# bus_xfer_ctrl_flat

$ cat src/rtl/bus_xfer_ctrl_if.sv
// rtl/bus_xfer_ctrl_if.sv - request/strobe/status bundle for the bus transfer initiator
interface bus_xfer_ctrl_if #(
  parameter int NSEL = 8,
  parameter int SELW = 3
);
  logic            req;
  logic [SELW-1:0] src;
  logic [SELW-1:0] dst;
  logic [3:0]      bus;
  logic [NSEL-1:0] rs;
  logic [NSEL-1:0] ws;
  logic            busy;
  logic            done;
  logic            err;
  logic [3:0]      xdata;

  modport master (
    input  req, src, dst, bus,
    output rs, ws, busy, done, err, xdata
  );

  modport slave (
    output req, src, dst, bus,
    input  rs, ws, busy, done, err, xdata
  );
endinterface

$ cat src/rtl/bus_xfer_ctrl.sv
// rtl/bus_xfer_ctrl.sv - initiator sequencing read-select/write-select strobes on the 4-bit bus
module bus_xfer_ctrl #(
  parameter int NSEL  = 8,
  parameter int SELW  = 3,
  parameter int SETUP = 1
) (
  input  logic             clk,
  input  logic             rst,
  bus_xfer_ctrl_if.master  xif
);

  localparam logic [1:0] ST_IDLE  = 2'd0;
  localparam logic [1:0] ST_DRIVE = 2'd1;
  localparam logic [1:0] ST_WRITE = 2'd2;
  localparam logic [1:0] ST_DONE  = 2'd3;
  localparam int CW = 2;

  logic [1:0]      state;
  logic [CW-1:0]   cnt;
  logic [SELW-1:0] dst_l;
  logic [NSEL-1:0] rs_q;
  logic [NSEL-1:0] ws_q;
  logic            busy_q;
  logic            done_q;
  logic            err_q;
  logic [3:0]      xdata_q;
  logic            src_ok;
  logic            dst_ok;
  logic            req_ok;

  function automatic logic [NSEL-1:0] onehot(input logic [SELW-1:0] idx);
    logic [NSEL-1:0] v;
    v = '0;
    v[idx] = 1'b1;
    return v;
  endfunction

  // Range checks only matter when the index width can name absent participants.
  if ((1 << SELW) > NSEL) begin : g_range
    assign src_ok = int'(xif.src) < NSEL;
    assign dst_ok = int'(xif.dst) < NSEL;
  end else begin : g_full
    assign src_ok = 1'b1;
    assign dst_ok = 1'b1;
  end

  assign req_ok = src_ok && dst_ok && (xif.src != xif.dst);

  always_ff @(posedge clk or negedge rst) begin
    if (!rst) begin
      state   <= ST_IDLE;
      cnt     <= '0;
      dst_l   <= '0;
      rs_q    <= '0;
      ws_q    <= '0;
      busy_q  <= 1'b0;
      done_q  <= 1'b0;
      err_q   <= 1'b0;
      xdata_q <= 4'd0;
    end else begin
      done_q <= 1'b0;
      err_q  <= 1'b0;
      case (state)
        ST_IDLE: begin
          if (xif.req) begin
            if (req_ok) begin
              dst_l  <= xif.dst;
              cnt    <= CW'(SETUP - 1);
              rs_q   <= onehot(xif.src);
              busy_q <= 1'b1;
              state  <= ST_DRIVE;
            end else begin
              err_q <= 1'b1;
            end
          end
        end
        ST_DRIVE: begin
          // rs alone for SETUP cycles so the source has settled before ws rises
          if (cnt == '0) begin
            ws_q  <= onehot(dst_l);
            state <= ST_WRITE;
          end else begin
            cnt <= cnt - 1'b1;
          end
        end
        ST_WRITE: begin
          xdata_q <= xif.bus;
          rs_q    <= '0;
          ws_q    <= '0;
          done_q  <= 1'b1;
          state   <= ST_DONE;
        end
        default: begin
          busy_q <= 1'b0;
          state  <= ST_IDLE;
        end
      endcase
    end
  end

  assign xif.rs    = rs_q;
  assign xif.ws    = ws_q;
  assign xif.busy  = busy_q;
  assign xif.done  = done_q;
  assign xif.err   = err_q;
  assign xif.xdata = xdata_q;

endmodule

$ cat src/flat_wrapper.sv
// flat-port wrapper written by rule: the top's interface ports become plain ports
module bus_xfer_ctrl_flat 
#(
  parameter int NSEL  = 8,
  parameter int SELW  = 3,
  parameter int SETUP = 1
)
  (clk, rst, xif_req, xif_src, xif_dst, xif_bus, xif_rs, xif_ws, xif_busy, xif_done, xif_err, xif_xdata);
  bus_xfer_ctrl_if #(.NSEL(NSEL), .SELW(SELW)) xif_i ();
  input  logic clk;
  input  logic rst;
  input wire logic [$bits(xif_i.req)-1:0] xif_req;
  input wire logic [$bits(xif_i.src)-1:0] xif_src;
  input wire logic [$bits(xif_i.dst)-1:0] xif_dst;
  input wire logic [$bits(xif_i.bus)-1:0] xif_bus;
  output wire logic [$bits(xif_i.rs)-1:0] xif_rs;
  output wire logic [$bits(xif_i.ws)-1:0] xif_ws;
  output wire logic [$bits(xif_i.busy)-1:0] xif_busy;
  output wire logic [$bits(xif_i.done)-1:0] xif_done;
  output wire logic [$bits(xif_i.err)-1:0] xif_err;
  output wire logic [$bits(xif_i.xdata)-1:0] xif_xdata;
  assign xif_i.req = xif_req;
  assign xif_i.src = xif_src;
  assign xif_i.dst = xif_dst;
  assign xif_i.bus = xif_bus;
  assign xif_rs = xif_i.rs;
  assign xif_ws = xif_i.ws;
  assign xif_busy = xif_i.busy;
  assign xif_done = xif_i.done;
  assign xif_err = xif_i.err;
  assign xif_xdata = xif_i.xdata;
  bus_xfer_ctrl #(.NSEL(NSEL), .SELW(SELW), .SETUP(SETUP)) u_core (.clk(clk), .rst(rst), .xif(xif_i));
endmodule
$ cat config.mk
export PLATFORM = sky130hd
export DESIGN_NAME = bus_xfer_ctrl_flat
export DESIGN_NICKNAME = d
export VERILOG_FILES = /design/src/rtl/bus_xfer_ctrl_if.sv /design/src/rtl/bus_xfer_ctrl.sv /design/src/flat_wrapper.sv
export SDC_FILE = /design/constraint.sdc
export NUM_CORES = 1
export LEC_CHECK = 0
export CORE_ASPECT_RATIO = 0.75
export CORE_UTILIZATION = 37
export DETAILED_ROUTE_END_ITERATION = 16
export GPL_TIMING_DRIVEN = 0
export HOLD_SLACK_MARGIN = 0.08
export MAX_ROUTING_LAYER = met4
export PLACE_DENSITY_LB_ADDON = 0.25
export SYNTH_ARGS = -nofsm -noshare
export SYNTH_HDL_FRONTEND = slang
export SYNTH_SLANG_ARGS = --single-unit
$ cat constraint.sdc
create_clock -name clk -period 5.5 [get_ports clk]
set_clock_uncertainty 0.15 [all_clocks]
set_input_delay 1.1 -clock clk [delete_from_list [all_inputs] [get_ports clk]]
set_output_delay 1.1 -clock clk [all_outputs]
set_load 0.02 [all_outputs]
# fifo_wr_arbiter

===== src/rtl/fifo_wr_arbiter.sv =====
// Round-robin write-port arbiter for an async FIFO.
// Shares the FIFO write side (w_inc/w_data/full) among NUM_REQ byte producers
// in the write clock domain. Each grant streams up to MAX_BURST bytes, ends
// early on req_last, and is released after IDLE_TIMEOUT idle cycles. Every
// grant costs one IDLE bubble cycle. The strobe, data and grant outputs are
// combinational from req/fifo_full so that a full flag rising in the same
// cycle as a byte blocks that byte.
module fifo_wr_arbiter #(
    parameter int NUM_REQ      = 4,
    parameter int DATA_W       = 8,
    parameter int MAX_BURST    = 4,
    parameter int IDLE_TIMEOUT = 3
) (
    input  logic                      clk,
    input  logic                      rst,
    input  logic [NUM_REQ-1:0]        req,
    input  logic [NUM_REQ*DATA_W-1:0] req_data,
    input  logic [NUM_REQ-1:0]        req_last,
    input  logic                      fifo_full,
    output logic                      w_inc,
    output logic [DATA_W-1:0]         w_data,
    output logic [NUM_REQ-1:0]        grant,
    output logic [2:0]                owner,
    output logic                      busy
);

    localparam int IDX_W = (NUM_REQ > 1) ? $clog2(NUM_REQ) : 1;

    typedef enum logic {
        IDLE = 1'b0,
        BUSY = 1'b1
    } state_t;

    state_t           state;
    logic [IDX_W-1:0] owner_q;
    logic [IDX_W-1:0] rr_ptr;
    logic [3:0]       beat_cnt;
    logic [2:0]       idle_cnt;
    logic             busy_q;

    logic [IDX_W-1:0] pick;
    logic             pick_found;
    logic             own_req;
    logic             own_last;
    logic [DATA_W-1:0] own_data;
    logic             xfer;

    // Route the current owner's valid, last flag and byte out of the flat buses.
    always_comb begin
        // NOTE: every always_comb output gets a default first so no path
        // leaves it unassigned; otherwise synthesis infers a latch.
        own_req  = 1'b0;
        own_last = 1'b0;
        own_data = '0;
        for (int i = 0; i < NUM_REQ; i++) begin
            if (owner_q == IDX_W'(i)) begin
                own_req  = req[i];
                own_last = req_last[i];
                own_data = req_data[i*DATA_W +: DATA_W];
            end
        end
    end

    // Round-robin search: first requester above rr_ptr, then wrap to the lowest index.
    always_comb begin
        pick       = '0;
        pick_found = 1'b0;
        for (int i = 0; i < NUM_REQ; i++) begin
            if (!pick_found && req[i] && (IDX_W'(i) > rr_ptr)) begin
                pick       = IDX_W'(i);
                pick_found = 1'b1;
            end
        end
        for (int i = 0; i < NUM_REQ; i++) begin
            if (!pick_found && req[i] && (IDX_W'(i) <= rr_ptr)) begin
                pick       = IDX_W'(i);
                pick_found = 1'b1;
            end
        end
    end

    // A byte moves only while busy, the owner holds a byte, and the FIFO has room.
    assign xfer   = (state == BUSY) && own_req && !fifo_full;
    assign w_inc  = xfer;
    assign w_data = xfer ? own_data : '0;

    // One-hot accept pulse towards the owning producer.
    always_comb begin
        grant = '0;
        for (int i = 0; i < NUM_REQ; i++) begin
            grant[i] = xfer && (owner_q == IDX_W'(i));
        end
    end

    assign owner = 3'(owner_q);
    assign busy  = busy_q;

    // Arbitration FSM: pick an owner in IDLE, count beats and idle cycles in BUSY.
    always_ff @(posedge clk) begin
        // NOTE: state registers use non-blocking assignments so every register
        // samples the pre-edge values regardless of statement order.
        if (rst) begin
            state    <= IDLE;
            rr_ptr   <= IDX_W'(NUM_REQ - 1);
            owner_q  <= '0;
            beat_cnt <= '0;
            idle_cnt <= '0;
            busy_q   <= 1'b0;
        end else begin
            case (state)
                IDLE: begin
                    if (|req) begin
                        owner_q  <= pick;
                        beat_cnt <= '0;
                        idle_cnt <= '0;
                        busy_q   <= 1'b1;
                        state    <= BUSY;
                    end
                end
                BUSY: begin
                    if (xfer) begin
                        beat_cnt <= beat_cnt + 4'd1;
                        idle_cnt <= '0;
                        if (own_last || (beat_cnt == 4'(MAX_BURST - 1))) begin
                            rr_ptr <= owner_q;
                            busy_q <= 1'b0;
                            state  <= IDLE;
                        end
                    end else if (!own_req) begin
                        // Owner went quiet; give up the port after the timeout.
                        idle_cnt <= idle_cnt + 3'd1;
                        if (idle_cnt == 3'(IDLE_TIMEOUT - 1)) begin
                            rr_ptr <= owner_q;
                            busy_q <= 1'b0;
                            state  <= IDLE;
                        end
                    end
                    // Owner waiting on a full FIFO: both counters hold.
                end
                default: begin
                    busy_q <= 1'b0;
                    state  <= IDLE;
                end
            endcase
        end
    end

endmodule

===== config.mk =====
export PLATFORM = sky130hd
export DESIGN_NAME = fifo_wr_arbiter
export DESIGN_NICKNAME = d
export VERILOG_FILES = /design/src/rtl/fifo_wr_arbiter.sv
export SDC_FILE = /design/constraint.sdc
export NUM_CORES = 1
export LEC_CHECK = 0
export CAP_MARGIN = 10
export CELL_PAD_IN_SITES_DETAIL_PLACEMENT = 0
export CELL_PAD_IN_SITES_GLOBAL_PLACEMENT = 1
export CORE_ASPECT_RATIO = 2
export CORE_UTILIZATION = 28
export CTS_CLUSTER_DIAMETER = 200
export DETAILED_ROUTE_END_ITERATION = 12
export MAX_ROUTING_LAYER = met4
export PLACE_DENSITY = 0.91
export SLEW_MARGIN = 40
export SYNTH_ARGS = -nofsm -noshare
export SYNTH_HDL_FRONTEND = slang
export SYNTH_SLANG_ARGS = --single-unit
export TNS_END_PERCENT = 10

===== constraint.sdc =====
create_clock -name clk -period 3.6 [get_ports clk]
set_clock_uncertainty 0.05 [all_clocks]
set_input_delay 0.54 -clock clk [delete_from_list [all_inputs] [get_ports clk]]
set_output_delay 0.54 -clock clk [all_outputs]
set_load 0.01 [all_outputs]

# algo_refr_sched_mbnk_flat

**src/rtl/algo_refr_sched_mbnk_if.sv**
```systemverilog
// Bus between the algorithmic-memory core and its refresh scheduler.
//
// Handshake: en and blk_vld/blk_bank are sampled every cycle with no
// acknowledgement; blk_bank is meaningful only while blk_vld is high.
// refr_vld is a one-cycle pulse with no ready/backpressure; refr_bank,
// refr_row, refr_urg and refr_wrap are meaningful only while refr_vld
// is high (bank/row hold their last value otherwise). ready, debt and
// ovf are plain status levels.
interface algo_refr_sched_mbnk_if #(
  parameter int BITRBNK = 2,
  parameter int BITRROW = 8,
  parameter int BITDEBT = 2
);
  logic               en;
  logic               blk_vld;
  logic [BITRBNK-1:0] blk_bank;
  logic               ready;
  logic               refr_vld;
  logic [BITRBNK-1:0] refr_bank;
  logic [BITRROW-1:0] refr_row;
  logic               refr_urg;
  logic               refr_wrap;
  logic [BITDEBT-1:0] debt;
  logic               ovf;

  // core side
  modport master (
    output en, blk_vld, blk_bank,
    input  ready, refr_vld, refr_bank, refr_row, refr_urg, refr_wrap, debt, ovf
  );

  // scheduler side
  modport slave (
    input  en, blk_vld, blk_bank,
    output ready, refr_vld, refr_bank, refr_row, refr_urg, refr_wrap, debt, ovf
  );
endinterface

```
**src/rtl/algo_refr_sched_mbnk.sv**
```systemverilog
// DRAM refresh scheduler: fractional-rate refresh cadence, bank-then-row
// walk, deferral of refreshes that collide with a pending access on the
// same bank, bounded refresh debt and forced issue once debt is full.
module algo_refr_sched_mbnk #(
  parameter int NUMRBNK = 4,
  parameter int BITRBNK = 2,
  parameter int NUMRROW = 256,
  parameter int BITRROW = 8,
  parameter int REFFREQ = 6,
  parameter int REFFRHF = 0,
  parameter int MAXDEBT = 3,
  parameter int BITDEBT = 2
) (
  input logic                  clk,
  input logic                  rst,
  algo_refr_sched_mbnk_if.slave bus
);

  // icnt must reach REFFREQ when the long (REFFREQ+1) interval is in use
  localparam int BITICNT = $clog2(REFFREQ + 1);

  localparam logic [BITRBNK-1:0] LASTBNK = BITRBNK'(NUMRBNK - 1);
  localparam logic [BITRROW-1:0] LASTROW = BITRROW'(NUMRROW - 1);
  localparam logic [BITDEBT-1:0] DEBTMAX = BITDEBT'(MAXDEBT);
  localparam logic [BITICNT-1:0] ICNTLO  = BITICNT'(REFFREQ - 1);
  localparam logic [BITICNT-1:0] ICNTHI  = BITICNT'(REFFREQ);

  logic [BITICNT-1:0] icnt;
  logic               phase;
  logic [BITRBNK-1:0] bankPtr;
  logic [BITRROW-1:0] rowPtr;
  logic [BITDEBT-1:0] debtQ;
  logic               ovfQ;
  logic               readyQ;

  logic               refrVldQ;
  logic [BITRBNK-1:0] refrBankQ;
  logic [BITRROW-1:0] refrRowQ;
  logic               refrUrgQ;
  logic               refrWrapQ;

  logic [BITICNT-1:0] icntLast;
  logic               due;
  logic               atMax;
  logic               blocked;
  logic               issue;
  logic               urgent;
  logic               wrapNow;
  logic [BITDEBT-1:0] debtNext;

  // Issue decision from registered state and this cycle's inputs; a new
  // due only becomes issuable in the cycle after it is counted as debt.
  always_comb begin
    icntLast = ((REFFRHF != 0) && phase) ? ICNTHI : ICNTLO;
    due      = (icnt == icntLast);
    atMax    = (debtQ == DEBTMAX);
    blocked  = bus.blk_vld && (bus.blk_bank == bankPtr);
    issue    = bus.en && (debtQ != '0) && (atMax || !blocked);
    urgent   = issue && atMax;
    wrapNow  = issue && (bankPtr == LASTBNK) && (rowPtr == LASTROW);
    debtNext = debtQ;
    if (due && !issue && !atMax) begin
      debtNext = debtQ + 1'b1;
    end else if (!due && issue) begin
      debtNext = debtQ - 1'b1;
    end
  end

  // Interval counter; phase alternates short/long intervals when enabled
  always_ff @(posedge clk or negedge rst) begin
    if (!rst) begin
      icnt  <= '0;
      phase <= 1'b0;
    end else if (due) begin
      icnt  <= '0;
      phase <= ~phase;
    end else begin
      icnt <= icnt + 1'b1;
    end
  end

  // Debt accounting, sticky overflow and the ready flag
  always_ff @(posedge clk or negedge rst) begin
    if (!rst) begin
      debtQ  <= '0;
      ovfQ   <= 1'b0;
      readyQ <= 1'b0;
    end else begin
      readyQ <= 1'b1;
      debtQ  <= debtNext;
      if (due && atMax && !issue) begin
        ovfQ <= 1'b1;
      end
    end
  end

  // Bank-then-row walk and the registered issue outputs
  always_ff @(posedge clk or negedge rst) begin
    if (!rst) begin
      bankPtr   <= '0;
      rowPtr    <= '0;
      refrVldQ  <= 1'b0;
      refrBankQ <= '0;
      refrRowQ  <= '0;
      refrUrgQ  <= 1'b0;
      refrWrapQ <= 1'b0;
    end else begin
      refrVldQ  <= issue;
      refrUrgQ  <= urgent;
      refrWrapQ <= wrapNow;
      if (issue) begin
        refrBankQ <= bankPtr;
        refrRowQ  <= rowPtr;
        if (bankPtr == LASTBNK) begin
          bankPtr <= '0;
          rowPtr  <= (rowPtr == LASTROW) ? '0 : rowPtr + 1'b1;
        end else begin
          bankPtr <= bankPtr + 1'b1;
        end
      end
    end
  end

  assign bus.ready     = readyQ;
  assign bus.refr_vld  = refrVldQ;
  assign bus.refr_bank = refrBankQ;
  assign bus.refr_row  = refrRowQ;
  assign bus.refr_urg  = refrUrgQ;
  assign bus.refr_wrap = refrWrapQ;
  assign bus.debt      = debtQ;
  assign bus.ovf       = ovfQ;

endmodule

```
**src/flat_wrapper.sv**
```systemverilog
// flat-port wrapper written by rule: the top's interface ports become plain ports
module algo_refr_sched_mbnk_flat 
#(
  parameter int NUMRBNK = 4,
  parameter int BITRBNK = 2,
  parameter int NUMRROW = 256,
  parameter int BITRROW = 8,
  parameter int REFFREQ = 6,
  parameter int REFFRHF = 0,
  parameter int MAXDEBT = 3,
  parameter int BITDEBT = 2
)
  (clk, rst, bus_en, bus_blk_vld, bus_blk_bank, bus_ready, bus_refr_vld, bus_refr_bank, bus_refr_row, bus_refr_urg, bus_refr_wrap, bus_debt, bus_ovf);
  algo_refr_sched_mbnk_if #(.BITRBNK(BITRBNK), .BITRROW(BITRROW), .BITDEBT(BITDEBT)) bus_i ();
  input logic clk;
  input logic rst;
  input wire logic [$bits(bus_i.en)-1:0] bus_en;
  input wire logic [$bits(bus_i.blk_vld)-1:0] bus_blk_vld;
  input wire logic [$bits(bus_i.blk_bank)-1:0] bus_blk_bank;
  output wire logic [$bits(bus_i.ready)-1:0] bus_ready;
  output wire logic [$bits(bus_i.refr_vld)-1:0] bus_refr_vld;
  output wire logic [$bits(bus_i.refr_bank)-1:0] bus_refr_bank;
  output wire logic [$bits(bus_i.refr_row)-1:0] bus_refr_row;
  output wire logic [$bits(bus_i.refr_urg)-1:0] bus_refr_urg;
  output wire logic [$bits(bus_i.refr_wrap)-1:0] bus_refr_wrap;
  output wire logic [$bits(bus_i.debt)-1:0] bus_debt;
  output wire logic [$bits(bus_i.ovf)-1:0] bus_ovf;
  assign bus_i.en = bus_en;
  assign bus_i.blk_vld = bus_blk_vld;
  assign bus_i.blk_bank = bus_blk_bank;
  assign bus_ready = bus_i.ready;
  assign bus_refr_vld = bus_i.refr_vld;
  assign bus_refr_bank = bus_i.refr_bank;
  assign bus_refr_row = bus_i.refr_row;
  assign bus_refr_urg = bus_i.refr_urg;
  assign bus_refr_wrap = bus_i.refr_wrap;
  assign bus_debt = bus_i.debt;
  assign bus_ovf = bus_i.ovf;
  algo_refr_sched_mbnk #(.NUMRBNK(NUMRBNK), .BITRBNK(BITRBNK), .NUMRROW(NUMRROW), .BITRROW(BITRROW), .REFFREQ(REFFREQ), .REFFRHF(REFFRHF), .MAXDEBT(MAXDEBT), .BITDEBT(BITDEBT)) u_core (.clk(clk), .rst(rst), .bus(bus_i));
endmodule
```
**config.mk**
```make
export PLATFORM = sky130hd
export DESIGN_NAME = algo_refr_sched_mbnk_flat
export DESIGN_NICKNAME = d
export VERILOG_FILES = /design/src/rtl/algo_refr_sched_mbnk_if.sv /design/src/rtl/algo_refr_sched_mbnk.sv /design/src/flat_wrapper.sv
export SDC_FILE = /design/constraint.sdc
export NUM_CORES = 1
export LEC_CHECK = 0
export CORE_AREA = 3 3 62 49
export DETAILED_ROUTE_END_ITERATION = 16
export DIE_AREA = 0 0 65 52
export PLACE_DENSITY = 0.82
export SETUP_SLACK_MARGIN = 0.02
export SYNTH_ARGS = -nofsm -noshare
export SYNTH_HDL_FRONTEND = slang
export SYNTH_SLANG_ARGS = --single-unit
```
**constraint.sdc**
```tcl
create_clock -name clk -period 3.38 [get_ports clk]
set_clock_uncertainty 0.2 [all_clocks]
set_input_delay 0.845 -clock clk [delete_from_list [all_inputs] [get_ports clk]]
set_output_delay 0.845 -clock clk [all_outputs]
set_load 0.005 [all_outputs]
```
# onewire_read_flat

File: src/rtl/onewire_pkg.sv
// Shared 1-Wire timing constants and state encoding for the read/write engines
// and the reset/presence detector.
package onewire_pkg;

   localparam int CLKS_PER_US = 27;
   localparam int NUM_BITS    = 8;

   // Slot timing in microseconds, common to read and write slots.
   localparam int DRIVE_US      = 6;
   localparam int SAMPLE_US     = 14;
   localparam int SLOT_US       = 70;
   localparam int WRITE_LOW0_US = 60;
   localparam int WRITE_LOW1_US = 6;

   typedef enum logic [1:0] {
      IDLE = 2'd0,
      SLOT = 2'd1,
      DONE = 2'd2
   } state_e;

   function automatic int us_to_cyc(input int us, input int clks_per_us);
      return us * clks_per_us;
   endfunction

   function automatic logic maj3(input logic [2:0] s);
      return (s[0] & s[1]) | (s[0] & s[2]) | (s[1] & s[2]);
   endfunction

endpackage

File: src/rtl/onewire_read_if.sv
// Control/pad bundle between the sequencer (master) and the read engine (slave).
interface onewire_read_if #(
   parameter int NUM_BITS = 8
);
   logic                enable;
   logic                bus_in;
   logic                drive_low;
   logic                done;
   logic [NUM_BITS-1:0] data;

   modport master (
      output enable,
      output bus_in,
      input  drive_low,
      input  done,
      input  data
   );

   modport slave (
      input  enable,
      input  bus_in,
      output drive_low,
      output done,
      output data
   );
endinterface

File: src/rtl/onewire_sync.sv
// Two-flop synchronizer for the raw 1-Wire line; resets to 1 because the bus idles high.
module onewire_sync (
   input  logic clk,
   input  logic rst,
   input  logic din,
   output logic dout
);
   logic meta;

   always_ff @(posedge clk) begin
      if (rst) begin
         meta <= 1'b1;
         dout <= 1'b1;
      end else begin
         meta <= din;
         dout <= meta;
      end
   end
endmodule

File: src/rtl/onewire_read.sv
// 1-Wire master read engine: NUM_BITS read slots, LSB first, 2-of-3 vote around the sample point.
// done rises NUM_BITS*SLOT_CYC cycles after drive_low first rises; enable low returns to IDLE.
module onewire_read #(
   parameter int CLKS_PER_US = onewire_pkg::CLKS_PER_US,
   parameter int NUM_BITS    = onewire_pkg::NUM_BITS,
   parameter int DRIVE_US    = onewire_pkg::DRIVE_US,
   parameter int SAMPLE_US   = onewire_pkg::SAMPLE_US,
   parameter int SLOT_US     = onewire_pkg::SLOT_US
) (
   input logic           clk,
   input logic           rst,
   onewire_read_if.slave ow
);
   import onewire_pkg::*;

   localparam int DRIVE_CYC  = us_to_cyc(DRIVE_US, CLKS_PER_US);
   localparam int SAMPLE_CYC = us_to_cyc(SAMPLE_US, CLKS_PER_US);
   localparam int SLOT_CYC   = us_to_cyc(SLOT_US, CLKS_PER_US);
   localparam int CNT_W      = $clog2(SLOT_CYC) + 1;
   localparam int IDX_W      = $clog2(NUM_BITS) + 1;
   localparam int SEL_W      = $clog2(NUM_BITS);

   localparam logic [CNT_W-1:0] CNT_DRIVE = CNT_W'(DRIVE_CYC);
   localparam logic [CNT_W-1:0] CNT_SMP0  = CNT_W'(SAMPLE_CYC - 1);
   localparam logic [CNT_W-1:0] CNT_SMP1  = CNT_W'(SAMPLE_CYC);
   localparam logic [CNT_W-1:0] CNT_SMP2  = CNT_W'(SAMPLE_CYC + 1);
   localparam logic [CNT_W-1:0] CNT_VOTE  = CNT_W'(SAMPLE_CYC + 2);
   localparam logic [CNT_W-1:0] CNT_LAST  = CNT_W'(SLOT_CYC - 1);
   localparam logic [IDX_W-1:0] IDX_LAST  = IDX_W'(NUM_BITS - 1);
   localparam logic             DRIVE_AT_START = (DRIVE_CYC > 0);

   localparam logic [1:0] ST_IDLE = 2'(IDLE);
   localparam logic [1:0] ST_SLOT = 2'(SLOT);
   localparam logic [1:0] ST_DONE = 2'(DONE);

   if (!((DRIVE_CYC + 2 < SAMPLE_CYC) && (SAMPLE_CYC + 2 < SLOT_CYC - 1))) begin : g_bad_timing
      $error("onewire_read: drive/sample/slot timing out of order");
   end

   logic [1:0]          state;
   logic [CNT_W-1:0]    slot_cnt;
   logic [CNT_W-1:0]    slot_nxt;
   logic [IDX_W-1:0]    bit_idx;
   logic [2:0]          samples;
   logic                bus_s;
   logic                drive_low_r;
   logic                done_r;
   logic [NUM_BITS-1:0] data_r;

   onewire_sync u_sync (
      .clk  (clk),
      .rst  (rst),
      .din  (ow.bus_in),
      .dout (bus_s)
   );

   assign slot_nxt = slot_cnt + CNT_W'(1);

   // drive_low is computed from the count the next cycle will hold, so the
   // low pulse lines up exactly with slot_cnt 0 .. DRIVE_CYC-1.
   always_ff @(posedge clk) begin
      if (rst) begin
         state       <= ST_IDLE;
         slot_cnt    <= '0;
         bit_idx     <= '0;
         samples     <= '1;
         drive_low_r <= 1'b0;
         done_r      <= 1'b0;
         data_r      <= '0;
      end else if (!ow.enable) begin
         state       <= ST_IDLE;
         drive_low_r <= 1'b0;
         done_r      <= 1'b0;
      end else begin
         case (state)
            ST_IDLE: begin
               state       <= ST_SLOT;
               slot_cnt    <= '0;
               bit_idx     <= '0;
               data_r      <= '0;
               drive_low_r <= DRIVE_AT_START;
               done_r      <= 1'b0;
            end
            ST_SLOT: begin
               if (slot_cnt == CNT_SMP0) samples[0] <= bus_s;
               if (slot_cnt == CNT_SMP1) samples[1] <= bus_s;
               if (slot_cnt == CNT_SMP2) samples[2] <= bus_s;
               if (slot_cnt == CNT_VOTE) data_r[bit_idx[SEL_W-1:0]] <= maj3(samples);

               if (slot_cnt == CNT_LAST) begin
                  slot_cnt <= '0;
                  if (bit_idx == IDX_LAST) begin
                     state       <= ST_DONE;
                     done_r      <= 1'b1;
                     drive_low_r <= 1'b0;
                  end else begin
                     bit_idx     <= bit_idx + IDX_W'(1);
                     drive_low_r <= DRIVE_AT_START;
                  end
               end else begin
                  slot_cnt    <= slot_nxt;
                  drive_low_r <= (slot_nxt < CNT_DRIVE);
               end
            end
            ST_DONE: begin
               done_r      <= 1'b1;
               drive_low_r <= 1'b0;
            end
            default: begin
               state       <= ST_IDLE;
               drive_low_r <= 1'b0;
               done_r      <= 1'b0;
            end
         endcase
      end
   end

   assign ow.drive_low = drive_low_r;
   assign ow.done      = done_r;
   assign ow.data      = data_r;
endmodule

File: src/flat_wrapper.sv
// flat-port wrapper written by rule: the top's interface ports become plain ports
module onewire_read_flat import onewire_pkg::*;
#(
   parameter int CLKS_PER_US = onewire_pkg::CLKS_PER_US,
   parameter int NUM_BITS    = onewire_pkg::NUM_BITS,
   parameter int DRIVE_US    = onewire_pkg::DRIVE_US,
   parameter int SAMPLE_US   = onewire_pkg::SAMPLE_US,
   parameter int SLOT_US     = onewire_pkg::SLOT_US
)
  (clk, rst, ow_enable, ow_bus_in, ow_drive_low, ow_done, ow_data);
  onewire_read_if #(.NUM_BITS(NUM_BITS)) ow_i ();
  input logic clk;
  input logic rst;
  input wire logic [$bits(ow_i.enable)-1:0] ow_enable;
  input wire logic [$bits(ow_i.bus_in)-1:0] ow_bus_in;
  output wire logic [$bits(ow_i.drive_low)-1:0] ow_drive_low;
  output wire logic [$bits(ow_i.done)-1:0] ow_done;
  output wire logic [$bits(ow_i.data)-1:0] ow_data;
  assign ow_i.enable = ow_enable;
  assign ow_i.bus_in = ow_bus_in;
  assign ow_drive_low = ow_i.drive_low;
  assign ow_done = ow_i.done;
  assign ow_data = ow_i.data;
  onewire_read #(.CLKS_PER_US(CLKS_PER_US), .NUM_BITS(NUM_BITS), .DRIVE_US(DRIVE_US), .SAMPLE_US(SAMPLE_US), .SLOT_US(SLOT_US)) u_core (.clk(clk), .rst(rst), .ow(ow_i));
endmodule
File: config.mk
export PLATFORM = sky130hd
export DESIGN_NAME = onewire_read_flat
export DESIGN_NICKNAME = d
export VERILOG_FILES = /design/src/rtl/onewire_pkg.sv /design/src/rtl/onewire_read_if.sv /design/src/rtl/onewire_sync.sv /design/src/rtl/onewire_read.sv /design/src/flat_wrapper.sv
export SDC_FILE = /design/constraint.sdc
export NUM_CORES = 1
export LEC_CHECK = 0
export ABC_AREA = 1
export CORE_UTILIZATION = 50
export CTS_CLUSTER_SIZE = 20
export DETAILED_ROUTE_END_ITERATION = 7
export PLACE_DENSITY_LB_ADDON = 0.25
export SYNTH_ARGS = -nofsm -noshare
export SYNTH_HDL_FRONTEND = slang
export SYNTH_SLANG_ARGS = --single-unit
File: constraint.sdc
create_clock -name clk -period 2.7 [get_ports clk]
set_input_delay 0.405 -clock clk [delete_from_list [all_inputs] [get_ports clk]]
set_output_delay 0.405 -clock clk [all_outputs]
set_load 0.005 [all_outputs]
**onewire_read_flat: where the registers sit**

Bar = 20 µm. Other sequential cells in the stronger gray, the rest of the logic in the fainter gray.
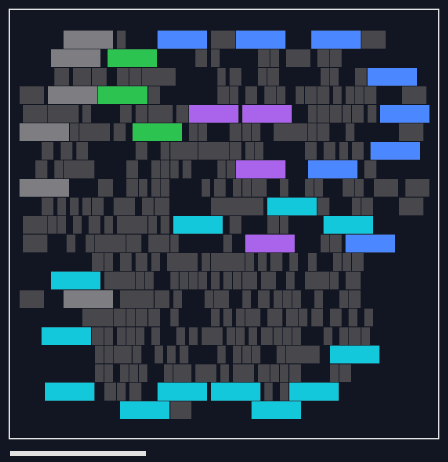
[`u_core.samples`] green | sequential cells: 3
[`u_core.bit_idx`] purple | sequential cells: 4
[`u_core.ow.data`] blue | sequential cells: 8 | where: upper right
[`u_core.slot_cnt`] cyan | sequential cells: 12
not colored: 6
FF/Latch Area: 661 µm²
sequential cell area share: 31.5%
fin util: 61.0%
seq pwr: 0.000502 W

==> results.txt, onewire_read_flat <==
fresh numbers from the pnr run: met2 Usage GRT 33.0%, filler instances ~340, row count 21, Synth area leader dfxtp_1, WL met2 around 1600 µm, tapcell count 46, Adder Share, Synth 5.95%, # port buffers 13, H-tree depth 2, Cells after DPL approximately 330, CTS tree done, status completed, synthesized area per cell approximately 6.7 µm², worst path bufs/invs 3, ys async rst share 0%
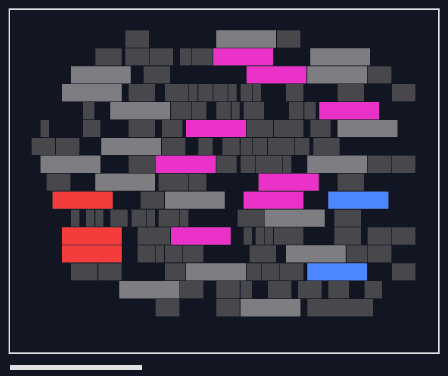
**Above:** algo_refr_sched_mbnk_flat (where the registers sit).
Bar = 20 µm. Other sequential cells in the stronger gray, the rest of the logic in the fainter gray.
[`u_core.icnt`] red | sequential cells: 3
[`u_core.rowPtr`] magenta | sequential cells: 8
[`u_core.bus.refr_bank`] blue | sequential cells: 2
not colored: 17
fin util: 64.3%
sequential cell area share: 45.9%

==> results.txt, algo_refr_sched_mbnk_flat <==
fresh numbers from the pnr run: share of the synthesized area in the top cell type 56.0%, hold depth 1, CP Cell Sequence clkdlybuf4s50_1 -> xnor2_1 -> a41oi_4 -> and4_2 -> xor2_1, core area roughly 0.0025 mm², status completed, r2r setup slk around 1.2 ns, unrepaired setup endpoints after global routing false, tapcell count 36, setup bufs post-CTS 0, Routed WL ~2200 µm, M1 WL 1040 µm, row count 16, CTS sink count 30, worst hold path class reg -> reg, number of sequential cells 30, Final Max-Slew Violation Tally 0, Comb group 0.000386 W, final hold slack ~0.27 ns, Final Hold Fails 0, Starting DRT DRC Count ~43, P per Cell Area approximately 690 mW/mm²
**bus_xfer_ctrl_flat: wiring by layer**

Bar = 20 µm.
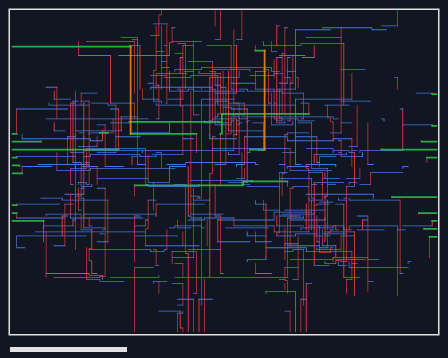
[met2] red | wire length: 1,330 µm
[met4] orange | wire length: 32.0 µm
[met3] green | wire length: 162 µm
[met1] blue | wire length: 1,400 µm
DR WL/cell: 14.3 µm
via count: 1,026
Routed WL: 2930 µm

==> results.txt, bus_xfer_ctrl_flat <==
fresh numbers from the pnr run: most numerous logic cell after layout clkdlybuf4s50_1, unrepaired setup endpoints after global routing false, ant diodes 0, yosys warns 0, hold_buf cts 0, largest net degree at the start of global routing 31, cell depth of the worst flop-to-flop path 6, MaxCap Viol Count 0, Sw Ratio about two fifths, layout cells sized above 1 between 10% and 20%, post-route minimum period around 2.8 ns, Crit Path Class in -> reg, status completed, Yosys top cell by instances dfrtp_1, yosys cell count 110, GRT Overall Usage between 10% and 20%, register bit total from synthesis 30, max incr delay on CP between 0.5 and 0.6 ns, Ports 36, Max VDD drop approximately 0.22 mV, die span in x 73.4 µm, Final Hold Fails 0, nature of the critical path startpoint primary input, hold depth 2, WL met2 1330 µm, area grow syn2layout 34.4%, HP Start u_core.xif.ws[5], Worst path depth 5, met2 Usage GRT between 20% and 30%
**fifo_wr_arbiter: I/O nets highlighted**

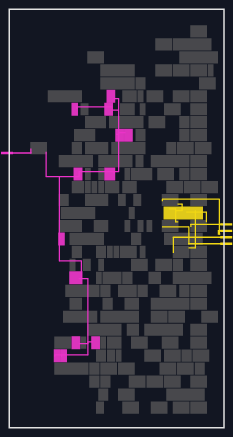
[`rst`] magenta | bits: 1 | direction: input | edge: left | end cells: 13 | wire: 109 µm
[`req_last`] yellow | bits: 4 | direction: input | edge: right | end cells: 1 | wire: 81.2 µm
# port buffers: 58
Ports: 60

==> results.txt, fifo_wr_arbiter <==
fresh numbers from the pnr run: register bit total from synthesis 13, Biggest register beat_cnt, yosys stat chip area roughly 0.0010 mm², Synth area leader dfxtp_1, vias in the first global route roughly 1,200, clock share of power 28.6%, most frequent cells after synthesis 13 x dfxtp_1, 11 x and2_1, 11 x nor2_1, Final Total Pwr about 0.00044 W, Final HPWL DP between 2000 and 3000 µm, Regs by FF count beat_cnt: 4 flops, idle_cnt: 3 flops, nature of the critical path startpoint primary input, H-tree depth 1, setup tns final 0 ns, Die Y around 90 µm, tapcell count 48, seq pwr between 0.00015 and 0.0002 W, post-route minimum period about 3.2 ns, floorplan utilization slightly below 30%, switching power approximately 0.00011 W, MaxCap Viol Count 0, drt drc 0, status completed, Crit Path Class in -> out, CTS tree done, cell depth of the worst flop-to-flop path 7, clock-pin transition on the worst setup and hold timing paths 0.05 ns

# rd_nibble_packer_flat

**src/rtl/rd_nibble_packer_if.sv**
```systemverilog
// rd_nibble_packer_if: FIFO read-side entry bus plus packed-word valid/ready output bus
interface rd_nibble_packer_if #(
  parameter int Width   = 4,
  parameter int Nibbles = 4
);
  logic                       Rd_Empty;
  logic [Width-1:0]           Data_in;
  logic [Width*Nibbles-1:0]   Word_out;
  logic                       Word_valid;
  logic                       Word_ready;
  logic [1:0]                 Q_level;
  logic                       Overflow;
  modport slave (input Rd_Empty, Data_in, Word_ready, output Word_out, Word_valid, Q_level, Overflow);
  modport master (output Rd_Empty, Data_in, Word_ready, input Word_out, Word_valid, Q_level, Overflow);
endinterface

```
**src/rtl/rd_nibble_packer.sv**
```systemverilog
// rd_nibble_packer: packs self-popped FIFO entries into words behind a 2-entry valid/ready queue
module rd_nibble_packer #(
  parameter int Width   = 4,
  parameter int Nibbles = 4
) (
  input  logic                Rd_clk,
  input  logic                reset,
  rd_nibble_packer_if.slave   bus
);
  localparam int CW = $clog2(Nibbles);
  localparam int W  = Width * Nibbles;
  logic          pop_seen_q;
  logic [CW-1:0] nib_cnt_q, nib_cnt_d;
  logic [W-1:0]  sr_q, sr_d;
  logic [W-1:0]  mem_q [2];
  logic          head_q, tail_q;
  logic [1:0]    level_q, level_d;
  logic          ovf_q;
  logic          last, push, pop, accept;
  always_comb begin
    last = nib_cnt_q == CW'(Nibbles - 1);
    push = pop_seen_q & last;
    pop = (level_q != 2'd0) & bus.Word_ready;
    accept = push & ((level_q != 2'd2) | pop);
    sr_d = sr_q;
    if (pop_seen_q) sr_d[nib_cnt_q*Width +: Width] = bus.Data_in;
    nib_cnt_d = pop_seen_q ? (last ? '0 : nib_cnt_q + 1'b1) : nib_cnt_q;
    level_d = level_q + {1'b0, accept} - {1'b0, pop};
  end
  always_ff @(posedge Rd_clk) begin
    if (reset) begin
      pop_seen_q <= 1'b0;
      nib_cnt_q <= '0;
      sr_q <= '0;
      mem_q[0] <= '0;
      mem_q[1] <= '0;
      head_q <= 1'b0;
      tail_q <= 1'b0;
      level_q <= 2'd0;
      ovf_q <= 1'b0;
    end else begin
      pop_seen_q <= ~bus.Rd_Empty;
      nib_cnt_q <= nib_cnt_d;
      sr_q <= sr_d;
      // on a full queue with a pop, tail equals head so the freed slot is reused
      if (accept) mem_q[tail_q] <= sr_d;
      tail_q <= tail_q ^ accept;
      head_q <= head_q ^ pop;
      level_q <= level_d;
      ovf_q <= ovf_q | (push & ~accept);
    end
  end
  assign bus.Word_out = mem_q[head_q];
  assign bus.Word_valid = level_q != 2'd0;
  assign bus.Q_level = level_q;
  assign bus.Overflow = ovf_q;
endmodule

```
**src/flat_wrapper.sv**
```systemverilog
// flat-port wrapper written by rule: the top's interface ports become plain ports
module rd_nibble_packer_flat 
#(
  parameter int Width   = 4,
  parameter int Nibbles = 4
)
  (Rd_clk, reset, bus_Rd_Empty, bus_Data_in, bus_Word_ready, bus_Word_out, bus_Word_valid, bus_Q_level, bus_Overflow);
  rd_nibble_packer_if #(.Width(Width), .Nibbles(Nibbles)) bus_i ();
  input  logic Rd_clk;
  input  logic reset;
  input wire logic [$bits(bus_i.Rd_Empty)-1:0] bus_Rd_Empty;
  input wire logic [$bits(bus_i.Data_in)-1:0] bus_Data_in;
  input wire logic [$bits(bus_i.Word_ready)-1:0] bus_Word_ready;
  output wire logic [$bits(bus_i.Word_out)-1:0] bus_Word_out;
  output wire logic [$bits(bus_i.Word_valid)-1:0] bus_Word_valid;
  output wire logic [$bits(bus_i.Q_level)-1:0] bus_Q_level;
  output wire logic [$bits(bus_i.Overflow)-1:0] bus_Overflow;
  assign bus_i.Rd_Empty = bus_Rd_Empty;
  assign bus_i.Data_in = bus_Data_in;
  assign bus_i.Word_ready = bus_Word_ready;
  assign bus_Word_out = bus_i.Word_out;
  assign bus_Word_valid = bus_i.Word_valid;
  assign bus_Q_level = bus_i.Q_level;
  assign bus_Overflow = bus_i.Overflow;
  rd_nibble_packer #(.Width(Width), .Nibbles(Nibbles)) u_core (.Rd_clk(Rd_clk), .reset(reset), .bus(bus_i));
endmodule
```
**config.mk**
```make
export PLATFORM = sky130hd
export DESIGN_NAME = rd_nibble_packer_flat
export DESIGN_NICKNAME = d
export VERILOG_FILES = /design/src/rtl/rd_nibble_packer_if.sv /design/src/rtl/rd_nibble_packer.sv /design/src/flat_wrapper.sv
export SDC_FILE = /design/constraint.sdc
export NUM_CORES = 1
export LEC_CHECK = 0
export ABC_AREA = 1
export CORE_ASPECT_RATIO = 1.1
export CORE_UTILIZATION = 42
export CTS_CLUSTER_SIZE = 14
export DETAILED_ROUTE_END_ITERATION = 7
export HOLD_SLACK_MARGIN = 0.08
export SLEW_MARGIN = 20
export SYNTH_ARGS = -nofsm -noshare
export SYNTH_HDL_FRONTEND = slang
export SYNTH_SLANG_ARGS = --single-unit
```
**constraint.sdc**
```tcl
create_clock -name Rd_clk -period 2.6 [get_ports Rd_clk]
set_clock_uncertainty 0.15 [all_clocks]
set_input_delay 0.78 -clock Rd_clk [delete_from_list [all_inputs] [get_ports Rd_clk]]
set_output_delay 0.78 -clock Rd_clk [all_outputs]
set_load 0.005 [all_outputs]
```
# psa_simd_pipe

### config.mk
export PLATFORM = sky130hd
export DESIGN_NAME = psa_simd_pipe
export DESIGN_NICKNAME = d
export VERILOG_FILES = /design/src/rtl/psa_simd_pipe.sv
export SDC_FILE = /design/constraint.sdc
export NUM_CORES = 1
export LEC_CHECK = 0
export CAP_MARGIN = 20
export CELL_PAD_IN_SITES_DETAIL_PLACEMENT = 0
export CELL_PAD_IN_SITES_GLOBAL_PLACEMENT = 1
export CORE_MARGIN = 3
export CORE_UTILIZATION = 43
export CTS_BUF_LIST = sky130_fd_sc_hd__clkbuf_8
export DETAILED_ROUTE_END_ITERATION = 10
export GPL_ROUTABILITY_DRIVEN = 0
export GPL_TIMING_DRIVEN = 1
export MAX_ROUTING_LAYER = met4
export PLACE_DENSITY = 0.95
export REMOVE_ABC_BUFFERS = 1
export SLEW_MARGIN = 40
export SYNTH_ARGS = -nofsm -noshare
export SYNTH_HDL_FRONTEND = slang
export SYNTH_SLANG_ARGS = --single-unit
### constraint.sdc
create_clock -name clk -period 6.55 [get_ports clk]
set_clock_uncertainty 0.1 [all_clocks]
set_input_delay 0.655 -clock clk [delete_from_list [all_inputs] [get_ports clk]]
set_output_delay 0.655 -clock clk [all_outputs]
set_load 0.005 [all_outputs]
### src/rtl/psa_simd_pipe.sv
// Packed SIMD signed add/subtract, LANES x LANE_W, with saturate or wrap per beat.
// Latency: a beat handshaken in the cycle after edge N is captured at N+1 and presented after N+2.
// Backpressure: the output holds while out_ready is low; in_ready drops only when S1 and S2 are both full.
module psa_simd_pipe #(
  parameter int LANE_W = 4,
  parameter int LANES  = 4
) (
  input  logic                       clk,
  input  logic                       rst,
  input  logic                       in_valid,
  output logic                       in_ready,
  input  logic [LANES*LANE_W-1:0]    a,
  input  logic [LANES*LANE_W-1:0]    b,
  input  logic                       op,
  input  logic                       sat_en,
  output logic                       out_valid,
  input  logic                       out_ready,
  output logic [LANES*LANE_W-1:0]    sum,
  output logic [LANES-1:0]           ovf,
  output logic [LANES-1:0]           err_sticky,
  input  logic                       err_clr
);

  localparam int DW = LANES * LANE_W;

  // Saturation limits for one lane in two's complement.
  localparam logic [LANE_W-1:0] LANE_MAX = {1'b0, {(LANE_W-1){1'b1}}};
  localparam logic [LANE_W-1:0] LANE_MIN = {1'b1, {(LANE_W-1){1'b0}}};

  logic          s1_valid;
  logic [DW-1:0] s1_a;
  logic [DW-1:0] s1_b;
  logic          s1_op;
  logic          s1_sat;

  logic          s2_load;
  logic          out_fire;

  logic [DW-1:0]    res_n;
  logic [LANES-1:0] ovf_n;
  logic [LANE_W:0]  ax;
  logic [LANE_W:0]  bx;
  logic [LANE_W:0]  rx;

  // S2 can take a new beat when it is empty or is being drained this cycle.
  assign s2_load  = !out_valid || out_ready;
  assign in_ready = !s1_valid || s2_load;
  assign out_fire = out_valid && out_ready;

  // Stage 1: capture operands and per-beat mode whenever S1 is free or advancing.
  always_ff @(posedge clk) begin
    if (rst) begin
      s1_valid <= 1'b0;
      s1_a     <= '0;
      s1_b     <= '0;
      s1_op    <= 1'b0;
      s1_sat   <= 1'b0;
    end else if (in_ready) begin
      s1_valid <= in_valid;
      if (in_valid) begin
        s1_a   <= a;
        s1_b   <= b;
        s1_op  <= op;
        s1_sat <= sat_en;
      end
    end
  end

  // Per-lane arithmetic in LANE_W+1 bits so that 0 - MIN and MAX + 1 are representable;
  // overflow shows as disagreement between the extension bit and the lane sign bit.
  always_comb begin
    res_n = '0;
    ovf_n = '0;
    ax    = '0;
    bx    = '0;
    rx    = '0;
    for (int i = 0; i < LANES; i++) begin
      ax = {s1_a[i*LANE_W + LANE_W - 1], s1_a[i*LANE_W +: LANE_W]};
      bx = {s1_b[i*LANE_W + LANE_W - 1], s1_b[i*LANE_W +: LANE_W]};
      rx = s1_op ? (ax - bx) : (ax + bx);
      ovf_n[i] = rx[LANE_W] ^ rx[LANE_W-1];
      if (ovf_n[i] && s1_sat) begin
        res_n[i*LANE_W +: LANE_W] = rx[LANE_W] ? LANE_MIN : LANE_MAX;
      end else begin
        res_n[i*LANE_W +: LANE_W] = rx[LANE_W-1:0];
      end
    end
  end

  // Stage 2: output register; holds while stalled, drops valid on a bubble.
  always_ff @(posedge clk) begin
    if (rst) begin
      out_valid <= 1'b0;
      sum       <= '0;
      ovf       <= '0;
    end else if (s2_load) begin
      out_valid <= s1_valid;
      if (s1_valid) begin
        sum <= res_n;
        ovf <= ovf_n;
      end
    end
  end

  // Sticky overflow: clear-all on err_clr, but a lane overflowing on this handshake still sets.
  always_ff @(posedge clk) begin
    if (rst) begin
      err_sticky <= '0;
    end else begin
      err_sticky <= (err_clr ? '0 : err_sticky) | (out_fire ? ovf : '0);
    end
  end

endmodule

# matmul_reader_flat

===== src/rtl/matmul_pkg.sv =====
// matmul_pkg: shared widths, FSM states and address helper
// for the 8x8 signed matrix multiplier read/MAC engine.
package matmul_pkg;

  localparam int N    = 8;
  localparam int DW   = 8;
  localparam int AW   = 6;
  localparam int ACCW = 19;

  typedef logic [AW-1:0]          addr_t;
  typedef logic signed [DW-1:0]   data_t;
  typedef logic signed [ACCW-1:0] acc_t;
  typedef logic [2:0]             idx_t;

  typedef enum logic [2:0] {
    IDLE,
    READ,
    DRAIN,
    WR0,
    WR1,
    DONE
  } state_e;

  // Row-major address of element (r, c): r*N + c.
  function automatic addr_t rc_addr(idx_t r, idx_t c);
    return {r, c};
  endfunction

endpackage


===== src/rtl/matmul_reader_if.sv =====
// matmul_reader_if: controller handshake plus A/B operand RAM
// read buses and result RAM write bus of the matmul reader.
//   master: the reader (drives addresses, busy/done, C writes)
//   slave : controller + RAMs (drive start and read data)
interface matmul_reader_if;
  import matmul_pkg::*;

  logic  start;
  logic  busy;
  logic  done;
  addr_t a_addr;
  data_t a_dout;
  addr_t b_addr1;
  addr_t b_addr2;
  data_t b_dout1;
  data_t b_dout2;
  logic  ab_mwr;
  addr_t c_addr;
  acc_t  c_mdi;
  logic  c_mwr;

  modport master (
    input  start,
    input  a_dout,
    input  b_dout1,
    input  b_dout2,
    output busy,
    output done,
    output a_addr,
    output b_addr1,
    output b_addr2,
    output ab_mwr,
    output c_addr,
    output c_mdi,
    output c_mwr
  );

  modport slave (
    output start,
    output a_dout,
    output b_dout1,
    output b_dout2,
    input  busy,
    input  done,
    input  a_addr,
    input  b_addr1,
    input  b_addr2,
    input  ab_mwr,
    input  c_addr,
    input  c_mdi,
    input  c_mwr
  );

endinterface


===== src/rtl/matmul_reader_mac_lane.sv =====
// mac_lane: one signed DW x DW multiply feeding an ACCW accumulator.
// Ports: clk, rst_n, clr_i (zero acc), en_i (accumulate), a_i, b_i, acc_o.
module mac_lane
  import matmul_pkg::*;
(
  input  logic  clk,
  input  logic  rst_n,
  input  logic  clr_i,
  input  logic  en_i,
  input  data_t a_i,
  input  data_t b_i,
  output acc_t  acc_o
);

  logic signed [2*DW-1:0] prod;
  acc_t                   prod_x;
  acc_t                   acc_q;
  acc_t                   acc_d;

  assign prod   = a_i * b_i;
  assign prod_x = {{(ACCW-2*DW){prod[2*DW-1]}}, prod};

  // Clear wins over enable so a new dot product never
  // picks up a stale partial sum.
  always_comb begin
    acc_d = acc_q;
    if (clr_i) begin
      acc_d = '0;
    end else if (en_i) begin
      acc_d = acc_q + prod_x;
    end
  end

  always_ff @(posedge clk or negedge rst_n) begin
    if (!rst_n) begin
      acc_q <= '0;
    end else begin
      acc_q <= acc_d;
    end
  end

  assign acc_o = acc_q;

endmodule


===== src/rtl/matmul_reader.sv =====
// matmul_reader: sequences A/B RAM reads, accumulates two dot products
// per pass and writes C = A x B to the result RAM.
// Ports: clk, reset_n (async, active-low), bus (matmul_reader_if.master).
module matmul_reader
  import matmul_pkg::*;
(
  input logic       clk,
  input logic       reset_n,
  matmul_reader_if.master bus
);

  state_e state_q;
  state_e state_d;
  idx_t   i_q;
  idx_t   i_d;
  idx_t   j_q;
  idx_t   j_d;
  idx_t   k_q;
  idx_t   k_d;
  logic   vld_q;
  logic   clr;

  acc_t  acc1;
  acc_t  acc2;
  addr_t a_addr;
  addr_t b_addr1;
  addr_t b_addr2;
  addr_t c_addr;
  acc_t  c_mdi;
  logic  c_mwr;
  logic  done;

  always_ff @(posedge clk or negedge reset_n) begin
    if (!reset_n) begin
      state_q <= IDLE;
      i_q     <= '0;
      j_q     <= '0;
      k_q     <= '0;
      vld_q   <= 1'b0;
    end else begin
      state_q <= state_d;
      i_q     <= i_d;
      j_q     <= j_d;
      k_q     <= k_d;
      // RAM data lags its address by one cycle.
      vld_q   <= (state_q == READ);
    end
  end

  always_comb begin
    state_d = state_q;
    i_d     = i_q;
    j_d     = j_q;
    k_d     = k_q;
    clr     = 1'b0;
    a_addr  = '0;
    b_addr1 = '0;
    b_addr2 = '0;
    c_addr  = '0;
    c_mdi   = '0;
    c_mwr   = 1'b0;
    done    = 1'b0;
    unique case (state_q)
      IDLE: begin
        if (bus.start) begin
          state_d = READ;
          clr     = 1'b1;
          i_d     = '0;
          j_d     = '0;
          k_d     = '0;
        end
      end
      READ: begin
        a_addr  = rc_addr(i_q, k_q);
        b_addr1 = rc_addr(k_q, j_q);
        b_addr2 = rc_addr(k_q, j_q | 3'd1);
        if (k_q == 3'd7) begin
          k_d     = '0;
          state_d = DRAIN;
        end else begin
          k_d = k_q + 3'd1;
        end
      end
      DRAIN: begin
        state_d = WR0;
      end
      WR0: begin
        c_addr  = rc_addr(i_q, j_q);
        c_mdi   = acc1;
        c_mwr   = 1'b1;
        state_d = WR1;
      end
      WR1: begin
        c_addr = rc_addr(i_q, j_q | 3'd1);
        c_mdi  = acc2;
        c_mwr  = 1'b1;
        if (i_q == 3'd7 && j_q == 3'd6) begin
          state_d = DONE;
        end else begin
          // Next pair: clear the lanes on the way into READ.
          state_d = READ;
          clr     = 1'b1;
          if (j_q == 3'd6) begin
            j_d = '0;
            i_d = i_q + 3'd1;
          end else begin
            j_d = j_q + 3'd2;
          end
        end
      end
      DONE: begin
        done    = 1'b1;
        i_d     = '0;
        j_d     = '0;
        state_d = IDLE;
      end
      default: begin
        state_d = IDLE;
      end
    endcase
  end

  mac_lane u_lane1 (
    .clk   (clk),
    .rst_n (reset_n),
    .clr_i (clr),
    .en_i  (vld_q),
    .a_i   (bus.a_dout),
    .b_i   (bus.b_dout1),
    .acc_o (acc1)
  );

  mac_lane u_lane2 (
    .clk   (clk),
    .rst_n (reset_n),
    .clr_i (clr),
    .en_i  (vld_q),
    .a_i   (bus.a_dout),
    .b_i   (bus.b_dout2),
    .acc_o (acc2)
  );

  assign bus.busy    = (state_q != IDLE);
  assign bus.done    = done;
  assign bus.a_addr  = a_addr;
  assign bus.b_addr1 = b_addr1;
  assign bus.b_addr2 = b_addr2;
  assign bus.ab_mwr  = 1'b0;
  assign bus.c_addr  = c_addr;
  assign bus.c_mdi   = c_mdi;
  assign bus.c_mwr   = c_mwr;

endmodule


===== src/flat_wrapper.sv =====
// flat-port wrapper written by rule: the top's interface ports become plain ports
module matmul_reader_flat import matmul_pkg::*;
  (clk, reset_n, bus_start, bus_a_dout, bus_b_dout1, bus_b_dout2, bus_busy, bus_done, bus_a_addr, bus_b_addr1, bus_b_addr2, bus_ab_mwr, bus_c_addr, bus_c_mdi, bus_c_mwr);
  matmul_reader_if bus_i ();
  input logic clk;
  input logic reset_n;
  input wire logic [$bits(bus_i.start)-1:0] bus_start;
  input wire logic [$bits(bus_i.a_dout)-1:0] bus_a_dout;
  input wire logic [$bits(bus_i.b_dout1)-1:0] bus_b_dout1;
  input wire logic [$bits(bus_i.b_dout2)-1:0] bus_b_dout2;
  output wire logic [$bits(bus_i.busy)-1:0] bus_busy;
  output wire logic [$bits(bus_i.done)-1:0] bus_done;
  output wire logic [$bits(bus_i.a_addr)-1:0] bus_a_addr;
  output wire logic [$bits(bus_i.b_addr1)-1:0] bus_b_addr1;
  output wire logic [$bits(bus_i.b_addr2)-1:0] bus_b_addr2;
  output wire logic [$bits(bus_i.ab_mwr)-1:0] bus_ab_mwr;
  output wire logic [$bits(bus_i.c_addr)-1:0] bus_c_addr;
  output wire logic [$bits(bus_i.c_mdi)-1:0] bus_c_mdi;
  output wire logic [$bits(bus_i.c_mwr)-1:0] bus_c_mwr;
  assign bus_i.start = bus_start;
  assign bus_i.a_dout = bus_a_dout;
  assign bus_i.b_dout1 = bus_b_dout1;
  assign bus_i.b_dout2 = bus_b_dout2;
  assign bus_busy = bus_i.busy;
  assign bus_done = bus_i.done;
  assign bus_a_addr = bus_i.a_addr;
  assign bus_b_addr1 = bus_i.b_addr1;
  assign bus_b_addr2 = bus_i.b_addr2;
  assign bus_ab_mwr = bus_i.ab_mwr;
  assign bus_c_addr = bus_i.c_addr;
  assign bus_c_mdi = bus_i.c_mdi;
  assign bus_c_mwr = bus_i.c_mwr;
  matmul_reader u_core (.clk(clk), .reset_n(reset_n), .bus(bus_i));
endmodule

===== config.mk =====
export PLATFORM = sky130hd
export DESIGN_NAME = matmul_reader_flat
export DESIGN_NICKNAME = d
export VERILOG_FILES = /design/src/rtl/matmul_pkg.sv /design/src/rtl/matmul_reader_if.sv /design/src/rtl/matmul_reader_mac_lane.sv /design/src/rtl/matmul_reader.sv /design/src/flat_wrapper.sv
export SDC_FILE = /design/constraint.sdc
export NUM_CORES = 1
export LEC_CHECK = 0
export ABC_AREA = 1
export CORE_MARGIN = 5
export CORE_UTILIZATION = 55
export DETAILED_ROUTE_END_ITERATION = 8
export PLACE_DENSITY = 0.76
export REMOVE_ABC_BUFFERS = 1
export SETUP_SLACK_MARGIN = 0.1
export SYNTH_ARGS = -nofsm -noshare
export SYNTH_HDL_FRONTEND = slang
export SYNTH_HIERARCHICAL = 1
export SYNTH_SLANG_ARGS = --single-unit

===== constraint.sdc =====
create_clock -name clk -period 11.3 [get_ports clk]
set_input_delay 1.13 -clock clk [delete_from_list [all_inputs] [get_ports clk]]
set_output_delay 1.13 -clock clk [all_outputs]
set_load 0.03 [all_outputs]

**matmul_reader_flat: wiring by layer**

Bar = 50 µm.
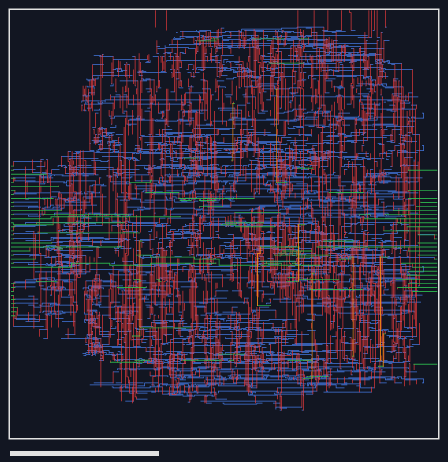
[met4] orange | wire length: 236 µm
[met1] blue | wire length: 9,540 µm
[met3] green | wire length: 1,150 µm
[met2] red | wire length: 10,400 µm
GRT Overall Usage: 22.1%
via count: 7,765
Routed WL: 21,400 µm
DR WL/cell: 13.8 µm

==> results.txt, matmul_reader_flat <==
fresh numbers from the pnr run: Buffers, non-clock between 70 and 80, Adder Share, Synth between 40% and 50%, vias in the first global route between 8,000 and 9,000, post-route minimum period 6.24 ns, hold depth 2, Hold EP u_core/j_q[2], tapcell count between 200 and 250, yosys stat chip area roughly 0.0099 mm², status completed, multi-input gate count 848, antenna-violating nets left 0, top sig layer met4, clock-pin transition on the worst setup and hold timing paths roughly 0.070 ns, CP max stage cell clkdlybuf4s50_1, DR vias/cell about 5, Logic cell area just over 0.007 mm², # port buffers between 70 and 80, CTS root buf clkbuf_16, ys async rst share 100%, CTS tree done, core area ~0.018 mm², final setup margin a little over 5 ns
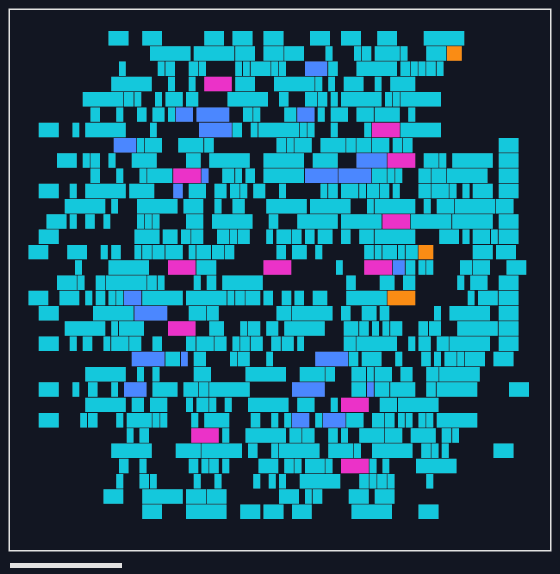
**Above:** psa_simd_pipe (cells by drive strength).
Bar = 20 µm.
[drive 1 or less] cyan | cells: 464 | most used: nand2_1
[drive 6 and up] magenta | cells: 12 | most used: clkbuf_8
[drive 2] blue | cells: 22 | most used: xnor2_2
[drive 3 to 4] orange | cells: 3 | most used: buf_4
Buffers, non-clock: 65
final setup margin: 3.62 ns
Final Instance Area: 0.00436 mm²

==> results.txt, psa_simd_pipe <==
fresh numbers from the pnr run: status completed, Mux area share 1.29%, antenna-violating nets left 0, worst path bufs/invs 2, aoi share ~16%, Placed Area 0.00418 mm², number of antenna violations at the first check in global routing 0, multi-input gate count between 300 and 400, Starting DRT DRC Count around 90, OpenROAD warnings 25, M1 WL 3460 µm, Worst path depth 4, worst hold path class reg -> reg, Num CTS Buffers 9, switching power 0.000320 W, power share of the combinational group between 30% and 40%, CP Cell Sequence clkdlybuf4s50_1 -> nor2b_1 -> nand2_1 -> clkdlybuf4s50_1, H-tree depth 3, WL met2 roughly 3600 µm, most numerous logic cell after layout nand2_1, setup tns final 0 ns, post-route insts no fill ~600
**rd_nibble_packer_flat: cells by drive strength**

Bar = 20 µm.
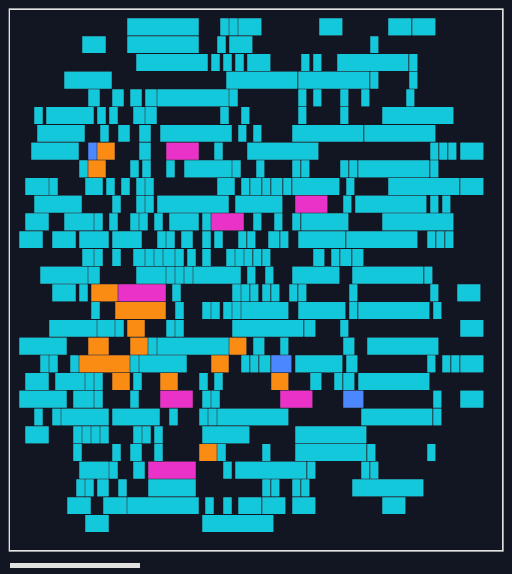
[drive 1 or less] cyan | cells: 299 | most used: nand2_1
[drive 6 and up] magenta | cells: 7 | most used: clkbuf_8
[drive 2] blue | cells: 3 | most used: a21oi_2
[drive 3 to 4] orange | cells: 14 | most used: buf_4
Buffers, non-clock: 37
Final Instance Area: 0.00300 mm²

==> results.txt, rd_nibble_packer_flat <==
fresh numbers from the pnr run: status completed, Post-CTS Resized 0, tapcell count between 70 and 80, setup bufs post-CTS 0, pre-CTS WS 0.144 ns, Seq pwr share between 50% and 60%, yosys stat chip area roughly 0.0025 mm², Unique masters post-synth 24, H-tree depth 2, CP max stage cell clkdlybuf4s50_1, TritonRoute pass-1 iters 4, Final Hold Fails 0, Post-Syn Instances ~290, top sig layer met4, Slew @ Worst Pin between 0.2 and 0.3 ns, filler instances 592, Critical R2R Launch u_core.nib_cnt_q[0], GRT Overall Usage 17.9%, Pwr top registers, Ports 28, Logic cell area slightly below 900 µm², Max VDD drop 0.418 mV

# cpu_controller

**cpu_controller: cells by drive strength**

Bar = 10 µm.
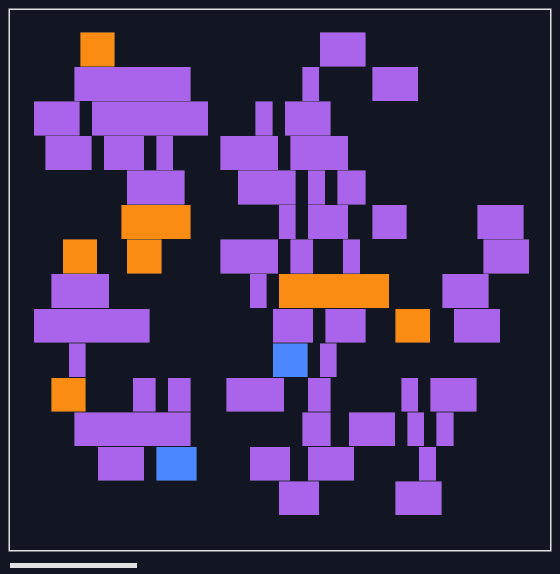

$ cat src/rtl/cpu_pkg.sv
// Shared encodings for the 8-phase RISC CPU: opcode and phase values plus field widths.
// Used by the controller, address_mux and datapath so every block agrees on the encoding.
// No logic beyond the ALU-opcode classification helper.
package cpu_pkg;

    localparam int OPCODE_W = 3;
    localparam int PHASE_W  = 3;

    // Opcode encodings
    localparam logic [OPCODE_W-1:0] HLT = 3'd0;
    localparam logic [OPCODE_W-1:0] SKZ = 3'd1;
    localparam logic [OPCODE_W-1:0] ADD = 3'd2;
    localparam logic [OPCODE_W-1:0] AND = 3'd3;
    localparam logic [OPCODE_W-1:0] XOR = 3'd4;
    localparam logic [OPCODE_W-1:0] LDA = 3'd5;
    localparam logic [OPCODE_W-1:0] STO = 3'd6;
    localparam logic [OPCODE_W-1:0] JMP = 3'd7;

    // Phase encodings; the counter walks these in order and wraps STORE -> INST_ADDR
    localparam logic [PHASE_W-1:0] INST_ADDR  = 3'd0;
    localparam logic [PHASE_W-1:0] INST_FETCH = 3'd1;
    localparam logic [PHASE_W-1:0] INST_LOAD  = 3'd2;
    localparam logic [PHASE_W-1:0] IDLE       = 3'd3;
    localparam logic [PHASE_W-1:0] OP_ADDR    = 3'd4;
    localparam logic [PHASE_W-1:0] OP_FETCH   = 3'd5;
    localparam logic [PHASE_W-1:0] ALU_OP     = 3'd6;
    localparam logic [PHASE_W-1:0] STORE      = 3'd7;

    // Opcodes whose result comes back through the ALU into the accumulator
    function automatic logic is_aluop(input logic [OPCODE_W-1:0] op);
        return (op == ADD) || (op == AND) || (op == XOR) || (op == LDA);
    endfunction

endpackage

$ cat src/rtl/cpu_phase_counter.sv
// Free-running phase counter for the CPU sequencer, wraps 7 -> 0.
// Latency: phase_o is the registered count, advances one step per clock.
// hold_i freezes the count (used while the CPU is halted); no other stalls.
module cpu_phase_counter
    import cpu_pkg::*;
(
    input  logic               clk,
    input  logic               rst_n,
    input  logic               hold_i,
    output logic [PHASE_W-1:0] phase_o
);

    logic [PHASE_W-1:0] phase_q;
    logic [PHASE_W-1:0] phase_d;

    assign phase_d = hold_i ? phase_q : phase_q + 1'b1;

    // Phase register; natural overflow provides the 7 -> 0 wrap
    always_ff @(posedge clk or negedge rst_n) begin
        if (!rst_n) begin
            phase_q <= INST_ADDR;
        end else begin
            phase_q <= phase_d;
        end
    end

    assign phase_o = phase_q;

endmodule

$ cat src/rtl/cpu_controller.sv
// Sequencing controller: phase counter plus decode of phase/opcode/zero into datapath strobes.
// Latency: strobes are combinational from registered phase and halted flag; phase steps every clock.
// No backpressure; HLT freezes the phase at OP_ADDR until rst_n is asserted.
module cpu_controller
    import cpu_pkg::*;
(
    input  logic                clk,
    input  logic                rst_n,
    input  logic [OPCODE_W-1:0] opcode,
    input  logic                zero,
    output logic                sel,
    output logic                rd,
    output logic                wr,
    output logic                ld_ir,
    output logic                ld_ac,
    output logic                ld_pc,
    output logic                inc_pc,
    output logic                data_e,
    output logic                halt,
    output logic [PHASE_W-1:0]  phase
);

    logic halted_q;
    logic halted_d;
    logic halt_now;
    logic aluop;

    // HLT seen at OP_ADDR: the counter must not step on this same edge, or it
    // would leave OP_ADDR before the halted flag takes effect
    assign halt_now = (phase == OP_ADDR) && (opcode == HLT) && !halted_q;
    assign halted_d = halted_q | halt_now;
    assign aluop    = is_aluop(opcode);

    cpu_phase_counter u_phase (
        .clk     (clk),
        .rst_n   (rst_n),
        .hold_i  (halted_d),
        .phase_o (phase)
    );

    // Sticky halted flag, cleared only by reset
    always_ff @(posedge clk or negedge rst_n) begin
        if (!rst_n) begin
            halted_q <= 1'b0;
        end else begin
            halted_q <= halted_d;
        end
    end

    // Strobe decode; while halted only halt and sel are driven so PC stays put
    always_comb begin
        sel    = 1'b0;
        rd     = 1'b0;
        wr     = 1'b0;
        ld_ir  = 1'b0;
        ld_ac  = 1'b0;
        ld_pc  = 1'b0;
        inc_pc = 1'b0;
        data_e = 1'b0;
        halt   = 1'b0;
        if (halted_q) begin
            sel  = 1'b1;
            halt = 1'b1;
        end else begin
            case (phase)
                INST_ADDR: begin
                    sel = 1'b0;
                end
                INST_FETCH: begin
                    rd = 1'b1;
                end
                INST_LOAD, IDLE: begin
                    rd    = 1'b1;
                    ld_ir = 1'b1;
                end
                OP_ADDR: begin
                    sel    = 1'b1;
                    inc_pc = 1'b1;
                    halt   = (opcode == HLT);
                end
                OP_FETCH: begin
                    sel = 1'b1;
                    rd  = aluop;
                end
                ALU_OP: begin
                    sel    = 1'b1;
                    rd     = aluop;
                    inc_pc = (opcode == SKZ) && zero;
                    ld_pc  = (opcode == JMP);
                    data_e = (opcode == STO);
                end
                STORE: begin
                    sel    = 1'b1;
                    rd     = aluop;
                    ld_ac  = aluop;
                    ld_pc  = (opcode == JMP);
                    wr     = (opcode == STO);
                    data_e = (opcode == STO);
                end
            endcase
        end
    end

endmodule

$ cat config.mk
export PLATFORM = sky130hd
export DESIGN_NAME = cpu_controller
export DESIGN_NICKNAME = d
export VERILOG_FILES = /design/src/rtl/cpu_pkg.sv /design/src/rtl/cpu_phase_counter.sv /design/src/rtl/cpu_controller.sv
export SDC_FILE = /design/constraint.sdc
export NUM_CORES = 1
export LEC_CHECK = 0
export ABC_CLOCK_PERIOD_IN_PS = 2700
export CELL_PAD_IN_SITES_DETAIL_PLACEMENT = 1
export CELL_PAD_IN_SITES_GLOBAL_PLACEMENT = 2
export CORE_UTILIZATION = 21
export DETAILED_ROUTE_END_ITERATION = 16
export PLACE_DENSITY_LB_ADDON = 0.1
export SKIP_LAST_GASP = 1
export SLEW_MARGIN = 20
export SYNTH_ARGS = -nofsm -noshare
export SYNTH_HDL_FRONTEND = slang
export SYNTH_SLANG_ARGS = --single-unit
$ cat constraint.sdc
create_clock -name clk -period 2.7 [get_ports clk]
set_input_delay 0.54 -clock clk [delete_from_list [all_inputs] [get_ports clk]]
set_output_delay 0.54 -clock clk [all_outputs]
set_load 0.02 [all_outputs]
# rv32im_wb_arbiter

## src/rtl/rv32im_pkg.sv

```systemverilog
// rv32im_pkg
// Shared definitions for the rv32im writeback slice: default data and
// register-address widths, the writeback requester indices used by the
// round-robin arbiter, and a helper that advances a requester index
// cyclically.
package rv32im_pkg;

  localparam int XLEN_DEF     = 32;
  localparam int REG_BITS_DEF = 5;
  localparam int NUM_WB_REQ   = 3;

  typedef enum logic [1:0] {
    REQ_ALU = 2'd0,
    REQ_MEM = 2'd1,
    REQ_MD  = 2'd2
  } req_e;

  // Cyclic advance over the NUM_WB_REQ requesters; off is always < NUM_WB_REQ.
  function automatic req_e req_add(input req_e base, input int unsigned off);
    int unsigned sum;
    sum = int'(base) + off;
    if (sum >= NUM_WB_REQ) sum = sum - NUM_WB_REQ;
    return req_e'(sum[1:0]);
  endfunction

endpackage

```

## src/rtl/rv32im_scoreboard.sv

```systemverilog
// rv32im_scoreboard
// Busy-register scoreboard for long-latency (load, mul/div) destinations.
// Produces the decode stall for RAW/WAW hazards and a sticky error flag
// when a long-latency writeback targets a register that was never marked busy.
// Ports:
//   clk_i, reset_ni         clock, async active-low reset
//   dec_valid_i             decoder holds a valid instruction
//   dec_rs1_i/rs2_i/rd_i    decoded operand / destination addresses
//   dec_long_i, issue_i     long-latency instruction, issued this cycle
//   long_gnt_i, long_rd_i   MEM/MD writeback granted this cycle and its rd
//   clr_i, clr_rd_i         registered long-latency write (clears busy)
//   busy_o, stall_o, err_o  scoreboard vector, hazard stall, sticky error
module rv32im_scoreboard
  import rv32im_pkg::*;
#(
  parameter int REG_BITS = REG_BITS_DEF
) (
  input  logic                   clk_i,
  input  logic                   reset_ni,
  input  logic                   dec_valid_i,
  input  logic [REG_BITS-1:0]    dec_rs1_i,
  input  logic [REG_BITS-1:0]    dec_rs2_i,
  input  logic [REG_BITS-1:0]    dec_rd_i,
  input  logic                   dec_long_i,
  input  logic                   issue_i,
  input  logic                   long_gnt_i,
  input  logic [REG_BITS-1:0]    long_rd_i,
  input  logic                   clr_i,
  input  logic [REG_BITS-1:0]    clr_rd_i,
  output logic [2**REG_BITS-1:0] busy_o,
  output logic                   stall_o,
  output logic                   err_o
);

  localparam int NREGS = 2**REG_BITS;

  logic [NREGS-1:0] busy_q;
  logic [NREGS-1:0] busy_d;
  logic             set_busy;
  logic             err_q;

  assign stall_o  = dec_valid_i & (busy_q[dec_rs1_i] | busy_q[dec_rs2_i] | busy_q[dec_rd_i]);
  assign set_busy = issue_i & ~stall_o & dec_long_i & (dec_rd_i != '0);

  // Clear is applied before set so a same-register set wins; x0 never busy.
  always_comb begin
    busy_d = busy_q;
    if (clr_i) busy_d[clr_rd_i] = 1'b0;
    if (set_busy) busy_d[dec_rd_i] = 1'b1;
    busy_d[0] = 1'b0;
  end

  always_ff @(posedge clk_i or negedge reset_ni) begin
    if (!reset_ni) begin
      busy_q <= '0;
      err_q  <= 1'b0;
    end else begin
      busy_q <= busy_d;
      if (long_gnt_i && (long_rd_i != '0) && !busy_q[long_rd_i]) err_q <= 1'b1;
    end
  end

  assign busy_o = busy_q;
  assign err_o  = err_q;

endmodule

```

## src/rtl/rv32im_wb_arbiter.sv

```systemverilog
// rv32im_wb_arbiter
// Sequences the register-file write port between the ALU, load unit and
// mul/div unit with a per-cycle round-robin grant, and drives the register
// file from a registered output stage. The scoreboard sub-module tracks
// long-latency destinations and raises the decode stall.
// Ports:
//   clk_i, reset_ni                    clock, async active-low reset
//   alu_/mem_/md_ valid_i rd_i data_i   writeback requests
//   alu_/mem_/md_ ready_o               grant (transfer on valid & ready)
//   dec_valid_i, dec_rs1_i, dec_rs2_i, dec_rd_i, dec_long_i, issue_i
//                                      decoder hazard interface
//   stall_o                            decoder must not issue
//   write_o, rd_addr_o, data_o         register-file write port
//   busy_o, err_o                      scoreboard vector, sticky error
module rv32im_wb_arbiter
  import rv32im_pkg::*;
#(
  parameter int XLEN     = XLEN_DEF,
  parameter int REG_BITS = REG_BITS_DEF
) (
  input  logic                   clk_i,
  input  logic                   reset_ni,
  input  logic                   alu_valid_i,
  input  logic [REG_BITS-1:0]    alu_rd_i,
  input  logic [XLEN-1:0]        alu_data_i,
  output logic                   alu_ready_o,
  input  logic                   mem_valid_i,
  input  logic [REG_BITS-1:0]    mem_rd_i,
  input  logic [XLEN-1:0]        mem_data_i,
  output logic                   mem_ready_o,
  input  logic                   md_valid_i,
  input  logic [REG_BITS-1:0]    md_rd_i,
  input  logic [XLEN-1:0]        md_data_i,
  output logic                   md_ready_o,
  input  logic                   dec_valid_i,
  input  logic [REG_BITS-1:0]    dec_rs1_i,
  input  logic [REG_BITS-1:0]    dec_rs2_i,
  input  logic [REG_BITS-1:0]    dec_rd_i,
  input  logic                   dec_long_i,
  input  logic                   issue_i,
  output logic                   stall_o,
  output logic                   write_o,
  output logic [REG_BITS-1:0]    rd_addr_o,
  output logic [XLEN-1:0]        data_o,
  output logic [2**REG_BITS-1:0] busy_o,
  output logic                   err_o
);

  req_e                  ptr_q;
  logic [NUM_WB_REQ-1:0] req_vld_p0;
  logic                  gnt_vld_p0;
  req_e                  gnt_idx_p0;
  logic [REG_BITS-1:0]   win_rd_p0;
  logic [XLEN-1:0]       win_data_p0;
  logic                  long_gnt_p0;
  logic                  out_long_p1;

  assign req_vld_p0 = {md_valid_i, mem_valid_i, alu_valid_i};

  // Stage p0: round-robin search starting at the pointer. Grants are
  // suppressed while reset is asserted so no requester sees ready.
  always_comb begin
    req_e cand;
    gnt_vld_p0 = 1'b0;
    gnt_idx_p0 = REQ_ALU;
    for (int i = 0; i < NUM_WB_REQ; i++) begin
      cand = req_add(ptr_q, i);
      if (!gnt_vld_p0 && req_vld_p0[cand]) begin
        gnt_vld_p0 = 1'b1;
        gnt_idx_p0 = cand;
      end
    end
    if (!reset_ni) gnt_vld_p0 = 1'b0;
  end

  always_comb begin
    win_rd_p0   = alu_rd_i;
    win_data_p0 = alu_data_i;
    case (gnt_idx_p0)
      REQ_MEM: begin win_rd_p0 = mem_rd_i; win_data_p0 = mem_data_i; end
      REQ_MD:  begin win_rd_p0 = md_rd_i;  win_data_p0 = md_data_i;  end
      default: begin win_rd_p0 = alu_rd_i; win_data_p0 = alu_data_i; end
    endcase
  end

  assign alu_ready_o = gnt_vld_p0 && (gnt_idx_p0 == REQ_ALU);
  assign mem_ready_o = gnt_vld_p0 && (gnt_idx_p0 == REQ_MEM);
  assign md_ready_o  = gnt_vld_p0 && (gnt_idx_p0 == REQ_MD);
  assign long_gnt_p0 = gnt_vld_p0 && (gnt_idx_p0 != REQ_ALU);

  // Stage p1: registered write port. An rd==0 winner is consumed without
  // a write; address/data hold when nothing is granted.
  always_ff @(posedge clk_i or negedge reset_ni) begin
    if (!reset_ni) begin
      write_o     <= 1'b0;
      rd_addr_o   <= '0;
      data_o      <= '0;
      out_long_p1 <= 1'b0;
      ptr_q       <= REQ_MEM;
    end else begin
      write_o     <= gnt_vld_p0 && (win_rd_p0 != '0);
      out_long_p1 <= long_gnt_p0;
      if (gnt_vld_p0) begin
        rd_addr_o <= win_rd_p0;
        data_o    <= win_data_p0;
        ptr_q     <= req_add(gnt_idx_p0, 1);
      end
    end
  end

  rv32im_scoreboard #(
    .REG_BITS(REG_BITS)
  ) u_scoreboard (
    .clk_i      (clk_i),
    .reset_ni   (reset_ni),
    .dec_valid_i(dec_valid_i),
    .dec_rs1_i  (dec_rs1_i),
    .dec_rs2_i  (dec_rs2_i),
    .dec_rd_i   (dec_rd_i),
    .dec_long_i (dec_long_i),
    .issue_i    (issue_i),
    .long_gnt_i (long_gnt_p0),
    .long_rd_i  (win_rd_p0),
    .clr_i      (write_o & out_long_p1),
    .clr_rd_i   (rd_addr_o),
    .busy_o     (busy_o),
    .stall_o    (stall_o),
    .err_o      (err_o)
  );

endmodule

```

## config.mk

```make
export PLATFORM = sky130hd
export DESIGN_NAME = rv32im_wb_arbiter
export DESIGN_NICKNAME = d
export VERILOG_FILES = /design/src/rtl/rv32im_pkg.sv /design/src/rtl/rv32im_scoreboard.sv /design/src/rtl/rv32im_wb_arbiter.sv
export SDC_FILE = /design/constraint.sdc
export NUM_CORES = 1
export LEC_CHECK = 0
export CORE_ASPECT_RATIO = 1.75
export CORE_MARGIN = 2
export CORE_UTILIZATION = 44
export CTS_CLUSTER_DIAMETER = 100
export DETAILED_ROUTE_END_ITERATION = 8
export GPL_TIMING_DRIVEN = 0
export PLACE_DENSITY = 0.93
export REMOVE_ABC_BUFFERS = 1
export SYNTH_ARGS = -nofsm -noshare
export SYNTH_HDL_FRONTEND = slang
export SYNTH_SLANG_ARGS = --single-unit
```

## constraint.sdc

```tcl
create_clock -name clk_i -period 4.7 [get_ports clk_i]
set_input_delay 0.94 -clock clk_i [delete_from_list [all_inputs] [get_ports clk_i]]
set_output_delay 0.94 -clock clk_i [all_outputs]
set_load 0.1 [all_outputs]
```

# spi_frame_receiver

`src/rtl/spi_frame_receiver.sv`:
```
// SPI mode-0 frame receiver: synchronizes the host link, assembles MSB-first bytes
// and issues one sequential frame-memory write per byte, closing each window with done/error.
module spi_frame_receiver #(
   parameter int unsigned FRAME_BYTES = 12288,
   parameter int unsigned ADDR_WIDTH  = 14
) (
   input  logic                  clk,
   input  logic                  reset,
   input  logic                  spi_sclk,
   input  logic                  spi_mosi,
   input  logic                  spi_cs_n,
   output logic                  wr_en,
   output logic [ADDR_WIDTH-1:0] wr_addr,
   output logic [7:0]            wr_data,
   output logic                  frame_done,
   output logic                  frame_error,
   output logic                  busy
);

   typedef enum logic [0:0] {IDLE = 1'b0, RECEIVE = 1'b1} state_e;

   localparam logic [ADDR_WIDTH:0] FRAME_LEN = (ADDR_WIDTH+1)'(FRAME_BYTES);
   localparam logic [ADDR_WIDTH:0] CNT_ONE   = (ADDR_WIDTH+1)'(1);

   logic [2:0]            sclk_q;
   logic [2:0]            cs_q;
   logic [1:0]            mosi_q;
   logic [1:0]            valid_q;
   logic                  armed_q;
   state_e                state_q, state_d;
   logic [2:0]            bit_cnt_q, bit_cnt_d;
   logic [ADDR_WIDTH:0]   byte_cnt_q, byte_cnt_d;
   logic                  overflow_q, overflow_d;
   logic [6:0]            shift_q, shift_d;
   logic                  wr_en_q, wr_en_d;
   logic [ADDR_WIDTH-1:0] wr_addr_q, wr_addr_d;
   logic [7:0]            wr_data_q, wr_data_d;
   logic                  done_q, done_d;
   logic                  error_q, error_d;
   logic                  busy_q, busy_d;
   logic                  sclk_rise_s, cs_fall_s, cs_rise_s;

   // A cs fall only opens a window once a genuine high level has been seen after reset,
   // so a host still mid-window at reset release is ignored until its next window.
   // Next-state and output decode for the receive FSM.
   always_comb begin
      sclk_rise_s = sclk_q[1] & ~sclk_q[2];
      cs_fall_s   = ~cs_q[1] & cs_q[2] & armed_q;
      cs_rise_s   = cs_q[1] & ~cs_q[2];
      state_d     = state_q;
      bit_cnt_d   = bit_cnt_q;
      byte_cnt_d  = byte_cnt_q;
      overflow_d  = overflow_q;
      shift_d     = shift_q;
      wr_en_d     = 1'b0;
      wr_addr_d   = wr_addr_q;
      wr_data_d   = wr_data_q;
      done_d      = 1'b0;
      error_d     = 1'b0;
      case (state_q)
         IDLE: begin
            if (cs_fall_s) begin
               bit_cnt_d  = 3'd0;
               byte_cnt_d = '0;
               overflow_d = 1'b0;
               state_d    = RECEIVE;
            end else begin
               state_d = IDLE;
            end
         end
         RECEIVE: begin
            if (sclk_rise_s) begin
               shift_d   = {shift_q[5:0], mosi_q[1]};
               bit_cnt_d = bit_cnt_q + 3'd1;
               if (bit_cnt_q == 3'd7) begin
                  if (byte_cnt_q < FRAME_LEN) begin
                     wr_en_d    = 1'b1;
                     wr_data_d  = {shift_q, mosi_q[1]};
                     wr_addr_d  = byte_cnt_q[ADDR_WIDTH-1:0];
                     byte_cnt_d = byte_cnt_q + CNT_ONE;
                  end else begin
                     overflow_d = 1'b1;
                  end
               end else begin
                  byte_cnt_d = byte_cnt_q;
               end
            end else begin
               shift_d = shift_q;
            end
            // Close uses the counters already updated by a coincident sclk edge.
            if (cs_rise_s) begin
               state_d = IDLE;
               if ((byte_cnt_d == FRAME_LEN) && (bit_cnt_d == 3'd0) && !overflow_d) begin
                  done_d = 1'b1;
               end else begin
                  error_d = 1'b1;
               end
            end else begin
               state_d = RECEIVE;
            end
         end
         default: begin
            state_d = IDLE;
         end
      endcase
      busy_d = (state_d == RECEIVE);
   end

   // Synchronizers, FSM state and registered outputs.
   always_ff @(posedge clk) begin
      if (reset) begin
         sclk_q     <= 3'b000;
         cs_q       <= 3'b111;
         mosi_q     <= 2'b00;
         valid_q    <= 2'b00;
         armed_q    <= 1'b0;
         state_q    <= IDLE;
         bit_cnt_q  <= 3'd0;
         byte_cnt_q <= '0;
         overflow_q <= 1'b0;
         shift_q    <= 7'd0;
         wr_en_q    <= 1'b0;
         wr_addr_q  <= '0;
         wr_data_q  <= 8'd0;
         done_q     <= 1'b0;
         error_q    <= 1'b0;
         busy_q     <= 1'b0;
      end else begin
         sclk_q     <= {sclk_q[1:0], spi_sclk};
         cs_q       <= {cs_q[1:0], spi_cs_n};
         mosi_q     <= {mosi_q[0], spi_mosi};
         valid_q    <= {valid_q[0], 1'b1};
         armed_q    <= armed_q | (valid_q[1] & cs_q[1]);
         state_q    <= state_d;
         bit_cnt_q  <= bit_cnt_d;
         byte_cnt_q <= byte_cnt_d;
         overflow_q <= overflow_d;
         shift_q    <= shift_d;
         wr_en_q    <= wr_en_d;
         wr_addr_q  <= wr_addr_d;
         wr_data_q  <= wr_data_d;
         done_q     <= done_d;
         error_q    <= error_d;
         busy_q     <= busy_d;
      end
   end

   assign wr_en       = wr_en_q;
   assign wr_addr     = wr_addr_q;
   assign wr_data     = wr_data_q;
   assign frame_done  = done_q;
   assign frame_error = error_q;
   assign busy        = busy_q;

endmodule
```
`config.mk`:
```
export PLATFORM = sky130hd
export DESIGN_NAME = spi_frame_receiver
export DESIGN_NICKNAME = d
export VERILOG_FILES = /design/src/rtl/spi_frame_receiver.sv
export SDC_FILE = /design/constraint.sdc
export NUM_CORES = 1
export LEC_CHECK = 0
export CAP_MARGIN = 20
export CORE_MARGIN = 8
export CORE_UTILIZATION = 62
export CTS_BUF_LIST = sky130_fd_sc_hd__clkbuf_4 sky130_fd_sc_hd__clkbuf_8
export DETAILED_ROUTE_END_ITERATION = 12
export PLACE_DENSITY = 0.87
export SYNTH_ARGS = -nofsm -noshare
export SYNTH_HDL_FRONTEND = slang
export SYNTH_SLANG_ARGS = --single-unit
```
`constraint.sdc`:
```
create_clock -name clk -period 5.3 [get_ports clk]
set_input_delay 1.06 -clock clk [delete_from_list [all_inputs] [get_ports clk]]
set_output_delay 1.06 -clock clk [all_outputs]
set_load 0.005 [all_outputs]
```
**rv32im_wb_arbiter: cells by drive strength**

Bar = 20 µm.
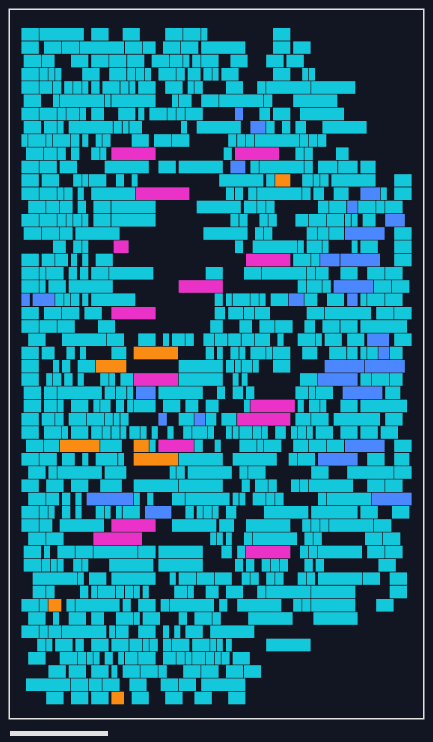
[drive 6 and up] magenta | cells: 14 | most used: clkbuf_16
[drive 2] blue | cells: 28 | most used: mux4_2
[drive 3 to 4] orange | cells: 8
[drive 1 or less] cyan | cells: 707 | most used: clkdlybuf4s50_1
final setup margin: 0.0959 ns
Final Instance Area: 0.00745 mm²
area grow syn2layout: 48.9%

==> results.txt, rv32im_wb_arbiter <==
fresh numbers from the pnr run: status completed, Num CTS Buffers 9, CP startpoint dec_rd_i[4], layout cells sized above 1 between 6 and 7%, antenna-violating nets left 0, post-route minimum period around 4.6 ns, yosys warns 0, met1 Use GR 30.4%, clock-pin transition on the worst setup and hold timing paths ~0.06 ns, DR vias/cell between 6 and 7, cell depth of the worst flop-to-flop path 17, gpl congestion 0.964, multi-input gate count approximately 450, Buffers, non-clock between 200 and 250, GRT busiest layer met2, crit-path leading delay family buffers and inverters, Mapped Area roughly 0.005 mm², sequential cell area share ~25%, GRT met3 Usage around 5.2%, synthesized area per cell 8.72 µm², met2 Usage GRT around half, Setup Skew 0.00623 ns
**cpu_controller: I/O nets highlighted**

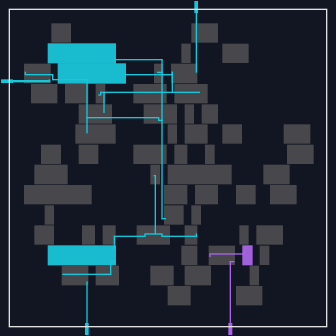
[`phase`] cyan | bits: 3 | direction: output | edge: 1 top, 1 left, 1 bottom | end cells: 3 | wire: 131 µm
[`data_e`] purple | bits: 1 | direction: output | edge: bottom | end cells: 1 | wire: 14.1 µm
Ports: 18
# port buffers: 17

**cpu_controller: wiring by layer**

Bar = 10 µm.
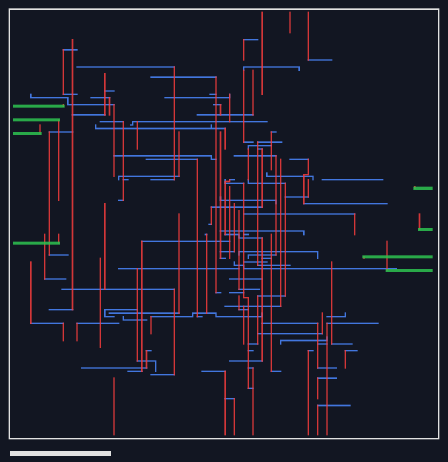
[met1] blue | wire length: 376 µm
[met2] red | wire length: 480 µm
[met3] green | wire length: 29.9 µm
DR WL/cell: 11.7 µm
via count: 347
GRT Overall Usage: 11.2%
Routed WL: 886 µm

About 'cells by drive strength' of cpu_controller:
[drive 1 or less] purple | cells: 51 | most used: clkdlybuf4s50_1
[drive 3 to 4] orange | cells: 7 | most used: clkbuf_4
[drive 2] blue | cells: 2
final setup margin: 0.110 ns
Final Instance Area: 582 µm²
area grow syn2layout: 68.5%
Buffers, non-clock: 19

==> results.txt, cpu_controller <==
fresh numbers from the pnr run: r2r setup slk between 1 and 1.5 ns, Slew headroom between 80% and 90%, drt drc 0, WL met2 about 480 µm, hold_buf cts 0, GRT overflow 0, H-tree depth 1, Critical R2R Launch u_phase.phase_o[1], CP max stage cell clkdlybuf4s50_1, first-pass GRT wire length approximately 1500 µm, AND/OR/NAND/NOR Cells, Area Fraction 22.8%, met2 Usage GRT approximately a fifth, Crit Path Class in -> out, invs w/o clock 6, Unique masters post-synth 19, status completed, register bit total from synthesis 4, Final Max-Slew Violation Tally 0, gpl congestion about 0.66, share of the synthesized area in the top cell type roughly 29%, layout cells sized above 1 between 10% and 20%, Synth logic family simple AND/OR/NAND/NOR gates, Synth Net Count 50, M1 WL roughly 380 µm, worst flop-to-flop path endpoint u_phase.phase_o[1], Skew-Pair Late Insertion Delay ~0.23 ns
**spi_frame_receiver: I/O nets highlighted**

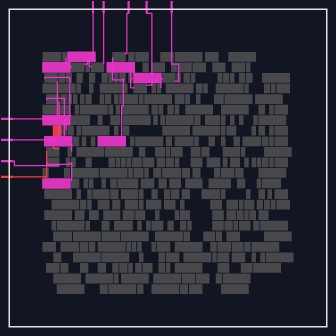
[`spi_mosi`] red | bits: 1 | direction: input | edge: left | end cells: 1 | wire: 21.7 µm
[`wr_data`] magenta | bits: 8 | direction: output | edge: 5 top, 3 left | end cells: 8 | wire: 235 µm
Ports: 31
# port buffers: 30

==> results.txt, spi_frame_receiver <==
fresh numbers from the pnr run: status completed, DR WL/cell approximately 15 µm, Critical R2R Launch bit_cnt_q[0], end point of the critical path busy, core area 0.00406 mm², GRT met3 Usage under 10%, fin nets between 300 and 400, top cells, area dfxtp_1 48%, nand2_1 10%, a21oi_1 8.1%, nor2_1 3.7%, clkbuf_1 1.7%, Starting DRT DRC Count 114, Post-CTS Resized 0, fin util about three quarters, top cell category multi-input combinational cells, worst hold path class reg -> reg, DR WL met3 292 µm, CP Cell Sequence clkdlybuf4s50_1, die span in x just over 80 µm, r2r setup slk 3.10 ns, crit end category primary output, final setup fails 0, HP Start cs_q[0], sequential cell area share about two fifths

==> layout pictures side by side <==
Clock nets.
image #1
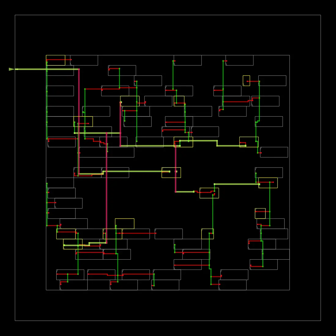
image #2
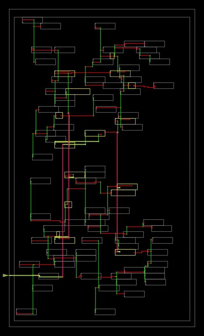
image #3
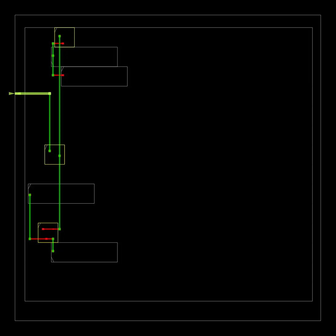
Image #2 is rv32im_wb_arbiter.
Image #3 is cpu_controller.
Image #1 is spi_frame_receiver.
Of these, fewest sequential cells: image #3
Of these, fewest clock buffers: image #3


# scale_frame_collector

**scale_frame_collector: cells by drive strength**

Bar = 50 µm.
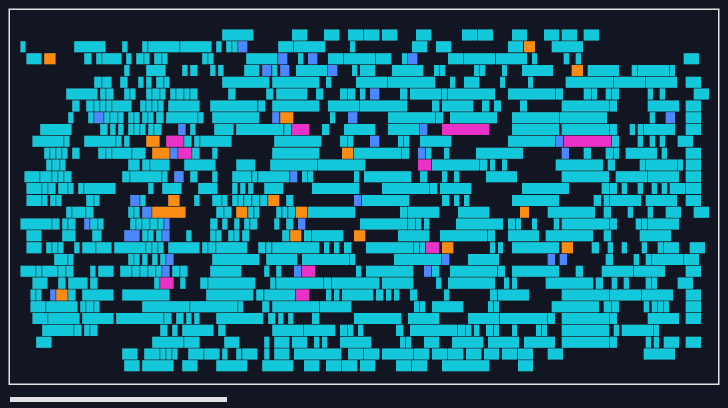

### config.mk
export PLATFORM = sky130hd
export DESIGN_NAME = scale_frame_collector
export DESIGN_NICKNAME = d
export VERILOG_FILES = /design/src/rtl/scale_frame_collector.sv
export SDC_FILE = /design/constraint.sdc
export NUM_CORES = 1
export LEC_CHECK = 0
export ABC_AREA = 1
export CAP_MARGIN = 25
export CORE_AREA = 2 2 161 84
export CTS_BUF_LIST = sky130_fd_sc_hd__clkbuf_2
export DETAILED_ROUTE_END_ITERATION = 8
export DIE_AREA = 0 0 163 86
export PLACE_DENSITY_LB_ADDON = 0.12
export REMOVE_ABC_BUFFERS = 1
export SYNTH_ARGS = -nofsm -noshare
export SYNTH_HDL_FRONTEND = slang
export SYNTH_SLANG_ARGS = --single-unit
### constraint.sdc
create_clock -name clk -period 7 [get_ports clk]
set_clock_uncertainty 0.1 [all_clocks]
set_input_delay 2.1 -clock clk [delete_from_list [all_inputs] [get_ports clk]]
set_output_delay 2.1 -clock clk [all_outputs]
set_load 0.005 [all_outputs]
### src/rtl/scale_frame_collector.sv
// Byte-serial frame collector: finds the 0xA5 header, gathers 9 payload bytes and a checksum, and holds the decoded fields under a frame handshake.
// Define SCALE_COLLECT_TIMEOUT_EN to build the inter-byte idle timeout.
module scale_frame_collector #(
  parameter int TIMEOUT_CYCLES = 255
) (
  input  logic       clk,
  input  logic       rst,
  input  logic [7:0] in_data,
  input  logic       in_valid,
  output logic       in_ready,
  output logic [8:0] weight,
  output logic [7:0] height,
  output logic [7:0] wf,
  output logic [7:0] hf,
  output logic [7:0] af,
  output logic [7:0] wm,
  output logic [7:0] hm,
  output logic [7:0] am,
  output logic       s,
  output logic [2:0] bmdrange,
  output logic       frame_valid,
  input  logic       frame_ready,
  output logic       err_frame,
  output logic       err_timeout,
  output logic [7:0] err_count
);

  // state   | meaning
  // HUNT    | discard bytes until header 0xA5
  // PAYLOAD | collect bytes 1..9 into shadow, accumulate sum
  // CHECK   | compare checksum byte, publish or reject
  // HOLD    | frame_valid high until frame_ready
  typedef enum logic [1:0] {HUNT, PAYLOAD, CHECK, HOLD} state_t;

  state_t     state, state_nxt;
  logic       accept;
  logic       frame_ok;
  logic       timeout_hit;
  logic       err_inc;
  logic [3:0] idx;
  logic [7:0] sum;
  logic [7:0] shadow [9];

  assign frame_ok = (in_data == sum) && (shadow[0][7:5] == 3'b000);
  assign err_inc  = (state == CHECK && accept && !frame_ok) || timeout_hit;

`ifdef SCALE_COLLECT_TIMEOUT_EN
  localparam int CW = $clog2(TIMEOUT_CYCLES + 1);
  logic [CW-1:0] idle_cnt;

  // Reloaded on every accept; hitting zero with no accept is the timeout edge.
  always_ff @(posedge clk) begin
    if (rst || state == HUNT || state == HOLD || accept)
      idle_cnt <= CW'(TIMEOUT_CYCLES - 1);
    else if (idle_cnt != '0)
      idle_cnt <= idle_cnt - CW'(1);
  end

  assign timeout_hit = (state == PAYLOAD || state == CHECK) && !accept && (idle_cnt == '0);
`else
  // No idle counter; the comparison folds to constant 0 and keeps the parameter referenced.
  assign timeout_hit = (TIMEOUT_CYCLES < 0);
`endif

  always_ff @(posedge clk) begin
    if (rst) state <= HUNT;
    else     state <= state_nxt;
  end

  always_comb begin
    state_nxt = state;
    case (state)
      HUNT:    if (accept && in_data == 8'hA5) state_nxt = PAYLOAD;
      PAYLOAD: if (timeout_hit) state_nxt = HUNT;
               else if (accept && idx == 4'd8) state_nxt = CHECK;
      CHECK:   if (timeout_hit) state_nxt = HUNT;
               else if (accept) state_nxt = frame_ok ? HOLD : HUNT;
      HOLD:    if (frame_ready) state_nxt = HUNT;
      default: state_nxt = HUNT;
    endcase
  end

  always_comb begin
    in_ready    = !rst && (state != HOLD);
    frame_valid = (state == HOLD);
    accept      = in_valid && in_ready;
  end

  always_ff @(posedge clk) begin
    if (state == PAYLOAD && accept) shadow[idx] <= in_data;
  end

  always_ff @(posedge clk) begin
    if (rst) begin
      idx         <= '0;
      sum         <= '0;
      weight      <= '0;
      height      <= '0;
      wf          <= '0;
      hf          <= '0;
      af          <= '0;
      wm          <= '0;
      hm          <= '0;
      am          <= '0;
      s           <= 1'b0;
      bmdrange    <= '0;
      err_frame   <= 1'b0;
      err_timeout <= 1'b0;
      err_count   <= '0;
    end else begin
      err_frame   <= state == CHECK && accept && !frame_ok;
      err_timeout <= timeout_hit;
      if (err_inc && err_count != 8'hFF) err_count <= err_count + 8'd1;
      case (state)
        HUNT: if (accept) begin
          idx <= '0;
          sum <= '0;
        end
        PAYLOAD: if (accept) begin
          sum <= sum + in_data;
          idx <= idx + 4'd1;
        end
        CHECK: if (accept && frame_ok) begin
          weight   <= {shadow[0][0], shadow[1]};
          s        <= shadow[0][4];
          bmdrange <= shadow[0][3:1];
          height   <= shadow[2];
          wf       <= shadow[3];
          hf       <= shadow[4];
          af       <= shadow[5];
          wm       <= shadow[6];
          hm       <= shadow[7];
          am       <= shadow[8];
        end
        default: ;
      endcase
    end
  end

endmodule

# conv_seq

File: config.mk
export PLATFORM = sky130hd
export DESIGN_NAME = conv_seq
export DESIGN_NICKNAME = d
export VERILOG_FILES = /design/src/rtl/conv_seq.sv
export SDC_FILE = /design/constraint.sdc
export NUM_CORES = 1
export LEC_CHECK = 0
export CAP_MARGIN = 10
export CORE_MARGIN = 4
export CORE_UTILIZATION = 45
export CTS_BUF_LIST = sky130_fd_sc_hd__clkbuf_4 sky130_fd_sc_hd__clkbuf_8 sky130_fd_sc_hd__clkbuf_16
export DETAILED_ROUTE_END_ITERATION = 10
export PLACE_DENSITY_LB_ADDON = 0.2
export SYNTH_ARGS = -nofsm -noshare
export SYNTH_HDL_FRONTEND = slang
export SYNTH_SLANG_ARGS = --single-unit
File: constraint.sdc
create_clock -name clk -period 5.62 [get_ports clk]
set_input_delay 0.843 -clock clk [delete_from_list [all_inputs] [get_ports clk]]
set_output_delay 0.843 -clock clk [all_outputs]
set_load 0.02 [all_outputs]
File: src/rtl/conv_seq.sv
// Sequencer for the time-multiplexed 3x3 multiply-sum datapath: latches a window/kernel pair,
// steps the datapath through three passes, accumulates the partial sums and hands the result downstream.
module conv_seq #(
    parameter int unsigned SUM_W = 16,
    parameter int unsigned ACC_W = 20
) (
    input  logic             clk,
    input  logic             rst_n,
    input  logic             in_valid,
    output logic             in_ready,
    input  logic [71:0]      in_img,
    input  logic [71:0]      in_krn,
    output logic [71:0]      img_q,
    output logic [71:0]      krn_q,
    output logic [1:0]       select,
    input  logic [SUM_W-1:0] sum_in,
    output logic             out_valid,
    input  logic             out_ready,
    output logic [ACC_W-1:0] result,
    output logic             busy
);

    localparam int unsigned PC_W   = 2;
    localparam int unsigned DATA_W = 72;

    typedef enum logic [1:0] {
        IDLE = 2'd0,
        RUN  = 2'd1,
        DONE = 2'd2
    } state_t;

    state_t             state, state_d;
    logic [PC_W-1:0]    pc, pc_d;
    logic [ACC_W-1:0]   acc, acc_d;
    logic [ACC_W-1:0]   result_d;
    logic [DATA_W-1:0]  img_d, krn_d;
    logic               out_valid_d;
    logic               accept;
    logic [ACC_W-1:0]   sum_ext;

    // Handshake and datapath control are decoded straight from the state register.
    assign in_ready = (state == IDLE) || ((state == DONE) && out_ready);
    assign accept   = in_valid && in_ready;
    assign select   = (state == RUN) ? pc : 2'd0;
    assign busy     = (state != IDLE);
    assign sum_ext  = ACC_W'(sum_in);

    always_ff @(posedge clk) begin
        if (!rst_n) begin
            state     <= IDLE;
            pc        <= '0;
            acc       <= '0;
            result    <= '0;
            img_q     <= '0;
            krn_q     <= '0;
            out_valid <= 1'b0;
        end else begin
            state     <= state_d;
            pc        <= pc_d;
            acc       <= acc_d;
            result    <= result_d;
            img_q     <= img_d;
            krn_q     <= krn_d;
            out_valid <= out_valid_d;
        end
    end

    // Next-state logic; a DONE handoff with a waiting pair goes straight back to RUN.
    always_comb begin
        state_d     = state;
        pc_d        = pc;
        acc_d       = acc;
        result_d    = result;
        img_d       = img_q;
        krn_d       = krn_q;
        out_valid_d = out_valid;

        case (state)
            IDLE: begin
                if (accept) begin
                    img_d   = in_img;
                    krn_d   = in_krn;
                    acc_d   = '0;
                    pc_d    = '0;
                    state_d = RUN;
                end
            end
            RUN: begin
                if (pc == 2'd2) begin
                    result_d    = acc + sum_ext;
                    out_valid_d = 1'b1;
                    pc_d        = '0;
                    state_d     = DONE;
                end else begin
                    acc_d = acc + sum_ext;
                    pc_d  = PC_W'(pc + 2'd1);
                end
            end
            DONE: begin
                if (out_valid && out_ready) begin
                    out_valid_d = 1'b0;
                    if (accept) begin
                        img_d   = in_img;
                        krn_d   = in_krn;
                        acc_d   = '0;
                        pc_d    = '0;
                        state_d = RUN;
                    end else begin
                        state_d = IDLE;
                    end
                end
            end
            default: begin
                state_d     = IDLE;
                pc_d        = '0;
                out_valid_d = 1'b0;
            end
        endcase
    end

endmodule

# uart_rx_frame_parser_flat

## src/rtl/uart_frame_pkg.sv

```systemverilog
// Shared state encoding, error codes and helpers for the UART RX frame parser.
package uart_frame_pkg;

    typedef enum logic [1:0] {
        ST_HUNT,
        ST_LEN,
        ST_PAYLOAD,
        ST_CHK
    } frame_state_t;

    localparam logic [1:0] ERR_NONE = 2'b00;
    localparam logic [1:0] ERR_LEN  = 2'b01;
    localparam logic [1:0] ERR_CHK  = 2'b10;
    localparam logic [1:0] ERR_TMO  = 2'b11;

    localparam logic [7:0] DEFAULT_SOF = 8'hA5;

    function automatic logic [15:0] sat_inc16(input logic [15:0] value);
        return (value == 16'hFFFF) ? value : value + 16'd1;
    endfunction

endpackage

```

## src/rtl/uart_rx_frame_parser_if.sv

```systemverilog
// Payload stream from the frame parser to its sink (valid/ready with frame markers).
interface uart_rx_frame_parser_if #(
    parameter int W = 8
);
    logic [W-1:0] pl_data;
    logic         pl_valid;
    logic         pl_ready;
    logic         pl_first;
    logic         pl_last;

    modport master (output pl_data, output pl_valid, output pl_first, output pl_last,
                    input  pl_ready);
    modport slave  (input  pl_data, input  pl_valid, input  pl_first, input  pl_last,
                    output pl_ready);
endinterface

```

## src/rtl/uart_frame_timer.sv

```systemverilog
// Mid-frame idle counter; expire is asserted during the TimeoutCycles-th consecutive idle clock.
module uart_frame_timer #(
    parameter int TimeoutCycles = 50000
) (
    input  logic clk,
    input  logic reset,
    input  logic clear,
    input  logic enable,
    output logic expire
);
    localparam int CW = $clog2(TimeoutCycles + 1);
    localparam logic [CW-1:0] LAST = CW'(TimeoutCycles - 1);

    logic [CW-1:0] count;

    // Clear has priority so a pop in the expiry cycle cancels the timeout.
    always_ff @(posedge clk) begin
        if (reset || clear) begin
            count <= '0;
        end else if (enable && count != LAST) begin
            count <= count + CW'(1);
        end
    end

    assign expire = enable && !clear && (count == LAST);

endmodule

```

## src/rtl/uart_rx_frame_parser.sv

```systemverilog
// Frame parser behind the UART RX FIFO: SOF, LEN, payload, XOR checksum; cut-through payload stream.
module uart_rx_frame_parser
    import uart_frame_pkg::*;
#(
    parameter int         DataBits      = 9,
    parameter int         MaxLen        = 64,
    parameter logic [7:0] SOF           = DEFAULT_SOF,
    parameter int         TimeoutCycles = 50000
) (
    input  logic                  clk,
    input  logic                  reset,
    input  logic [DataBits-2:0]   r_data,
    input  logic                  R_empty,
    output logic                  rd_en,
    uart_rx_frame_parser_if.master pl,
    output logic                  frame_ok,
    output logic                  frame_err,
    output logic [1:0]            err_code,
    output logic [7:0]            frame_len,
    output logic [15:0]           ok_cnt,
    output logic [15:0]           err_cnt,
    output logic [15:0]           drop_cnt
);
    localparam logic [7:0] MAX_LEN_B = 8'(MaxLen);

    frame_state_t state;
    logic [7:0]   in_byte;
    logic [7:0]   len_q;
    logic [7:0]   chk_q;
    logic [7:0]   remaining;
    logic         tmo_clear;
    logic         tmo_enable;
    logic         timed_out;

    assign in_byte = r_data[7:0];

    // Bytes are never popped during reset because the FIFO keeps its contents across it.
    always_comb begin
        rd_en = 1'b0;
        if (!R_empty && !reset) begin
            case (state)
                ST_HUNT, ST_LEN: rd_en = 1'b1;
                ST_PAYLOAD:      rd_en = !pl.pl_valid || pl.pl_ready;
                ST_CHK:          rd_en = !pl.pl_valid;
                default:         rd_en = 1'b0;
            endcase
        end
    end

    assign tmo_clear  = rd_en || (state == ST_HUNT);
    assign tmo_enable = (state != ST_HUNT) && R_empty;

    uart_frame_timer #(
        .TimeoutCycles(TimeoutCycles)
    ) u_timer (
        .clk    (clk),
        .reset  (reset),
        .clear  (tmo_clear),
        .enable (tmo_enable),
        .expire (timed_out)
    );

    always_ff @(posedge clk) begin
        if (reset) begin
            state       <= ST_HUNT;
            len_q       <= '0;
            chk_q       <= '0;
            remaining   <= '0;
            pl.pl_data  <= '0;
            pl.pl_valid <= 1'b0;
            pl.pl_first <= 1'b0;
            pl.pl_last  <= 1'b0;
            frame_ok    <= 1'b0;
            frame_err   <= 1'b0;
            err_code    <= ERR_NONE;
            frame_len   <= '0;
            ok_cnt      <= '0;
            err_cnt     <= '0;
            drop_cnt    <= '0;
        end else begin
            frame_ok  <= 1'b0;
            frame_err <= 1'b0;

            if (pl.pl_valid && pl.pl_ready) begin
                pl.pl_valid <= 1'b0;
                pl.pl_first <= 1'b0;
                pl.pl_last  <= 1'b0;
            end

            // A timeout abandons the frame and drops any byte the sink has not taken yet.
            if (timed_out) begin
                pl.pl_valid <= 1'b0;
                pl.pl_first <= 1'b0;
                pl.pl_last  <= 1'b0;
                frame_err   <= 1'b1;
                err_code    <= ERR_TMO;
                frame_len   <= len_q;
                err_cnt     <= sat_inc16(err_cnt);
                state       <= ST_HUNT;
            end else if (rd_en) begin
                case (state)
                    ST_HUNT: begin
                        if (in_byte == SOF) begin
                            state <= ST_LEN;
                        end else begin
                            drop_cnt <= sat_inc16(drop_cnt);
                        end
                    end

                    ST_LEN: begin
                        if (in_byte == 8'h00 || in_byte > MAX_LEN_B) begin
                            frame_err <= 1'b1;
                            err_code  <= ERR_LEN;
                            frame_len <= in_byte;
                            err_cnt   <= sat_inc16(err_cnt);
                            state     <= ST_HUNT;
                        end else begin
                            len_q     <= in_byte;
                            chk_q     <= in_byte;
                            remaining <= in_byte;
                            state     <= ST_PAYLOAD;
                        end
                    end

                    ST_PAYLOAD: begin
                        pl.pl_data  <= r_data;
                        pl.pl_valid <= 1'b1;
                        pl.pl_first <= (remaining == len_q);
                        pl.pl_last  <= (remaining == 8'd1);
                        chk_q       <= chk_q ^ in_byte;
                        remaining   <= remaining - 8'd1;
                        if (remaining == 8'd1) begin
                            state <= ST_CHK;
                        end
                    end

                    ST_CHK: begin
                        frame_len <= len_q;
                        if ((chk_q ^ in_byte) == 8'h00) begin
                            frame_ok <= 1'b1;
                            ok_cnt   <= sat_inc16(ok_cnt);
                        end else begin
                            frame_err <= 1'b1;
                            err_code  <= ERR_CHK;
                            err_cnt   <= sat_inc16(err_cnt);
                        end
                        state <= ST_HUNT;
                    end

                    default: state <= ST_HUNT;
                endcase
            end
        end
    end

endmodule

```

## src/flat_wrapper.sv

```systemverilog
// flat-port wrapper written by rule: the top's interface ports become plain ports
module uart_rx_frame_parser_flat import uart_frame_pkg::*;
#(
    parameter int         DataBits      = 9,
    parameter int         MaxLen        = 64,
    parameter logic [7:0] SOF           = DEFAULT_SOF,
    parameter int         TimeoutCycles = 50000
)
  (clk, reset, r_data, R_empty, rd_en, frame_ok, frame_err, err_code, frame_len, ok_cnt, err_cnt, drop_cnt, pl_pl_data, pl_pl_valid, pl_pl_first, pl_pl_last, pl_pl_ready);
  uart_rx_frame_parser_if #(.W(((9) - 1))) pl_i ();
  input  logic clk;
  input  logic reset;
  input  logic [DataBits-2:0] r_data;
  input  logic R_empty;
  output logic rd_en;
  output logic frame_ok;
  output logic frame_err;
  output logic [1:0] err_code;
  output logic [7:0] frame_len;
  output logic [15:0] ok_cnt;
  output logic [15:0] err_cnt;
  output logic [15:0] drop_cnt;
  output wire logic [$bits(pl_i.pl_data)-1:0] pl_pl_data;
  output wire logic [$bits(pl_i.pl_valid)-1:0] pl_pl_valid;
  output wire logic [$bits(pl_i.pl_first)-1:0] pl_pl_first;
  output wire logic [$bits(pl_i.pl_last)-1:0] pl_pl_last;
  input wire logic [$bits(pl_i.pl_ready)-1:0] pl_pl_ready;
  assign pl_pl_data = pl_i.pl_data;
  assign pl_pl_valid = pl_i.pl_valid;
  assign pl_pl_first = pl_i.pl_first;
  assign pl_pl_last = pl_i.pl_last;
  assign pl_i.pl_ready = pl_pl_ready;
  uart_rx_frame_parser #(.DataBits(DataBits), .MaxLen(MaxLen), .SOF(SOF), .TimeoutCycles(TimeoutCycles)) u_core (.clk(clk), .reset(reset), .r_data(r_data), .R_empty(R_empty), .rd_en(rd_en), .pl(pl_i), .frame_ok(frame_ok), .frame_err(frame_err), .err_code(err_code), .frame_len(frame_len), .ok_cnt(ok_cnt), .err_cnt(err_cnt), .drop_cnt(drop_cnt));
endmodule
```

## config.mk

```make
export PLATFORM = sky130hd
export DESIGN_NAME = uart_rx_frame_parser_flat
export DESIGN_NICKNAME = d
export VERILOG_FILES = /design/src/rtl/uart_frame_pkg.sv /design/src/rtl/uart_rx_frame_parser_if.sv /design/src/rtl/uart_frame_timer.sv /design/src/rtl/uart_rx_frame_parser.sv /design/src/flat_wrapper.sv
export SDC_FILE = /design/constraint.sdc
export NUM_CORES = 1
export LEC_CHECK = 0
export CAP_MARGIN = 10
export CORE_ASPECT_RATIO = 0.7
export CORE_MARGIN = 2
export CORE_UTILIZATION = 49
export CTS_BUF_LIST = sky130_fd_sc_hd__clkbuf_2
export CTS_CLUSTER_SIZE = 40
export DETAILED_ROUTE_END_ITERATION = 8
export GPL_TIMING_DRIVEN = 0
export PLACE_DENSITY = 0.73
export SLEW_MARGIN = 20
export SYNTH_ARGS = -nofsm -noshare
export SYNTH_HDL_FRONTEND = slang
export SYNTH_SLANG_ARGS = --single-unit
```

## constraint.sdc

```tcl
create_clock -name clk -period 3.21 [get_ports clk]
set_input_delay 0.963 -clock clk [delete_from_list [all_inputs] [get_ports clk]]
set_output_delay 0.963 -clock clk [all_outputs]
set_load 0.02 [all_outputs]
```

# filter_mode_ctrl

`config.mk`:
```
export PLATFORM = sky130hd
export DESIGN_NAME = filter_mode_ctrl
export DESIGN_NICKNAME = d
export VERILOG_FILES = /design/src/rtl/filter_ctrl_pkg.sv /design/src/rtl/button_debounce.sv /design/src/rtl/filter_mode_ctrl.sv
export SDC_FILE = /design/constraint.sdc
export NUM_CORES = 1
export LEC_CHECK = 0
export CAP_MARGIN = 40
export CORE_ASPECT_RATIO = 1.25
export CORE_MARGIN = 2
export CORE_UTILIZATION = 50
export DETAILED_ROUTE_END_ITERATION = 6
export PLACE_DENSITY = 0.74
export SKIP_CTS_REPAIR_TIMING = 1
export SYNTH_ARGS = -nofsm -noshare
export SYNTH_HDL_FRONTEND = slang
export SYNTH_SLANG_ARGS = --single-unit
```
`constraint.sdc`:
```
create_clock -name clk_i -period 2.4 [get_ports clk_i]
set_clock_uncertainty 0.05 [all_clocks]
set_input_delay 0.36 -clock clk_i [delete_from_list [all_inputs] [get_ports clk_i]]
set_output_delay 0.36 -clock clk_i [all_outputs]
set_load 0.05 [all_outputs]
```
`src/rtl/filter_ctrl_pkg.sv`:
```
// Shared filter-mode types: mode enumeration, 3-bit state word constants and the encoder.
// Also used by the downstream filter state machine.
package filter_ctrl_pkg;

    typedef enum logic [1:0] {
        OFF  = 2'd0,
        IDLE = 2'd1,
        IIR  = 2'd2,
        FIR  = 2'd3
    } mode_e;

    // State word bits: [0] enable, [1] filter on, [2] 1=IIR / 0=FIR
    localparam logic [2:0] STATE_OFF  = 3'b000;
    localparam logic [2:0] STATE_IDLE = 3'b001;
    localparam logic [2:0] STATE_FIR  = 3'b011;
    localparam logic [2:0] STATE_IIR  = 3'b111;

    function automatic logic [2:0] encode_mode(input mode_e m);
        logic [2:0] s;
        case (m)
            IDLE:    s = STATE_IDLE;
            IIR:     s = STATE_IIR;
            FIR:     s = STATE_FIR;
            default: s = STATE_OFF;
        endcase
        return s;
    endfunction

endpackage

```
`src/rtl/button_debounce.sv`:
```
// Synchronises and debounces one raw push-button; emits the stable level and a
// one-cycle pulse on each accepted press (rising edge of the stable level).
module button_debounce #(
    parameter int DEBOUNCE_CYCLES = 1000000,
    parameter int SYNC_STAGES     = 2
) (
    input  logic clk_i,
    input  logic rst_i,
    input  logic btn_i,
    output logic level_o,
    output logic press_o
);

    localparam int CW = $clog2(DEBOUNCE_CYCLES + 1);

    logic [SYNC_STAGES-1:0] sync_q;
    logic [CW-1:0]          cnt_q;
    logic                   level_q;
    logic                   level_d_q;
    logic                   press_q;
    logic                   btn_sync;

    assign btn_sync = sync_q[SYNC_STAGES-1];

    always_ff @(posedge clk_i or posedge rst_i) begin
        if (rst_i) begin
            sync_q    <= '0;
            cnt_q     <= '0;
            level_q   <= 1'b0;
            level_d_q <= 1'b0;
            press_q   <= 1'b0;
        end else begin
            sync_q <= {sync_q[SYNC_STAGES-2:0], btn_i};
            // Any cycle agreeing with the stable level restarts the qualification window
            if (btn_sync == level_q) begin
                cnt_q <= '0;
            end else if (cnt_q == CW'(DEBOUNCE_CYCLES)) begin
                level_q <= btn_sync;
                cnt_q   <= '0;
            end else begin
                cnt_q <= cnt_q + 1'b1;
            end
            level_d_q <= level_q;
            press_q   <= level_q & ~level_d_q;
        end
    end

    assign level_o = level_q;
    assign press_o = press_q;

endmodule

```
`src/rtl/filter_mode_ctrl.sv`:
```
// Button-driven OFF/IDLE/IIR/FIR mode controller; applies the mode to state_o only on sample strobes.
// Optional IDLE auto-off timeout is enabled by defining FMC_AUTO_OFF_EN.
module filter_mode_ctrl
    import filter_ctrl_pkg::*;
#(
    parameter int DEBOUNCE_CYCLES      = 1000000,
    parameter int SYNC_STAGES          = 2,
    parameter int IDLE_TIMEOUT_STROBES = 48000
) (
    input  logic       clk_i,
    input  logic       rst_i,
    input  logic       btn_power_i,
    input  logic       btn_mode_i,
    input  logic       sample_strobe_i,
    output logic [2:0] state_o,
    output logic       pending_o,
    output logic       mode_changed_o
);

    logic       power_press;
    logic       mode_press;
    logic       unused_power_level;
    logic       unused_mode_level;
    logic       timeout_hit;
    mode_e      mode_q;
    mode_e      mode_d;
    logic [2:0] state_q;
    logic [2:0] state_d;
    logic       changed_q;
    logic       changed_d;
    logic       pending_q;
    logic       pending_d;

    button_debounce #(
        .DEBOUNCE_CYCLES (DEBOUNCE_CYCLES),
        .SYNC_STAGES     (SYNC_STAGES)
    ) u_db_power (
        .clk_i   (clk_i),
        .rst_i   (rst_i),
        .btn_i   (btn_power_i),
        .level_o (unused_power_level),
        .press_o (power_press)
    );

    button_debounce #(
        .DEBOUNCE_CYCLES (DEBOUNCE_CYCLES),
        .SYNC_STAGES     (SYNC_STAGES)
    ) u_db_mode (
        .clk_i   (clk_i),
        .rst_i   (rst_i),
        .btn_i   (btn_mode_i),
        .level_o (unused_mode_level),
        .press_o (mode_press)
    );

`ifdef FMC_AUTO_OFF_EN
    localparam int TW = $clog2(IDLE_TIMEOUT_STROBES + 1);
    logic [TW-1:0] idle_cnt_q;

    assign timeout_hit = (mode_q == IDLE) && sample_strobe_i &&
                         (idle_cnt_q == TW'(IDLE_TIMEOUT_STROBES - 1));

    always_ff @(posedge clk_i or posedge rst_i) begin
        if (rst_i) begin
            idle_cnt_q <= '0;
        end else if (power_press || mode_press || (mode_q != IDLE) || timeout_hit) begin
            idle_cnt_q <= '0;
        end else if (sample_strobe_i) begin
            idle_cnt_q <= idle_cnt_q + 1'b1;
        end
    end
`else
    localparam int unused_idle_timeout = IDLE_TIMEOUT_STROBES;
    assign timeout_hit = 1'b0;
`endif

    always_ff @(posedge clk_i or posedge rst_i) begin
        if (rst_i) begin
            mode_q    <= OFF;
            state_q   <= STATE_OFF;
            changed_q <= 1'b0;
            pending_q <= 1'b0;
        end else begin
            mode_q    <= mode_d;
            state_q   <= state_d;
            changed_q <= changed_d;
            pending_q <= pending_d;
        end
    end

    // Power press dominates a simultaneous mode press; a press also beats the timeout
    always_comb begin
        mode_d = mode_q;
        case (mode_q)
            OFF:  if (power_press) mode_d = IDLE;
            IDLE: begin
                if (power_press)      mode_d = OFF;
                else if (mode_press)  mode_d = IIR;
                else if (timeout_hit) mode_d = OFF;
            end
            IIR: begin
                if (power_press)     mode_d = OFF;
                else if (mode_press) mode_d = FIR;
            end
            FIR: begin
                if (power_press)     mode_d = OFF;
                else if (mode_press) mode_d = IDLE;
            end
            default: mode_d = OFF;
        endcase
    end

    // The strobe samples the pre-update mode_q; pending tracks the post-edge relation
    always_comb begin
        state_d   = state_q;
        changed_d = 1'b0;
        if (sample_strobe_i && (encode_mode(mode_q) != state_q)) begin
            state_d   = encode_mode(mode_q);
            changed_d = 1'b1;
        end
        pending_d = (encode_mode(mode_d) != state_d);
    end

    assign state_o        = state_q;
    assign pending_o      = pending_q;
    assign mode_changed_o = changed_q;

endmodule

```
**uart_rx_frame_parser_flat: cells by drive strength**

Bar = 50 µm.
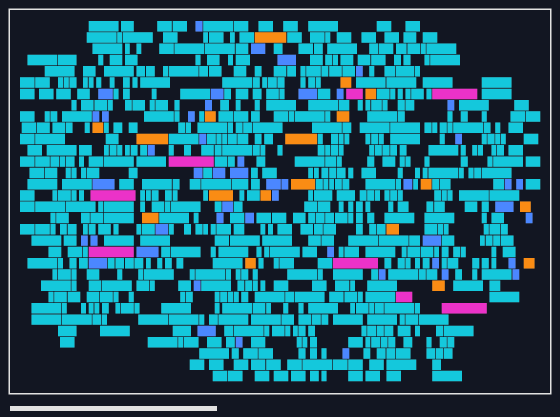
[drive 3 to 4] orange | cells: 18 | most used: buf_4
[drive 6 and up] magenta | cells: 8 | most used: bufinv_16
[drive 2] blue | cells: 48 | most used: clkbuf_2
[drive 1 or less] cyan | cells: 682 | most used: nor2_1
area grow syn2layout: 22.9%
final setup margin: 0.146 ns
Final Instance Area: 0.00671 mm²
Buffers, non-clock: 114

==> results.txt, uart_rx_frame_parser_flat <==
fresh numbers from the pnr run: first-pass GRT wire length ~23,000 µm, setup tns final 0 ns, DR WL/cell ~15 µm, top cell category multi-input combinational cells, HP Start u_core.pl.pl_data[2], buffering overhead between 10% and 20%, cycle use final about 95%, status completed, clock share of power 45.3%, worst hold path class reg -> reg, vias in the first global route 4,568, crit-path leading delay family buffers and inverters, aoi share between 10 and 15%, main flop type dfxtp_1, clock buffers 17, yosys xor share 10.8%, Routed WL between 10,000 and 15,000 µm, yosys cell count 650, crit path DRT approximately 2.3 ns
**scale_frame_collector: wiring by layer**

Bar = 50 µm.
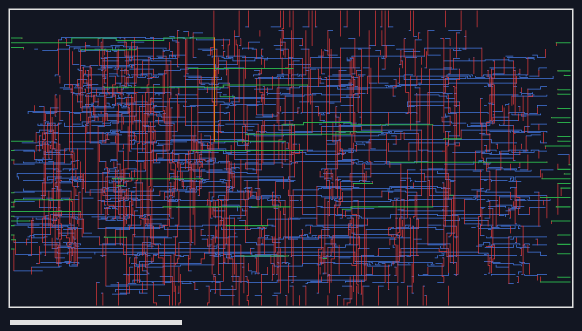
[met3] green | wire length: 656 µm
[met2] red | wire length: 5,790 µm
[met4] orange | wire length: 29.9 µm
[met1] blue | wire length: 5,950 µm
via count: 4,379
GRT Overall Usage: 18.8%
DR WL/cell: 13.7 µm
Routed WL: 12,400 µm

About 'cells by drive strength' of scale_frame_collector:
[drive 1 or less] cyan | cells: 671 | most used: nor2_1
[drive 2] blue | cells: 37 | most used: clkbuf_2
[drive 6 and up] magenta | cells: 10 | most used: inv_6
[drive 3 to 4] orange | cells: 18 | most used: buf_4
area grow syn2layout: 20.9%
Buffers, non-clock: 102
Final Instance Area: 0.00751 mm²
final setup margin: 1.42 ns

==> results.txt, scale_frame_collector <==
fresh numbers from the pnr run: status completed, yosys xor share less than 1%, P_int ~0.0012 W, register bit total from synthesis between 150 and 200, r2r setup slk around 4.4 ns, yosys stat chip area 0.00621 mm², crit end category primary output, FF/Latch Area 0.00400 mm², hold_buf cts 0, number of sequential cells between 150 and 200, gpl congestion between 0.8 and 0.9, number of antenna violations at the first check in global routing 0, switching power 0.000399 W, fin util about three fifths, setup tns final 0 ns, Regs by FF count shadow: 72 flops, weight: 9 flops, ant diodes 0, clock-pin transition on the worst setup and hold timing paths approximately 0.22 ns, DR WL met3 approximately 660 µm, Ports 93
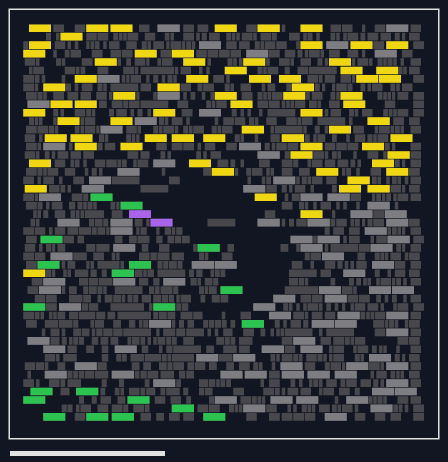
**Above:** conv_seq (where the registers sit).
Bar = 50 µm. Other sequential cells in the stronger gray, the rest of the logic in the fainter gray.
[`pc`] purple | sequential cells: 2
[`result`] green | sequential cells: 20
[`img_q`] yellow | sequential cells: 72
FF/Latch Area: 0.00378 mm²
seq pwr: 0.00146 W
fin util: 70.2%
sequential cell area share: 32.6%

==> results.txt, conv_seq <==
fresh numbers from the pnr run: clock share of power 37.8%, area grow syn2layout 53.0%, ant diodes 0, yosys cell count around 950, OpenROAD warnings 26, final setup fails 0, status completed, GRT met3 Usage just under 9%, power share of the combinational group slightly below 20%, floorplan utilization a little under half, CP startpoint out_ready, cycle use final 57.3%, worst flop-to-flop path endpoint img_q[46], row count about 47, Final Instance Area around 0.012 mm², Starting DRT DRC Count 538, Post-CTS Resized 0, pre-CTS WS a little over 2 ns, Final Total Pwr 0.00345 W, CP max stage cell and3_4, hold depth 2, GRT busiest layer met2, Num CTS Buffers 17, setup tns final 0 ns, Synth logic family simple AND/OR/NAND/NOR gates, GRT overflow 0, CTS root buf clkbuf_16, gpl congestion 0.811
**filter_mode_ctrl: I/O nets highlighted**

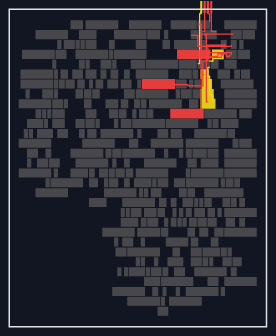
[`sample_strobe_i`] yellow | bits: 1 | direction: input | edge: top | end cells: 5 | wire: 33.6 µm
[`state_o`] red | bits: 3 | direction: output | edge: top | end cells: 3 | wire: 132 µm
# port buffers: 9
Ports: 10

==> results.txt, filter_mode_ctrl <==
fresh numbers from the pnr run: invs w/o clock 12, met2 Usage GRT ~28%, GRT busiest layer met2, MaxCap Viol Count 0, status completed, GRT met3 Usage 5.21%, CP Cell Sequence inv_1 -> ha_1 -> nor4bb_1 -> nand3b_1 -> o21ai_1 -> buf_4 -> a21oi_1, Comb/total area about two fifths, cycle use final roughly 86%, number of antenna violations at the first check in global routing 0, drt drc 0, Final Total Pwr just under 0.002 W, Yosys top cell by instances dfrtp_1, Final Max-Slew Violation Tally 0, synthesized area per cell a little over 10 µm², Synth Net Count roughly 280, WL met2 roughly 2400 µm

# uart_tx_ctrl_flat

`src/rtl/uart_tx_ctrl_pkg.sv`:
```
// Shared UART constants: clock frequency, baud divisors, transmit state encoding
// and the baud-select to divisor lookup used by uart_tx_ctrl.
package uart_tx_ctrl_pkg;

    localparam int FREQUENCY       = 50_000_000;
    localparam int UART_9600_CNT   = FREQUENCY / 9600;
    localparam int UART_19200_CNT  = FREQUENCY / 19200;
    localparam int UART_38400_CNT  = FREQUENCY / 38400;
    localparam int UART_57600_CNT  = FREQUENCY / 57600;
    localparam int UART_115200_CNT = FREQUENCY / 115200;

    // Wide enough for the slowest divisor (5208 at 50 MHz).
    localparam int UART_CNT_SIZE   = 13;

    typedef enum logic [1:0] {
        TX_IDLE,
        TX_START,
        TX_DATA,
        TX_STOP
    } tx_state_t;

    typedef enum logic [2:0] {
        B9600   = 3'd0,
        B19200  = 3'd1,
        B38400  = 3'd2,
        B57600  = 3'd3,
        B115200 = 3'd4
    } baud_sel_t;

    // Unlisted select codes fall back to the slowest rate.
    function automatic logic [UART_CNT_SIZE-1:0] uart_div(input baud_sel_t sel);
        case (sel)
            B19200:  return UART_CNT_SIZE'(UART_19200_CNT);
            B38400:  return UART_CNT_SIZE'(UART_38400_CNT);
            B57600:  return UART_CNT_SIZE'(UART_57600_CNT);
            B115200: return UART_CNT_SIZE'(UART_115200_CNT);
            default: return UART_CNT_SIZE'(UART_9600_CNT);
        endcase
    endfunction

endpackage

```
`src/rtl/uart_tx_ctrl_if.sv`:
```
// Byte-write and baud-select handshake between the UART peripheral (master)
// and the transmit controller (slave).
interface uart_tx_ctrl_if;
    logic [2:0] baud_sel;
    logic [7:0] in_data;
    logic       in_valid;
    logic       in_ready;

    modport master (
        output baud_sel,
        output in_data,
        output in_valid,
        input  in_ready
    );

    modport slave (
        input  baud_sel,
        input  in_data,
        input  in_valid,
        output in_ready
    );
endinterface

```
`src/rtl/uart_tx_ctrl_fifo.sv`:
```
// uart_tx_fifo: small synchronous FIFO for transmit bytes; pointers carry one
// extra MSB so full and empty are distinguished without a counter.
module uart_tx_fifo #(
    parameter int DEPTH = 4,
    parameter int W     = 8
) (
    input  logic         clk,
    input  logic         rst,
    input  logic         push,
    input  logic [W-1:0] push_data,
    input  logic         pop,
    output logic [W-1:0] pop_data,
    output logic         full,
    output logic         empty
);
    localparam int AW = $clog2(DEPTH);

    logic [W-1:0] mem [DEPTH];
    logic [AW:0]  wr_ptr;
    logic [AW:0]  rd_ptr;
    logic         do_push;
    logic         do_pop;

    assign empty    = (wr_ptr == rd_ptr);
    assign full     = (wr_ptr[AW] != rd_ptr[AW]) && (wr_ptr[AW-1:0] == rd_ptr[AW-1:0]);
    assign do_push  = push && !full;
    assign do_pop   = pop && !empty;
    assign pop_data = mem[rd_ptr[AW-1:0]];

    always_ff @(posedge clk or posedge rst) begin
        if (rst) begin
            wr_ptr <= '0;
            rd_ptr <= '0;
        end else begin
            if (do_push) wr_ptr <= wr_ptr + 1'b1;
            if (do_pop)  rd_ptr <= rd_ptr + 1'b1;
        end
    end

    // Storage needs no reset; the cleared pointers mark every entry stale.
    always_ff @(posedge clk) begin
        if (do_push) mem[wr_ptr[AW-1:0]] <= push_data;
    end

endmodule

```
`src/rtl/uart_tx_ctrl.sv`:
```
// UART 8N1 transmit controller. Optional build macro UART_TX_FIFO_EN swaps the
// single holding register for a FIFO_DEPTH-entry FIFO.
//
//   state    | meaning
//   ---------+-----------------------------------------------
//   TX_IDLE  | line high, waiting for a buffered byte
//   TX_START | start bit (low) for div_q cycles
//   TX_DATA  | eight data bits LSB first, div_q cycles each
//   TX_STOP  | stop bit (high); chains into TX_START if buffered
module uart_tx_ctrl
    import uart_tx_ctrl_pkg::*;
#(
    parameter int CNT_W      = UART_CNT_SIZE,
    parameter int FIFO_DEPTH = 4
) (
    input  logic           clk,
    input  logic           rst,
    uart_tx_ctrl_if.slave  bus,
    output logic           busy,
    output logic           tx
);
    tx_state_t        state;
    logic [CNT_W-1:0] cnt;
    logic [CNT_W-1:0] div_q;
    logic [CNT_W-1:0] div_sel;
    logic [2:0]       bit_cnt;
    logic [7:0]       shift;
    logic             cnt_last;
    logic             push;
    logic             pop;
    logic             buf_valid;
    logic [7:0]       buf_data;

    assign push     = bus.in_valid && bus.in_ready;
    assign cnt_last = (cnt == div_q - CNT_W'(1));
    assign div_sel  = CNT_W'(uart_div(baud_sel_t'(bus.baud_sel)));
    // A byte leaves the buffer when a frame is started, from IDLE or chained from STOP.
    assign pop      = buf_valid && ((state == TX_IDLE) || ((state == TX_STOP) && cnt_last));
    assign busy     = (state != TX_IDLE) || buf_valid;

`ifdef UART_TX_FIFO_EN
    logic fifo_full;
    logic fifo_empty;

    uart_tx_fifo #(
        .DEPTH (FIFO_DEPTH),
        .W     (8)
    ) u_fifo (
        .clk       (clk),
        .rst       (rst),
        .push      (push),
        .push_data (bus.in_data),
        .pop       (pop),
        .pop_data  (buf_data),
        .full      (fifo_full),
        .empty     (fifo_empty)
    );

    assign buf_valid    = !fifo_empty;
    assign bus.in_ready = !fifo_full && !rst;
`else
    logic       hold_valid;
    logic [7:0] hold_data;

    // in_ready is low while full, so a push and a pop never meet in one cycle.
    always_ff @(posedge clk or posedge rst) begin
        if (rst) begin
            hold_valid <= 1'b0;
            hold_data  <= 8'h00;
        end else if (push) begin
            hold_valid <= 1'b1;
            hold_data  <= bus.in_data;
        end else if (pop) begin
            hold_valid <= 1'b0;
        end
    end

    assign buf_valid    = hold_valid;
    assign buf_data     = hold_data;
    assign bus.in_ready = !hold_valid && !rst;
`endif

    always_ff @(posedge clk or posedge rst) begin
        if (rst) begin
            state   <= TX_IDLE;
            cnt     <= '0;
            div_q   <= '0;
            bit_cnt <= 3'd0;
            shift   <= 8'h00;
            tx      <= 1'b1;
        end else begin
            case (state)
                TX_IDLE: begin
                    tx  <= 1'b1;
                    cnt <= '0;
                    if (pop) begin
                        shift <= buf_data;
                        div_q <= div_sel;
                        state <= TX_START;
                        tx    <= 1'b0;
                    end
                end
                TX_START: begin
                    if (cnt_last) begin
                        cnt     <= '0;
                        bit_cnt <= 3'd0;
                        state   <= TX_DATA;
                        tx      <= shift[0];
                    end else begin
                        cnt <= cnt + CNT_W'(1);
                    end
                end
                TX_DATA: begin
                    if (cnt_last) begin
                        cnt <= '0;
                        if (bit_cnt == 3'd7) begin
                            state <= TX_STOP;
                            tx    <= 1'b1;
                        end else begin
                            bit_cnt <= bit_cnt + 3'd1;
                            shift   <= shift >> 1;
                            tx      <= shift[1];
                        end
                    end else begin
                        cnt <= cnt + CNT_W'(1);
                    end
                end
                TX_STOP: begin
                    if (cnt_last) begin
                        cnt <= '0;
                        if (pop) begin
                            shift <= buf_data;
                            div_q <= div_sel;
                            state <= TX_START;
                            tx    <= 1'b0;
                        end else begin
                            state <= TX_IDLE;
                        end
                    end else begin
                        cnt <= cnt + CNT_W'(1);
                    end
                end
                default: begin
                    state <= TX_IDLE;
                    tx    <= 1'b1;
                end
            endcase
        end
    end

endmodule

```
`src/flat_wrapper.sv`:
```
// flat-port wrapper written by rule: the top's interface ports become plain ports
module uart_tx_ctrl_flat import uart_tx_ctrl_pkg::*;
#(
    parameter int CNT_W      = UART_CNT_SIZE,
    parameter int FIFO_DEPTH = 4
)
  (clk, rst, busy, tx, bus_baud_sel, bus_in_data, bus_in_valid, bus_in_ready);
  uart_tx_ctrl_if bus_i ();
  input  logic clk;
  input  logic rst;
  output logic busy;
  output logic tx;
  input wire logic [$bits(bus_i.baud_sel)-1:0] bus_baud_sel;
  input wire logic [$bits(bus_i.in_data)-1:0] bus_in_data;
  input wire logic [$bits(bus_i.in_valid)-1:0] bus_in_valid;
  output wire logic [$bits(bus_i.in_ready)-1:0] bus_in_ready;
  assign bus_i.baud_sel = bus_baud_sel;
  assign bus_i.in_data = bus_in_data;
  assign bus_i.in_valid = bus_in_valid;
  assign bus_in_ready = bus_i.in_ready;
  uart_tx_ctrl #(.CNT_W(CNT_W), .FIFO_DEPTH(FIFO_DEPTH)) u_core (.clk(clk), .rst(rst), .bus(bus_i), .busy(busy), .tx(tx));
endmodule
```
`config.mk`:
```
export PLATFORM = sky130hd
export DESIGN_NAME = uart_tx_ctrl_flat
export DESIGN_NICKNAME = d
export VERILOG_FILES = /design/src/rtl/uart_tx_ctrl_pkg.sv /design/src/rtl/uart_tx_ctrl_if.sv /design/src/rtl/uart_tx_ctrl_fifo.sv /design/src/rtl/uart_tx_ctrl.sv /design/src/flat_wrapper.sv
export SDC_FILE = /design/constraint.sdc
export NUM_CORES = 1
export LEC_CHECK = 0
export ABC_AREA = 1
export CORE_AREA = 2 2 129 81
export CTS_CLUSTER_SIZE = 14
export DETAILED_ROUTE_END_ITERATION = 6
export DIE_AREA = 0 0 131 83
export HOLD_SLACK_MARGIN = 0.12
export PLACE_DENSITY = 0.55
export SYNTH_ARGS = -nofsm -noshare
export SYNTH_HDL_FRONTEND = slang
export SYNTH_SLANG_ARGS = --single-unit
```
`constraint.sdc`:
```
create_clock -name clk -period 5.27 [get_ports clk]
set_input_delay 0.7905 -clock clk [delete_from_list [all_inputs] [get_ports clk]]
set_output_delay 0.7905 -clock clk [all_outputs]
set_load 0.05 [all_outputs]
```
# fifo_param

==> config.mk <==
export PLATFORM = sky130hd
export DESIGN_NAME = fifo_param
export DESIGN_NICKNAME = d
export VERILOG_FILES = /design/src/rtl/fifo_param.sv
export SDC_FILE = /design/constraint.sdc
export NUM_CORES = 1
export LEC_CHECK = 0
export ABC_AREA = 0
export CORE_UTILIZATION = 30
export DETAILED_ROUTE_END_ITERATION = 10
export PLACE_DENSITY = 0.43
export SLEW_MARGIN = 30
export SYNTH_ARGS = -nofsm -noshare
export SYNTH_HDL_FRONTEND = slang
export SYNTH_SLANG_ARGS = --single-unit
export TNS_END_PERCENT = 5
==> constraint.sdc <==
create_clock -name clk -period 3.65 [get_ports clk]
set_input_delay 0.73 -clock clk [delete_from_list [all_inputs] [get_ports clk]]
set_output_delay 0.73 -clock clk [all_outputs]
set_load 0.02 [all_outputs]
==> src/rtl/fifo_param.sv <==
// Parametrised single-clock FWFT FIFO with arbitrary depth, almost-full/almost-empty flags,
// synchronous flush and sticky overflow/underflow error flags.
module fifo_param #(
    parameter int unsigned BUSW  = 32,
    parameter int unsigned DEPTH = 32,
    localparam int unsigned PW   = $clog2(DEPTH),
    localparam int unsigned CW   = $clog2(DEPTH + 1)
) (
    input  logic            clk,
    input  logic            rst,
    input  logic            push,
    input  logic [BUSW-1:0] datain,
    input  logic            pull,
    output logic [BUSW-1:0] dataout,
    output logic            full,
    output logic            empty,
    output logic [CW-1:0]   count,
    input  logic [CW-1:0]   afull_thresh,
    input  logic [CW-1:0]   aempty_thresh,
    output logic            almost_full,
    output logic            almost_empty,
    input  logic            flush,
    output logic            overflow,
    output logic            underflow,
    input  logic            err_clr
);

    localparam logic [PW-1:0] PtrLast = PW'(DEPTH - 1);
    localparam logic [CW-1:0] CntFull = CW'(DEPTH);

    logic [BUSW-1:0] mem [DEPTH];

    logic [PW-1:0] h_q, h_d;
    logic [PW-1:0] t_q, t_d;
    logic [CW-1:0] count_q, count_d;
    logic          ovf_q, ovf_d;
    logic          unf_q, unf_d;
    logic          wr_ok, rd_ok;

    // Explicit wrap so non-power-of-two depths work.
    function automatic logic [PW-1:0] next_ptr(input logic [PW-1:0] p);
        return (p == PtrLast) ? '0 : p + PW'(1);
    endfunction

    assign full         = (count_q == CntFull);
    assign empty        = (count_q == '0);
    assign count        = count_q;
    assign almost_full  = (count_q >= afull_thresh);
    assign almost_empty = (count_q <= aempty_thresh);
    assign overflow     = ovf_q;
    assign underflow    = unf_q;
    assign dataout      = empty ? '0 : mem[t_q];

    // A pull at full frees the slot the push needs in the same cycle.
    assign wr_ok = push && (!full || pull);
    assign rd_ok = pull && !empty;

    always_comb begin
        h_d     = h_q;
        t_d     = t_q;
        count_d = count_q;
        ovf_d   = ovf_q && !err_clr;
        unf_d   = unf_q && !err_clr;
        if (flush) begin
            h_d     = '0;
            t_d     = '0;
            count_d = '0;
        end else begin
            if (wr_ok) h_d = next_ptr(h_q);
            if (rd_ok) t_d = next_ptr(t_q);
            if (wr_ok && !rd_ok) begin
                count_d = count_q + CW'(1);
            end else if (rd_ok && !wr_ok) begin
                count_d = count_q - CW'(1);
            end
            if (push && full && !pull) ovf_d = 1'b1;
            if (pull && empty) unf_d = 1'b1;
        end
    end

    always_ff @(posedge clk) begin
        if (!rst) begin
            h_q     <= '0;
            t_q     <= '0;
            count_q <= '0;
            ovf_q   <= 1'b0;
            unf_q   <= 1'b0;
        end else begin
            h_q     <= h_d;
            t_q     <= t_d;
            count_q <= count_d;
            ovf_q   <= ovf_d;
            unf_q   <= unf_d;
        end
    end

    // Storage is not reset; only written words are ever visible on dataout.
    always_ff @(posedge clk) begin
        if (rst && !flush && wr_ok) begin
            mem[h_q] <= datain;
        end
    end

endmodule

# sum_ctrl

**src/rtl/sum_ctrl.sv**
```systemverilog
// Keypad-driven BCD addition controller: collects two operands digit by digit,
// hands them to an external adder, and shows the sum (or an error on timeout).
module sum_ctrl #(
    parameter int MAX_DIGITS  = 3,
    parameter int TIMEOUT_CYC = 64
) (
    input  logic                      clk,
    input  logic                      n_reset,
    input  logic                      key_valid,
    input  logic [3:0]                key_code,
    output logic [4*MAX_DIGITS-1:0]   op_a,
    output logic [4*MAX_DIGITS-1:0]   op_b,
    output logic                      add_start,
    input  logic                      add_done,
    input  logic [4*MAX_DIGITS+3:0]   add_sum,
    output logic [4*MAX_DIGITS+3:0]   disp,
    output logic [2:0]                state_o,
    output logic                      busy
);

    localparam int OPW = 4 * MAX_DIGITS;
    localparam int SW  = OPW + 4;
    localparam int CW  = $clog2(MAX_DIGITS + 1);
    localparam int TW  = (TIMEOUT_CYC > 1) ? $clog2(TIMEOUT_CYC) : 1;

    typedef enum logic [2:0] {
        ENTER_A = 3'd0,
        ENTER_B = 3'd1,
        START   = 3'd2,
        WAIT    = 3'd3,
        SHOW    = 3'd4,
        ERROR   = 3'd5
    } state_t;

    state_t           state_q, state_d;
    logic [OPW-1:0]   op_a_q, op_a_d;
    logic [OPW-1:0]   op_b_q, op_b_d;
    logic [CW-1:0]    cnt_a_q, cnt_a_d;
    logic [CW-1:0]    cnt_b_q, cnt_b_d;
    logic [SW-1:0]    res_q, res_d;
    logic [TW-1:0]    tmr_q, tmr_d;

    logic key_digit, key_enter, key_clear, do_clear;

    function automatic logic [OPW-1:0] shift_in(input logic [OPW-1:0] op, input logic [3:0] d);
        logic [OPW+3:0] t;
        t = {op, d};
        return t[OPW-1:0];
    endfunction

    assign key_digit = key_valid && (key_code <= 4'd9);
    assign key_enter = key_valid && (key_code == 4'hA);
    assign key_clear = key_valid && (key_code == 4'hC);

    always_comb begin
        state_d  = state_q;
        op_a_d   = op_a_q;
        op_b_d   = op_b_q;
        cnt_a_d  = cnt_a_q;
        cnt_b_d  = cnt_b_q;
        res_d    = res_q;
        tmr_d    = tmr_q;
        do_clear = 1'b0;
        case (state_q)
            ENTER_A: begin
                if (key_clear) begin
                    do_clear = 1'b1;
                end else if (key_enter) begin
                    state_d = ENTER_B;
                    cnt_b_d = '0;
                end else if (key_digit && (cnt_a_q < CW'(MAX_DIGITS))) begin
                    op_a_d  = shift_in(op_a_q, key_code);
                    cnt_a_d = cnt_a_q + CW'(1);
                end
            end
            ENTER_B: begin
                if (key_clear) begin
                    do_clear = 1'b1;
                end else if (key_enter) begin
                    state_d = START;
                end else if (key_digit && (cnt_b_q < CW'(MAX_DIGITS))) begin
                    op_b_d  = shift_in(op_b_q, key_code);
                    cnt_b_d = cnt_b_q + CW'(1);
                end
            end
            START: begin
                state_d = WAIT;
                tmr_d   = '0;
            end
            WAIT: begin
                // A result arriving on the last allowed cycle still wins over the timeout
                if (add_done) begin
                    res_d   = add_sum;
                    state_d = SHOW;
                end else if (tmr_q == TW'(TIMEOUT_CYC - 1)) begin
                    state_d = ERROR;
                end else begin
                    tmr_d = tmr_q + TW'(1);
                end
            end
            SHOW, ERROR: begin
                if (key_clear) begin
                    do_clear = 1'b1;
                end
            end
            default: state_d = ENTER_A;
        endcase
        if (do_clear) begin
            state_d = ENTER_A;
            op_a_d  = '0;
            op_b_d  = '0;
            cnt_a_d = '0;
            cnt_b_d = '0;
            res_d   = '0;
        end
    end

    always_ff @(posedge clk) begin
        if (!n_reset) begin
            state_q <= ENTER_A;
            op_a_q  <= '0;
            op_b_q  <= '0;
            cnt_a_q <= '0;
            cnt_b_q <= '0;
            res_q   <= '0;
            tmr_q   <= '0;
        end else begin
            state_q <= state_d;
            op_a_q  <= op_a_d;
            op_b_q  <= op_b_d;
            cnt_a_q <= cnt_a_d;
            cnt_b_q <= cnt_b_d;
            res_q   <= res_d;
            tmr_q   <= tmr_d;
        end
    end

    // Outputs decode only registered state, never the key or adder inputs
    always_comb begin
        case (state_q)
            ENTER_A:             disp = SW'(op_a_q);
            ENTER_B, START, WAIT: disp = SW'(op_b_q);
            SHOW:                disp = res_q;
            ERROR:               disp = {(MAX_DIGITS + 1){4'hE}};
            default:             disp = '0;
        endcase
    end

    assign op_a      = op_a_q;
    assign op_b      = op_b_q;
    assign add_start = (state_q == START);
    assign busy      = (state_q == START) || (state_q == WAIT);
    assign state_o   = state_q;

endmodule

```
**config.mk**
```make
export PLATFORM = sky130hd
export DESIGN_NAME = sum_ctrl
export DESIGN_NICKNAME = d
export VERILOG_FILES = /design/src/rtl/sum_ctrl.sv
export SDC_FILE = /design/constraint.sdc
export NUM_CORES = 1
export LEC_CHECK = 0
export CORE_MARGIN = 5
export CORE_UTILIZATION = 48
export DETAILED_ROUTE_END_ITERATION = 6
export PLACE_DENSITY_LB_ADDON = 0.3
export RECOVER_POWER = 25
export SYNTH_ARGS = -nofsm -noshare
export SYNTH_HDL_FRONTEND = slang
export SYNTH_SLANG_ARGS = --single-unit
```
**constraint.sdc**
```tcl
create_clock -name clk -period 2.15 [get_ports clk]
set_input_delay 0.5375 -clock clk [delete_from_list [all_inputs] [get_ports clk]]
set_output_delay 0.5375 -clock clk [all_outputs]
set_load 0.02 [all_outputs]
```
**uart_tx_ctrl_flat: wiring by layer**

Bar = 50 µm.
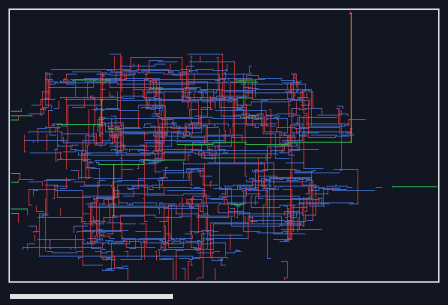
[met3] green | wire length: 202 µm
[met2] red | wire length: 2,160 µm
[met1] blue | wire length: 3,720 µm
[met4] orange | wire length: 62.6 µm
via count: 2,261
GRT Overall Usage: 11.9%

==> results.txt, uart_tx_ctrl_flat <==
fresh numbers from the pnr run: status completed, worst-path maximum fanout 2, hold depth 2, Placed Area about 0.0031 mm², Pwr top combinational logic, Comb/total area about 44%, yosys cell count 368, antenna-violating nets left 0, most numerous logic cell after layout nand2_1, fmax roughly 340 MHz, Mapped Area 0.00282 mm², row count 28, Max VDD drop ~0.17 mV, Yosys top cell by instances nand2_1, Unique masters post-synth 33, CTS root buf clkbuf_16, Pleak about 1.6 nW, Synth area leader dfrtp_1, unrepaired setup endpoints after global routing false, clock-pin transition on the worst setup and hold timing paths 0.07 ns, worst hold path class reg -> reg, floorplan utilization around 30%, CP startpoint rst, worst path bufs/invs 2
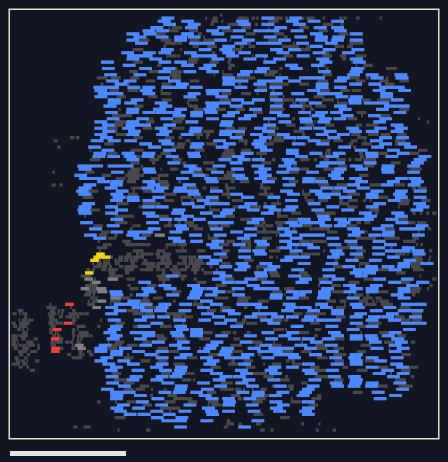
**Above:** fifo_param (where the registers sit).
Bar = 100 µm. Other sequential cells in the stronger gray, the rest of the logic in the fainter gray.
[`count`] red | sequential cells: 6 | where: lower left
[`mem`] blue | sequential cells: 1,024
[`h_q`] yellow | sequential cells: 5 | where: middle left
not colored: 12
fin util: 37.0%
sequential cell area share: 63.1%
seq pwr: 0.0133 W
FF/Latch Area: 0.0312 mm²

**fifo_param: I/O nets highlighted**

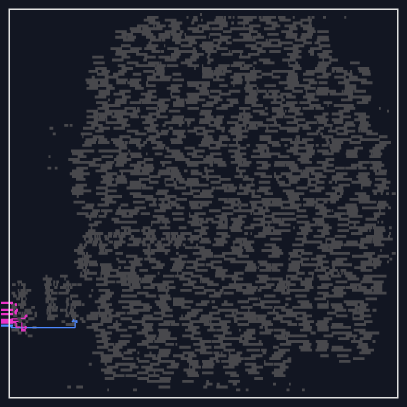
[`afull_thresh`] magenta | bits: 6 | direction: input | edge: left | end cells: 6 | wire: 61.6 µm
[`empty`] blue | bits: 1 | direction: output | edge: left | end cells: 1 | wire: 75.0 µm
# port buffers: 93
Ports: 94

==> results.txt, fifo_param <==
fresh numbers from the pnr run: status finished with violations, failing checks setup timing, DR vias/cell between 4 and 5, power share of the combinational group 11.8%, nature of the critical path startpoint flip-flop, Yosys top cell by instances edfxtp_1, TritonRoute pass-1 iters 7, final setup fails 20, yosys xor share less than 1%, floorplan utilization 30.4%, GRT Overall Usage 16.5%, first-pass GRT wire length roughly 160,000 µm, DR WL met3 roughly 5700 µm, unrepaired setup endpoints after global routing true, final setup margin -0.0849 ns, clock-pin transition on the worst setup and hold timing paths around 0.060 ns, most numerous logic cell after layout edfxtp_1
**sum_ctrl: where the registers sit**

Bar = 20 µm. Other sequential cells in the stronger gray, the rest of the logic in the fainter gray.
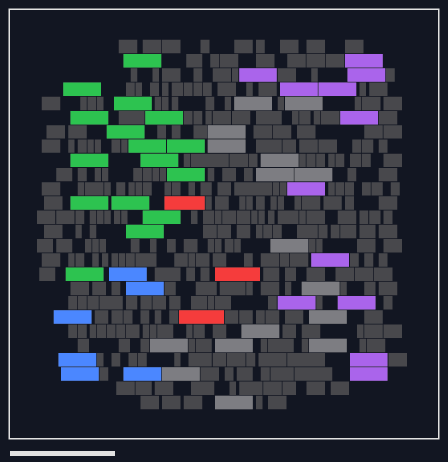
[`op_a`] purple | sequential cells: 12
[`res_q`] green | sequential cells: 16
[`state_o`] red | sequential cells: 3
[`tmr_q`] blue | sequential cells: 6 | where: lower left
not colored: 16
fin util: 67.9%
seq pwr: 0.00100 W
sequential cell area share: 31.2%

==> results.txt, sum_ctrl <==
fresh numbers from the pnr run: Final Instance Area 0.00343 mm², Synth Net Count 327, floorplan utilization about half, status completed, synthesized area per cell about 8.2 µm², Skew-Pair Late Insertion Delay around 0.3 ns, top cells, area dfxtp_1 43%, mux2i_1 12%, nor2_1 7.0%, nand2_1 6.4%, a21oi_1 5.9%, Pwr top registers, first-pass GRT wire length about 11,000 µm, yosys stat chip area about 0.0025 mm², Unique masters post-synth roughly 40, most numerous logic cells after layout 50 x dfxtp_1, 46 x nor2_1, 45 x clkdlybuf4s50_1, 42 x nand2_1, post-route minimum period approximately 2.1 ns, aoi share between 15 and 20%, share of the synthesized area in the top cell type 42.9%, ClkCell Share about 2.8%

==> gallery <==
Cells by drive strength.
picture 1
Bar = 20 µm.
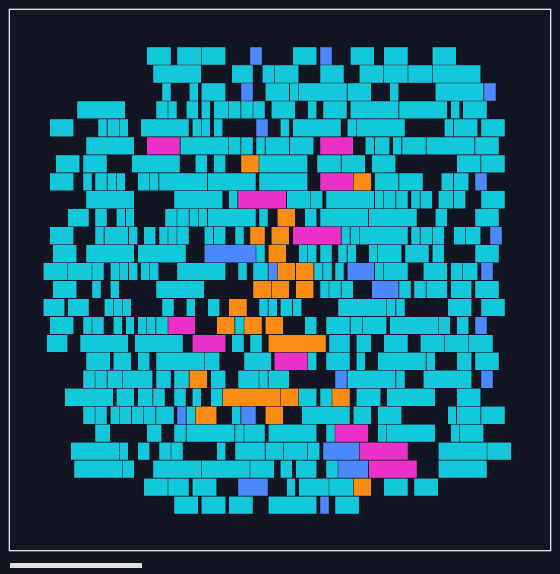
picture 2
Bar = 50 µm.
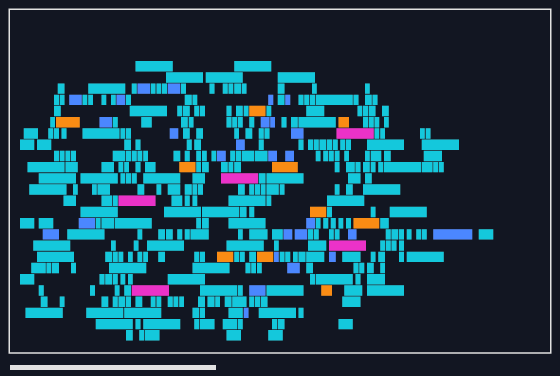
picture 3
Bar = 100 µm.
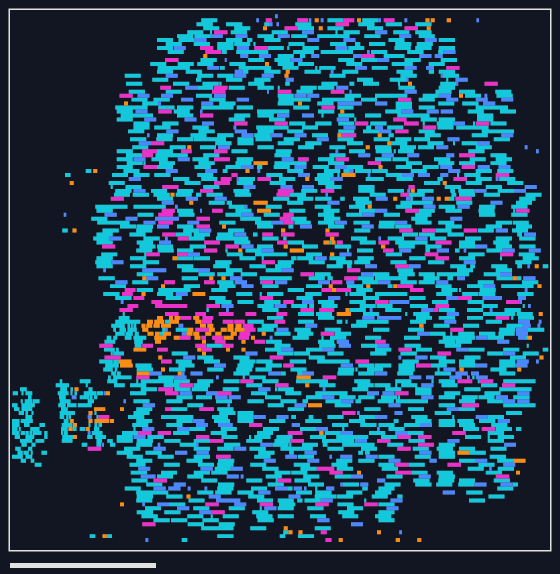
sum_ctrl -> picture 1
uart_tx_ctrl_flat -> picture 2
fifo_param -> picture 3


# input_conditioner_flat

**input_conditioner_flat: wiring by layer**

Bar = 20 µm.
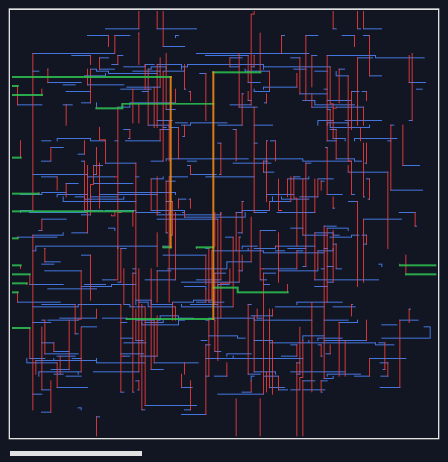

### src/rtl/input_conditioner_if.sv
// Pin-side bundle for the input conditioner: raw channel inputs plus the
// debounced levels and single-cycle edge pulses.
interface input_conditioner_if #(
   parameter int DIGITS = 6
);
   logic [DIGITS-1:0] data_in;
   logic [DIGITS-1:0] data_out;
   logic [DIGITS-1:0] rise_out;
   logic [DIGITS-1:0] fall_out;

   modport master (
      output data_in,
      input  data_out,
      input  rise_out,
      input  fall_out
   );

   modport slave (
      input  data_in,
      output data_out,
      output rise_out,
      output fall_out
   );
endinterface

### src/rtl/input_conditioner.sv
// Multi-channel input front end: per-channel synchronizer chain, debounce
// counter and registered rise/fall pulses. All outputs come straight from flops.
module input_conditioner #(
   parameter int DIGITS          = 6,
   parameter int SYNC_STAGES     = 2,
   parameter int DEBOUNCE_CYCLES = 4
) (
   input logic                clk,
   input logic                reset,
   input_conditioner_if.slave bus
);
   localparam int CNT_W = $clog2(DEBOUNCE_CYCLES + 1);
   localparam logic [CNT_W-1:0] CNT_LAST = CNT_W'(DEBOUNCE_CYCLES - 1);

   logic [SYNC_STAGES-1:0] stage [DIGITS];
   logic [CNT_W-1:0]       cnt   [DIGITS];
   logic [DIGITS-1:0]      s;
   logic [DIGITS-1:0]      accept;
   logic [DIGITS-1:0]      level;
   logic [DIGITS-1:0]      rise;
   logic [DIGITS-1:0]      fall;

   // accept is high on the edge where a differing level has held long enough
   always_comb begin
      s      = '0;
      accept = '0;
      for (int unsigned i = 0; i < DIGITS; i++) begin
         s[i]      = stage[i][SYNC_STAGES-1];
         accept[i] = (s[i] != level[i]) && (cnt[i] == CNT_LAST);
      end
   end

   always_ff @(posedge clk) begin
      if (reset) begin
         for (int unsigned i = 0; i < DIGITS; i++) begin
            stage[i] <= '0;
            cnt[i]   <= '0;
         end
         level <= '0;
         rise  <= '0;
         fall  <= '0;
      end else begin
         for (int unsigned i = 0; i < DIGITS; i++) begin
            stage[i][0] <= bus.data_in[i];
            for (int unsigned k = 1; k < SYNC_STAGES; k++) begin
               stage[i][k] <= stage[i][k-1];
            end
            if (s[i] == level[i]) begin
               cnt[i] <= '0;
            end else if (accept[i]) begin
               level[i] <= s[i];
               cnt[i]   <= '0;
            end else begin
               cnt[i] <= cnt[i] + 1'b1;
            end
         end
         rise <= ~level & accept & s;
         fall <= level & accept & ~s;
      end
   end

   assign bus.data_out = level;
   assign bus.rise_out = rise;
   assign bus.fall_out = fall;
endmodule

### src/flat_wrapper.sv
// flat-port wrapper written by rule: the top's interface ports become plain ports
module input_conditioner_flat 
#(
   parameter int DIGITS          = 6,
   parameter int SYNC_STAGES     = 2,
   parameter int DEBOUNCE_CYCLES = 4
)
  (clk, reset, bus_data_in, bus_data_out, bus_rise_out, bus_fall_out);
  input_conditioner_if #(.DIGITS(DIGITS)) bus_i ();
  input logic clk;
  input logic reset;
  input wire logic [$bits(bus_i.data_in)-1:0] bus_data_in;
  output wire logic [$bits(bus_i.data_out)-1:0] bus_data_out;
  output wire logic [$bits(bus_i.rise_out)-1:0] bus_rise_out;
  output wire logic [$bits(bus_i.fall_out)-1:0] bus_fall_out;
  assign bus_i.data_in = bus_data_in;
  assign bus_data_out = bus_i.data_out;
  assign bus_rise_out = bus_i.rise_out;
  assign bus_fall_out = bus_i.fall_out;
  input_conditioner #(.DIGITS(DIGITS), .SYNC_STAGES(SYNC_STAGES), .DEBOUNCE_CYCLES(DEBOUNCE_CYCLES)) u_core (.clk(clk), .reset(reset), .bus(bus_i));
endmodule
### config.mk
export PLATFORM = sky130hd
export DESIGN_NAME = input_conditioner_flat
export DESIGN_NICKNAME = d
export VERILOG_FILES = /design/src/rtl/input_conditioner_if.sv /design/src/rtl/input_conditioner.sv /design/src/flat_wrapper.sv
export SDC_FILE = /design/constraint.sdc
export NUM_CORES = 1
export LEC_CHECK = 0
export ABC_AREA = 0
export CORE_UTILIZATION = 48
export CTS_CLUSTER_DIAMETER = 30
export DETAILED_ROUTE_END_ITERATION = 12
export PLACE_DENSITY_LB_ADDON = 0.05
export REMOVE_ABC_BUFFERS = 1
export SYNTH_ARGS = -nofsm -noshare
export SYNTH_HDL_FRONTEND = slang
export SYNTH_SLANG_ARGS = --single-unit
### constraint.sdc
create_clock -name clk -period 1.4 [get_ports clk]
set_clock_uncertainty 0.1 [all_clocks]
set_input_delay 0.28 -clock clk [delete_from_list [all_inputs] [get_ports clk]]
set_output_delay 0.28 -clock clk [all_outputs]
set_load 0.01 [all_outputs]
# pc_redirect_unit

### src/rtl/pc_redirect_unit.sv
// ---------------------------------------------------------------------------
// pc_redirect_unit
//
// Fetch-PC stage that sits directly downstream of the branch-offset shifter.
// It holds the architectural fetch PC and sequences these events:
//   - normal +4 increment
//   - hold while the hazard unit stalls
//   - branch/JAL or JALR redirect, followed by a flush window
//   - trap on a misaligned redirect target
//
// Configuration macro: RVC_TARGETS_EN
//   undefined (default) : a target with bit 1 set traps to TRAP_PC.
//   defined             : halfword-aligned targets are legal, the trap path
//                         is unreachable and misalign_o is tied low.
//   The sequential increment stays +4 in both builds.
//
// Parameters:
//   N            PC / datapath width
//   RESET_PC     PC loaded on reset
//   TRAP_PC      PC loaded on a misaligned-target trap
//   FLUSH_CYCLES cycles flush_o stays high after a redirect (1..7)
//
// Ports:
//   clk            in   system clock, rising edge
//   rst            in   synchronous active-high reset, overrides all inputs
//   stall_i        in   hold the PC
//   br_taken_i     in   EX branch/JAL resolved taken
//   br_pc_i        in   PC of the branch in EX
//   br_offset_i    in   sign-extended immediate, already shifted left by 1
//   jalr_i         in   EX JALR valid (wins over br_taken_i)
//   jalr_target_i  in   rs1+imm from the ALU
//   trap_ack_i     in   trap handler acknowledge
//   pc_o           out  current fetch PC (registered)
//   pc_plus4_o     out  pc_o + 4 (combinational)
//   flush_o        out  kill IF/ID and ID/EX contents (registered)
//   misalign_o     out  misaligned-target trap pending (registered)
// ---------------------------------------------------------------------------
module pc_redirect_unit #(
  parameter int            N            = 32,
  parameter logic [N-1:0]  RESET_PC     = '0,
  parameter logic [N-1:0]  TRAP_PC      = N'('h100),
  parameter int            FLUSH_CYCLES = 2
) (
  input  logic         clk,
  input  logic         rst,
  input  logic         stall_i,
  input  logic         br_taken_i,
  input  logic [N-1:0] br_pc_i,
  input  logic [N-1:0] br_offset_i,
  input  logic         jalr_i,
  input  logic [N-1:0] jalr_target_i,
  input  logic         trap_ack_i,
  output logic [N-1:0] pc_o,
  output logic [N-1:0] pc_plus4_o,
  output logic         flush_o,
  output logic         misalign_o
);

  typedef enum logic [1:0] {
    RUN   = 2'd0,
    FLUSH = 2'd1,
    TRAP  = 2'd2
  } state_t;

  localparam logic [N-1:0] PC_INC     = N'(4);
  localparam logic [2:0]   FLUSH_INIT = 3'(FLUSH_CYCLES);

  state_t       state_q, state_d;
  logic [N-1:0] pc_q, pc_d;
  logic [2:0]   cnt_q, cnt_d;
  logic         flush_q, flush_d;
  logic         misalign_q, misalign_d;

  logic [N-1:0] br_tgt;
  logic [N-1:0] jalr_tgt;
  logic [N-1:0] target;
  logic [N-1:0] seq_pc;
  logic         redirect;
  logic         misaligned;

  // Redirect target selection. The branch sum wraps silently modulo 2^N.
  // JALR clears bit 0 of its target, so only bit 1 can make a target
  // misaligned. JALR wins when both sources fire in the same cycle.
  always_comb begin
    br_tgt   = br_pc_i + br_offset_i;
    jalr_tgt = {jalr_target_i[N-1:1], 1'b0};
    redirect = jalr_i | br_taken_i;
    target   = jalr_i ? jalr_tgt : br_tgt;
`ifdef RVC_TARGETS_EN
    misaligned = 1'b0;
`else
    misaligned = target[1];
`endif
  end

  // Sequential PC used whenever no redirect is accepted: +4, or hold on stall.
  always_comb begin
    seq_pc = stall_i ? pc_q : (pc_q + PC_INC);
  end

  // Next-state and next-output logic.
  // In FLUSH the counter runs regardless of stall so that the flush window
  // length is fixed; redirects arriving in FLUSH come from instructions that
  // are themselves being killed, so they are dropped. In TRAP the PC is
  // pinned to TRAP_PC until the handler acknowledges.
  always_comb begin
    state_d    = state_q;
    pc_d       = pc_q;
    cnt_d      = cnt_q;
    flush_d    = flush_q;
    misalign_d = misalign_q;

    unique case (state_q)
      RUN: begin
        flush_d = 1'b0;
        if (redirect) begin
          flush_d = 1'b1;
          if (misaligned) begin
            pc_d       = TRAP_PC;
            misalign_d = 1'b1;
            state_d    = TRAP;
          end else begin
            pc_d    = target;
            cnt_d   = FLUSH_INIT;
            state_d = FLUSH;
          end
        end else begin
          pc_d = seq_pc;
        end
      end

      FLUSH: begin
        pc_d = seq_pc;
        if (cnt_q <= 3'd1) begin
          cnt_d   = 3'd0;
          flush_d = 1'b0;
          state_d = RUN;
        end else begin
          cnt_d   = cnt_q - 3'd1;
          flush_d = 1'b1;
        end
      end

      TRAP: begin
        pc_d       = TRAP_PC;
        flush_d    = 1'b0;
        misalign_d = 1'b1;
        if (trap_ack_i) begin
          misalign_d = 1'b0;
          state_d    = RUN;
        end
      end

      default: begin
        state_d    = RUN;
        flush_d    = 1'b0;
        misalign_d = 1'b0;
        cnt_d      = 3'd0;
      end
    endcase
  end

  // State register with synchronous reset.
  always_ff @(posedge clk) begin
    if (rst) begin
      state_q    <= RUN;
      pc_q       <= RESET_PC;
      cnt_q      <= 3'd0;
      flush_q    <= 1'b0;
      misalign_q <= 1'b0;
    end else begin
      state_q    <= state_d;
      pc_q       <= pc_d;
      cnt_q      <= cnt_d;
      flush_q    <= flush_d;
      misalign_q <= misalign_d;
    end
  end

  assign pc_o       = pc_q;
  assign pc_plus4_o = pc_q + PC_INC;
  assign flush_o    = flush_q;

`ifdef RVC_TARGETS_EN
  assign misalign_o = 1'b0;
`else
  assign misalign_o = misalign_q;
`endif

endmodule

### config.mk
export PLATFORM = sky130hd
export DESIGN_NAME = pc_redirect_unit
export DESIGN_NICKNAME = d
export VERILOG_FILES = /design/src/rtl/pc_redirect_unit.sv
export SDC_FILE = /design/constraint.sdc
export NUM_CORES = 1
export LEC_CHECK = 0
export ABC_AREA = 1
export CAP_MARGIN = 20
export CORE_AREA = 8 8 117 119
export CTS_CLUSTER_SIZE = 8
export DETAILED_ROUTE_END_ITERATION = 12
export DIE_AREA = 0 0 125 127
export GPL_TIMING_DRIVEN = 0
export HOLD_SLACK_MARGIN = 0.05
export PLACE_DENSITY = 0.83
export SYNTH_ARGS = -nofsm -noshare
export SYNTH_HDL_FRONTEND = slang
export SYNTH_SLANG_ARGS = --single-unit
### constraint.sdc
create_clock -name clk -period 2.7 [get_ports clk]
set_input_delay 0.54 -clock clk [delete_from_list [all_inputs] [get_ports clk]]
set_output_delay 0.54 -clock clk [all_outputs]
set_load 0.005 [all_outputs]
# atm_cash_dispenser

$ cat src/rtl/atm_cash_dispenser.sv
`default_nettype none
// ============================================================================
// Module   : atm_cash_dispenser
// Purpose  : Converts a withdrawal amount into greedy, stock-limited note
//            eject commands. Optional macro: DISPENSE_TIMEOUT_EN (ack timeout).
// Revision : 1.0 - initial release
// ============================================================================
module atm_cash_dispenser #(
    parameter int CASH_W      = 10,
    parameter int CNT_W       = 8,
    parameter int INIT_N100   = 20,
    parameter int INIT_N50    = 20,
    parameter int INIT_N20    = 20,
    parameter int INIT_N10    = 20,
    parameter int NOTE_GAP    = 2,
    parameter int ACK_TIMEOUT = 64
) (
    input  logic              clk,
    input  logic              rst,
    input  logic              cash_valid,
    input  logic [CASH_W-1:0] cash_amount,
    output logic              cash_ready,
    output logic              note_req,
    output logic [1:0]        note_denom,
    input  logic              note_ack,
    output logic              busy,
    output logic              done,
    output logic              err,
    output logic [1:0]        err_code,
    input  logic              refill,
    input  logic [1:0]        refill_denom,
    input  logic [CNT_W-1:0]  refill_count
);

    localparam int PW = (CASH_W > CNT_W) ? CASH_W : CNT_W;

    typedef enum logic [2:0] {
        S_IDLE     = 3'd0,
        S_CHECK    = 3'd1,
        S_PLAN     = 3'd2,
        S_DISPENSE = 3'd3,
        S_GAP      = 3'd4,
        S_FINISH   = 3'd5,
        S_FAIL     = 3'd6
    } state_t;

    state_t            r_state, w_next;
    logic [CASH_W-1:0] r_rem;
    logic [1:0]        r_pidx;
    logic [CNT_W-1:0]  r_inv  [4];
    logic [CNT_W-1:0]  r_plan [4];
    logic [3:0]        r_gap;
    logic [1:0]        r_err_code;

    logic [CASH_W-1:0] w_q;
    logic [6:0]        w_dval;
    logic [PW-1:0]     w_take;
    logic [PW+6:0]     w_prod;
    logic [CASH_W-1:0] w_rem_next;
    logic              w_not_mult10;
    logic [1:0]        w_sel;
    logic              w_any_plan;
    logic              w_ack_take;
    logic              w_gap_end;
    logic [CNT_W:0]    w_sum;
    logic [CNT_W-1:0]  w_refill_val;
    logic              w_tmo_hit;

    if (NOTE_GAP < 1 || NOTE_GAP > 15 || ACK_TIMEOUT < 1) begin : g_bad_cfg
        $error("atm_cash_dispenser: NOTE_GAP must be 1..15 and ACK_TIMEOUT >= 1");
    end

`ifdef DISPENSE_TIMEOUT_EN
    localparam int TW = $clog2(ACK_TIMEOUT + 1);
    logic [TW-1:0] r_tmo;

    assign w_tmo_hit = (r_state == S_DISPENSE) && !note_ack &&
                       (r_tmo == TW'(ACK_TIMEOUT - 1));

    always_ff @(posedge clk or negedge rst) begin
        if (!rst) begin
            r_tmo <= '0;
        end else if (r_state == S_DISPENSE && !note_ack && !w_tmo_hit) begin
            r_tmo <= r_tmo + 1'b1;
        end else begin
            r_tmo <= '0;
        end
    end
`else
    assign w_tmo_hit = 1'b0;
`endif

    // Greedy step for the denomination currently being planned.
    always_comb begin
        w_dval = 7'd10;
        w_q    = r_rem / CASH_W'(10);
        case (r_pidx)
            2'd3: begin w_dval = 7'd100; w_q = r_rem / CASH_W'(100); end
            2'd2: begin w_dval = 7'd50;  w_q = r_rem / CASH_W'(50);  end
            2'd1: begin w_dval = 7'd20;  w_q = r_rem / CASH_W'(20);  end
            default: ;
        endcase
        w_take     = (PW'(w_q) < PW'(r_inv[r_pidx])) ? PW'(w_q) : PW'(r_inv[r_pidx]);
        w_prod     = (PW+7)'(w_take) * (PW+7)'(w_dval);
        w_rem_next = r_rem - w_prod[CASH_W-1:0];
    end

    assign w_not_mult10 = (r_rem % CASH_W'(10)) != '0;

    // Highest denomination with notes still owed wins.
    always_comb begin
        w_sel = 2'd0;
        for (int i = 0; i < 4; i++) begin
            if (r_plan[i] != '0) w_sel = 2'(i);
        end
    end

    assign w_any_plan   = (r_plan[0] != '0) || (r_plan[1] != '0) ||
                          (r_plan[2] != '0) || (r_plan[3] != '0);
    assign w_ack_take   = (r_state == S_DISPENSE) && note_ack;
    assign w_gap_end    = (r_gap == 4'(NOTE_GAP - 1));
    assign w_sum        = {1'b0, r_inv[refill_denom]} + {1'b0, refill_count};
    assign w_refill_val = w_sum[CNT_W] ? {CNT_W{1'b1}} : w_sum[CNT_W-1:0];

    always_ff @(posedge clk or negedge rst) begin
        if (!rst) r_state <= S_IDLE;
        else      r_state <= w_next;
    end

    always_comb begin
        w_next     = r_state;
        cash_ready = 1'b0;
        busy       = 1'b1;
        note_req   = 1'b0;
        note_denom = 2'd0;
        done       = 1'b0;
        err        = 1'b0;
        case (r_state)
            S_IDLE: begin
                cash_ready = 1'b1;
                busy       = 1'b0;
                if (cash_valid) w_next = S_CHECK;
            end
            S_CHECK: begin
                if (w_not_mult10)     w_next = S_FAIL;
                else if (r_rem == '0) w_next = S_FINISH;
                else                  w_next = S_PLAN;
            end
            S_PLAN: begin
                if (r_pidx == 2'd0) w_next = (w_rem_next != '0) ? S_FAIL : S_DISPENSE;
            end
            S_DISPENSE: begin
                note_req   = 1'b1;
                note_denom = w_sel;
                if (w_ack_take)     w_next = S_GAP;
                else if (w_tmo_hit) w_next = S_FAIL;
            end
            S_GAP: begin
                if (w_gap_end) w_next = w_any_plan ? S_DISPENSE : S_FINISH;
            end
            S_FINISH: begin
                done   = 1'b1;
                w_next = S_IDLE;
            end
            S_FAIL: begin
                err    = 1'b1;
                w_next = S_IDLE;
            end
            default: w_next = S_IDLE;
        endcase
    end

    always_ff @(posedge clk or negedge rst) begin
        if (!rst) begin
            r_inv[3]   <= CNT_W'(INIT_N100);
            r_inv[2]   <= CNT_W'(INIT_N50);
            r_inv[1]   <= CNT_W'(INIT_N20);
            r_inv[0]   <= CNT_W'(INIT_N10);
            for (int i = 0; i < 4; i++) r_plan[i] <= '0;
            r_rem      <= '0;
            r_pidx     <= 2'd0;
            r_gap      <= 4'd0;
            r_err_code <= 2'd0;
        end else begin
            case (r_state)
                S_IDLE: begin
                    if (cash_valid) r_rem <= cash_amount;
                    if (refill)     r_inv[refill_denom] <= w_refill_val;
                end
                S_CHECK: begin
                    for (int i = 0; i < 4; i++) r_plan[i] <= '0;
                    r_pidx <= 2'd3;
                    if (w_not_mult10) r_err_code <= 2'd1;
                end
                S_PLAN: begin
                    r_plan[r_pidx] <= w_take[CNT_W-1:0];
                    r_rem          <= w_rem_next;
                    r_pidx         <= r_pidx - 2'd1;
                    // A failed plan must leave nothing owed, so nothing is dispensed.
                    if (r_pidx == 2'd0 && w_rem_next != '0) begin
                        r_err_code <= 2'd2;
                        for (int i = 0; i < 4; i++) r_plan[i] <= '0;
                    end
                end
                S_DISPENSE: begin
                    r_gap <= 4'd0;
                    if (w_ack_take) begin
                        r_plan[w_sel] <= r_plan[w_sel] - 1'b1;
                        r_inv[w_sel]  <= r_inv[w_sel] - 1'b1;
                    end else if (w_tmo_hit) begin
                        r_err_code <= 2'd3;
                        for (int i = 0; i < 4; i++) r_plan[i] <= '0;
                    end
                end
                S_GAP: begin
                    r_gap <= r_gap + 4'd1;
                end
                default: ;
            endcase
        end
    end

    assign err_code = r_err_code;

endmodule
`default_nettype wire

$ cat config.mk
export PLATFORM = sky130hd
export DESIGN_NAME = atm_cash_dispenser
export DESIGN_NICKNAME = d
export VERILOG_FILES = /design/src/rtl/atm_cash_dispenser.sv
export SDC_FILE = /design/constraint.sdc
export NUM_CORES = 1
export LEC_CHECK = 0
export CAP_MARGIN = 20
export CORE_ASPECT_RATIO = 2
export CORE_MARGIN = 4
export CORE_UTILIZATION = 50
export CTS_CLUSTER_DIAMETER = 40
export DETAILED_ROUTE_END_ITERATION = 12
export PLACE_DENSITY_LB_ADDON = 0.2
export SYNTH_ARGS = -nofsm -noshare
export SYNTH_HDL_FRONTEND = slang
export SYNTH_SLANG_ARGS = --single-unit
$ cat constraint.sdc
create_clock -name clk -period 36.6 [get_ports clk]
set_input_delay 5.49 -clock clk [delete_from_list [all_inputs] [get_ports clk]]
set_output_delay 5.49 -clock clk [all_outputs]
set_load 0.005 [all_outputs]
**input_conditioner_flat: cells by drive strength**

Bar = 20 µm.
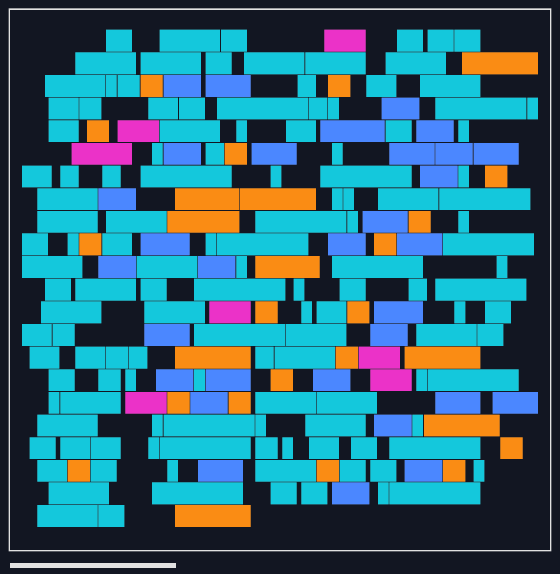
[drive 1 or less] cyan | cells: 131 | most used: dfxtp_1
[drive 6 and up] magenta | cells: 7 | most used: clkbuf_8
[drive 3 to 4] orange | cells: 27 | most used: buf_4
[drive 2] blue | cells: 31 | most used: and4bb_2
Buffers, non-clock: 44
final setup margin: 0.0226 ns
area grow syn2layout: 38.8%

**input_conditioner_flat: I/O nets highlighted**

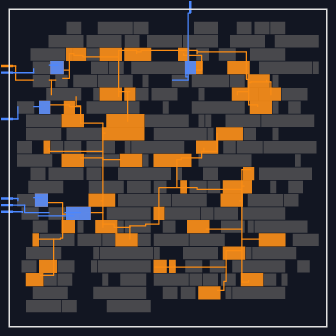
[`bus_data_in`] blue | bits: 6 | direction: input | edge: 5 left, 1 top | end cells: 6 | wire: 57.2 µm
[`reset`] orange | bits: 1 | direction: input | edge: left | end cells: 48 | wire: 339 µm
Ports: 26
# port buffers: 25

About 'wiring by layer' of input_conditioner_flat:
[met2] red | wire length: 1,310 µm
[met4] orange | wire length: 63.2 µm
[met1] blue | wire length: 1,240 µm
[met3] green | wire length: 126 µm
via count: 1,139
DR WL/cell: 11.2 µm
GRT Overall Usage: 15.2%
Routed WL: 2740 µm

==> results.txt, input_conditioner_flat <==
fresh numbers from the pnr run: post-route minimum period ~1.4 ns, Logic cell area about 940 µm², FF/Latch Area 0.00114 mm², layout cells sized above 1 around 33%, status completed, Post-CTS Resized 31, AND/OR/NAND/NOR Cells, Area Fraction approximately 22%, buffering overhead about 15%, Num CTS Buffers 5, most frequent cells after synthesis 30 x dfxtp_1, 18 x edfxtp_1, 12 x ha_1, CP startpoint u_core.cnt[0][3], most numerous logic cell after layout dfxtp_1, end point of the critical path u_core.cnt[0][4], HP Start u_core.stage[0][4], worst-path maximum fanout 6, largest net degree at the start of global routing 33, Crit Path Class reg -> reg, CTS sink count 48
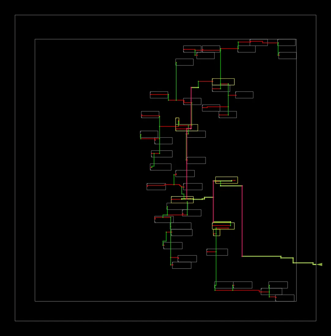
**Above:** pc_redirect_unit (clock nets).
CTS sink count: 38
Num CTS Buffers: 5
Skew-Pair Late Insertion Delay: 0.29 ns
number of sequential cells: 38

==> results.txt, pc_redirect_unit <==
fresh numbers from the pnr run: Logic cell area roughly 0.0044 mm², ys async rst share 0%, Yosys top cell by instances nand2_1, setup tns final 0 ns, met2 Usage GRT around half, worst path bufs/invs 2, crit end category primary output, worst-path maximum fanout 5, most frequent cells after synthesis 334 x nand2_1, 188 x inv_1, 105 x nor2_1, Post-synth seq share 13.1%, worst flop-to-flop path endpoint pc_o[19], GRT overflow 0, via count around 7,500, status completed, MaxCap Viol Count 0, WL met2 roughly 11,000 µm, Die Area 0.0159 mm², worst hold path class reg -> reg, cell depth of the worst flop-to-flop path 9, hold_buf cts 0, Comb/total area 54.6%, Starting DRT DRC Count roughly 600, row count ~40, synthesized area per cell 5.39 µm²
**atm_cash_dispenser: where the registers sit**

Bar = 20 µm. Other sequential cells in the stronger gray, the rest of the logic in the fainter gray.
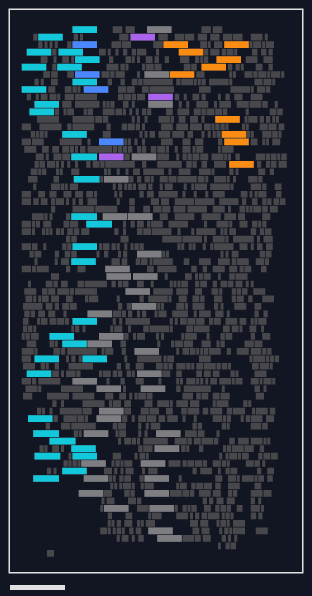
[`r_gap`] blue | sequential cells: 4 | where: upper left
[`r_inv`] cyan | sequential cells: 32 | where: a column on the left
[`r_state`] purple | sequential cells: 3
[`r_rem`] orange | sequential cells: 10 | where: upper right
fin util: 56.1%
sequential cell area share: 20.1%
FF/Latch Area: 0.00214 mm²

==> results.txt, atm_cash_dispenser <==
fresh numbers from the pnr run: status completed, H-tree depth 3, Clock Path Buffers 2, Regs by FF count r_inv: 32 flops, r_plan: 32 flops, r_rem: 10 flops, post-route insts no fill around 1,500, top cells, area dfrtp_1 20%, ha_1 12%, nor2_1 6.1%, a21oi_1 5.0%, fa_1 4.8%, Final Instance Area 0.0106 mm², Post-CTS Resized 0, GRT overflow 0, Die Y ~200 µm, Num CTS Buffers 9, unrepaired setup endpoints after global routing false, row count roughly 71, crit path DRT between 30 and 40 ns, floorplan utilization roughly half, drt drc 0, OpenROAD warnings 36, gpl congestion about 1.1, M1 WL roughly 11,000 µm, register bit total from synthesis 85, DR WL met3 roughly 1500 µm, Final Hold Fails 0, Synth area leader dfrtp_1, end point of the critical path r_plan[2], Mux area share under 10%

# rx_bit_timer

**rx_bit_timer: I/O nets highlighted**

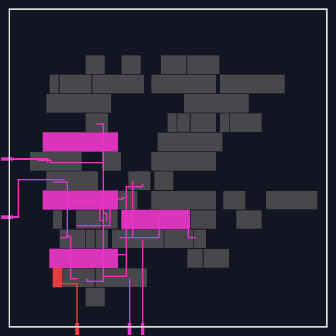

--- src/rtl/rx_timer_pkg.sv ---
// Shared types and default constants for the USB receive bit timer.
package rx_timer_pkg;

    typedef enum logic {
        IDLE = 1'b0,
        RUN  = 1'b1
    } state_t;

    localparam int CLKS_PER_BIT_DEF  = 8;
    localparam int SAMPLE_PHASE_DEF  = 3;
    localparam int BITS_PER_BYTE_DEF = 8;

    // Consecutive ones after which the next received bit is a stuff bit.
    localparam int STUFF_LIMIT = 6;

endpackage

--- src/rtl/flex_counter.sv ---
// Generic up-counter with synchronous clear, synchronous load and a
// programmable rollover value. The rollover flag is high in the cycle whose
// count_enable makes the counter wrap to zero.
module flex_counter #(
    parameter int WIDTH = 4
) (
    input  logic             clk,
    input  logic             n_rst,
    input  logic             clear,
    input  logic             load,
    input  logic [WIDTH-1:0] load_val,
    input  logic             count_enable,
    input  logic [WIDTH-1:0] rollover_val,
    output logic [WIDTH-1:0] count_out,
    output logic             rollover_flag
);

    logic at_rollover;

    assign at_rollover   = (count_out == rollover_val);
    assign rollover_flag = count_enable && !clear && !load && at_rollover;

    // Count register: clear beats load, load beats counting.
    always_ff @(posedge clk or negedge n_rst) begin
        // NOTE: non-blocking assignments keep every register sampling the
        // pre-edge values, so this block cannot race other clocked logic.
        if (!n_rst) begin
            count_out <= '0;
        end else if (clear) begin
            count_out <= '0;
        end else if (load) begin
            count_out <= load_val;
        end else if (count_enable) begin
            count_out <= at_rollover ? '0 : count_out + WIDTH'(1);
        end
    end

endmodule

--- src/rtl/rx_bit_timer.sv ---
// USB receive bit timer: per-bit phase counter resynchronised by d_edge,
// mid-bit shift_enable strobe and byte completion pulse.
// Optional bit-stuff removal/checking is built when RX_BIT_STUFF_EN is defined.
module rx_bit_timer
    import rx_timer_pkg::*;
#(
    parameter int CLKS_PER_BIT  = CLKS_PER_BIT_DEF,   // must be at least 4
    parameter int SAMPLE_PHASE  = SAMPLE_PHASE_DEF,
    parameter int BITS_PER_BYTE = BITS_PER_BYTE_DEF
) (
    input  logic                             clk,
    input  logic                             n_rst,
    input  logic                             enable_timer,
    input  logic                             d_edge,
    input  logic                             d_orig,
    output logic                             shift_enable,
    output logic                             byte_received,
    output logic [$clog2(BITS_PER_BYTE):0]   bit_count,
    output logic                             stuff_error
);

    localparam int PHASE_W = $clog2(CLKS_PER_BIT);
    localparam int COUNT_W = $clog2(BITS_PER_BYTE) + 1;

    localparam logic [PHASE_W-1:0] SAMPLE_VAL = PHASE_W'(SAMPLE_PHASE);
    localparam logic [PHASE_W-1:0] PHASE_TOP  = PHASE_W'(CLKS_PER_BIT - 1);
    localparam logic [COUNT_W-1:0] COUNT_TOP  = COUNT_W'(BITS_PER_BYTE - 1);

    state_t             state;
    logic [PHASE_W-1:0] phase;
    logic               run;
    logic               clear_cnt;
    logic               sample_point;
    logic               stuff_bit;
    logic               byte_done;
    logic               phase_wrap_unused;

    assign run          = (state == RUN);
    // Counters are cleared while idle and on the edge that leaves RUN.
    assign clear_cnt    = !run || !enable_timer;
    assign sample_point = run && (phase == SAMPLE_VAL);
    // Decoded straight from registered state so the strobe lines up with the
    // sample phase even when a resync edge arrives in the same cycle.
    assign shift_enable = sample_point && !stuff_bit;

    // Phase within the current bit; a d_edge marks phase 0, so load 1.
    flex_counter #(
        .WIDTH(PHASE_W)
    ) u_phase_cnt (
        .clk          (clk),
        .n_rst        (n_rst),
        .clear        (clear_cnt),
        .load         (run && d_edge),
        .load_val     (PHASE_W'(1)),
        .count_enable (run),
        .rollover_val (PHASE_TOP),
        .count_out    (phase),
        .rollover_flag(phase_wrap_unused)
    );

    // Bits shifted into the current byte; wraps to 0 as the byte completes.
    flex_counter #(
        .WIDTH(COUNT_W)
    ) u_bit_cnt (
        .clk          (clk),
        .n_rst        (n_rst),
        .clear        (clear_cnt),
        .load         (1'b0),
        .load_val     ('0),
        .count_enable (shift_enable),
        .rollover_val (COUNT_TOP),
        .count_out    (bit_count),
        .rollover_flag(byte_done)
    );

`ifdef RX_BIT_STUFF_EN
    logic [2:0] ones_cnt;

    assign stuff_bit = (ones_cnt == 3'(STUFF_LIMIT));
`else
    logic unused_d_orig;

    assign stuff_bit     = 1'b0;
    assign stuff_error   = 1'b0;
    assign unused_d_orig = d_orig;
`endif

    // Control FSM with its registered pulse outputs and stuff tracking.
    always_ff @(posedge clk or negedge n_rst) begin
        if (!n_rst) begin
            state         <= IDLE;
            byte_received <= 1'b0;
`ifdef RX_BIT_STUFF_EN
            ones_cnt      <= '0;
            stuff_error   <= 1'b0;
`endif
        end else begin
            // byte_done is already masked when the timer is being disabled.
            byte_received <= byte_done;

            case (state)
                IDLE:    if (enable_timer)  state <= RUN;
                RUN:     if (!enable_timer) state <= IDLE;
                default: state <= IDLE;
            endcase

`ifdef RX_BIT_STUFF_EN
            stuff_error <= 1'b0;
            if (clear_cnt) begin
                ones_cnt <= '0;
            end else if (sample_point) begin
                if (stuff_bit) begin
                    // Stuff bit is discarded; a one here breaks the rule.
                    ones_cnt    <= '0;
                    stuff_error <= d_orig;
                end else if (d_orig) begin
                    ones_cnt <= ones_cnt + 3'd1;
                end else begin
                    ones_cnt <= '0;
                end
            end
`endif
        end
    end

endmodule
--- config.mk ---
export PLATFORM = sky130hd
export DESIGN_NAME = rx_bit_timer
export DESIGN_NICKNAME = d
export VERILOG_FILES = /design/src/rtl/rx_timer_pkg.sv /design/src/rtl/flex_counter.sv /design/src/rtl/rx_bit_timer.sv
export SDC_FILE = /design/constraint.sdc
export NUM_CORES = 1
export LEC_CHECK = 0
export CAP_MARGIN = 40
export CELL_PAD_IN_SITES_DETAIL_PLACEMENT = 0
export CELL_PAD_IN_SITES_GLOBAL_PLACEMENT = 2
export CORE_UTILIZATION = 25
export DETAILED_ROUTE_END_ITERATION = 8
export PLACE_DENSITY = 0.66
export SLEW_MARGIN = 20
export SYNTH_ARGS = -nofsm -noshare
export SYNTH_HDL_FRONTEND = slang
export SYNTH_SLANG_ARGS = --single-unit
--- constraint.sdc ---
create_clock -name clk -period 1.35 [get_ports clk]
set_input_delay 0.27 -clock clk [delete_from_list [all_inputs] [get_ports clk]]
set_output_delay 0.27 -clock clk [all_outputs]
set_load 0.1 [all_outputs]
# uart_echo_buffer

$ cat config.mk
export PLATFORM = sky130hd
export DESIGN_NAME = uart_echo_buffer
export DESIGN_NICKNAME = d
export VERILOG_FILES = /design/src/rtl/uart_echo_pkg.sv /design/src/rtl/echo_fifo.sv /design/src/rtl/uart_echo_buffer.sv
export SDC_FILE = /design/constraint.sdc
export NUM_CORES = 1
export LEC_CHECK = 0
export CAP_MARGIN = 10
export CORE_MARGIN = 1.5
export CORE_UTILIZATION = 35
export CTS_CLUSTER_SIZE = 25
export DETAILED_ROUTE_END_ITERATION = 16
export PLACE_DENSITY = 0.6
export SETUP_SLACK_MARGIN = 0.3
export SYNTH_ARGS = -nofsm -noshare
export SYNTH_HDL_FRONTEND = slang
export SYNTH_SLANG_ARGS = --single-unit
$ cat constraint.sdc
create_clock -name clk -period 3.1 [get_ports clk]
set_input_delay 0.31 -clock clk [delete_from_list [all_inputs] [get_ports clk]]
set_output_delay 0.31 -clock clk [all_outputs]
set_load 0.02 [all_outputs]
$ cat src/rtl/uart_echo_pkg.sv
// uart_echo_pkg: FSM encoding, line terminator and banner table shared by the echo buffer.
package uart_echo_pkg;
    typedef enum logic [2:0] {S_BANNER, S_IDLE, S_START, S_WAIT_BUSY, S_WAIT_DONE} state_e;
    localparam logic [7:0] LINE_TERM = 8'h0D;
    localparam int BANNER_LEN = 12;
    localparam logic [8*BANNER_LEN-1:0] BANNER_TEXT = "Hello World!";
    // Byte 0 is the leftmost character, which sits in the top byte of the literal.
    function automatic logic [7:0] banner_byte(input logic [3:0] idx);
        return BANNER_TEXT[8*(BANNER_LEN-1-int'(idx)) +: 8];
    endfunction
endpackage

$ cat src/rtl/echo_fifo.sv
// echo_fifo: power-of-two circular buffer with show-ahead head, push accepted when full if popping.
module echo_fifo #(
    parameter int DATA_W = 8,
    parameter int DEPTH  = 16
) (
    input  logic                   clk,
    input  logic                   rst,
    input  logic                   push,
    input  logic                   pop,
    input  logic [DATA_W-1:0]      din,
    output logic [DATA_W-1:0]      dout,
    output logic                   full,
    output logic                   empty,
    output logic [$clog2(DEPTH):0] count
);
    localparam int AW = $clog2(DEPTH);
    logic [DATA_W-1:0] mem_q [DEPTH];
    logic [AW-1:0] wr_q, rd_q;
    logic [AW:0] cnt_q;
    logic do_push, do_pop;
    assign do_pop  = pop && !empty;
    assign do_push = push && (!full || do_pop);
    assign full    = cnt_q == (AW+1)'(DEPTH);
    assign empty   = cnt_q == '0;
    assign count   = cnt_q;
    assign dout    = mem_q[rd_q];
    always_ff @(posedge clk) begin
        if (do_push) mem_q[wr_q] <= din;
    end
    always_ff @(posedge clk) begin
        if (rst) begin
            wr_q  <= '0;
            rd_q  <= '0;
            cnt_q <= '0;
        end else begin
            wr_q  <= do_push ? wr_q + 1'b1 : wr_q;
            rd_q  <= do_pop ? rd_q + 1'b1 : rd_q;
            cnt_q <= cnt_q + {{AW{1'b0}}, do_push} - {{AW{1'b0}}, do_pop};
        end
    end
endmodule

$ cat src/rtl/uart_echo_buffer.sv
// uart_echo_buffer: buffers received characters and echoes them to a UART transmitter,
// optionally after a power-on banner and optionally held back until a full line arrives.
module uart_echo_buffer
    import uart_echo_pkg::*;
#(
    parameter int DATA_W    = 8,
    parameter int DEPTH     = 16,
    parameter int BANNER_EN = 1,
    parameter int LINE_MODE = 0
) (
    input  logic                   clk,
    input  logic                   rst,
    input  logic                   rx_valid,
    input  logic [DATA_W-1:0]      rx_data,
    input  logic                   rx_error,
    input  logic                   tx_busy,
    output logic                   tx_start,
    output logic [DATA_W-1:0]      tx_data,
    output logic [$clog2(DEPTH):0] fifo_count,
    output logic                   overflow,
    output logic [7:0]             err_count
);
    localparam bit LM = LINE_MODE != 0;
    state_e state_q, state_d;
    logic [3:0] idx_q, idx_d;
    logic banner_q, banner_d;
    logic [DATA_W-1:0] tx_data_q, tx_data_d, dout;
    logic [$clog2(DEPTH):0] pend_q, pend_d;
    logic flush_q, flush_d, ovf_q, ovf_d;
    logic [7:0] err_q, err_d;
    logic full, empty, pop, push_ok, go, inc, dec;

    echo_fifo #(.DATA_W(DATA_W), .DEPTH(DEPTH)) u_fifo (
        .clk(clk), .rst(rst), .push(rx_valid), .pop(pop), .din(rx_data),
        .dout(dout), .full(full), .empty(empty), .count(fifo_count)
    );

    assign push_ok = rx_valid && (!full || pop);
    assign inc     = LM && push_ok && rx_data == DATA_W'(LINE_TERM);
    assign dec     = LM && pop && dout == DATA_W'(LINE_TERM);
    assign go      = !empty && (!LM || pend_q != '0 || flush_q);

    always_comb begin
        state_d   = state_q;
        idx_d     = idx_q;
        banner_d  = banner_q;
        tx_data_d = tx_data_q;
        pop       = 1'b0;
        case (state_q)
            S_BANNER: if (!tx_busy) begin
                state_d   = S_START;
                tx_data_d = DATA_W'(banner_byte(idx_q));
            end
            S_IDLE: if (go && !tx_busy) begin
                state_d   = S_START;
                tx_data_d = dout;
                pop       = 1'b1;
            end
            S_START:     state_d = S_WAIT_BUSY;
            S_WAIT_BUSY: state_d = tx_busy ? S_WAIT_DONE : S_WAIT_BUSY;
            S_WAIT_DONE: if (!tx_busy) begin
                if (banner_q && idx_q != 4'(BANNER_LEN - 1)) begin
                    idx_d   = idx_q + 4'd1;
                    state_d = S_BANNER;
                end else begin
                    banner_d = 1'b0;
                    state_d  = S_IDLE;
                end
            end
            default: state_d = S_IDLE;
        endcase
    end

    // Flush drains a line-less full buffer completely before line gating resumes.
    always_comb begin
        pend_d  = (inc && !dec) ? pend_q + 1'b1 : (dec && !inc) ? pend_q - 1'b1 : pend_q;
        flush_d = LM && (flush_q ? !empty : (full && pend_q == '0));
        ovf_d   = ovf_q || (rx_valid && !push_ok);
        err_d   = (rx_error && err_q != 8'hFF) ? err_q + 8'd1 : err_q;
    end

    always_ff @(posedge clk) begin
        if (rst) begin
            state_q   <= (BANNER_EN != 0) ? S_BANNER : S_IDLE;
            banner_q  <= BANNER_EN != 0;
            idx_q     <= '0;
            tx_data_q <= '0;
            pend_q    <= '0;
            flush_q   <= 1'b0;
            ovf_q     <= 1'b0;
            err_q     <= '0;
        end else begin
            state_q   <= state_d;
            banner_q  <= banner_d;
            idx_q     <= idx_d;
            tx_data_q <= tx_data_d;
            pend_q    <= pend_d;
            flush_q   <= flush_d;
            ovf_q     <= ovf_d;
            err_q     <= err_d;
        end
    end

    assign tx_start  = state_q == S_START;
    assign tx_data   = tx_data_q;
    assign overflow  = ovf_q;
    assign err_count = err_q;
endmodule

# pipe_select_subtractor_flat

$ cat src/rtl/pipe_select_subtractor_if.sv
// pipe_select_subtractor_if
// Groups the operand and result handshake of the pipelined carry-select
// subtractor.
//   in_valid/in_ready   : operand handshake (A, B, Bin)
//   out_valid/out_ready : result handshake (D, Bout, OV)
// Modports:
//   master : the environment; drives operands and out_ready
//   slave  : the subtractor; drives in_ready and results
interface pipe_select_subtractor_if #(
  parameter int WIDTH = 16
);
  logic             in_valid;
  logic             in_ready;
  logic [WIDTH-1:0] A;
  logic [WIDTH-1:0] B;
  logic             Bin;
  logic             out_valid;
  logic             out_ready;
  logic [WIDTH-1:0] D;
  logic             Bout;
  logic             OV;

  modport master (
    output in_valid, A, B, Bin, out_ready,
    input  in_ready, out_valid, D, Bout, OV
  );

  modport slave (
    input  in_valid, A, B, Bin, out_ready,
    output in_ready, out_valid, D, Bout, OV
  );
endinterface

$ cat src/rtl/pipe_select_subtractor.sv
// pipe_select_subtractor
// Pipelined carry-select subtractor, D = A - B - Bin, one SEG-bit segment
// per stage. Each segment is evaluated for both borrow-in values and the
// registered borrow of the previous stage picks one. Latency is
// STAGES-1 edges after the accepting edge; one result per cycle when the
// consumer keeps out_ready high.
// Ports:
//   clk   : rising-edge clock
//   rst_n : asynchronous active-low reset, flushes all in-flight work
//   bus   : slave side of pipe_select_subtractor_if (A, B, Bin, in_valid,
//           in_ready, D, Bout, OV, out_valid, out_ready)
// Parameters: WIDTH (multiple of SEG), SEG. STAGES = WIDTH/SEG is derived.
// Optional macro SUB_SATURATE_EN: on signed overflow the final stage replaces
// D with the signed saturation value chosen by the sign of A. Bout/OV keep
// their unsaturated meaning.
module pipe_select_subtractor #(
  parameter int WIDTH = 16,
  parameter int SEG   = 4
) (
  input logic                    clk,
  input logic                    rst_n,
  pipe_select_subtractor_if.slave bus
);

  localparam int STAGES = WIDTH / SEG;

  if (SEG < 1 || (WIDTH % SEG) != 0) begin : g_param_check
    $error("pipe_select_subtractor: WIDTH must be a positive multiple of SEG");
  end

  logic advance;
  logic out_valid_w;

  for (genvar gi = 0; gi < STAGES; gi++) begin : stg
    localparam int LO = gi * SEG;   // first bit of this stage's segment
    localparam int HI = LO + SEG;   // result bits known after this stage

    // Operand bits still to be consumed, starting at this segment.
    logic              vld_in;
    logic              brw_in;
    logic [WIDTH-LO-1:0] a_in;
    logic [WIDTH-LO-1:0] b_in;

    logic [SEG:0]      sum_b0;   // borrow-in 0 (carry-in 1)
    logic [SEG:0]      sum_b1;   // borrow-in 1 (carry-in 0)
    logic [SEG:0]      sel;
    logic [HI-1:0]     res_cat;

    logic              vld_d, vld_q;
    logic              brw_d, brw_q;
    logic [HI-1:0]     res_d, res_q;

    // Subtraction as A + ~B + carry, with carry = ~borrow.
    always_comb begin
      sum_b0 = {1'b0, a_in[SEG-1:0]} + {1'b0, ~b_in[SEG-1:0]} + {{SEG{1'b0}}, 1'b1};
      sum_b1 = {1'b0, a_in[SEG-1:0]} + {1'b0, ~b_in[SEG-1:0]};
      sel    = brw_in ? sum_b1 : sum_b0;
      vld_d  = vld_in;
      brw_d  = ~sel[SEG];
    end

    if (gi == 0) begin : g_first
      assign vld_in = bus.in_valid;
      assign brw_in = bus.Bin;
      assign a_in   = bus.A;
      assign b_in   = bus.B;
      always_comb res_cat = sel[SEG-1:0];
    end else begin : g_next
      assign vld_in = stg[gi-1].vld_q;
      assign brw_in = stg[gi-1].brw_q;
      assign a_in   = stg[gi-1].g_mid.a_q;
      assign b_in   = stg[gi-1].g_mid.b_q;
      always_comb res_cat = {sel[SEG-1:0], stg[gi-1].res_q};
    end

    if (gi < STAGES - 1) begin : g_mid
      // Carry forward only the segments later stages still need.
      logic [WIDTH-HI-1:0] a_d, a_q;
      logic [WIDTH-HI-1:0] b_d, b_q;

      always_comb begin
        a_d   = a_in[WIDTH-LO-1:SEG];
        b_d   = b_in[WIDTH-LO-1:SEG];
        res_d = res_cat;
      end

      always_ff @(posedge clk or negedge rst_n) begin
        if (!rst_n) begin
          a_q <= '0;
          b_q <= '0;
        end else if (advance) begin
          a_q <= a_d;
          b_q <= b_d;
        end
      end
    end else begin : g_last
      logic cin_msb;
      logic ov_d, ov_q;

      always_comb begin
        // Sum bit = a ^ ~b ^ carry_in, so the carry into the MSB falls out
        // of the result bit without a separate adder.
        cin_msb = res_cat[WIDTH-1] ^ a_in[SEG-1] ^ ~b_in[SEG-1];
        ov_d    = cin_msb ^ sel[SEG];
        res_d   = res_cat;
`ifdef SUB_SATURATE_EN
        if (ov_d) begin
          res_d = a_in[SEG-1] ? {1'b1, {(WIDTH-1){1'b0}}}
                              : {1'b0, {(WIDTH-1){1'b1}}};
        end
`endif
      end

      always_ff @(posedge clk or negedge rst_n) begin
        if (!rst_n) begin
          ov_q <= 1'b0;
        end else if (advance) begin
          ov_q <= ov_d;
        end
      end
    end

    always_ff @(posedge clk or negedge rst_n) begin
      if (!rst_n) begin
        vld_q <= 1'b0;
        brw_q <= 1'b0;
        res_q <= '0;
      end else if (advance) begin
        vld_q <= vld_d;
        brw_q <= brw_d;
        res_q <= res_d;
      end
    end
  end

  // The whole pipe moves in lockstep (bubbles included) unless a valid result
  // is stalled at the output.
  assign out_valid_w   = stg[STAGES-1].vld_q;
  assign advance       = !out_valid_w || bus.out_ready;
  assign bus.in_ready  = advance;
  assign bus.out_valid = out_valid_w;
  // Stale data in an empty output slot is masked.
  assign bus.D         = out_valid_w ? stg[STAGES-1].res_q : '0;
  assign bus.Bout      = out_valid_w & stg[STAGES-1].brw_q;
  assign bus.OV        = out_valid_w & stg[STAGES-1].g_last.ov_q;

endmodule

$ cat src/flat_wrapper.sv
// flat-port wrapper written by rule: the top's interface ports become plain ports
module pipe_select_subtractor_flat 
#(
  parameter int WIDTH = 16,
  parameter int SEG   = 4
)
  (clk, rst_n, bus_in_valid, bus_A, bus_B, bus_Bin, bus_out_ready, bus_in_ready, bus_out_valid, bus_D, bus_Bout, bus_OV);
  pipe_select_subtractor_if #(.WIDTH(WIDTH)) bus_i ();
  input logic clk;
  input logic rst_n;
  input wire logic [$bits(bus_i.in_valid)-1:0] bus_in_valid;
  input wire logic [$bits(bus_i.A)-1:0] bus_A;
  input wire logic [$bits(bus_i.B)-1:0] bus_B;
  input wire logic [$bits(bus_i.Bin)-1:0] bus_Bin;
  input wire logic [$bits(bus_i.out_ready)-1:0] bus_out_ready;
  output wire logic [$bits(bus_i.in_ready)-1:0] bus_in_ready;
  output wire logic [$bits(bus_i.out_valid)-1:0] bus_out_valid;
  output wire logic [$bits(bus_i.D)-1:0] bus_D;
  output wire logic [$bits(bus_i.Bout)-1:0] bus_Bout;
  output wire logic [$bits(bus_i.OV)-1:0] bus_OV;
  assign bus_i.in_valid = bus_in_valid;
  assign bus_i.A = bus_A;
  assign bus_i.B = bus_B;
  assign bus_i.Bin = bus_Bin;
  assign bus_i.out_ready = bus_out_ready;
  assign bus_in_ready = bus_i.in_ready;
  assign bus_out_valid = bus_i.out_valid;
  assign bus_D = bus_i.D;
  assign bus_Bout = bus_i.Bout;
  assign bus_OV = bus_i.OV;
  pipe_select_subtractor #(.WIDTH(WIDTH), .SEG(SEG)) u_core (.clk(clk), .rst_n(rst_n), .bus(bus_i));
endmodule
$ cat config.mk
export PLATFORM = sky130hd
export DESIGN_NAME = pipe_select_subtractor_flat
export DESIGN_NICKNAME = d
export VERILOG_FILES = /design/src/rtl/pipe_select_subtractor_if.sv /design/src/rtl/pipe_select_subtractor.sv /design/src/flat_wrapper.sv
export SDC_FILE = /design/constraint.sdc
export NUM_CORES = 1
export LEC_CHECK = 0
export CAP_MARGIN = 20
export CORE_MARGIN = 10
export CORE_UTILIZATION = 60
export DETAILED_ROUTE_END_ITERATION = 6
export PLACE_DENSITY = 0.95
export RECOVER_POWER = 50
export SLEW_MARGIN = 20
export SYNTH_ARGS = -nofsm -noshare
export SYNTH_HDL_FRONTEND = slang
export SYNTH_SLANG_ARGS = --single-unit
$ cat constraint.sdc
create_clock -name clk -period 5.5 [get_ports clk]
set_input_delay 0.825 -clock clk [delete_from_list [all_inputs] [get_ports clk]]
set_output_delay 0.825 -clock clk [all_outputs]
set_load 0.005 [all_outputs]
**rx_bit_timer: wiring by layer**

Bar = 10 µm.
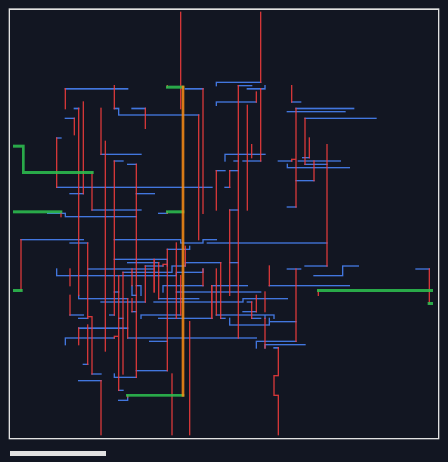
[met4] orange | wire length: 32.0 µm
[met1] blue | wire length: 352 µm
[met3] green | wire length: 37.2 µm
[met2] red | wire length: 419 µm
via count: 306
Routed WL: 839 µm
GRT Overall Usage: 10.8%
DR WL/cell: 11.5 µm

About 'I/O nets highlighted' of rx_bit_timer:
[`stuff_error`] red | bits: 1 | direction: output | edge: bottom | end cells: 1 | wire: 7.90 µm
[`bit_count`] magenta | bits: 4 | direction: output | edge: 2 left, 2 bottom | end cells: 4 | wire: 157 µm
Ports: 12
# port buffers: 9

==> results.txt, rx_bit_timer <==
fresh numbers from the pnr run: post-route minimum period 1.59 ns, failing checks setup timing, DR WL met3 between 30 and 40 µm, CTS tree done, top sig layer met4, hold_buf cts 0, met1 Use GR between 10% and 20%, status finished with violations, Setup Skew roughly 0.0082 ns, Adder Share, Synth 11.1%, Final Total Pwr about 0.00053 W, Buffers, non-clock 11, Post-synth seq share between 50% and 60%, buffering overhead about a quarter, Cells after DPL approximately 68, cycle use final 118%, CP Cell Sequence ha_4 -> ha_4 -> and2_4 -> buf_12, P_int between 0.0004 and 0.0005 W, final setup margin -0.239 ns, end point of the critical path shift_enable, Placed Area ~640 µm², area grow syn2layout 53.2%, top cell category flip-flops and latches, final setup fails 1, most frequent cells after synthesis 9 x dfrtp_1, 4 x ha_1, 3 x nor2_1, OpenROAD warnings 30
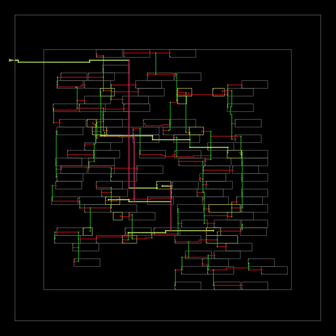
**Above:** pipe_select_subtractor_flat (clock nets).
Num CTS Buffers: 9
clock buffers: 9
Clk. pwr: 0.000533 W
Skew-Pair Late Insertion Delay: 0.37 ns

**pipe_select_subtractor_flat: where the registers sit**

Bar = 20 µm. Other sequential cells in the stronger gray, the rest of the logic in the fainter gray.
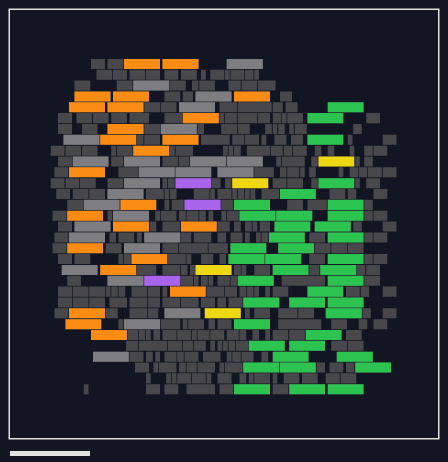
[`u_core.stg.g_mid.a_q`] orange | sequential cells: 24
[`u_core.stg.brw_q`] yellow | sequential cells: 4 | where: center
[`u_core.stg.res_q`] green | sequential cells: 40
[`u_core.stg.vld_q`] purple | sequential cells: 3
not colored: 26
seq pwr: 0.00122 W
sequential cell area share: 44.6%

==> results.txt, pipe_select_subtractor_flat <==
fresh numbers from the pnr run: MaxCap Viol Count 1, post-route insts no fill between 500 and 600, ClkCell Share around 4.2%, Sw Ratio 35.9%, Pwr top combinational logic, failing checks capacitance limit, slew limit, yosys cell count around 380, nature of the critical path startpoint primary input, Final Max-Slew Violation Tally 48, status finished with violations, number of sequential cells about 97, P per Cell Area 628 mW/mm², Setup Skew between 0.01 and 0.015 ns, top sig layer met4, Starting DRT DRC Count between 100 and 150, antenna-violating nets left 0
**uart_echo_buffer: wiring by layer**

Bar = 50 µm.
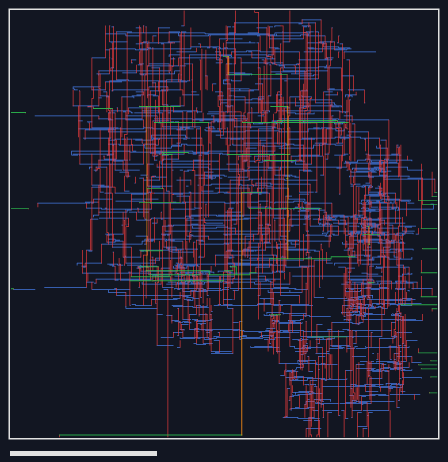
[met1] blue | wire length: 6,140 µm
[met2] red | wire length: 7,100 µm
[met3] green | wire length: 538 µm
[met4] orange | wire length: 202 µm
via count: 4,051
GRT Overall Usage: 14.0%
DR WL/cell: 17.4 µm

==> results.txt, uart_echo_buffer <==
fresh numbers from the pnr run: share of the synthesized area in the top cell type a little over half, post-route minimum period approximately 2.6 ns, status completed, Post-Syn Instances roughly 470, WL met2 about 7100 µm, filler instances about 1,800, Comb group between 0.0007 and 0.0008 W, CTS sink count roughly 170, gpl congestion around 0.79, final setup margin around 0.52 ns, Comb/total area 26.4%, max reg flops 128, Placed Area about 0.0079 mm², Starting DRT DRC Count 278, clock buffers 17, CTS tree done, final setup fails 0, nature of the critical path startpoint flip-flop, cycle use final 83.1%

==> screenshots <==
Cells by drive strength.
panel A
Bar = 50 µm.
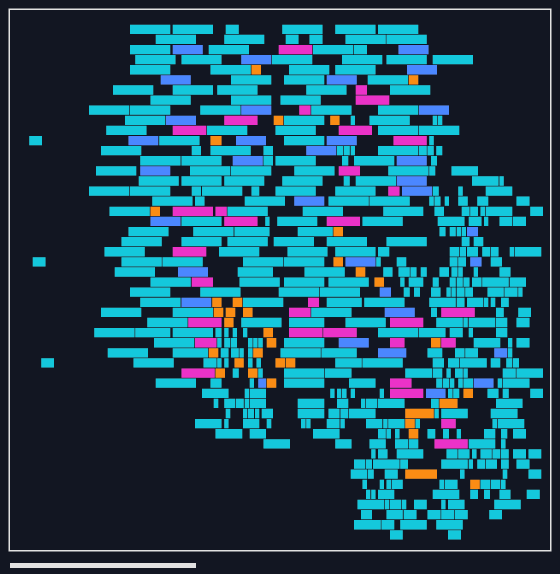
panel B
Bar = 20 µm.
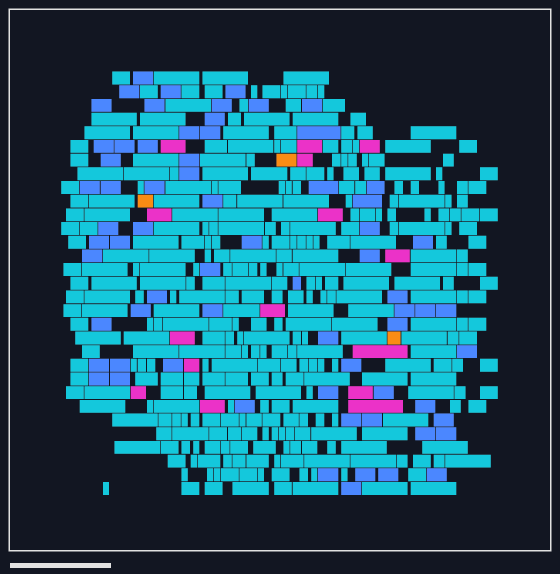
panel C
Bar = 10 µm.
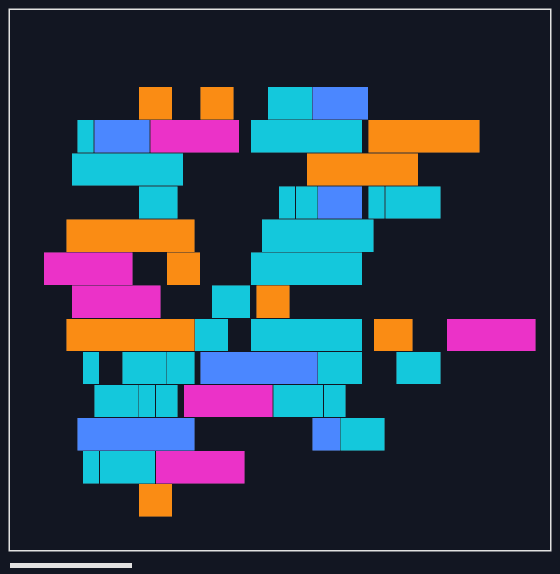
rx_bit_timer: panel C
uart_echo_buffer: panel A
pipe_select_subtractor_flat: panel B
- largest die: panel A


# fdc_meas_ctrl

**fdc_meas_ctrl: wiring by layer**

Bar = 20 µm.
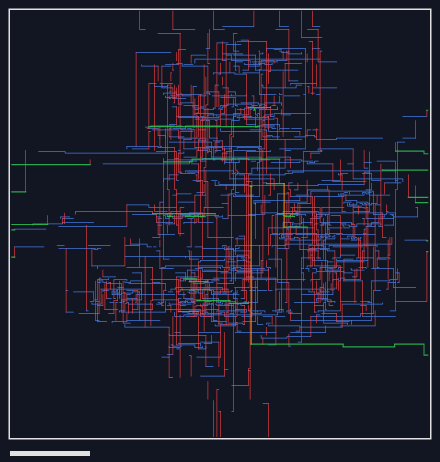

### src/rtl/fdc_meas_ctrl.sv
// -----------------------------------------------------------------------------
// fdc_meas_ctrl
//
// Measurement sequencer for the FDC core. It holds the core in clear, then
// frames gate windows of WIN_LEN clk_ref periods. Each window starts on a
// reference edge. After each window the 5-bit core count is sampled, N_WIN
// samples are summed, and the sum is presented on a valid/ready port.
//
// clk_ref is asynchronous to clk. It passes through a 2-flop synchronizer.
// A third flop provides rising-edge detection.
//
// Build option:
//   FDC_CTRL_CONT_EN  When defined, the block runs in continuous mode. When a
//                     handshake completes while start is high, the controller
//                     loops straight back into CLEAR. The accumulator is
//                     cleared and the latched sel is kept. When undefined, the
//                     block is single-shot and always returns to IDLE.
//
// Parameters:
//   WIN_LEN  clk_ref rising edges per gate window (>=1)
//   N_WIN    windows summed per result (>=1)
//   ACC_W    result width, >= 5 + clog2(N_WIN)
//   TIMEOUT  max clk cycles between reference edges in ARM/MEASURE
//
// Ports:
//   clk           system clock
//   reset         asynchronous active-high reset
//   start         measurement request, sampled in IDLE
//   sel           FDC range select, latched on an accepted start
//   clk_ref       asynchronous reference clock
//   fdc_out[4:0]  FDC count, unsigned
//   fdc_reset     clear to the FDC core, active-high
//   fdc_selec     latched sel
//   busy          high in every state except IDLE
//   result        sum of window samples
//   result_valid  result available
//   result_ready  consumer accepts the result
//   error         timeout flag, qualified by result_valid
// -----------------------------------------------------------------------------
module fdc_meas_ctrl #(
  parameter int WIN_LEN = 8,
  parameter int N_WIN   = 4,
  parameter int ACC_W   = 8,
  parameter int TIMEOUT = 1023
) (
  input  logic             clk,
  input  logic             reset,
  input  logic             start,
  input  logic             sel,
  input  logic             clk_ref,
  input  logic [4:0]       fdc_out,
  output logic             fdc_reset,
  output logic             fdc_selec,
  output logic             busy,
  output logic [ACC_W-1:0] result,
  output logic             result_valid,
  input  logic             result_ready,
  output logic             error
);

  localparam logic [2:0] ST_IDLE    = 3'd0;
  localparam logic [2:0] ST_CLEAR   = 3'd1;
  localparam logic [2:0] ST_ARM     = 3'd2;
  localparam logic [2:0] ST_MEASURE = 3'd3;
  localparam logic [2:0] ST_SETTLE  = 3'd4;
  localparam logic [2:0] ST_SAMPLE  = 3'd5;
  localparam logic [2:0] ST_DONE    = 3'd6;

  localparam int EC_W = $clog2(WIN_LEN + 1);
  localparam int WC_W = $clog2(N_WIN + 1);
  localparam int TC_W = $clog2(TIMEOUT + 1);

  localparam logic [EC_W-1:0] EDGE_LAST = EC_W'(WIN_LEN - 1);
  localparam logic [WC_W-1:0] N_WIN_C   = WC_W'(N_WIN);
  localparam logic [TC_W-1:0] TMO_C     = TC_W'(TIMEOUT);

  // Registers
  logic [2:0]       state_q, state_d;
  logic             sync1_q, sync2_q, sync3_q;
  logic             sel_q, sel_d;
  logic [ACC_W-1:0] acc_q, acc_d;
  logic [WC_W-1:0]  win_q, win_d;
  logic [EC_W-1:0]  edge_q, edge_d;
  logic [TC_W-1:0]  tmo_q, tmo_d;
  logic             ph_q, ph_d;          // cycle counter for the two-cycle CLEAR/SETTLE states
  logic [ACC_W-1:0] result_q, result_d;
  logic             valid_q, valid_d;
  logic             error_q, error_d;
  logic             fdc_reset_q, fdc_reset_d;
  logic             busy_q, busy_d;

  logic             ref_rise;
  logic [ACC_W-1:0] acc_sum;
  logic [WC_W-1:0]  win_inc;
  logic [TC_W-1:0]  tmo_inc;

  assign ref_rise = sync2_q & ~sync3_q;
  assign acc_sum  = acc_q + ACC_W'(fdc_out);
  assign win_inc  = win_q + WC_W'(1);
  assign tmo_inc  = tmo_q + TC_W'(1);

  always_comb begin
    state_d  = state_q;
    sel_d    = sel_q;
    acc_d    = acc_q;
    win_d    = win_q;
    edge_d   = edge_q;
    tmo_d    = tmo_q;
    ph_d     = ph_q;
    result_d = result_q;
    valid_d  = valid_q;
    error_d  = error_q;

    case (state_q)
      ST_IDLE: begin
        if (start) begin
          sel_d   = sel;
          acc_d   = '0;
          win_d   = '0;
          error_d = 1'b0;
          ph_d    = 1'b0;
          state_d = ST_CLEAR;
        end
      end

      ST_CLEAR: begin
        if (ph_q) begin
          ph_d    = 1'b0;
          tmo_d   = '0;
          state_d = ST_ARM;
        end else begin
          ph_d = 1'b1;
        end
      end

      ST_ARM: begin
        if (ref_rise) begin
          // Align the gate window to this reference edge.
          edge_d  = '0;
          tmo_d   = '0;
          state_d = ST_MEASURE;
        end else if (tmo_inc == TMO_C) begin
          // The reference has stalled. Report the partial sum.
          error_d  = 1'b1;
          result_d = acc_q;
          valid_d  = 1'b1;
          state_d  = ST_DONE;
        end else begin
          tmo_d = tmo_inc;
        end
      end

      ST_MEASURE: begin
        if (ref_rise) begin
          tmo_d = '0;
          if (edge_q == EDGE_LAST) begin
            ph_d    = 1'b0;
            state_d = ST_SETTLE;
          end else begin
            edge_d = edge_q + EC_W'(1);
          end
        end else if (tmo_inc == TMO_C) begin
          // The current window is abandoned and contributes nothing.
          error_d  = 1'b1;
          result_d = acc_q;
          valid_d  = 1'b1;
          state_d  = ST_DONE;
        end else begin
          tmo_d = tmo_inc;
        end
      end

      ST_SETTLE: begin
        if (ph_q) begin
          ph_d    = 1'b0;
          state_d = ST_SAMPLE;
        end else begin
          ph_d = 1'b1;
        end
      end

      ST_SAMPLE: begin
        acc_d = acc_sum;
        win_d = win_inc;
        if (win_inc < N_WIN_C) begin
          ph_d    = 1'b0;
          state_d = ST_CLEAR;
        end else begin
          result_d = acc_sum;
          valid_d  = 1'b1;
          state_d  = ST_DONE;
        end
      end

      ST_DONE: begin
        if (valid_q && result_ready) begin
          valid_d = 1'b0;
`ifdef FDC_CTRL_CONT_EN
          // start behaves as a run level: keep looping while it is held.
          if (start) begin
            acc_d   = '0;
            win_d   = '0;
            error_d = 1'b0;
            ph_d    = 1'b0;
            state_d = ST_CLEAR;
          end else begin
            state_d = ST_IDLE;
          end
`else
          state_d = ST_IDLE;
`endif
        end
      end

      default: state_d = ST_IDLE;
    endcase

    // The registered outputs follow the state being entered. This keeps them
    // aligned with the state register and free of input-to-output paths.
    fdc_reset_d = (state_d == ST_IDLE) || (state_d == ST_CLEAR) || (state_d == ST_DONE);
    busy_d      = (state_d != ST_IDLE);
  end

  always_ff @(posedge clk or posedge reset) begin
    if (reset) begin
      state_q     <= ST_IDLE;
      sync1_q     <= 1'b0;
      sync2_q     <= 1'b0;
      sync3_q     <= 1'b0;
      sel_q       <= 1'b0;
      acc_q       <= '0;
      win_q       <= '0;
      edge_q      <= '0;
      tmo_q       <= '0;
      ph_q        <= 1'b0;
      result_q    <= '0;
      valid_q     <= 1'b0;
      error_q     <= 1'b0;
      fdc_reset_q <= 1'b1;
      busy_q      <= 1'b0;
    end else begin
      state_q     <= state_d;
      sync1_q     <= clk_ref;
      sync2_q     <= sync1_q;
      sync3_q     <= sync2_q;
      sel_q       <= sel_d;
      acc_q       <= acc_d;
      win_q       <= win_d;
      edge_q      <= edge_d;
      tmo_q       <= tmo_d;
      ph_q        <= ph_d;
      result_q    <= result_d;
      valid_q     <= valid_d;
      error_q     <= error_d;
      fdc_reset_q <= fdc_reset_d;
      busy_q      <= busy_d;
    end
  end

  assign fdc_reset    = fdc_reset_q;
  assign fdc_selec    = sel_q;
  assign busy         = busy_q;
  assign result       = result_q;
  assign result_valid = valid_q;
  assign error        = error_q;

endmodule
### config.mk
export PLATFORM = sky130hd
export DESIGN_NAME = fdc_meas_ctrl
export DESIGN_NICKNAME = d
export VERILOG_FILES = /design/src/rtl/fdc_meas_ctrl.sv
export SDC_FILE = /design/constraint.sdc
export NUM_CORES = 1
export LEC_CHECK = 0
export ABC_AREA = 1
export CORE_AREA = 3 3 102 104
export CTS_CLUSTER_DIAMETER = 200
export DETAILED_ROUTE_END_ITERATION = 6
export DIE_AREA = 0 0 105 107
export SYNTH_ARGS = -nofsm -noshare
export SYNTH_HDL_FRONTEND = slang
export SYNTH_SLANG_ARGS = --single-unit
### constraint.sdc
create_clock -name clk -period 2.34 [get_ports clk]
set_clock_uncertainty 0.2 [all_clocks]
set_input_delay 0.468 -clock clk [delete_from_list [all_inputs] [get_ports clk]]
set_output_delay 0.468 -clock clk [all_outputs]
set_load 0.05 [all_outputs]
# vga_timing_gen

==> config.mk <==
export PLATFORM = sky130hd
export DESIGN_NAME = vga_timing_gen
export DESIGN_NICKNAME = d
export VERILOG_FILES = /design/src/rtl/vga_timing_pkg.sv /design/src/rtl/vga_delay_line.sv /design/src/rtl/vga_timing_gen.sv
export SDC_FILE = /design/constraint.sdc
export NUM_CORES = 1
export LEC_CHECK = 0
export ABC_CLOCK_PERIOD_IN_PS = 2400
export CORE_MARGIN = 4
export CORE_UTILIZATION = 50
export DETAILED_ROUTE_END_ITERATION = 10
export MAX_ROUTING_LAYER = met4
export PLACE_DENSITY = 0.77
export SYNTH_ARGS = -nofsm -noshare
export SYNTH_HDL_FRONTEND = slang
export SYNTH_SLANG_ARGS = --single-unit
export TNS_END_PERCENT = 20
==> constraint.sdc <==
create_clock -name clk -period 2.4 [get_ports clk]
set_input_delay 0.24 -clock clk [delete_from_list [all_inputs] [get_ports clk]]
set_output_delay 0.24 -clock clk [all_outputs]
set_load 0.005 [all_outputs]
==> src/rtl/vga_timing_pkg.sv <==
// Shared VGA timing constants (640x480@60 defaults), the sync bundle type and a counter width check.
package vga_timing_pkg;

   localparam int unsigned DEF_H_ACTIVE = 640;
   localparam int unsigned DEF_H_FP     = 16;
   localparam int unsigned DEF_H_SYNC   = 96;
   localparam int unsigned DEF_H_BP     = 48;
   localparam int unsigned DEF_V_ACTIVE = 480;
   localparam int unsigned DEF_V_FP     = 10;
   localparam int unsigned DEF_V_SYNC   = 2;
   localparam int unsigned DEF_V_BP     = 33;

   localparam int unsigned DEF_H_TOTAL = DEF_H_ACTIVE + DEF_H_FP + DEF_H_SYNC + DEF_H_BP;
   localparam int unsigned DEF_V_TOTAL = DEF_V_ACTIVE + DEF_V_FP + DEF_V_SYNC + DEF_V_BP;
   localparam int unsigned DEF_CNT_W   = (DEF_H_TOTAL > DEF_V_TOTAL) ? $clog2(DEF_H_TOTAL)
                                                                     : $clog2(DEF_V_TOTAL);

   typedef struct packed {
      logic hs;
      logic vs;
      logic de;
   } sync_t;

   localparam int unsigned SYNC_W = $bits(sync_t);

   // True when a cnt_w-bit counter can reach both h_total-1 and v_total-1.
   function automatic bit cnt_w_fits(input int unsigned cnt_w, input int unsigned h_total,
                                     input int unsigned v_total);
      return ($clog2(h_total) <= cnt_w) && ($clog2(v_total) <= cnt_w);
   endfunction

endpackage

==> src/rtl/vga_delay_line.sv <==
// WIDTH x DEPTH shift register advancing only when i_en is high; async active-high reset to 0.
module vga_delay_line #(
   parameter int unsigned WIDTH = 1,
   parameter int unsigned DEPTH = 1
) (
   input  logic             clk,
   input  logic             reset,
   input  logic             i_en,
   input  logic [WIDTH-1:0] i_data,
   output logic [WIDTH-1:0] o_data
);

   logic [WIDTH-1:0] r_stage [DEPTH];

   always_ff @(posedge clk or posedge reset) begin
      if (reset) begin
         for (int i = 0; i < DEPTH; i++) r_stage[i] <= '0;
      end else if (i_en) begin
         r_stage[0] <= i_data;
         for (int i = 1; i < DEPTH; i++) r_stage[i] <= r_stage[i-1];
      end
   end

   assign o_data = r_stage[DEPTH-1];

endmodule

==> src/rtl/vga_timing_gen.sv <==
// VGA raster timing generator: h/v counters, registered coordinates and strobes, and a pin stage
// whose sync/DE are delayed PIPE_LAT ticks to line up with the host's registered colour path.
module vga_timing_gen
   import vga_timing_pkg::*;
#(
   parameter int unsigned H_ACTIVE = DEF_H_ACTIVE,
   parameter int unsigned H_FP     = DEF_H_FP,
   parameter int unsigned H_SYNC   = DEF_H_SYNC,
   parameter int unsigned H_BP     = DEF_H_BP,
   parameter int unsigned V_ACTIVE = DEF_V_ACTIVE,
   parameter int unsigned V_FP     = DEF_V_FP,
   parameter int unsigned V_SYNC   = DEF_V_SYNC,
   parameter int unsigned V_BP     = DEF_V_BP,
   parameter int unsigned HS_POL   = 0,
   parameter int unsigned VS_POL   = 0,
   parameter int unsigned COLOR_W  = 4,
   parameter int unsigned PIPE_LAT = 1,
   parameter int unsigned CNT_W    = DEF_CNT_W
) (
   input  logic               clk,
   input  logic               reset,
   input  logic               pix_ce,
   input  logic [COLOR_W-1:0] i_red,
   input  logic [COLOR_W-1:0] i_green,
   input  logic [COLOR_W-1:0] i_blue,
   output logic [CNT_W-1:0]   x_cor,
   output logic [CNT_W-1:0]   y_cor,
   output logic               coord_valid,
   output logic               line_start,
   output logic               frame_start,
   output logic               hsync,
   output logic               vsync,
   output logic               de,
   output logic [COLOR_W-1:0] red,
   output logic [COLOR_W-1:0] green,
   output logic [COLOR_W-1:0] blue
);

   localparam int unsigned H_TOTAL = H_ACTIVE + H_FP + H_SYNC + H_BP;
   localparam int unsigned V_TOTAL = V_ACTIVE + V_FP + V_SYNC + V_BP;

   localparam logic [CNT_W-1:0] L_H_LAST    = CNT_W'(H_TOTAL - 1);
   localparam logic [CNT_W-1:0] L_V_LAST    = CNT_W'(V_TOTAL - 1);
   localparam logic [CNT_W-1:0] L_H_ACT     = CNT_W'(H_ACTIVE);
   localparam logic [CNT_W-1:0] L_V_ACT     = CNT_W'(V_ACTIVE);
   localparam logic [CNT_W-1:0] L_HS_FIRST  = CNT_W'(H_ACTIVE + H_FP);
   localparam logic [CNT_W-1:0] L_HS_LAST   = CNT_W'(H_ACTIVE + H_FP + H_SYNC - 1);
   localparam logic [CNT_W-1:0] L_VS_FIRST  = CNT_W'(V_ACTIVE + V_FP);
   localparam logic [CNT_W-1:0] L_VS_LAST   = CNT_W'(V_ACTIVE + V_FP + V_SYNC - 1);
   localparam logic             L_HS_IDLE   = (HS_POL == 0) ? 1'b1 : 1'b0;
   localparam logic             L_VS_IDLE   = (VS_POL == 0) ? 1'b1 : 1'b0;

   if (!cnt_w_fits(CNT_W, H_TOTAL, V_TOTAL)) begin : g_bad_cnt_w
      $error("vga_timing_gen: CNT_W cannot hold H_TOTAL-1/V_TOTAL-1");
   end
   if (PIPE_LAT < 1 || PIPE_LAT > 8) begin : g_bad_pipe_lat
      $error("vga_timing_gen: PIPE_LAT must be 1..8");
   end

   // S0: raster counters
   logic [CNT_W-1:0] r_h;
   logic [CNT_W-1:0] r_v;
   logic             w_h_last;
   logic             w_v_last;

   assign w_h_last = (r_h == L_H_LAST);
   assign w_v_last = (r_v == L_V_LAST);

   always_ff @(posedge clk or posedge reset) begin
      if (reset) begin
         r_h <= '0;
         r_v <= '0;
      end else if (pix_ce) begin
         if (w_h_last) begin
            r_h <= '0;
            r_v <= w_v_last ? '0 : r_v + 1'b1;
         end else begin
            r_h <= r_h + 1'b1;
         end
      end
   end

   // S1: coordinates, raw sync/DE and strobes
   logic             w_h_act;
   logic             w_v_act;
   logic             w_hs_raw;
   logic             w_vs_raw;
   logic [CNT_W-1:0] r_x;
   logic [CNT_W-1:0] r_y;
   logic             r_cv;
   logic             r_hs;
   logic             r_vs;
   logic             r_line_start;
   logic             r_frame_start;

   assign w_h_act  = (r_h < L_H_ACT);
   assign w_v_act  = (r_v < L_V_ACT);
   assign w_hs_raw = (r_h >= L_HS_FIRST) && (r_h <= L_HS_LAST);
   // v only moves on the h wrap, so this can only change at h=0
   assign w_vs_raw = (r_v >= L_VS_FIRST) && (r_v <= L_VS_LAST);

   always_ff @(posedge clk or posedge reset) begin
      if (reset) begin
         r_x           <= '0;
         r_y           <= '0;
         r_cv          <= 1'b0;
         r_hs          <= 1'b0;
         r_vs          <= 1'b0;
         r_line_start  <= 1'b0;
         r_frame_start <= 1'b0;
      end else begin
         // Strobes are rewritten every clk so they stay one clk wide even with pix_ce gaps.
         r_line_start  <= pix_ce && (r_h == '0) && w_v_act;
         r_frame_start <= pix_ce && (r_h == '0) && (r_v == '0);
         if (pix_ce) begin
            r_x  <= r_h;
            r_y  <= r_v;
            r_cv <= w_h_act && w_v_act;
            r_hs <= w_hs_raw;
            r_vs <= w_vs_raw;
         end
      end
   end

   // Sync/DE delay matching the host colour latency
   sync_t w_raw;
   sync_t w_dly;

   assign w_raw = '{hs: r_hs, vs: r_vs, de: r_cv};

   vga_delay_line #(
      .WIDTH (SYNC_W),
      .DEPTH (PIPE_LAT)
   ) u_sync_dly (
      .clk    (clk),
      .reset  (reset),
      .i_en   (pix_ce),
      .i_data (w_raw),
      .o_data (w_dly)
   );

   // Pin registers
   logic               r_hsync;
   logic               r_vsync;
   logic               r_de;
   logic [COLOR_W-1:0] r_red;
   logic [COLOR_W-1:0] r_green;
   logic [COLOR_W-1:0] r_blue;

   always_ff @(posedge clk or posedge reset) begin
      if (reset) begin
         r_hsync <= L_HS_IDLE;
         r_vsync <= L_VS_IDLE;
         r_de    <= 1'b0;
         r_red   <= '0;
         r_green <= '0;
         r_blue  <= '0;
      end else if (pix_ce) begin
         r_hsync <= w_dly.hs ^ L_HS_IDLE;
         r_vsync <= w_dly.vs ^ L_VS_IDLE;
         r_de    <= w_dly.de;
         r_red   <= w_dly.de ? i_red   : '0;
         r_green <= w_dly.de ? i_green : '0;
         r_blue  <= w_dly.de ? i_blue  : '0;
      end
   end

   assign x_cor       = r_x;
   assign y_cor       = r_y;
   assign coord_valid = r_cv;
   assign line_start  = r_line_start;
   assign frame_start = r_frame_start;
   assign hsync       = r_hsync;
   assign vsync       = r_vsync;
   assign de          = r_de;
   assign red         = r_red;
   assign green       = r_green;
   assign blue        = r_blue;

endmodule

# alu_seq

==> config.mk <==
export PLATFORM = sky130hd
export DESIGN_NAME = alu_seq
export DESIGN_NICKNAME = d
export VERILOG_FILES = /design/src/rtl/alu_seq_pkg.sv /design/src/rtl/alu_seq_core.sv /design/src/rtl/alu_seq.sv
export SDC_FILE = /design/constraint.sdc
export NUM_CORES = 1
export LEC_CHECK = 0
export CORE_MARGIN = 2
export CORE_UTILIZATION = 52
export DETAILED_ROUTE_END_ITERATION = 16
export PLACE_DENSITY = 0.76
export SETUP_SLACK_MARGIN = 0.4
export SLEW_MARGIN = 20
export SYNTH_ARGS = -nofsm -noshare
export SYNTH_HDL_FRONTEND = slang
export SYNTH_SLANG_ARGS = --single-unit
==> constraint.sdc <==
create_clock -name clk -period 0.8 [get_ports clk]
set_input_delay 0.08 -clock clk [delete_from_list [all_inputs] [get_ports clk]]
set_output_delay 0.08 -clock clk [all_outputs]
set_load 0.01 [all_outputs]
==> src/rtl/alu_seq_pkg.sv <==
// Shared constants and types for the alu_seq registered ALU.
package alu_seq_pkg;

    localparam int unsigned OPND_W = 4;
    localparam int unsigned RES_W  = 8;
    localparam int unsigned OP_W   = 2;

    localparam logic [OP_W-1:0] OP_ADD = 2'd0;
    localparam logic [OP_W-1:0] OP_MUL = 2'd1;
    localparam logic [OP_W-1:0] OP_SUB = 2'd2;
    localparam logic [OP_W-1:0] OP_AND = 2'd3;

    // One operation request: both operands plus the operation select.
    typedef struct packed {
        logic [OPND_W-1:0] a;
        logic [OPND_W-1:0] b;
        logic [OP_W-1:0]   opcode;
    } alu_req_t;

endpackage

==> src/rtl/alu_seq_core.sv <==
// Combinational operation mux: zero-extends both operands and applies the selected op modulo 256.
module alu_seq_core
    import alu_seq_pkg::*;
(
    input  logic [OPND_W-1:0] a,
    input  logic [OPND_W-1:0] b,
    input  logic [OP_W-1:0]   opcode,
    output logic [RES_W-1:0]  result_c
);

    logic [RES_W-1:0] a_ext;
    logic [RES_W-1:0] b_ext;

    assign a_ext = RES_W'(a);
    assign b_ext = RES_W'(b);

    // Unknown opcodes fall to the default branch and yield zero.
    always_comb begin
        result_c = '0;
        case (opcode)
            OP_ADD:  result_c = a_ext + b_ext;
            OP_MUL:  result_c = a_ext * b_ext;
            OP_SUB:  result_c = a_ext - b_ext;
            OP_AND:  result_c = RES_W'(a & b);
            default: result_c = '0;
        endcase
    end

endmodule

==> src/rtl/alu_seq.sv <==
// Registered 4-bit ALU with 8-bit result; ALU_SEQ_INPUT_REG_EN adds an input register stage
// (latency 2 instead of 1).
module alu_seq
    import alu_seq_pkg::*;
(
    input  logic [OPND_W-1:0] A,
    input  logic [OPND_W-1:0] B,
    input  logic [OP_W-1:0]   opcode,
    input  logic              rst,
    input  logic              clk,
    output logic [RES_W-1:0]  out
);

    alu_req_t         req;
    logic [RES_W-1:0] result_c;

`ifdef ALU_SEQ_INPUT_REG_EN
    alu_req_t req_q;

    // Input capture stage; the result is computed from these copies.
    always_ff @(posedge clk or posedge rst) begin
        if (rst) begin
            req_q <= '0;
        end else begin
            req_q.a      <= A;
            req_q.b      <= B;
            req_q.opcode <= opcode;
        end
    end

    assign req = req_q;
`else
    assign req.a      = A;
    assign req.b      = B;
    assign req.opcode = opcode;
`endif

    alu_seq_core u_core (
        .a        (req.a),
        .b        (req.b),
        .opcode   (req.opcode),
        .result_c (result_c)
    );

    always_ff @(posedge clk or posedge rst) begin
        if (rst) begin
            out <= '0;
        end else begin
            out <= result_c;
        end
    end

endmodule


## Gallery

Clock nets.
Plate I
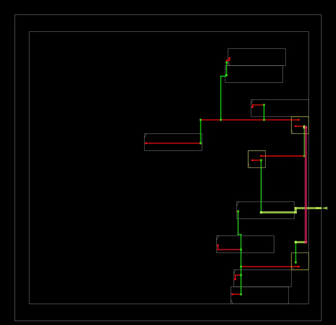
Plate II
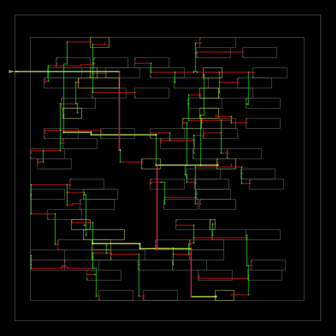
Plate III
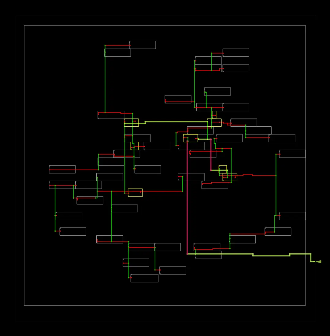
For alu_seq, see Plate I.
For vga_timing_gen, see Plate II.
For fdc_meas_ctrl, see Plate III.
The one with the fewest sequential cells is Plate I.
The one with the fewest clock buffers is Plate I.

**alu_seq: I/O nets highlighted**

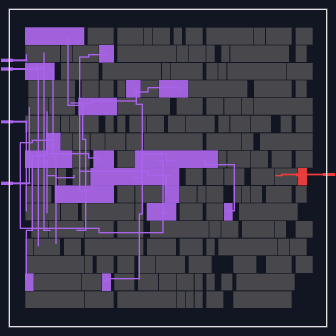
[`rst`] red | bits: 1 | direction: input | edge: right | end cells: 1 | wire: 8.30 µm
[`A`] purple | bits: 4 | direction: input | edge: left | end cells: 20 | wire: 385 µm
Ports: 20
# port buffers: 19

**alu_seq: a small window of the routed layout**

Region (9, 9) to (39, 39) µm. Cells in gray, sequential cells in the stronger gray; small squares are vias.
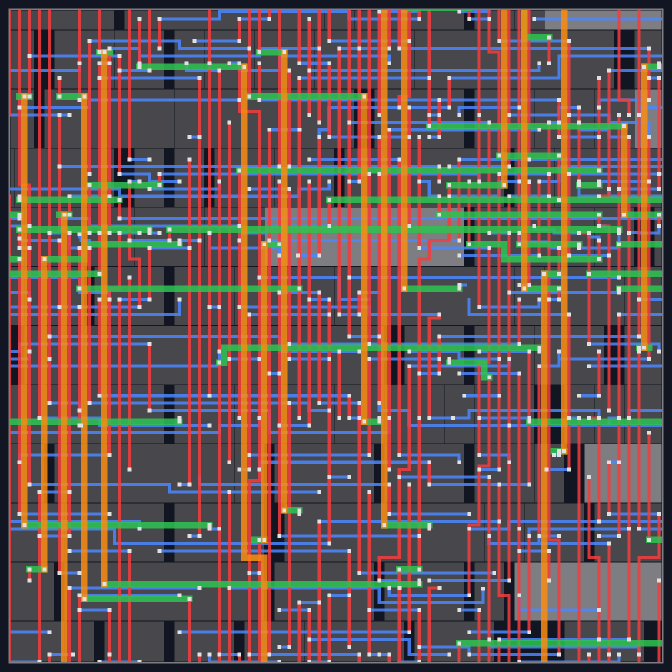
[met3] green
[met4] orange
[met1] blue
[met2] red
netlist names of flops here include: `out` (2)
cells with their middle in the window: 80
sequential cells in the window: 2
most frequent: buf_4 (18), ha_1 (8)

==> results.txt, alu_seq <==
fresh numbers from the pnr run: status finished with violations, count of library flops with an enable pin 0, DR vias/cell between 6 and 7, Die Y slightly below 50 µm, M1 WL ~1500 µm, number of sequential cells 8, ClkCell Share under 10%, final setup margin -1.44 ns, failing checks setup timing, Buffers, non-clock roughly 55, clock-pin transition on the worst setup and hold timing paths about 0.060 ns, final setup fails 15, yosys cell count 114, Mapped Area 0.00105 mm², most numerous logic cells after layout 29 x buf_4, 11 x inv_1, 11 x ha_4, 11 x buf_6, 9 x ha_1, Post-CTS Resized 87
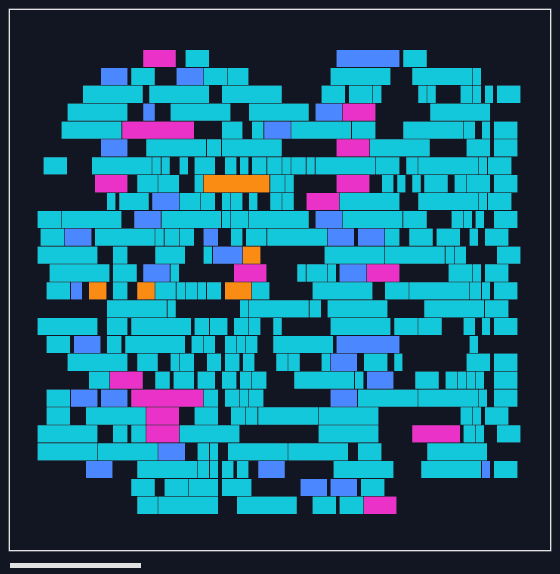
**Above:** vga_timing_gen (cells by drive strength).
Bar = 20 µm.
[drive 1 or less] cyan | cells: 254 | most used: dfrtp_1
[drive 2] blue | cells: 31 | most used: mux2_2
[drive 3 to 4] orange | cells: 5 | most used: buf_4
[drive 6 and up] magenta | cells: 15 | most used: clkbuf_8
Buffers, non-clock: 56
Final Instance Area: 0.00357 mm²
final setup margin: 0.601 ns
area grow syn2layout: 29.9%

==> results.txt, vga_timing_gen <==
fresh numbers from the pnr run: CTS sink count approximately 63, nature of the critical path startpoint flip-flop, fin nets 319, Synth logic family simple AND/OR/NAND/NOR gates, M1 WL ~2500 µm, pre-CTS WS between 0.6 and 0.7 ns, invs w/o clock 24, unrepaired setup endpoints after global routing false, cell depth of the worst flop-to-flop path 4, status completed, clock buffers 13, Num CTS Buffers 9, TritonRoute pass-1 iters 4, Placed Area 0.00334 mm², H-tree depth 3, die span in x between 80 and 90 µm, Die Y 82.2 µm, r2r setup slk between 0.6 and 0.7 ns, most numerous logic cells after layout 61 x dfrtp_1, 51 x clkdlybuf4s50_1, 24 x mux2_2, 23 x inv_1, 21 x nand2_1, Unique masters post-synth 39, Clock Path Buffers 2, fmax between 500 and 600 MHz, core area ~0.0052 mm², GRT overflow 0
**fdc_meas_ctrl: where the registers sit**

Bar = 20 µm. Other sequential cells in the stronger gray, the rest of the logic in the fainter gray.
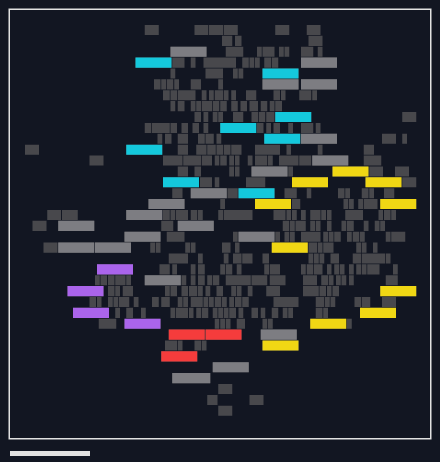
[`edge_q`] purple | sequential cells: 4
[`tmo_q`] yellow | sequential cells: 10 | where: middle right
[`state_q`] red | sequential cells: 3
[`acc_q`] cyan | sequential cells: 8
not colored: 20
fin util: 33.7%
sequential cell area share: 34.7%
seq pwr: 0.00100 W
FF/Latch Area: 0.00113 mm²

About 'wiring by layer' of fdc_meas_ctrl:
[met1] blue | wire length: 2,890 µm
[met2] red | wire length: 2,750 µm
[met4] orange | wire length: 50.3 µm
[met3] green | wire length: 246 µm
via count: 2,282
DR WL/cell: 11.6 µm
GRT Overall Usage: 10.9%

==> results.txt, fdc_meas_ctrl <==
fresh numbers from the pnr run: Placed Area between 0.003 and 0.004 mm², r2r setup slk 0.24 ns, status completed, multi-input gate count about 240, Comb/total area between 40% and 50%, Adder Share, Synth around 5%, area grow syn2layout 22.9%, Clock Path Buffers 2, Mux area share 0.426%, Hold EP sync2_q, yosys stat chip area ~0.0026 mm², Final Hold Fails 0, worst hold path class reg -> reg, Slew headroom about two thirds, crit path DRT approximately 1.7 ns, buffering overhead around 11%

# booth_divider_seq

**booth_divider_seq: cells by drive strength**

Bar = 20 µm.
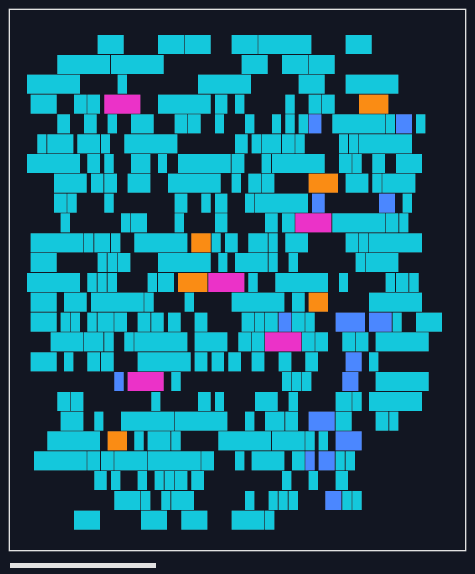

<file path="src/rtl/booth_divider_seq.sv">
// -----------------------------------------------------------------------------
// booth_divider_seq
//
// Sequential signed two's-complement divider, the companion of the Booth
// multiplier. A request is accepted on start while idle. The divider then runs
// WIDTH restoring-division steps on the operand magnitudes, one per clock, and
// finishes with one sign-correction cycle. The result is returned with a
// one-cycle done pulse.
//
// Results: the quotient truncates toward zero and the remainder takes the sign
// of the dividend. MIN / -1 wraps to quotient = MIN and remainder = 0. Division
// by zero returns an all-ones quotient, returns the dividend as the remainder,
// and raises div_by_zero.
//
// Ports:
//   clock        rising-edge clock
//   reset        synchronous, active-high reset (clears every register)
//   start        request strobe, sampled only while idle
//   dividend     signed dividend, captured at the accepting edge
//   divisor      signed divisor, captured at the accepting edge
//   quotient     signed quotient, registered, held until the next result
//   remainder    signed remainder, registered, held until the next result
//   busy         high while an operation is in progress
//   done         one-cycle pulse, outputs valid in that cycle
//   div_by_zero  registered with done, high if the divisor was zero;
//                cleared by the next accepted start
// -----------------------------------------------------------------------------
module booth_divider_seq #(
    parameter int WIDTH = 4
) (
    input  logic             clock,
    input  logic             reset,
    input  logic             start,
    input  logic [WIDTH-1:0] dividend,
    input  logic [WIDTH-1:0] divisor,
    output logic [WIDTH-1:0] quotient,
    output logic [WIDTH-1:0] remainder,
    output logic             busy,
    output logic             done,
    output logic             div_by_zero
);

    localparam int             CW        = $clog2(WIDTH + 1);
    localparam logic [CW-1:0]  LAST_STEP = CW'(WIDTH - 1);

    typedef enum logic [1:0] {
        ST_IDLE = 2'd0,
        ST_RUN  = 2'd1,
        ST_FIX  = 2'd2
    } state_t;

    // Two's-complement negation, truncated to WIDTH bits.
    function automatic logic [WIDTH-1:0] negate(input logic [WIDTH-1:0] v);
        negate = {WIDTH{1'b0}} - v;
    endfunction

    // Unsigned magnitude. |MIN| = 2^(WIDTH-1) is still representable unsigned.
    function automatic logic [WIDTH-1:0] magnitude(input logic [WIDTH-1:0] v);
        if (v[WIDTH-1]) begin
            magnitude = negate(v);
        end else begin
            magnitude = v;
        end
    endfunction

    state_t           state_q,       state_d;
    logic             neg_quo_q,     neg_quo_d;     // quotient needs negation
    logic             neg_rem_q,     neg_rem_d;     // remainder needs negation
    logic             dz_q,          dz_d;          // current op divides by zero
    logic [WIDTH-1:0] dvd_q,         dvd_d;         // raw dividend, for the dz remainder
    logic [WIDTH-1:0] quo_q,         quo_d;         // |dividend| shifting out, quotient bits shifting in
    logic [WIDTH-1:0] dsr_q,         dsr_d;         // |divisor|
    logic [WIDTH:0]   part_q,        part_d;        // partial remainder P
    logic [CW-1:0]    count_q,       count_d;
    logic [WIDTH-1:0] quotient_q,    quotient_d;
    logic [WIDTH-1:0] remainder_q,   remainder_d;
    logic             busy_q,        busy_d;
    logic             done_q,        done_d;
    logic             div_by_zero_q, div_by_zero_d;

    logic [WIDTH+1:0] shifted_s;   // {P, next dividend bit}, one extra bit of headroom
    logic [WIDTH+1:0] trial_s;     // shifted_s - |divisor|; the MSB is the borrow

    // Next-state, datapath and registered-output logic.
    always_comb begin
        state_d       = state_q;
        neg_quo_d     = neg_quo_q;
        neg_rem_d     = neg_rem_q;
        dz_d          = dz_q;
        dvd_d         = dvd_q;
        quo_d         = quo_q;
        dsr_d         = dsr_q;
        part_d        = part_q;
        count_d       = count_q;
        quotient_d    = quotient_q;
        remainder_d   = remainder_q;
        busy_d        = busy_q;
        done_d        = 1'b0;
        div_by_zero_d = div_by_zero_q;

        shifted_s = {part_q, quo_q[WIDTH-1]};
        trial_s   = shifted_s - {2'b00, dsr_q};

        case (state_q)
            ST_IDLE: begin
                if (start) begin
                    neg_quo_d     = dividend[WIDTH-1] ^ divisor[WIDTH-1];
                    neg_rem_d     = dividend[WIDTH-1];
                    dvd_d         = dividend;
                    quo_d         = magnitude(dividend);
                    dsr_d         = magnitude(divisor);
                    part_d        = {(WIDTH + 1){1'b0}};
                    count_d       = {CW{1'b0}};
                    dz_d          = (divisor == {WIDTH{1'b0}});
                    div_by_zero_d = 1'b0;
                    busy_d        = 1'b1;
                    if (divisor == {WIDTH{1'b0}}) begin
                        state_d = ST_FIX;
                    end else begin
                        state_d = ST_RUN;
                    end
                end else begin
                    busy_d = 1'b0;
                end
            end

            ST_RUN: begin
                busy_d = 1'b1;
                // A clear borrow means the trial subtraction fits.
                // Otherwise P is restored to the shifted value.
                if (!trial_s[WIDTH+1]) begin
                    part_d = trial_s[WIDTH:0];
                    quo_d  = {quo_q[WIDTH-2:0], 1'b1};
                end else begin
                    part_d = shifted_s[WIDTH:0];
                    quo_d  = {quo_q[WIDTH-2:0], 1'b0};
                end
                count_d = count_q + {{(CW - 1){1'b0}}, 1'b1};
                if (count_q == LAST_STEP) begin
                    state_d = ST_FIX;
                end else begin
                    state_d = ST_RUN;
                end
            end

            ST_FIX: begin
                if (dz_q) begin
                    quotient_d    = {WIDTH{1'b1}};
                    remainder_d   = dvd_q;
                    div_by_zero_d = 1'b1;
                end else begin
                    // MIN / -1 lands here as quo_q = 2^(WIDTH-1), so it wraps to MIN.
                    if (neg_quo_q) begin
                        quotient_d = negate(quo_q);
                    end else begin
                        quotient_d = quo_q;
                    end
                    if (neg_rem_q) begin
                        remainder_d = negate(part_q[WIDTH-1:0]);
                    end else begin
                        remainder_d = part_q[WIDTH-1:0];
                    end
                    div_by_zero_d = 1'b0;
                end
                done_d  = 1'b1;
                busy_d  = 1'b0;
                state_d = ST_IDLE;
            end

            default: begin
                state_d = ST_IDLE;
                busy_d  = 1'b0;
            end
        endcase
    end

    // State register with synchronous reset; every flop is cleared on reset.
    always_ff @(posedge clock) begin
        if (reset) begin
            state_q       <= ST_IDLE;
            neg_quo_q     <= 1'b0;
            neg_rem_q     <= 1'b0;
            dz_q          <= 1'b0;
            dvd_q         <= {WIDTH{1'b0}};
            quo_q         <= {WIDTH{1'b0}};
            dsr_q         <= {WIDTH{1'b0}};
            part_q        <= {(WIDTH + 1){1'b0}};
            count_q       <= {CW{1'b0}};
            quotient_q    <= {WIDTH{1'b0}};
            remainder_q   <= {WIDTH{1'b0}};
            busy_q        <= 1'b0;
            done_q        <= 1'b0;
            div_by_zero_q <= 1'b0;
        end else begin
            state_q       <= state_d;
            neg_quo_q     <= neg_quo_d;
            neg_rem_q     <= neg_rem_d;
            dz_q          <= dz_d;
            dvd_q         <= dvd_d;
            quo_q         <= quo_d;
            dsr_q         <= dsr_d;
            part_q        <= part_d;
            count_q       <= count_d;
            quotient_q    <= quotient_d;
            remainder_q   <= remainder_d;
            busy_q        <= busy_d;
            done_q        <= done_d;
            div_by_zero_q <= div_by_zero_d;
        end
    end

    assign quotient    = quotient_q;
    assign remainder   = remainder_q;
    assign busy        = busy_q;
    assign done        = done_q;
    assign div_by_zero = div_by_zero_q;

endmodule

</file>
<file path="config.mk">
export PLATFORM = sky130hd
export DESIGN_NAME = booth_divider_seq
export DESIGN_NICKNAME = d
export VERILOG_FILES = /design/src/rtl/booth_divider_seq.sv
export SDC_FILE = /design/constraint.sdc
export NUM_CORES = 1
export LEC_CHECK = 0
export ABC_AREA = 1
export CAP_MARGIN = 20
export CORE_ASPECT_RATIO = 1.2
export CORE_MARGIN = 2
export CORE_UTILIZATION = 45
export CTS_CLUSTER_DIAMETER = 80
export DETAILED_ROUTE_END_ITERATION = 8
export GPL_TIMING_DRIVEN = 0
export PLACE_DENSITY = 0.64
export SLEW_MARGIN = 5
export SYNTH_ARGS = -nofsm -noshare
export SYNTH_HDL_FRONTEND = slang
export SYNTH_SLANG_ARGS = --single-unit
</file>
<file path="constraint.sdc">
create_clock -name clock -period 1.97 [get_ports clock]
set_input_delay 0.4925 -clock clock [delete_from_list [all_inputs] [get_ports clock]]
set_output_delay 0.4925 -clock clock [all_outputs]
set_load 0.02 [all_outputs]
</file>
# uart_tx_monitor

<file path="src/rtl/uart_tx_monitor.sv">
// Passive 8N1 UART line monitor: decodes characters seen on a TX line,
// counts them and flags framing errors.
module uart_tx_monitor #(
    parameter int unsigned CLKS_PER_BIT = 16,
    parameter bit          PRINT_EN     = 1'b1
) (
    input  logic        clk_i,
    input  logic        rst_i,
    input  logic        uart_tx_i,
    output logic [7:0]  char_o,
    output logic        char_valid_o,
    output logic        frame_err_o,
    output logic [31:0] char_count_o
);

    localparam logic [15:0] LP_HALF = 16'(CLKS_PER_BIT / 2 - 1);
    localparam logic [15:0] LP_FULL = 16'(CLKS_PER_BIT - 1);

    typedef enum logic [2:0] {
        S_IDLE,
        S_START,
        S_DATA,
        S_STOP,
        S_WAIT_IDLE
    } state_t;

    state_t      r_state;
    state_t      w_next;
    logic        r_sync1;
    logic        r_sync2;
    logic        r_prev;
    logic [1:0]  r_fill;
    logic        r_armed;
    logic [15:0] r_timer;
    logic [7:0]  r_shift;
    logic [2:0]  r_bit;

    logic        w_fall;
    logic        w_half;
    logic        w_full;
    logic        w_timer_clr;
    logic        w_shift_en;
    logic        w_char_done;
    logic        w_frame_err;

    // Edges are only trusted once the line has really been seen high,
    // so a frame caught mid-flight at reset release is not decoded.
    always_ff @(posedge clk_i) begin
        if (rst_i) begin
            r_sync1 <= 1'b1;
            r_sync2 <= 1'b1;
            r_prev  <= 1'b1;
            r_fill  <= 2'b00;
            r_armed <= 1'b0;
        end else begin
            r_sync1 <= uart_tx_i;
            r_sync2 <= r_sync1;
            r_prev  <= r_sync2;
            r_fill  <= {r_fill[0], 1'b1};
            if (r_fill[1] && r_sync2) begin
                r_armed <= 1'b1;
            end
        end
    end

    assign w_fall = r_armed & r_prev & ~r_sync2;
    assign w_half = (r_timer == LP_HALF);
    assign w_full = (r_timer == LP_FULL);

    always_ff @(posedge clk_i) begin
        if (rst_i) begin
            r_state <= S_IDLE;
        end else begin
            r_state <= w_next;
        end
    end

    always_comb begin
        w_next      = r_state;
        w_timer_clr = 1'b0;
        w_shift_en  = 1'b0;
        w_char_done = 1'b0;
        w_frame_err = 1'b0;
        unique case (r_state)
            S_IDLE: begin
                if (w_fall) begin
                    w_next      = S_START;
                    w_timer_clr = 1'b1;
                end
            end
            S_START: begin
                if (w_half) begin
                    w_timer_clr = 1'b1;
                    w_next      = r_sync2 ? S_IDLE : S_DATA;
                end
            end
            S_DATA: begin
                if (w_full) begin
                    w_timer_clr = 1'b1;
                    w_shift_en  = 1'b1;
                    if (r_bit == 3'd7) begin
                        w_next = S_STOP;
                    end
                end
            end
            S_STOP: begin
                if (w_full) begin
                    w_timer_clr = 1'b1;
                    if (r_sync2) begin
                        w_char_done = 1'b1;
                        w_next      = S_IDLE;
                    end else begin
                        w_frame_err = 1'b1;
                        w_next      = S_WAIT_IDLE;
                    end
                end
            end
            S_WAIT_IDLE: begin
                if (r_sync2) begin
                    w_next = S_IDLE;
                end
            end
            default: begin
                w_next = S_IDLE;
            end
        endcase
    end

    always_ff @(posedge clk_i) begin
        if (rst_i) begin
            r_timer <= '0;
            r_shift <= '0;
            r_bit   <= '0;
        end else begin
            if (w_timer_clr || r_state == S_IDLE
                || r_state == S_WAIT_IDLE) begin
                r_timer <= '0;
            end else begin
                r_timer <= r_timer + 16'd1;
            end
            if (r_state == S_START) begin
                r_bit <= '0;
            end else if (w_shift_en) begin
                r_bit <= r_bit + 3'd1;
            end
            if (w_shift_en) begin
                r_shift <= {r_sync2, r_shift[7:1]};
            end
        end
    end

    always_ff @(posedge clk_i) begin
        if (rst_i) begin
            char_o       <= '0;
            char_valid_o <= 1'b0;
            frame_err_o  <= 1'b0;
            char_count_o <= '0;
        end else begin
            char_valid_o <= w_char_done;
            frame_err_o  <= w_frame_err;
            if (w_char_done) begin
                char_o       <= r_shift;
                char_count_o <= char_count_o + 32'd1;
            end
        end
    end

    generate
        if (PRINT_EN) begin : g_print
`ifndef SYNTHESIS
            always_ff @(posedge clk_i) begin
                if (char_valid_o) begin
                    $write("%c", char_o);
                end
            end
`endif
        end
    endgenerate

endmodule

</file>
<file path="config.mk">
export PLATFORM = sky130hd
export DESIGN_NAME = uart_tx_monitor
export DESIGN_NICKNAME = d
export VERILOG_FILES = /design/src/rtl/uart_tx_monitor.sv
export SDC_FILE = /design/constraint.sdc
export NUM_CORES = 1
export LEC_CHECK = 0
export ABC_AREA = 1
export CORE_ASPECT_RATIO = 1.25
export CORE_MARGIN = 2
export CORE_UTILIZATION = 50
export DETAILED_ROUTE_END_ITERATION = 6
export HOLD_SLACK_MARGIN = 0.06
export PLACE_DENSITY = 0.87
export SLEW_MARGIN = 25
export SYNTH_ARGS = -nofsm -noshare
export SYNTH_HDL_FRONTEND = slang
export SYNTH_SLANG_ARGS = --single-unit
</file>
<file path="constraint.sdc">
create_clock -name clk_i -period 1.55 [get_ports clk_i]
set_input_delay 0.465 -clock clk_i [delete_from_list [all_inputs] [get_ports clk_i]]
set_output_delay 0.465 -clock clk_i [all_outputs]
set_load 0.03 [all_outputs]
</file>
**booth_divider_seq: where the registers sit**

Bar = 20 µm. Other sequential cells in the stronger gray, the rest of the logic in the fainter gray.
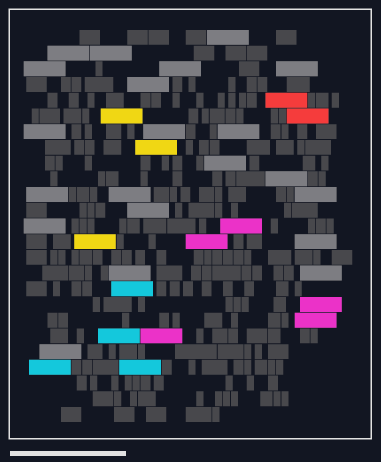
[`state_q`] red | sequential cells: 2
[`part_q`] magenta | sequential cells: 5
[`dsr_q`] cyan | sequential cells: 4
[`dvd_q`] yellow | sequential cells: 3
FF/Latch Area: 701 µm²
seq pwr: 0.000810 W
sequential cell area share: 31.8%
fin util: 55.9%

About 'cells by drive strength' of booth_divider_seq:
[drive 3 to 4] orange | cells: 6 | most used: buf_4
[drive 2] blue | cells: 15 | most used: nand2_2
[drive 6 and up] magenta | cells: 5 | most used: clkbuf_8
[drive 1 or less] cyan | cells: 250 | most used: nand2_1
area grow syn2layout: 19.5%
Final Instance Area: 0.00220 mm²

==> results.txt, booth_divider_seq <==
fresh numbers from the pnr run: post-route minimum period about 1.8 ns, cell depth of the worst flop-to-flop path 10, gpl congestion between 0.8 and 0.9, Comb/total area ~44%, GRT Overall Usage a little under a fifth, synthesized area per cell 7.46 µm², status completed, setup tns final 0 ns, Final Total Pwr about 0.0019 W, AND/OR/NAND/NOR Cells, Area Fraction approximately a quarter, Ports 22, ys async rst share 0%, row count 25, DR vias/cell 5.08, final setup margin ~0.13 ns
**uart_tx_monitor: where the registers sit**

Bar = 20 µm. Other sequential cells in the stronger gray, the rest of the logic in the fainter gray.
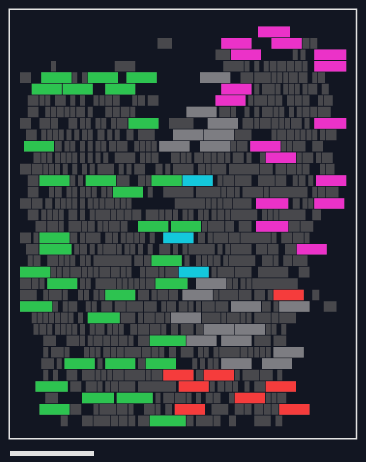
[`r_state`] cyan | sequential cells: 3
[`char_o`] red | sequential cells: 8
[`r_timer`] magenta | sequential cells: 16
[`char_count_o`] green | sequential cells: 32
not colored: 19
sequential cell area share: 30.6%
seq pwr: 0.00211 W
fin util: 70.1%
FF/Latch Area: 0.00159 mm²

**uart_tx_monitor: clock nets**

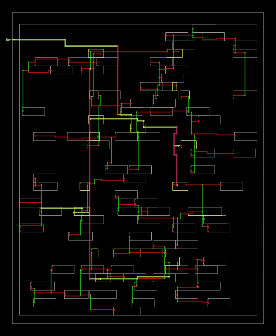
number of sequential cells: 78
Num CTS Buffers: 9

==> results.txt, uart_tx_monitor <==
fresh numbers from the pnr run: status finished with violations, GRT busiest layer met2, ys async rst share 0%, hold depth 2, Die Y roughly 100 µm, post-route minimum period between 1.5 and 2 ns, Comb/total area 44.0%, Final HPWL DP roughly 7200 µm, fmax roughly 620 MHz, final setup margin -0.0502 ns, Max VDD drop between 0.5 and 0.6 mV, CTS tree done, end point of the critical path r_state[1], worst hold path class reg -> reg, Hold EP r_fill[1], first-pass GRT wire length between 15,000 and 20,000 µm, power share of the combinational group about 16%, register bit total from synthesis 78, final setup fails 22, failing checks setup timing, clock-pin transition on the worst setup and hold timing paths ~0.09 ns, H-tree depth 3, Starting DRT DRC Count roughly 300, Routed WL roughly 11,000 µm, cycle use final 103%, Seq pwr share about 48%, Pleak between 1.5 and 2 nW, Pwr top registers, DR WL met3 ~590 µm, Comb group a little under 0.0007 W


## Gallery

I/O nets highlighted.
(a)
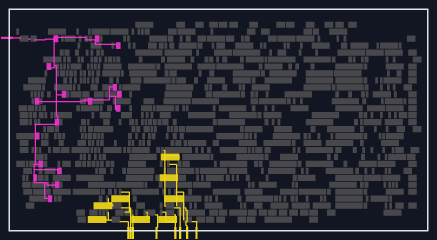
(b)
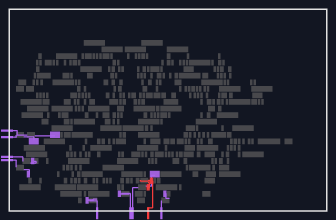
(c)
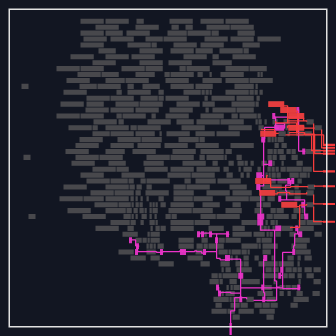
(d)
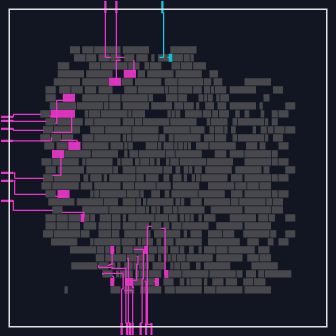
(e)
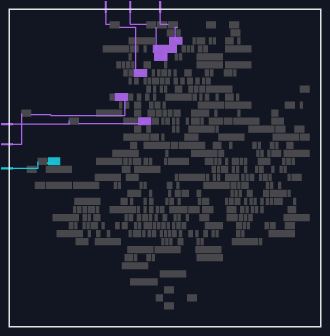
(f)
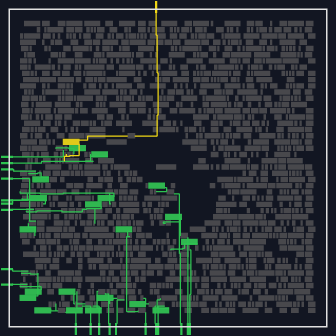
- (b) = uart_tx_ctrl_flat
- (f) = conv_seq
- (e) = fdc_meas_ctrl
- (a) = scale_frame_collector
- (d) = pipe_select_subtractor_flat
- (c) = uart_echo_buffer
The one with the most cells is (f).


==> layout pictures side by side <==
Where the registers sit.
shot_01.png
Bar = 20 µm. Other sequential cells in the stronger gray, the rest of the logic in the fainter gray.
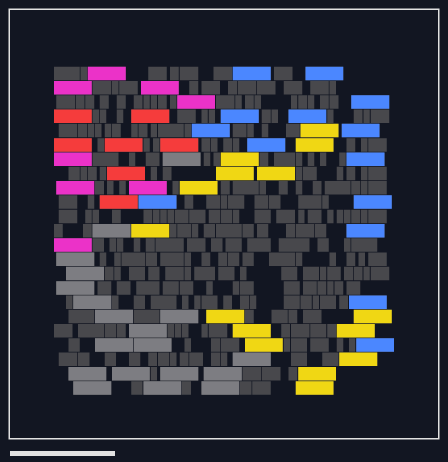
shot_02.png
Bar = 20 µm. Other sequential cells in the stronger gray, the rest of the logic in the fainter gray.
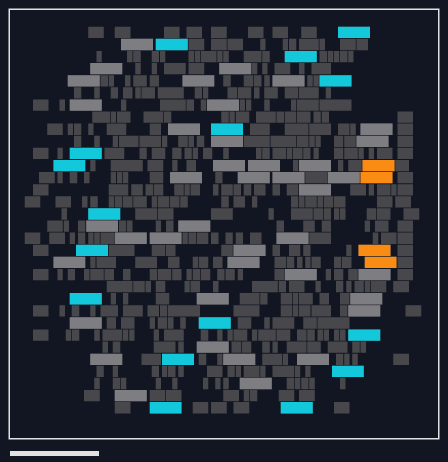
shot_03.png
Bar = 20 µm. Other sequential cells in the stronger gray, the rest of the logic in the fainter gray.
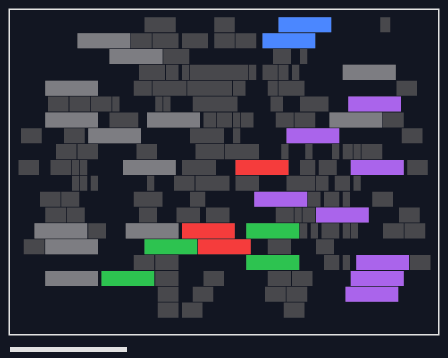
shot_04.png
Bar = 10 µm. Other sequential cells in the stronger gray, the rest of the logic in the fainter gray.
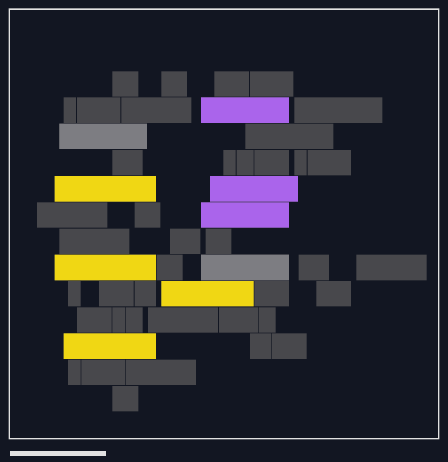
shot_05.png
Bar = 20 µm. Other sequential cells in the stronger gray, the rest of the logic in the fainter gray.
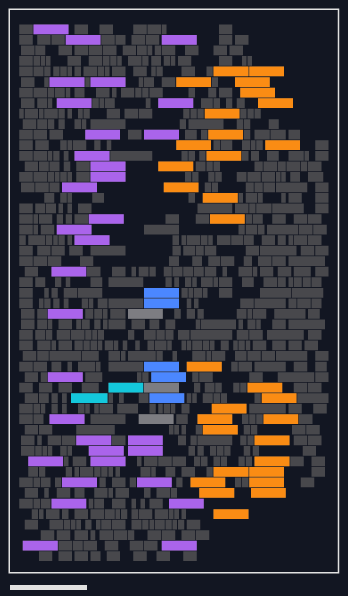
shot_06.png
Bar = 20 µm. Other sequential cells in the stronger gray, the rest of the logic in the fainter gray.
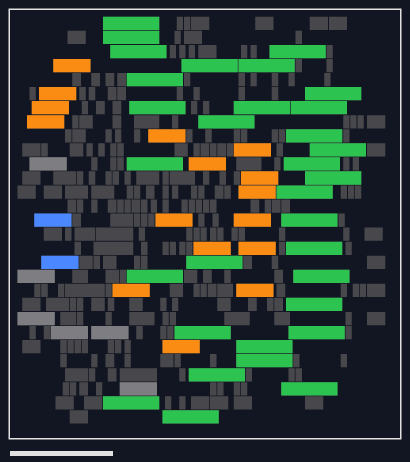
rv32im_wb_arbiter: shot_05.png
bus_xfer_ctrl_flat: shot_03.png
rx_bit_timer: shot_04.png
spi_frame_receiver: shot_01.png
psa_simd_pipe: shot_02.png
rd_nibble_packer_flat: shot_06.png
Of these, smallest die: shot_04.png
Of these, largest die: shot_05.png

Key to shot_06.png:
[`u_core.mem_q`] green | sequential cells: 32
[`u_core.sr_q`] orange | sequential cells: 16
[`u_core.nib_cnt_q`] blue | sequential cells: 2
not colored: 6

Power figures rest on the tool's default switching activity, not on a simulated workload.
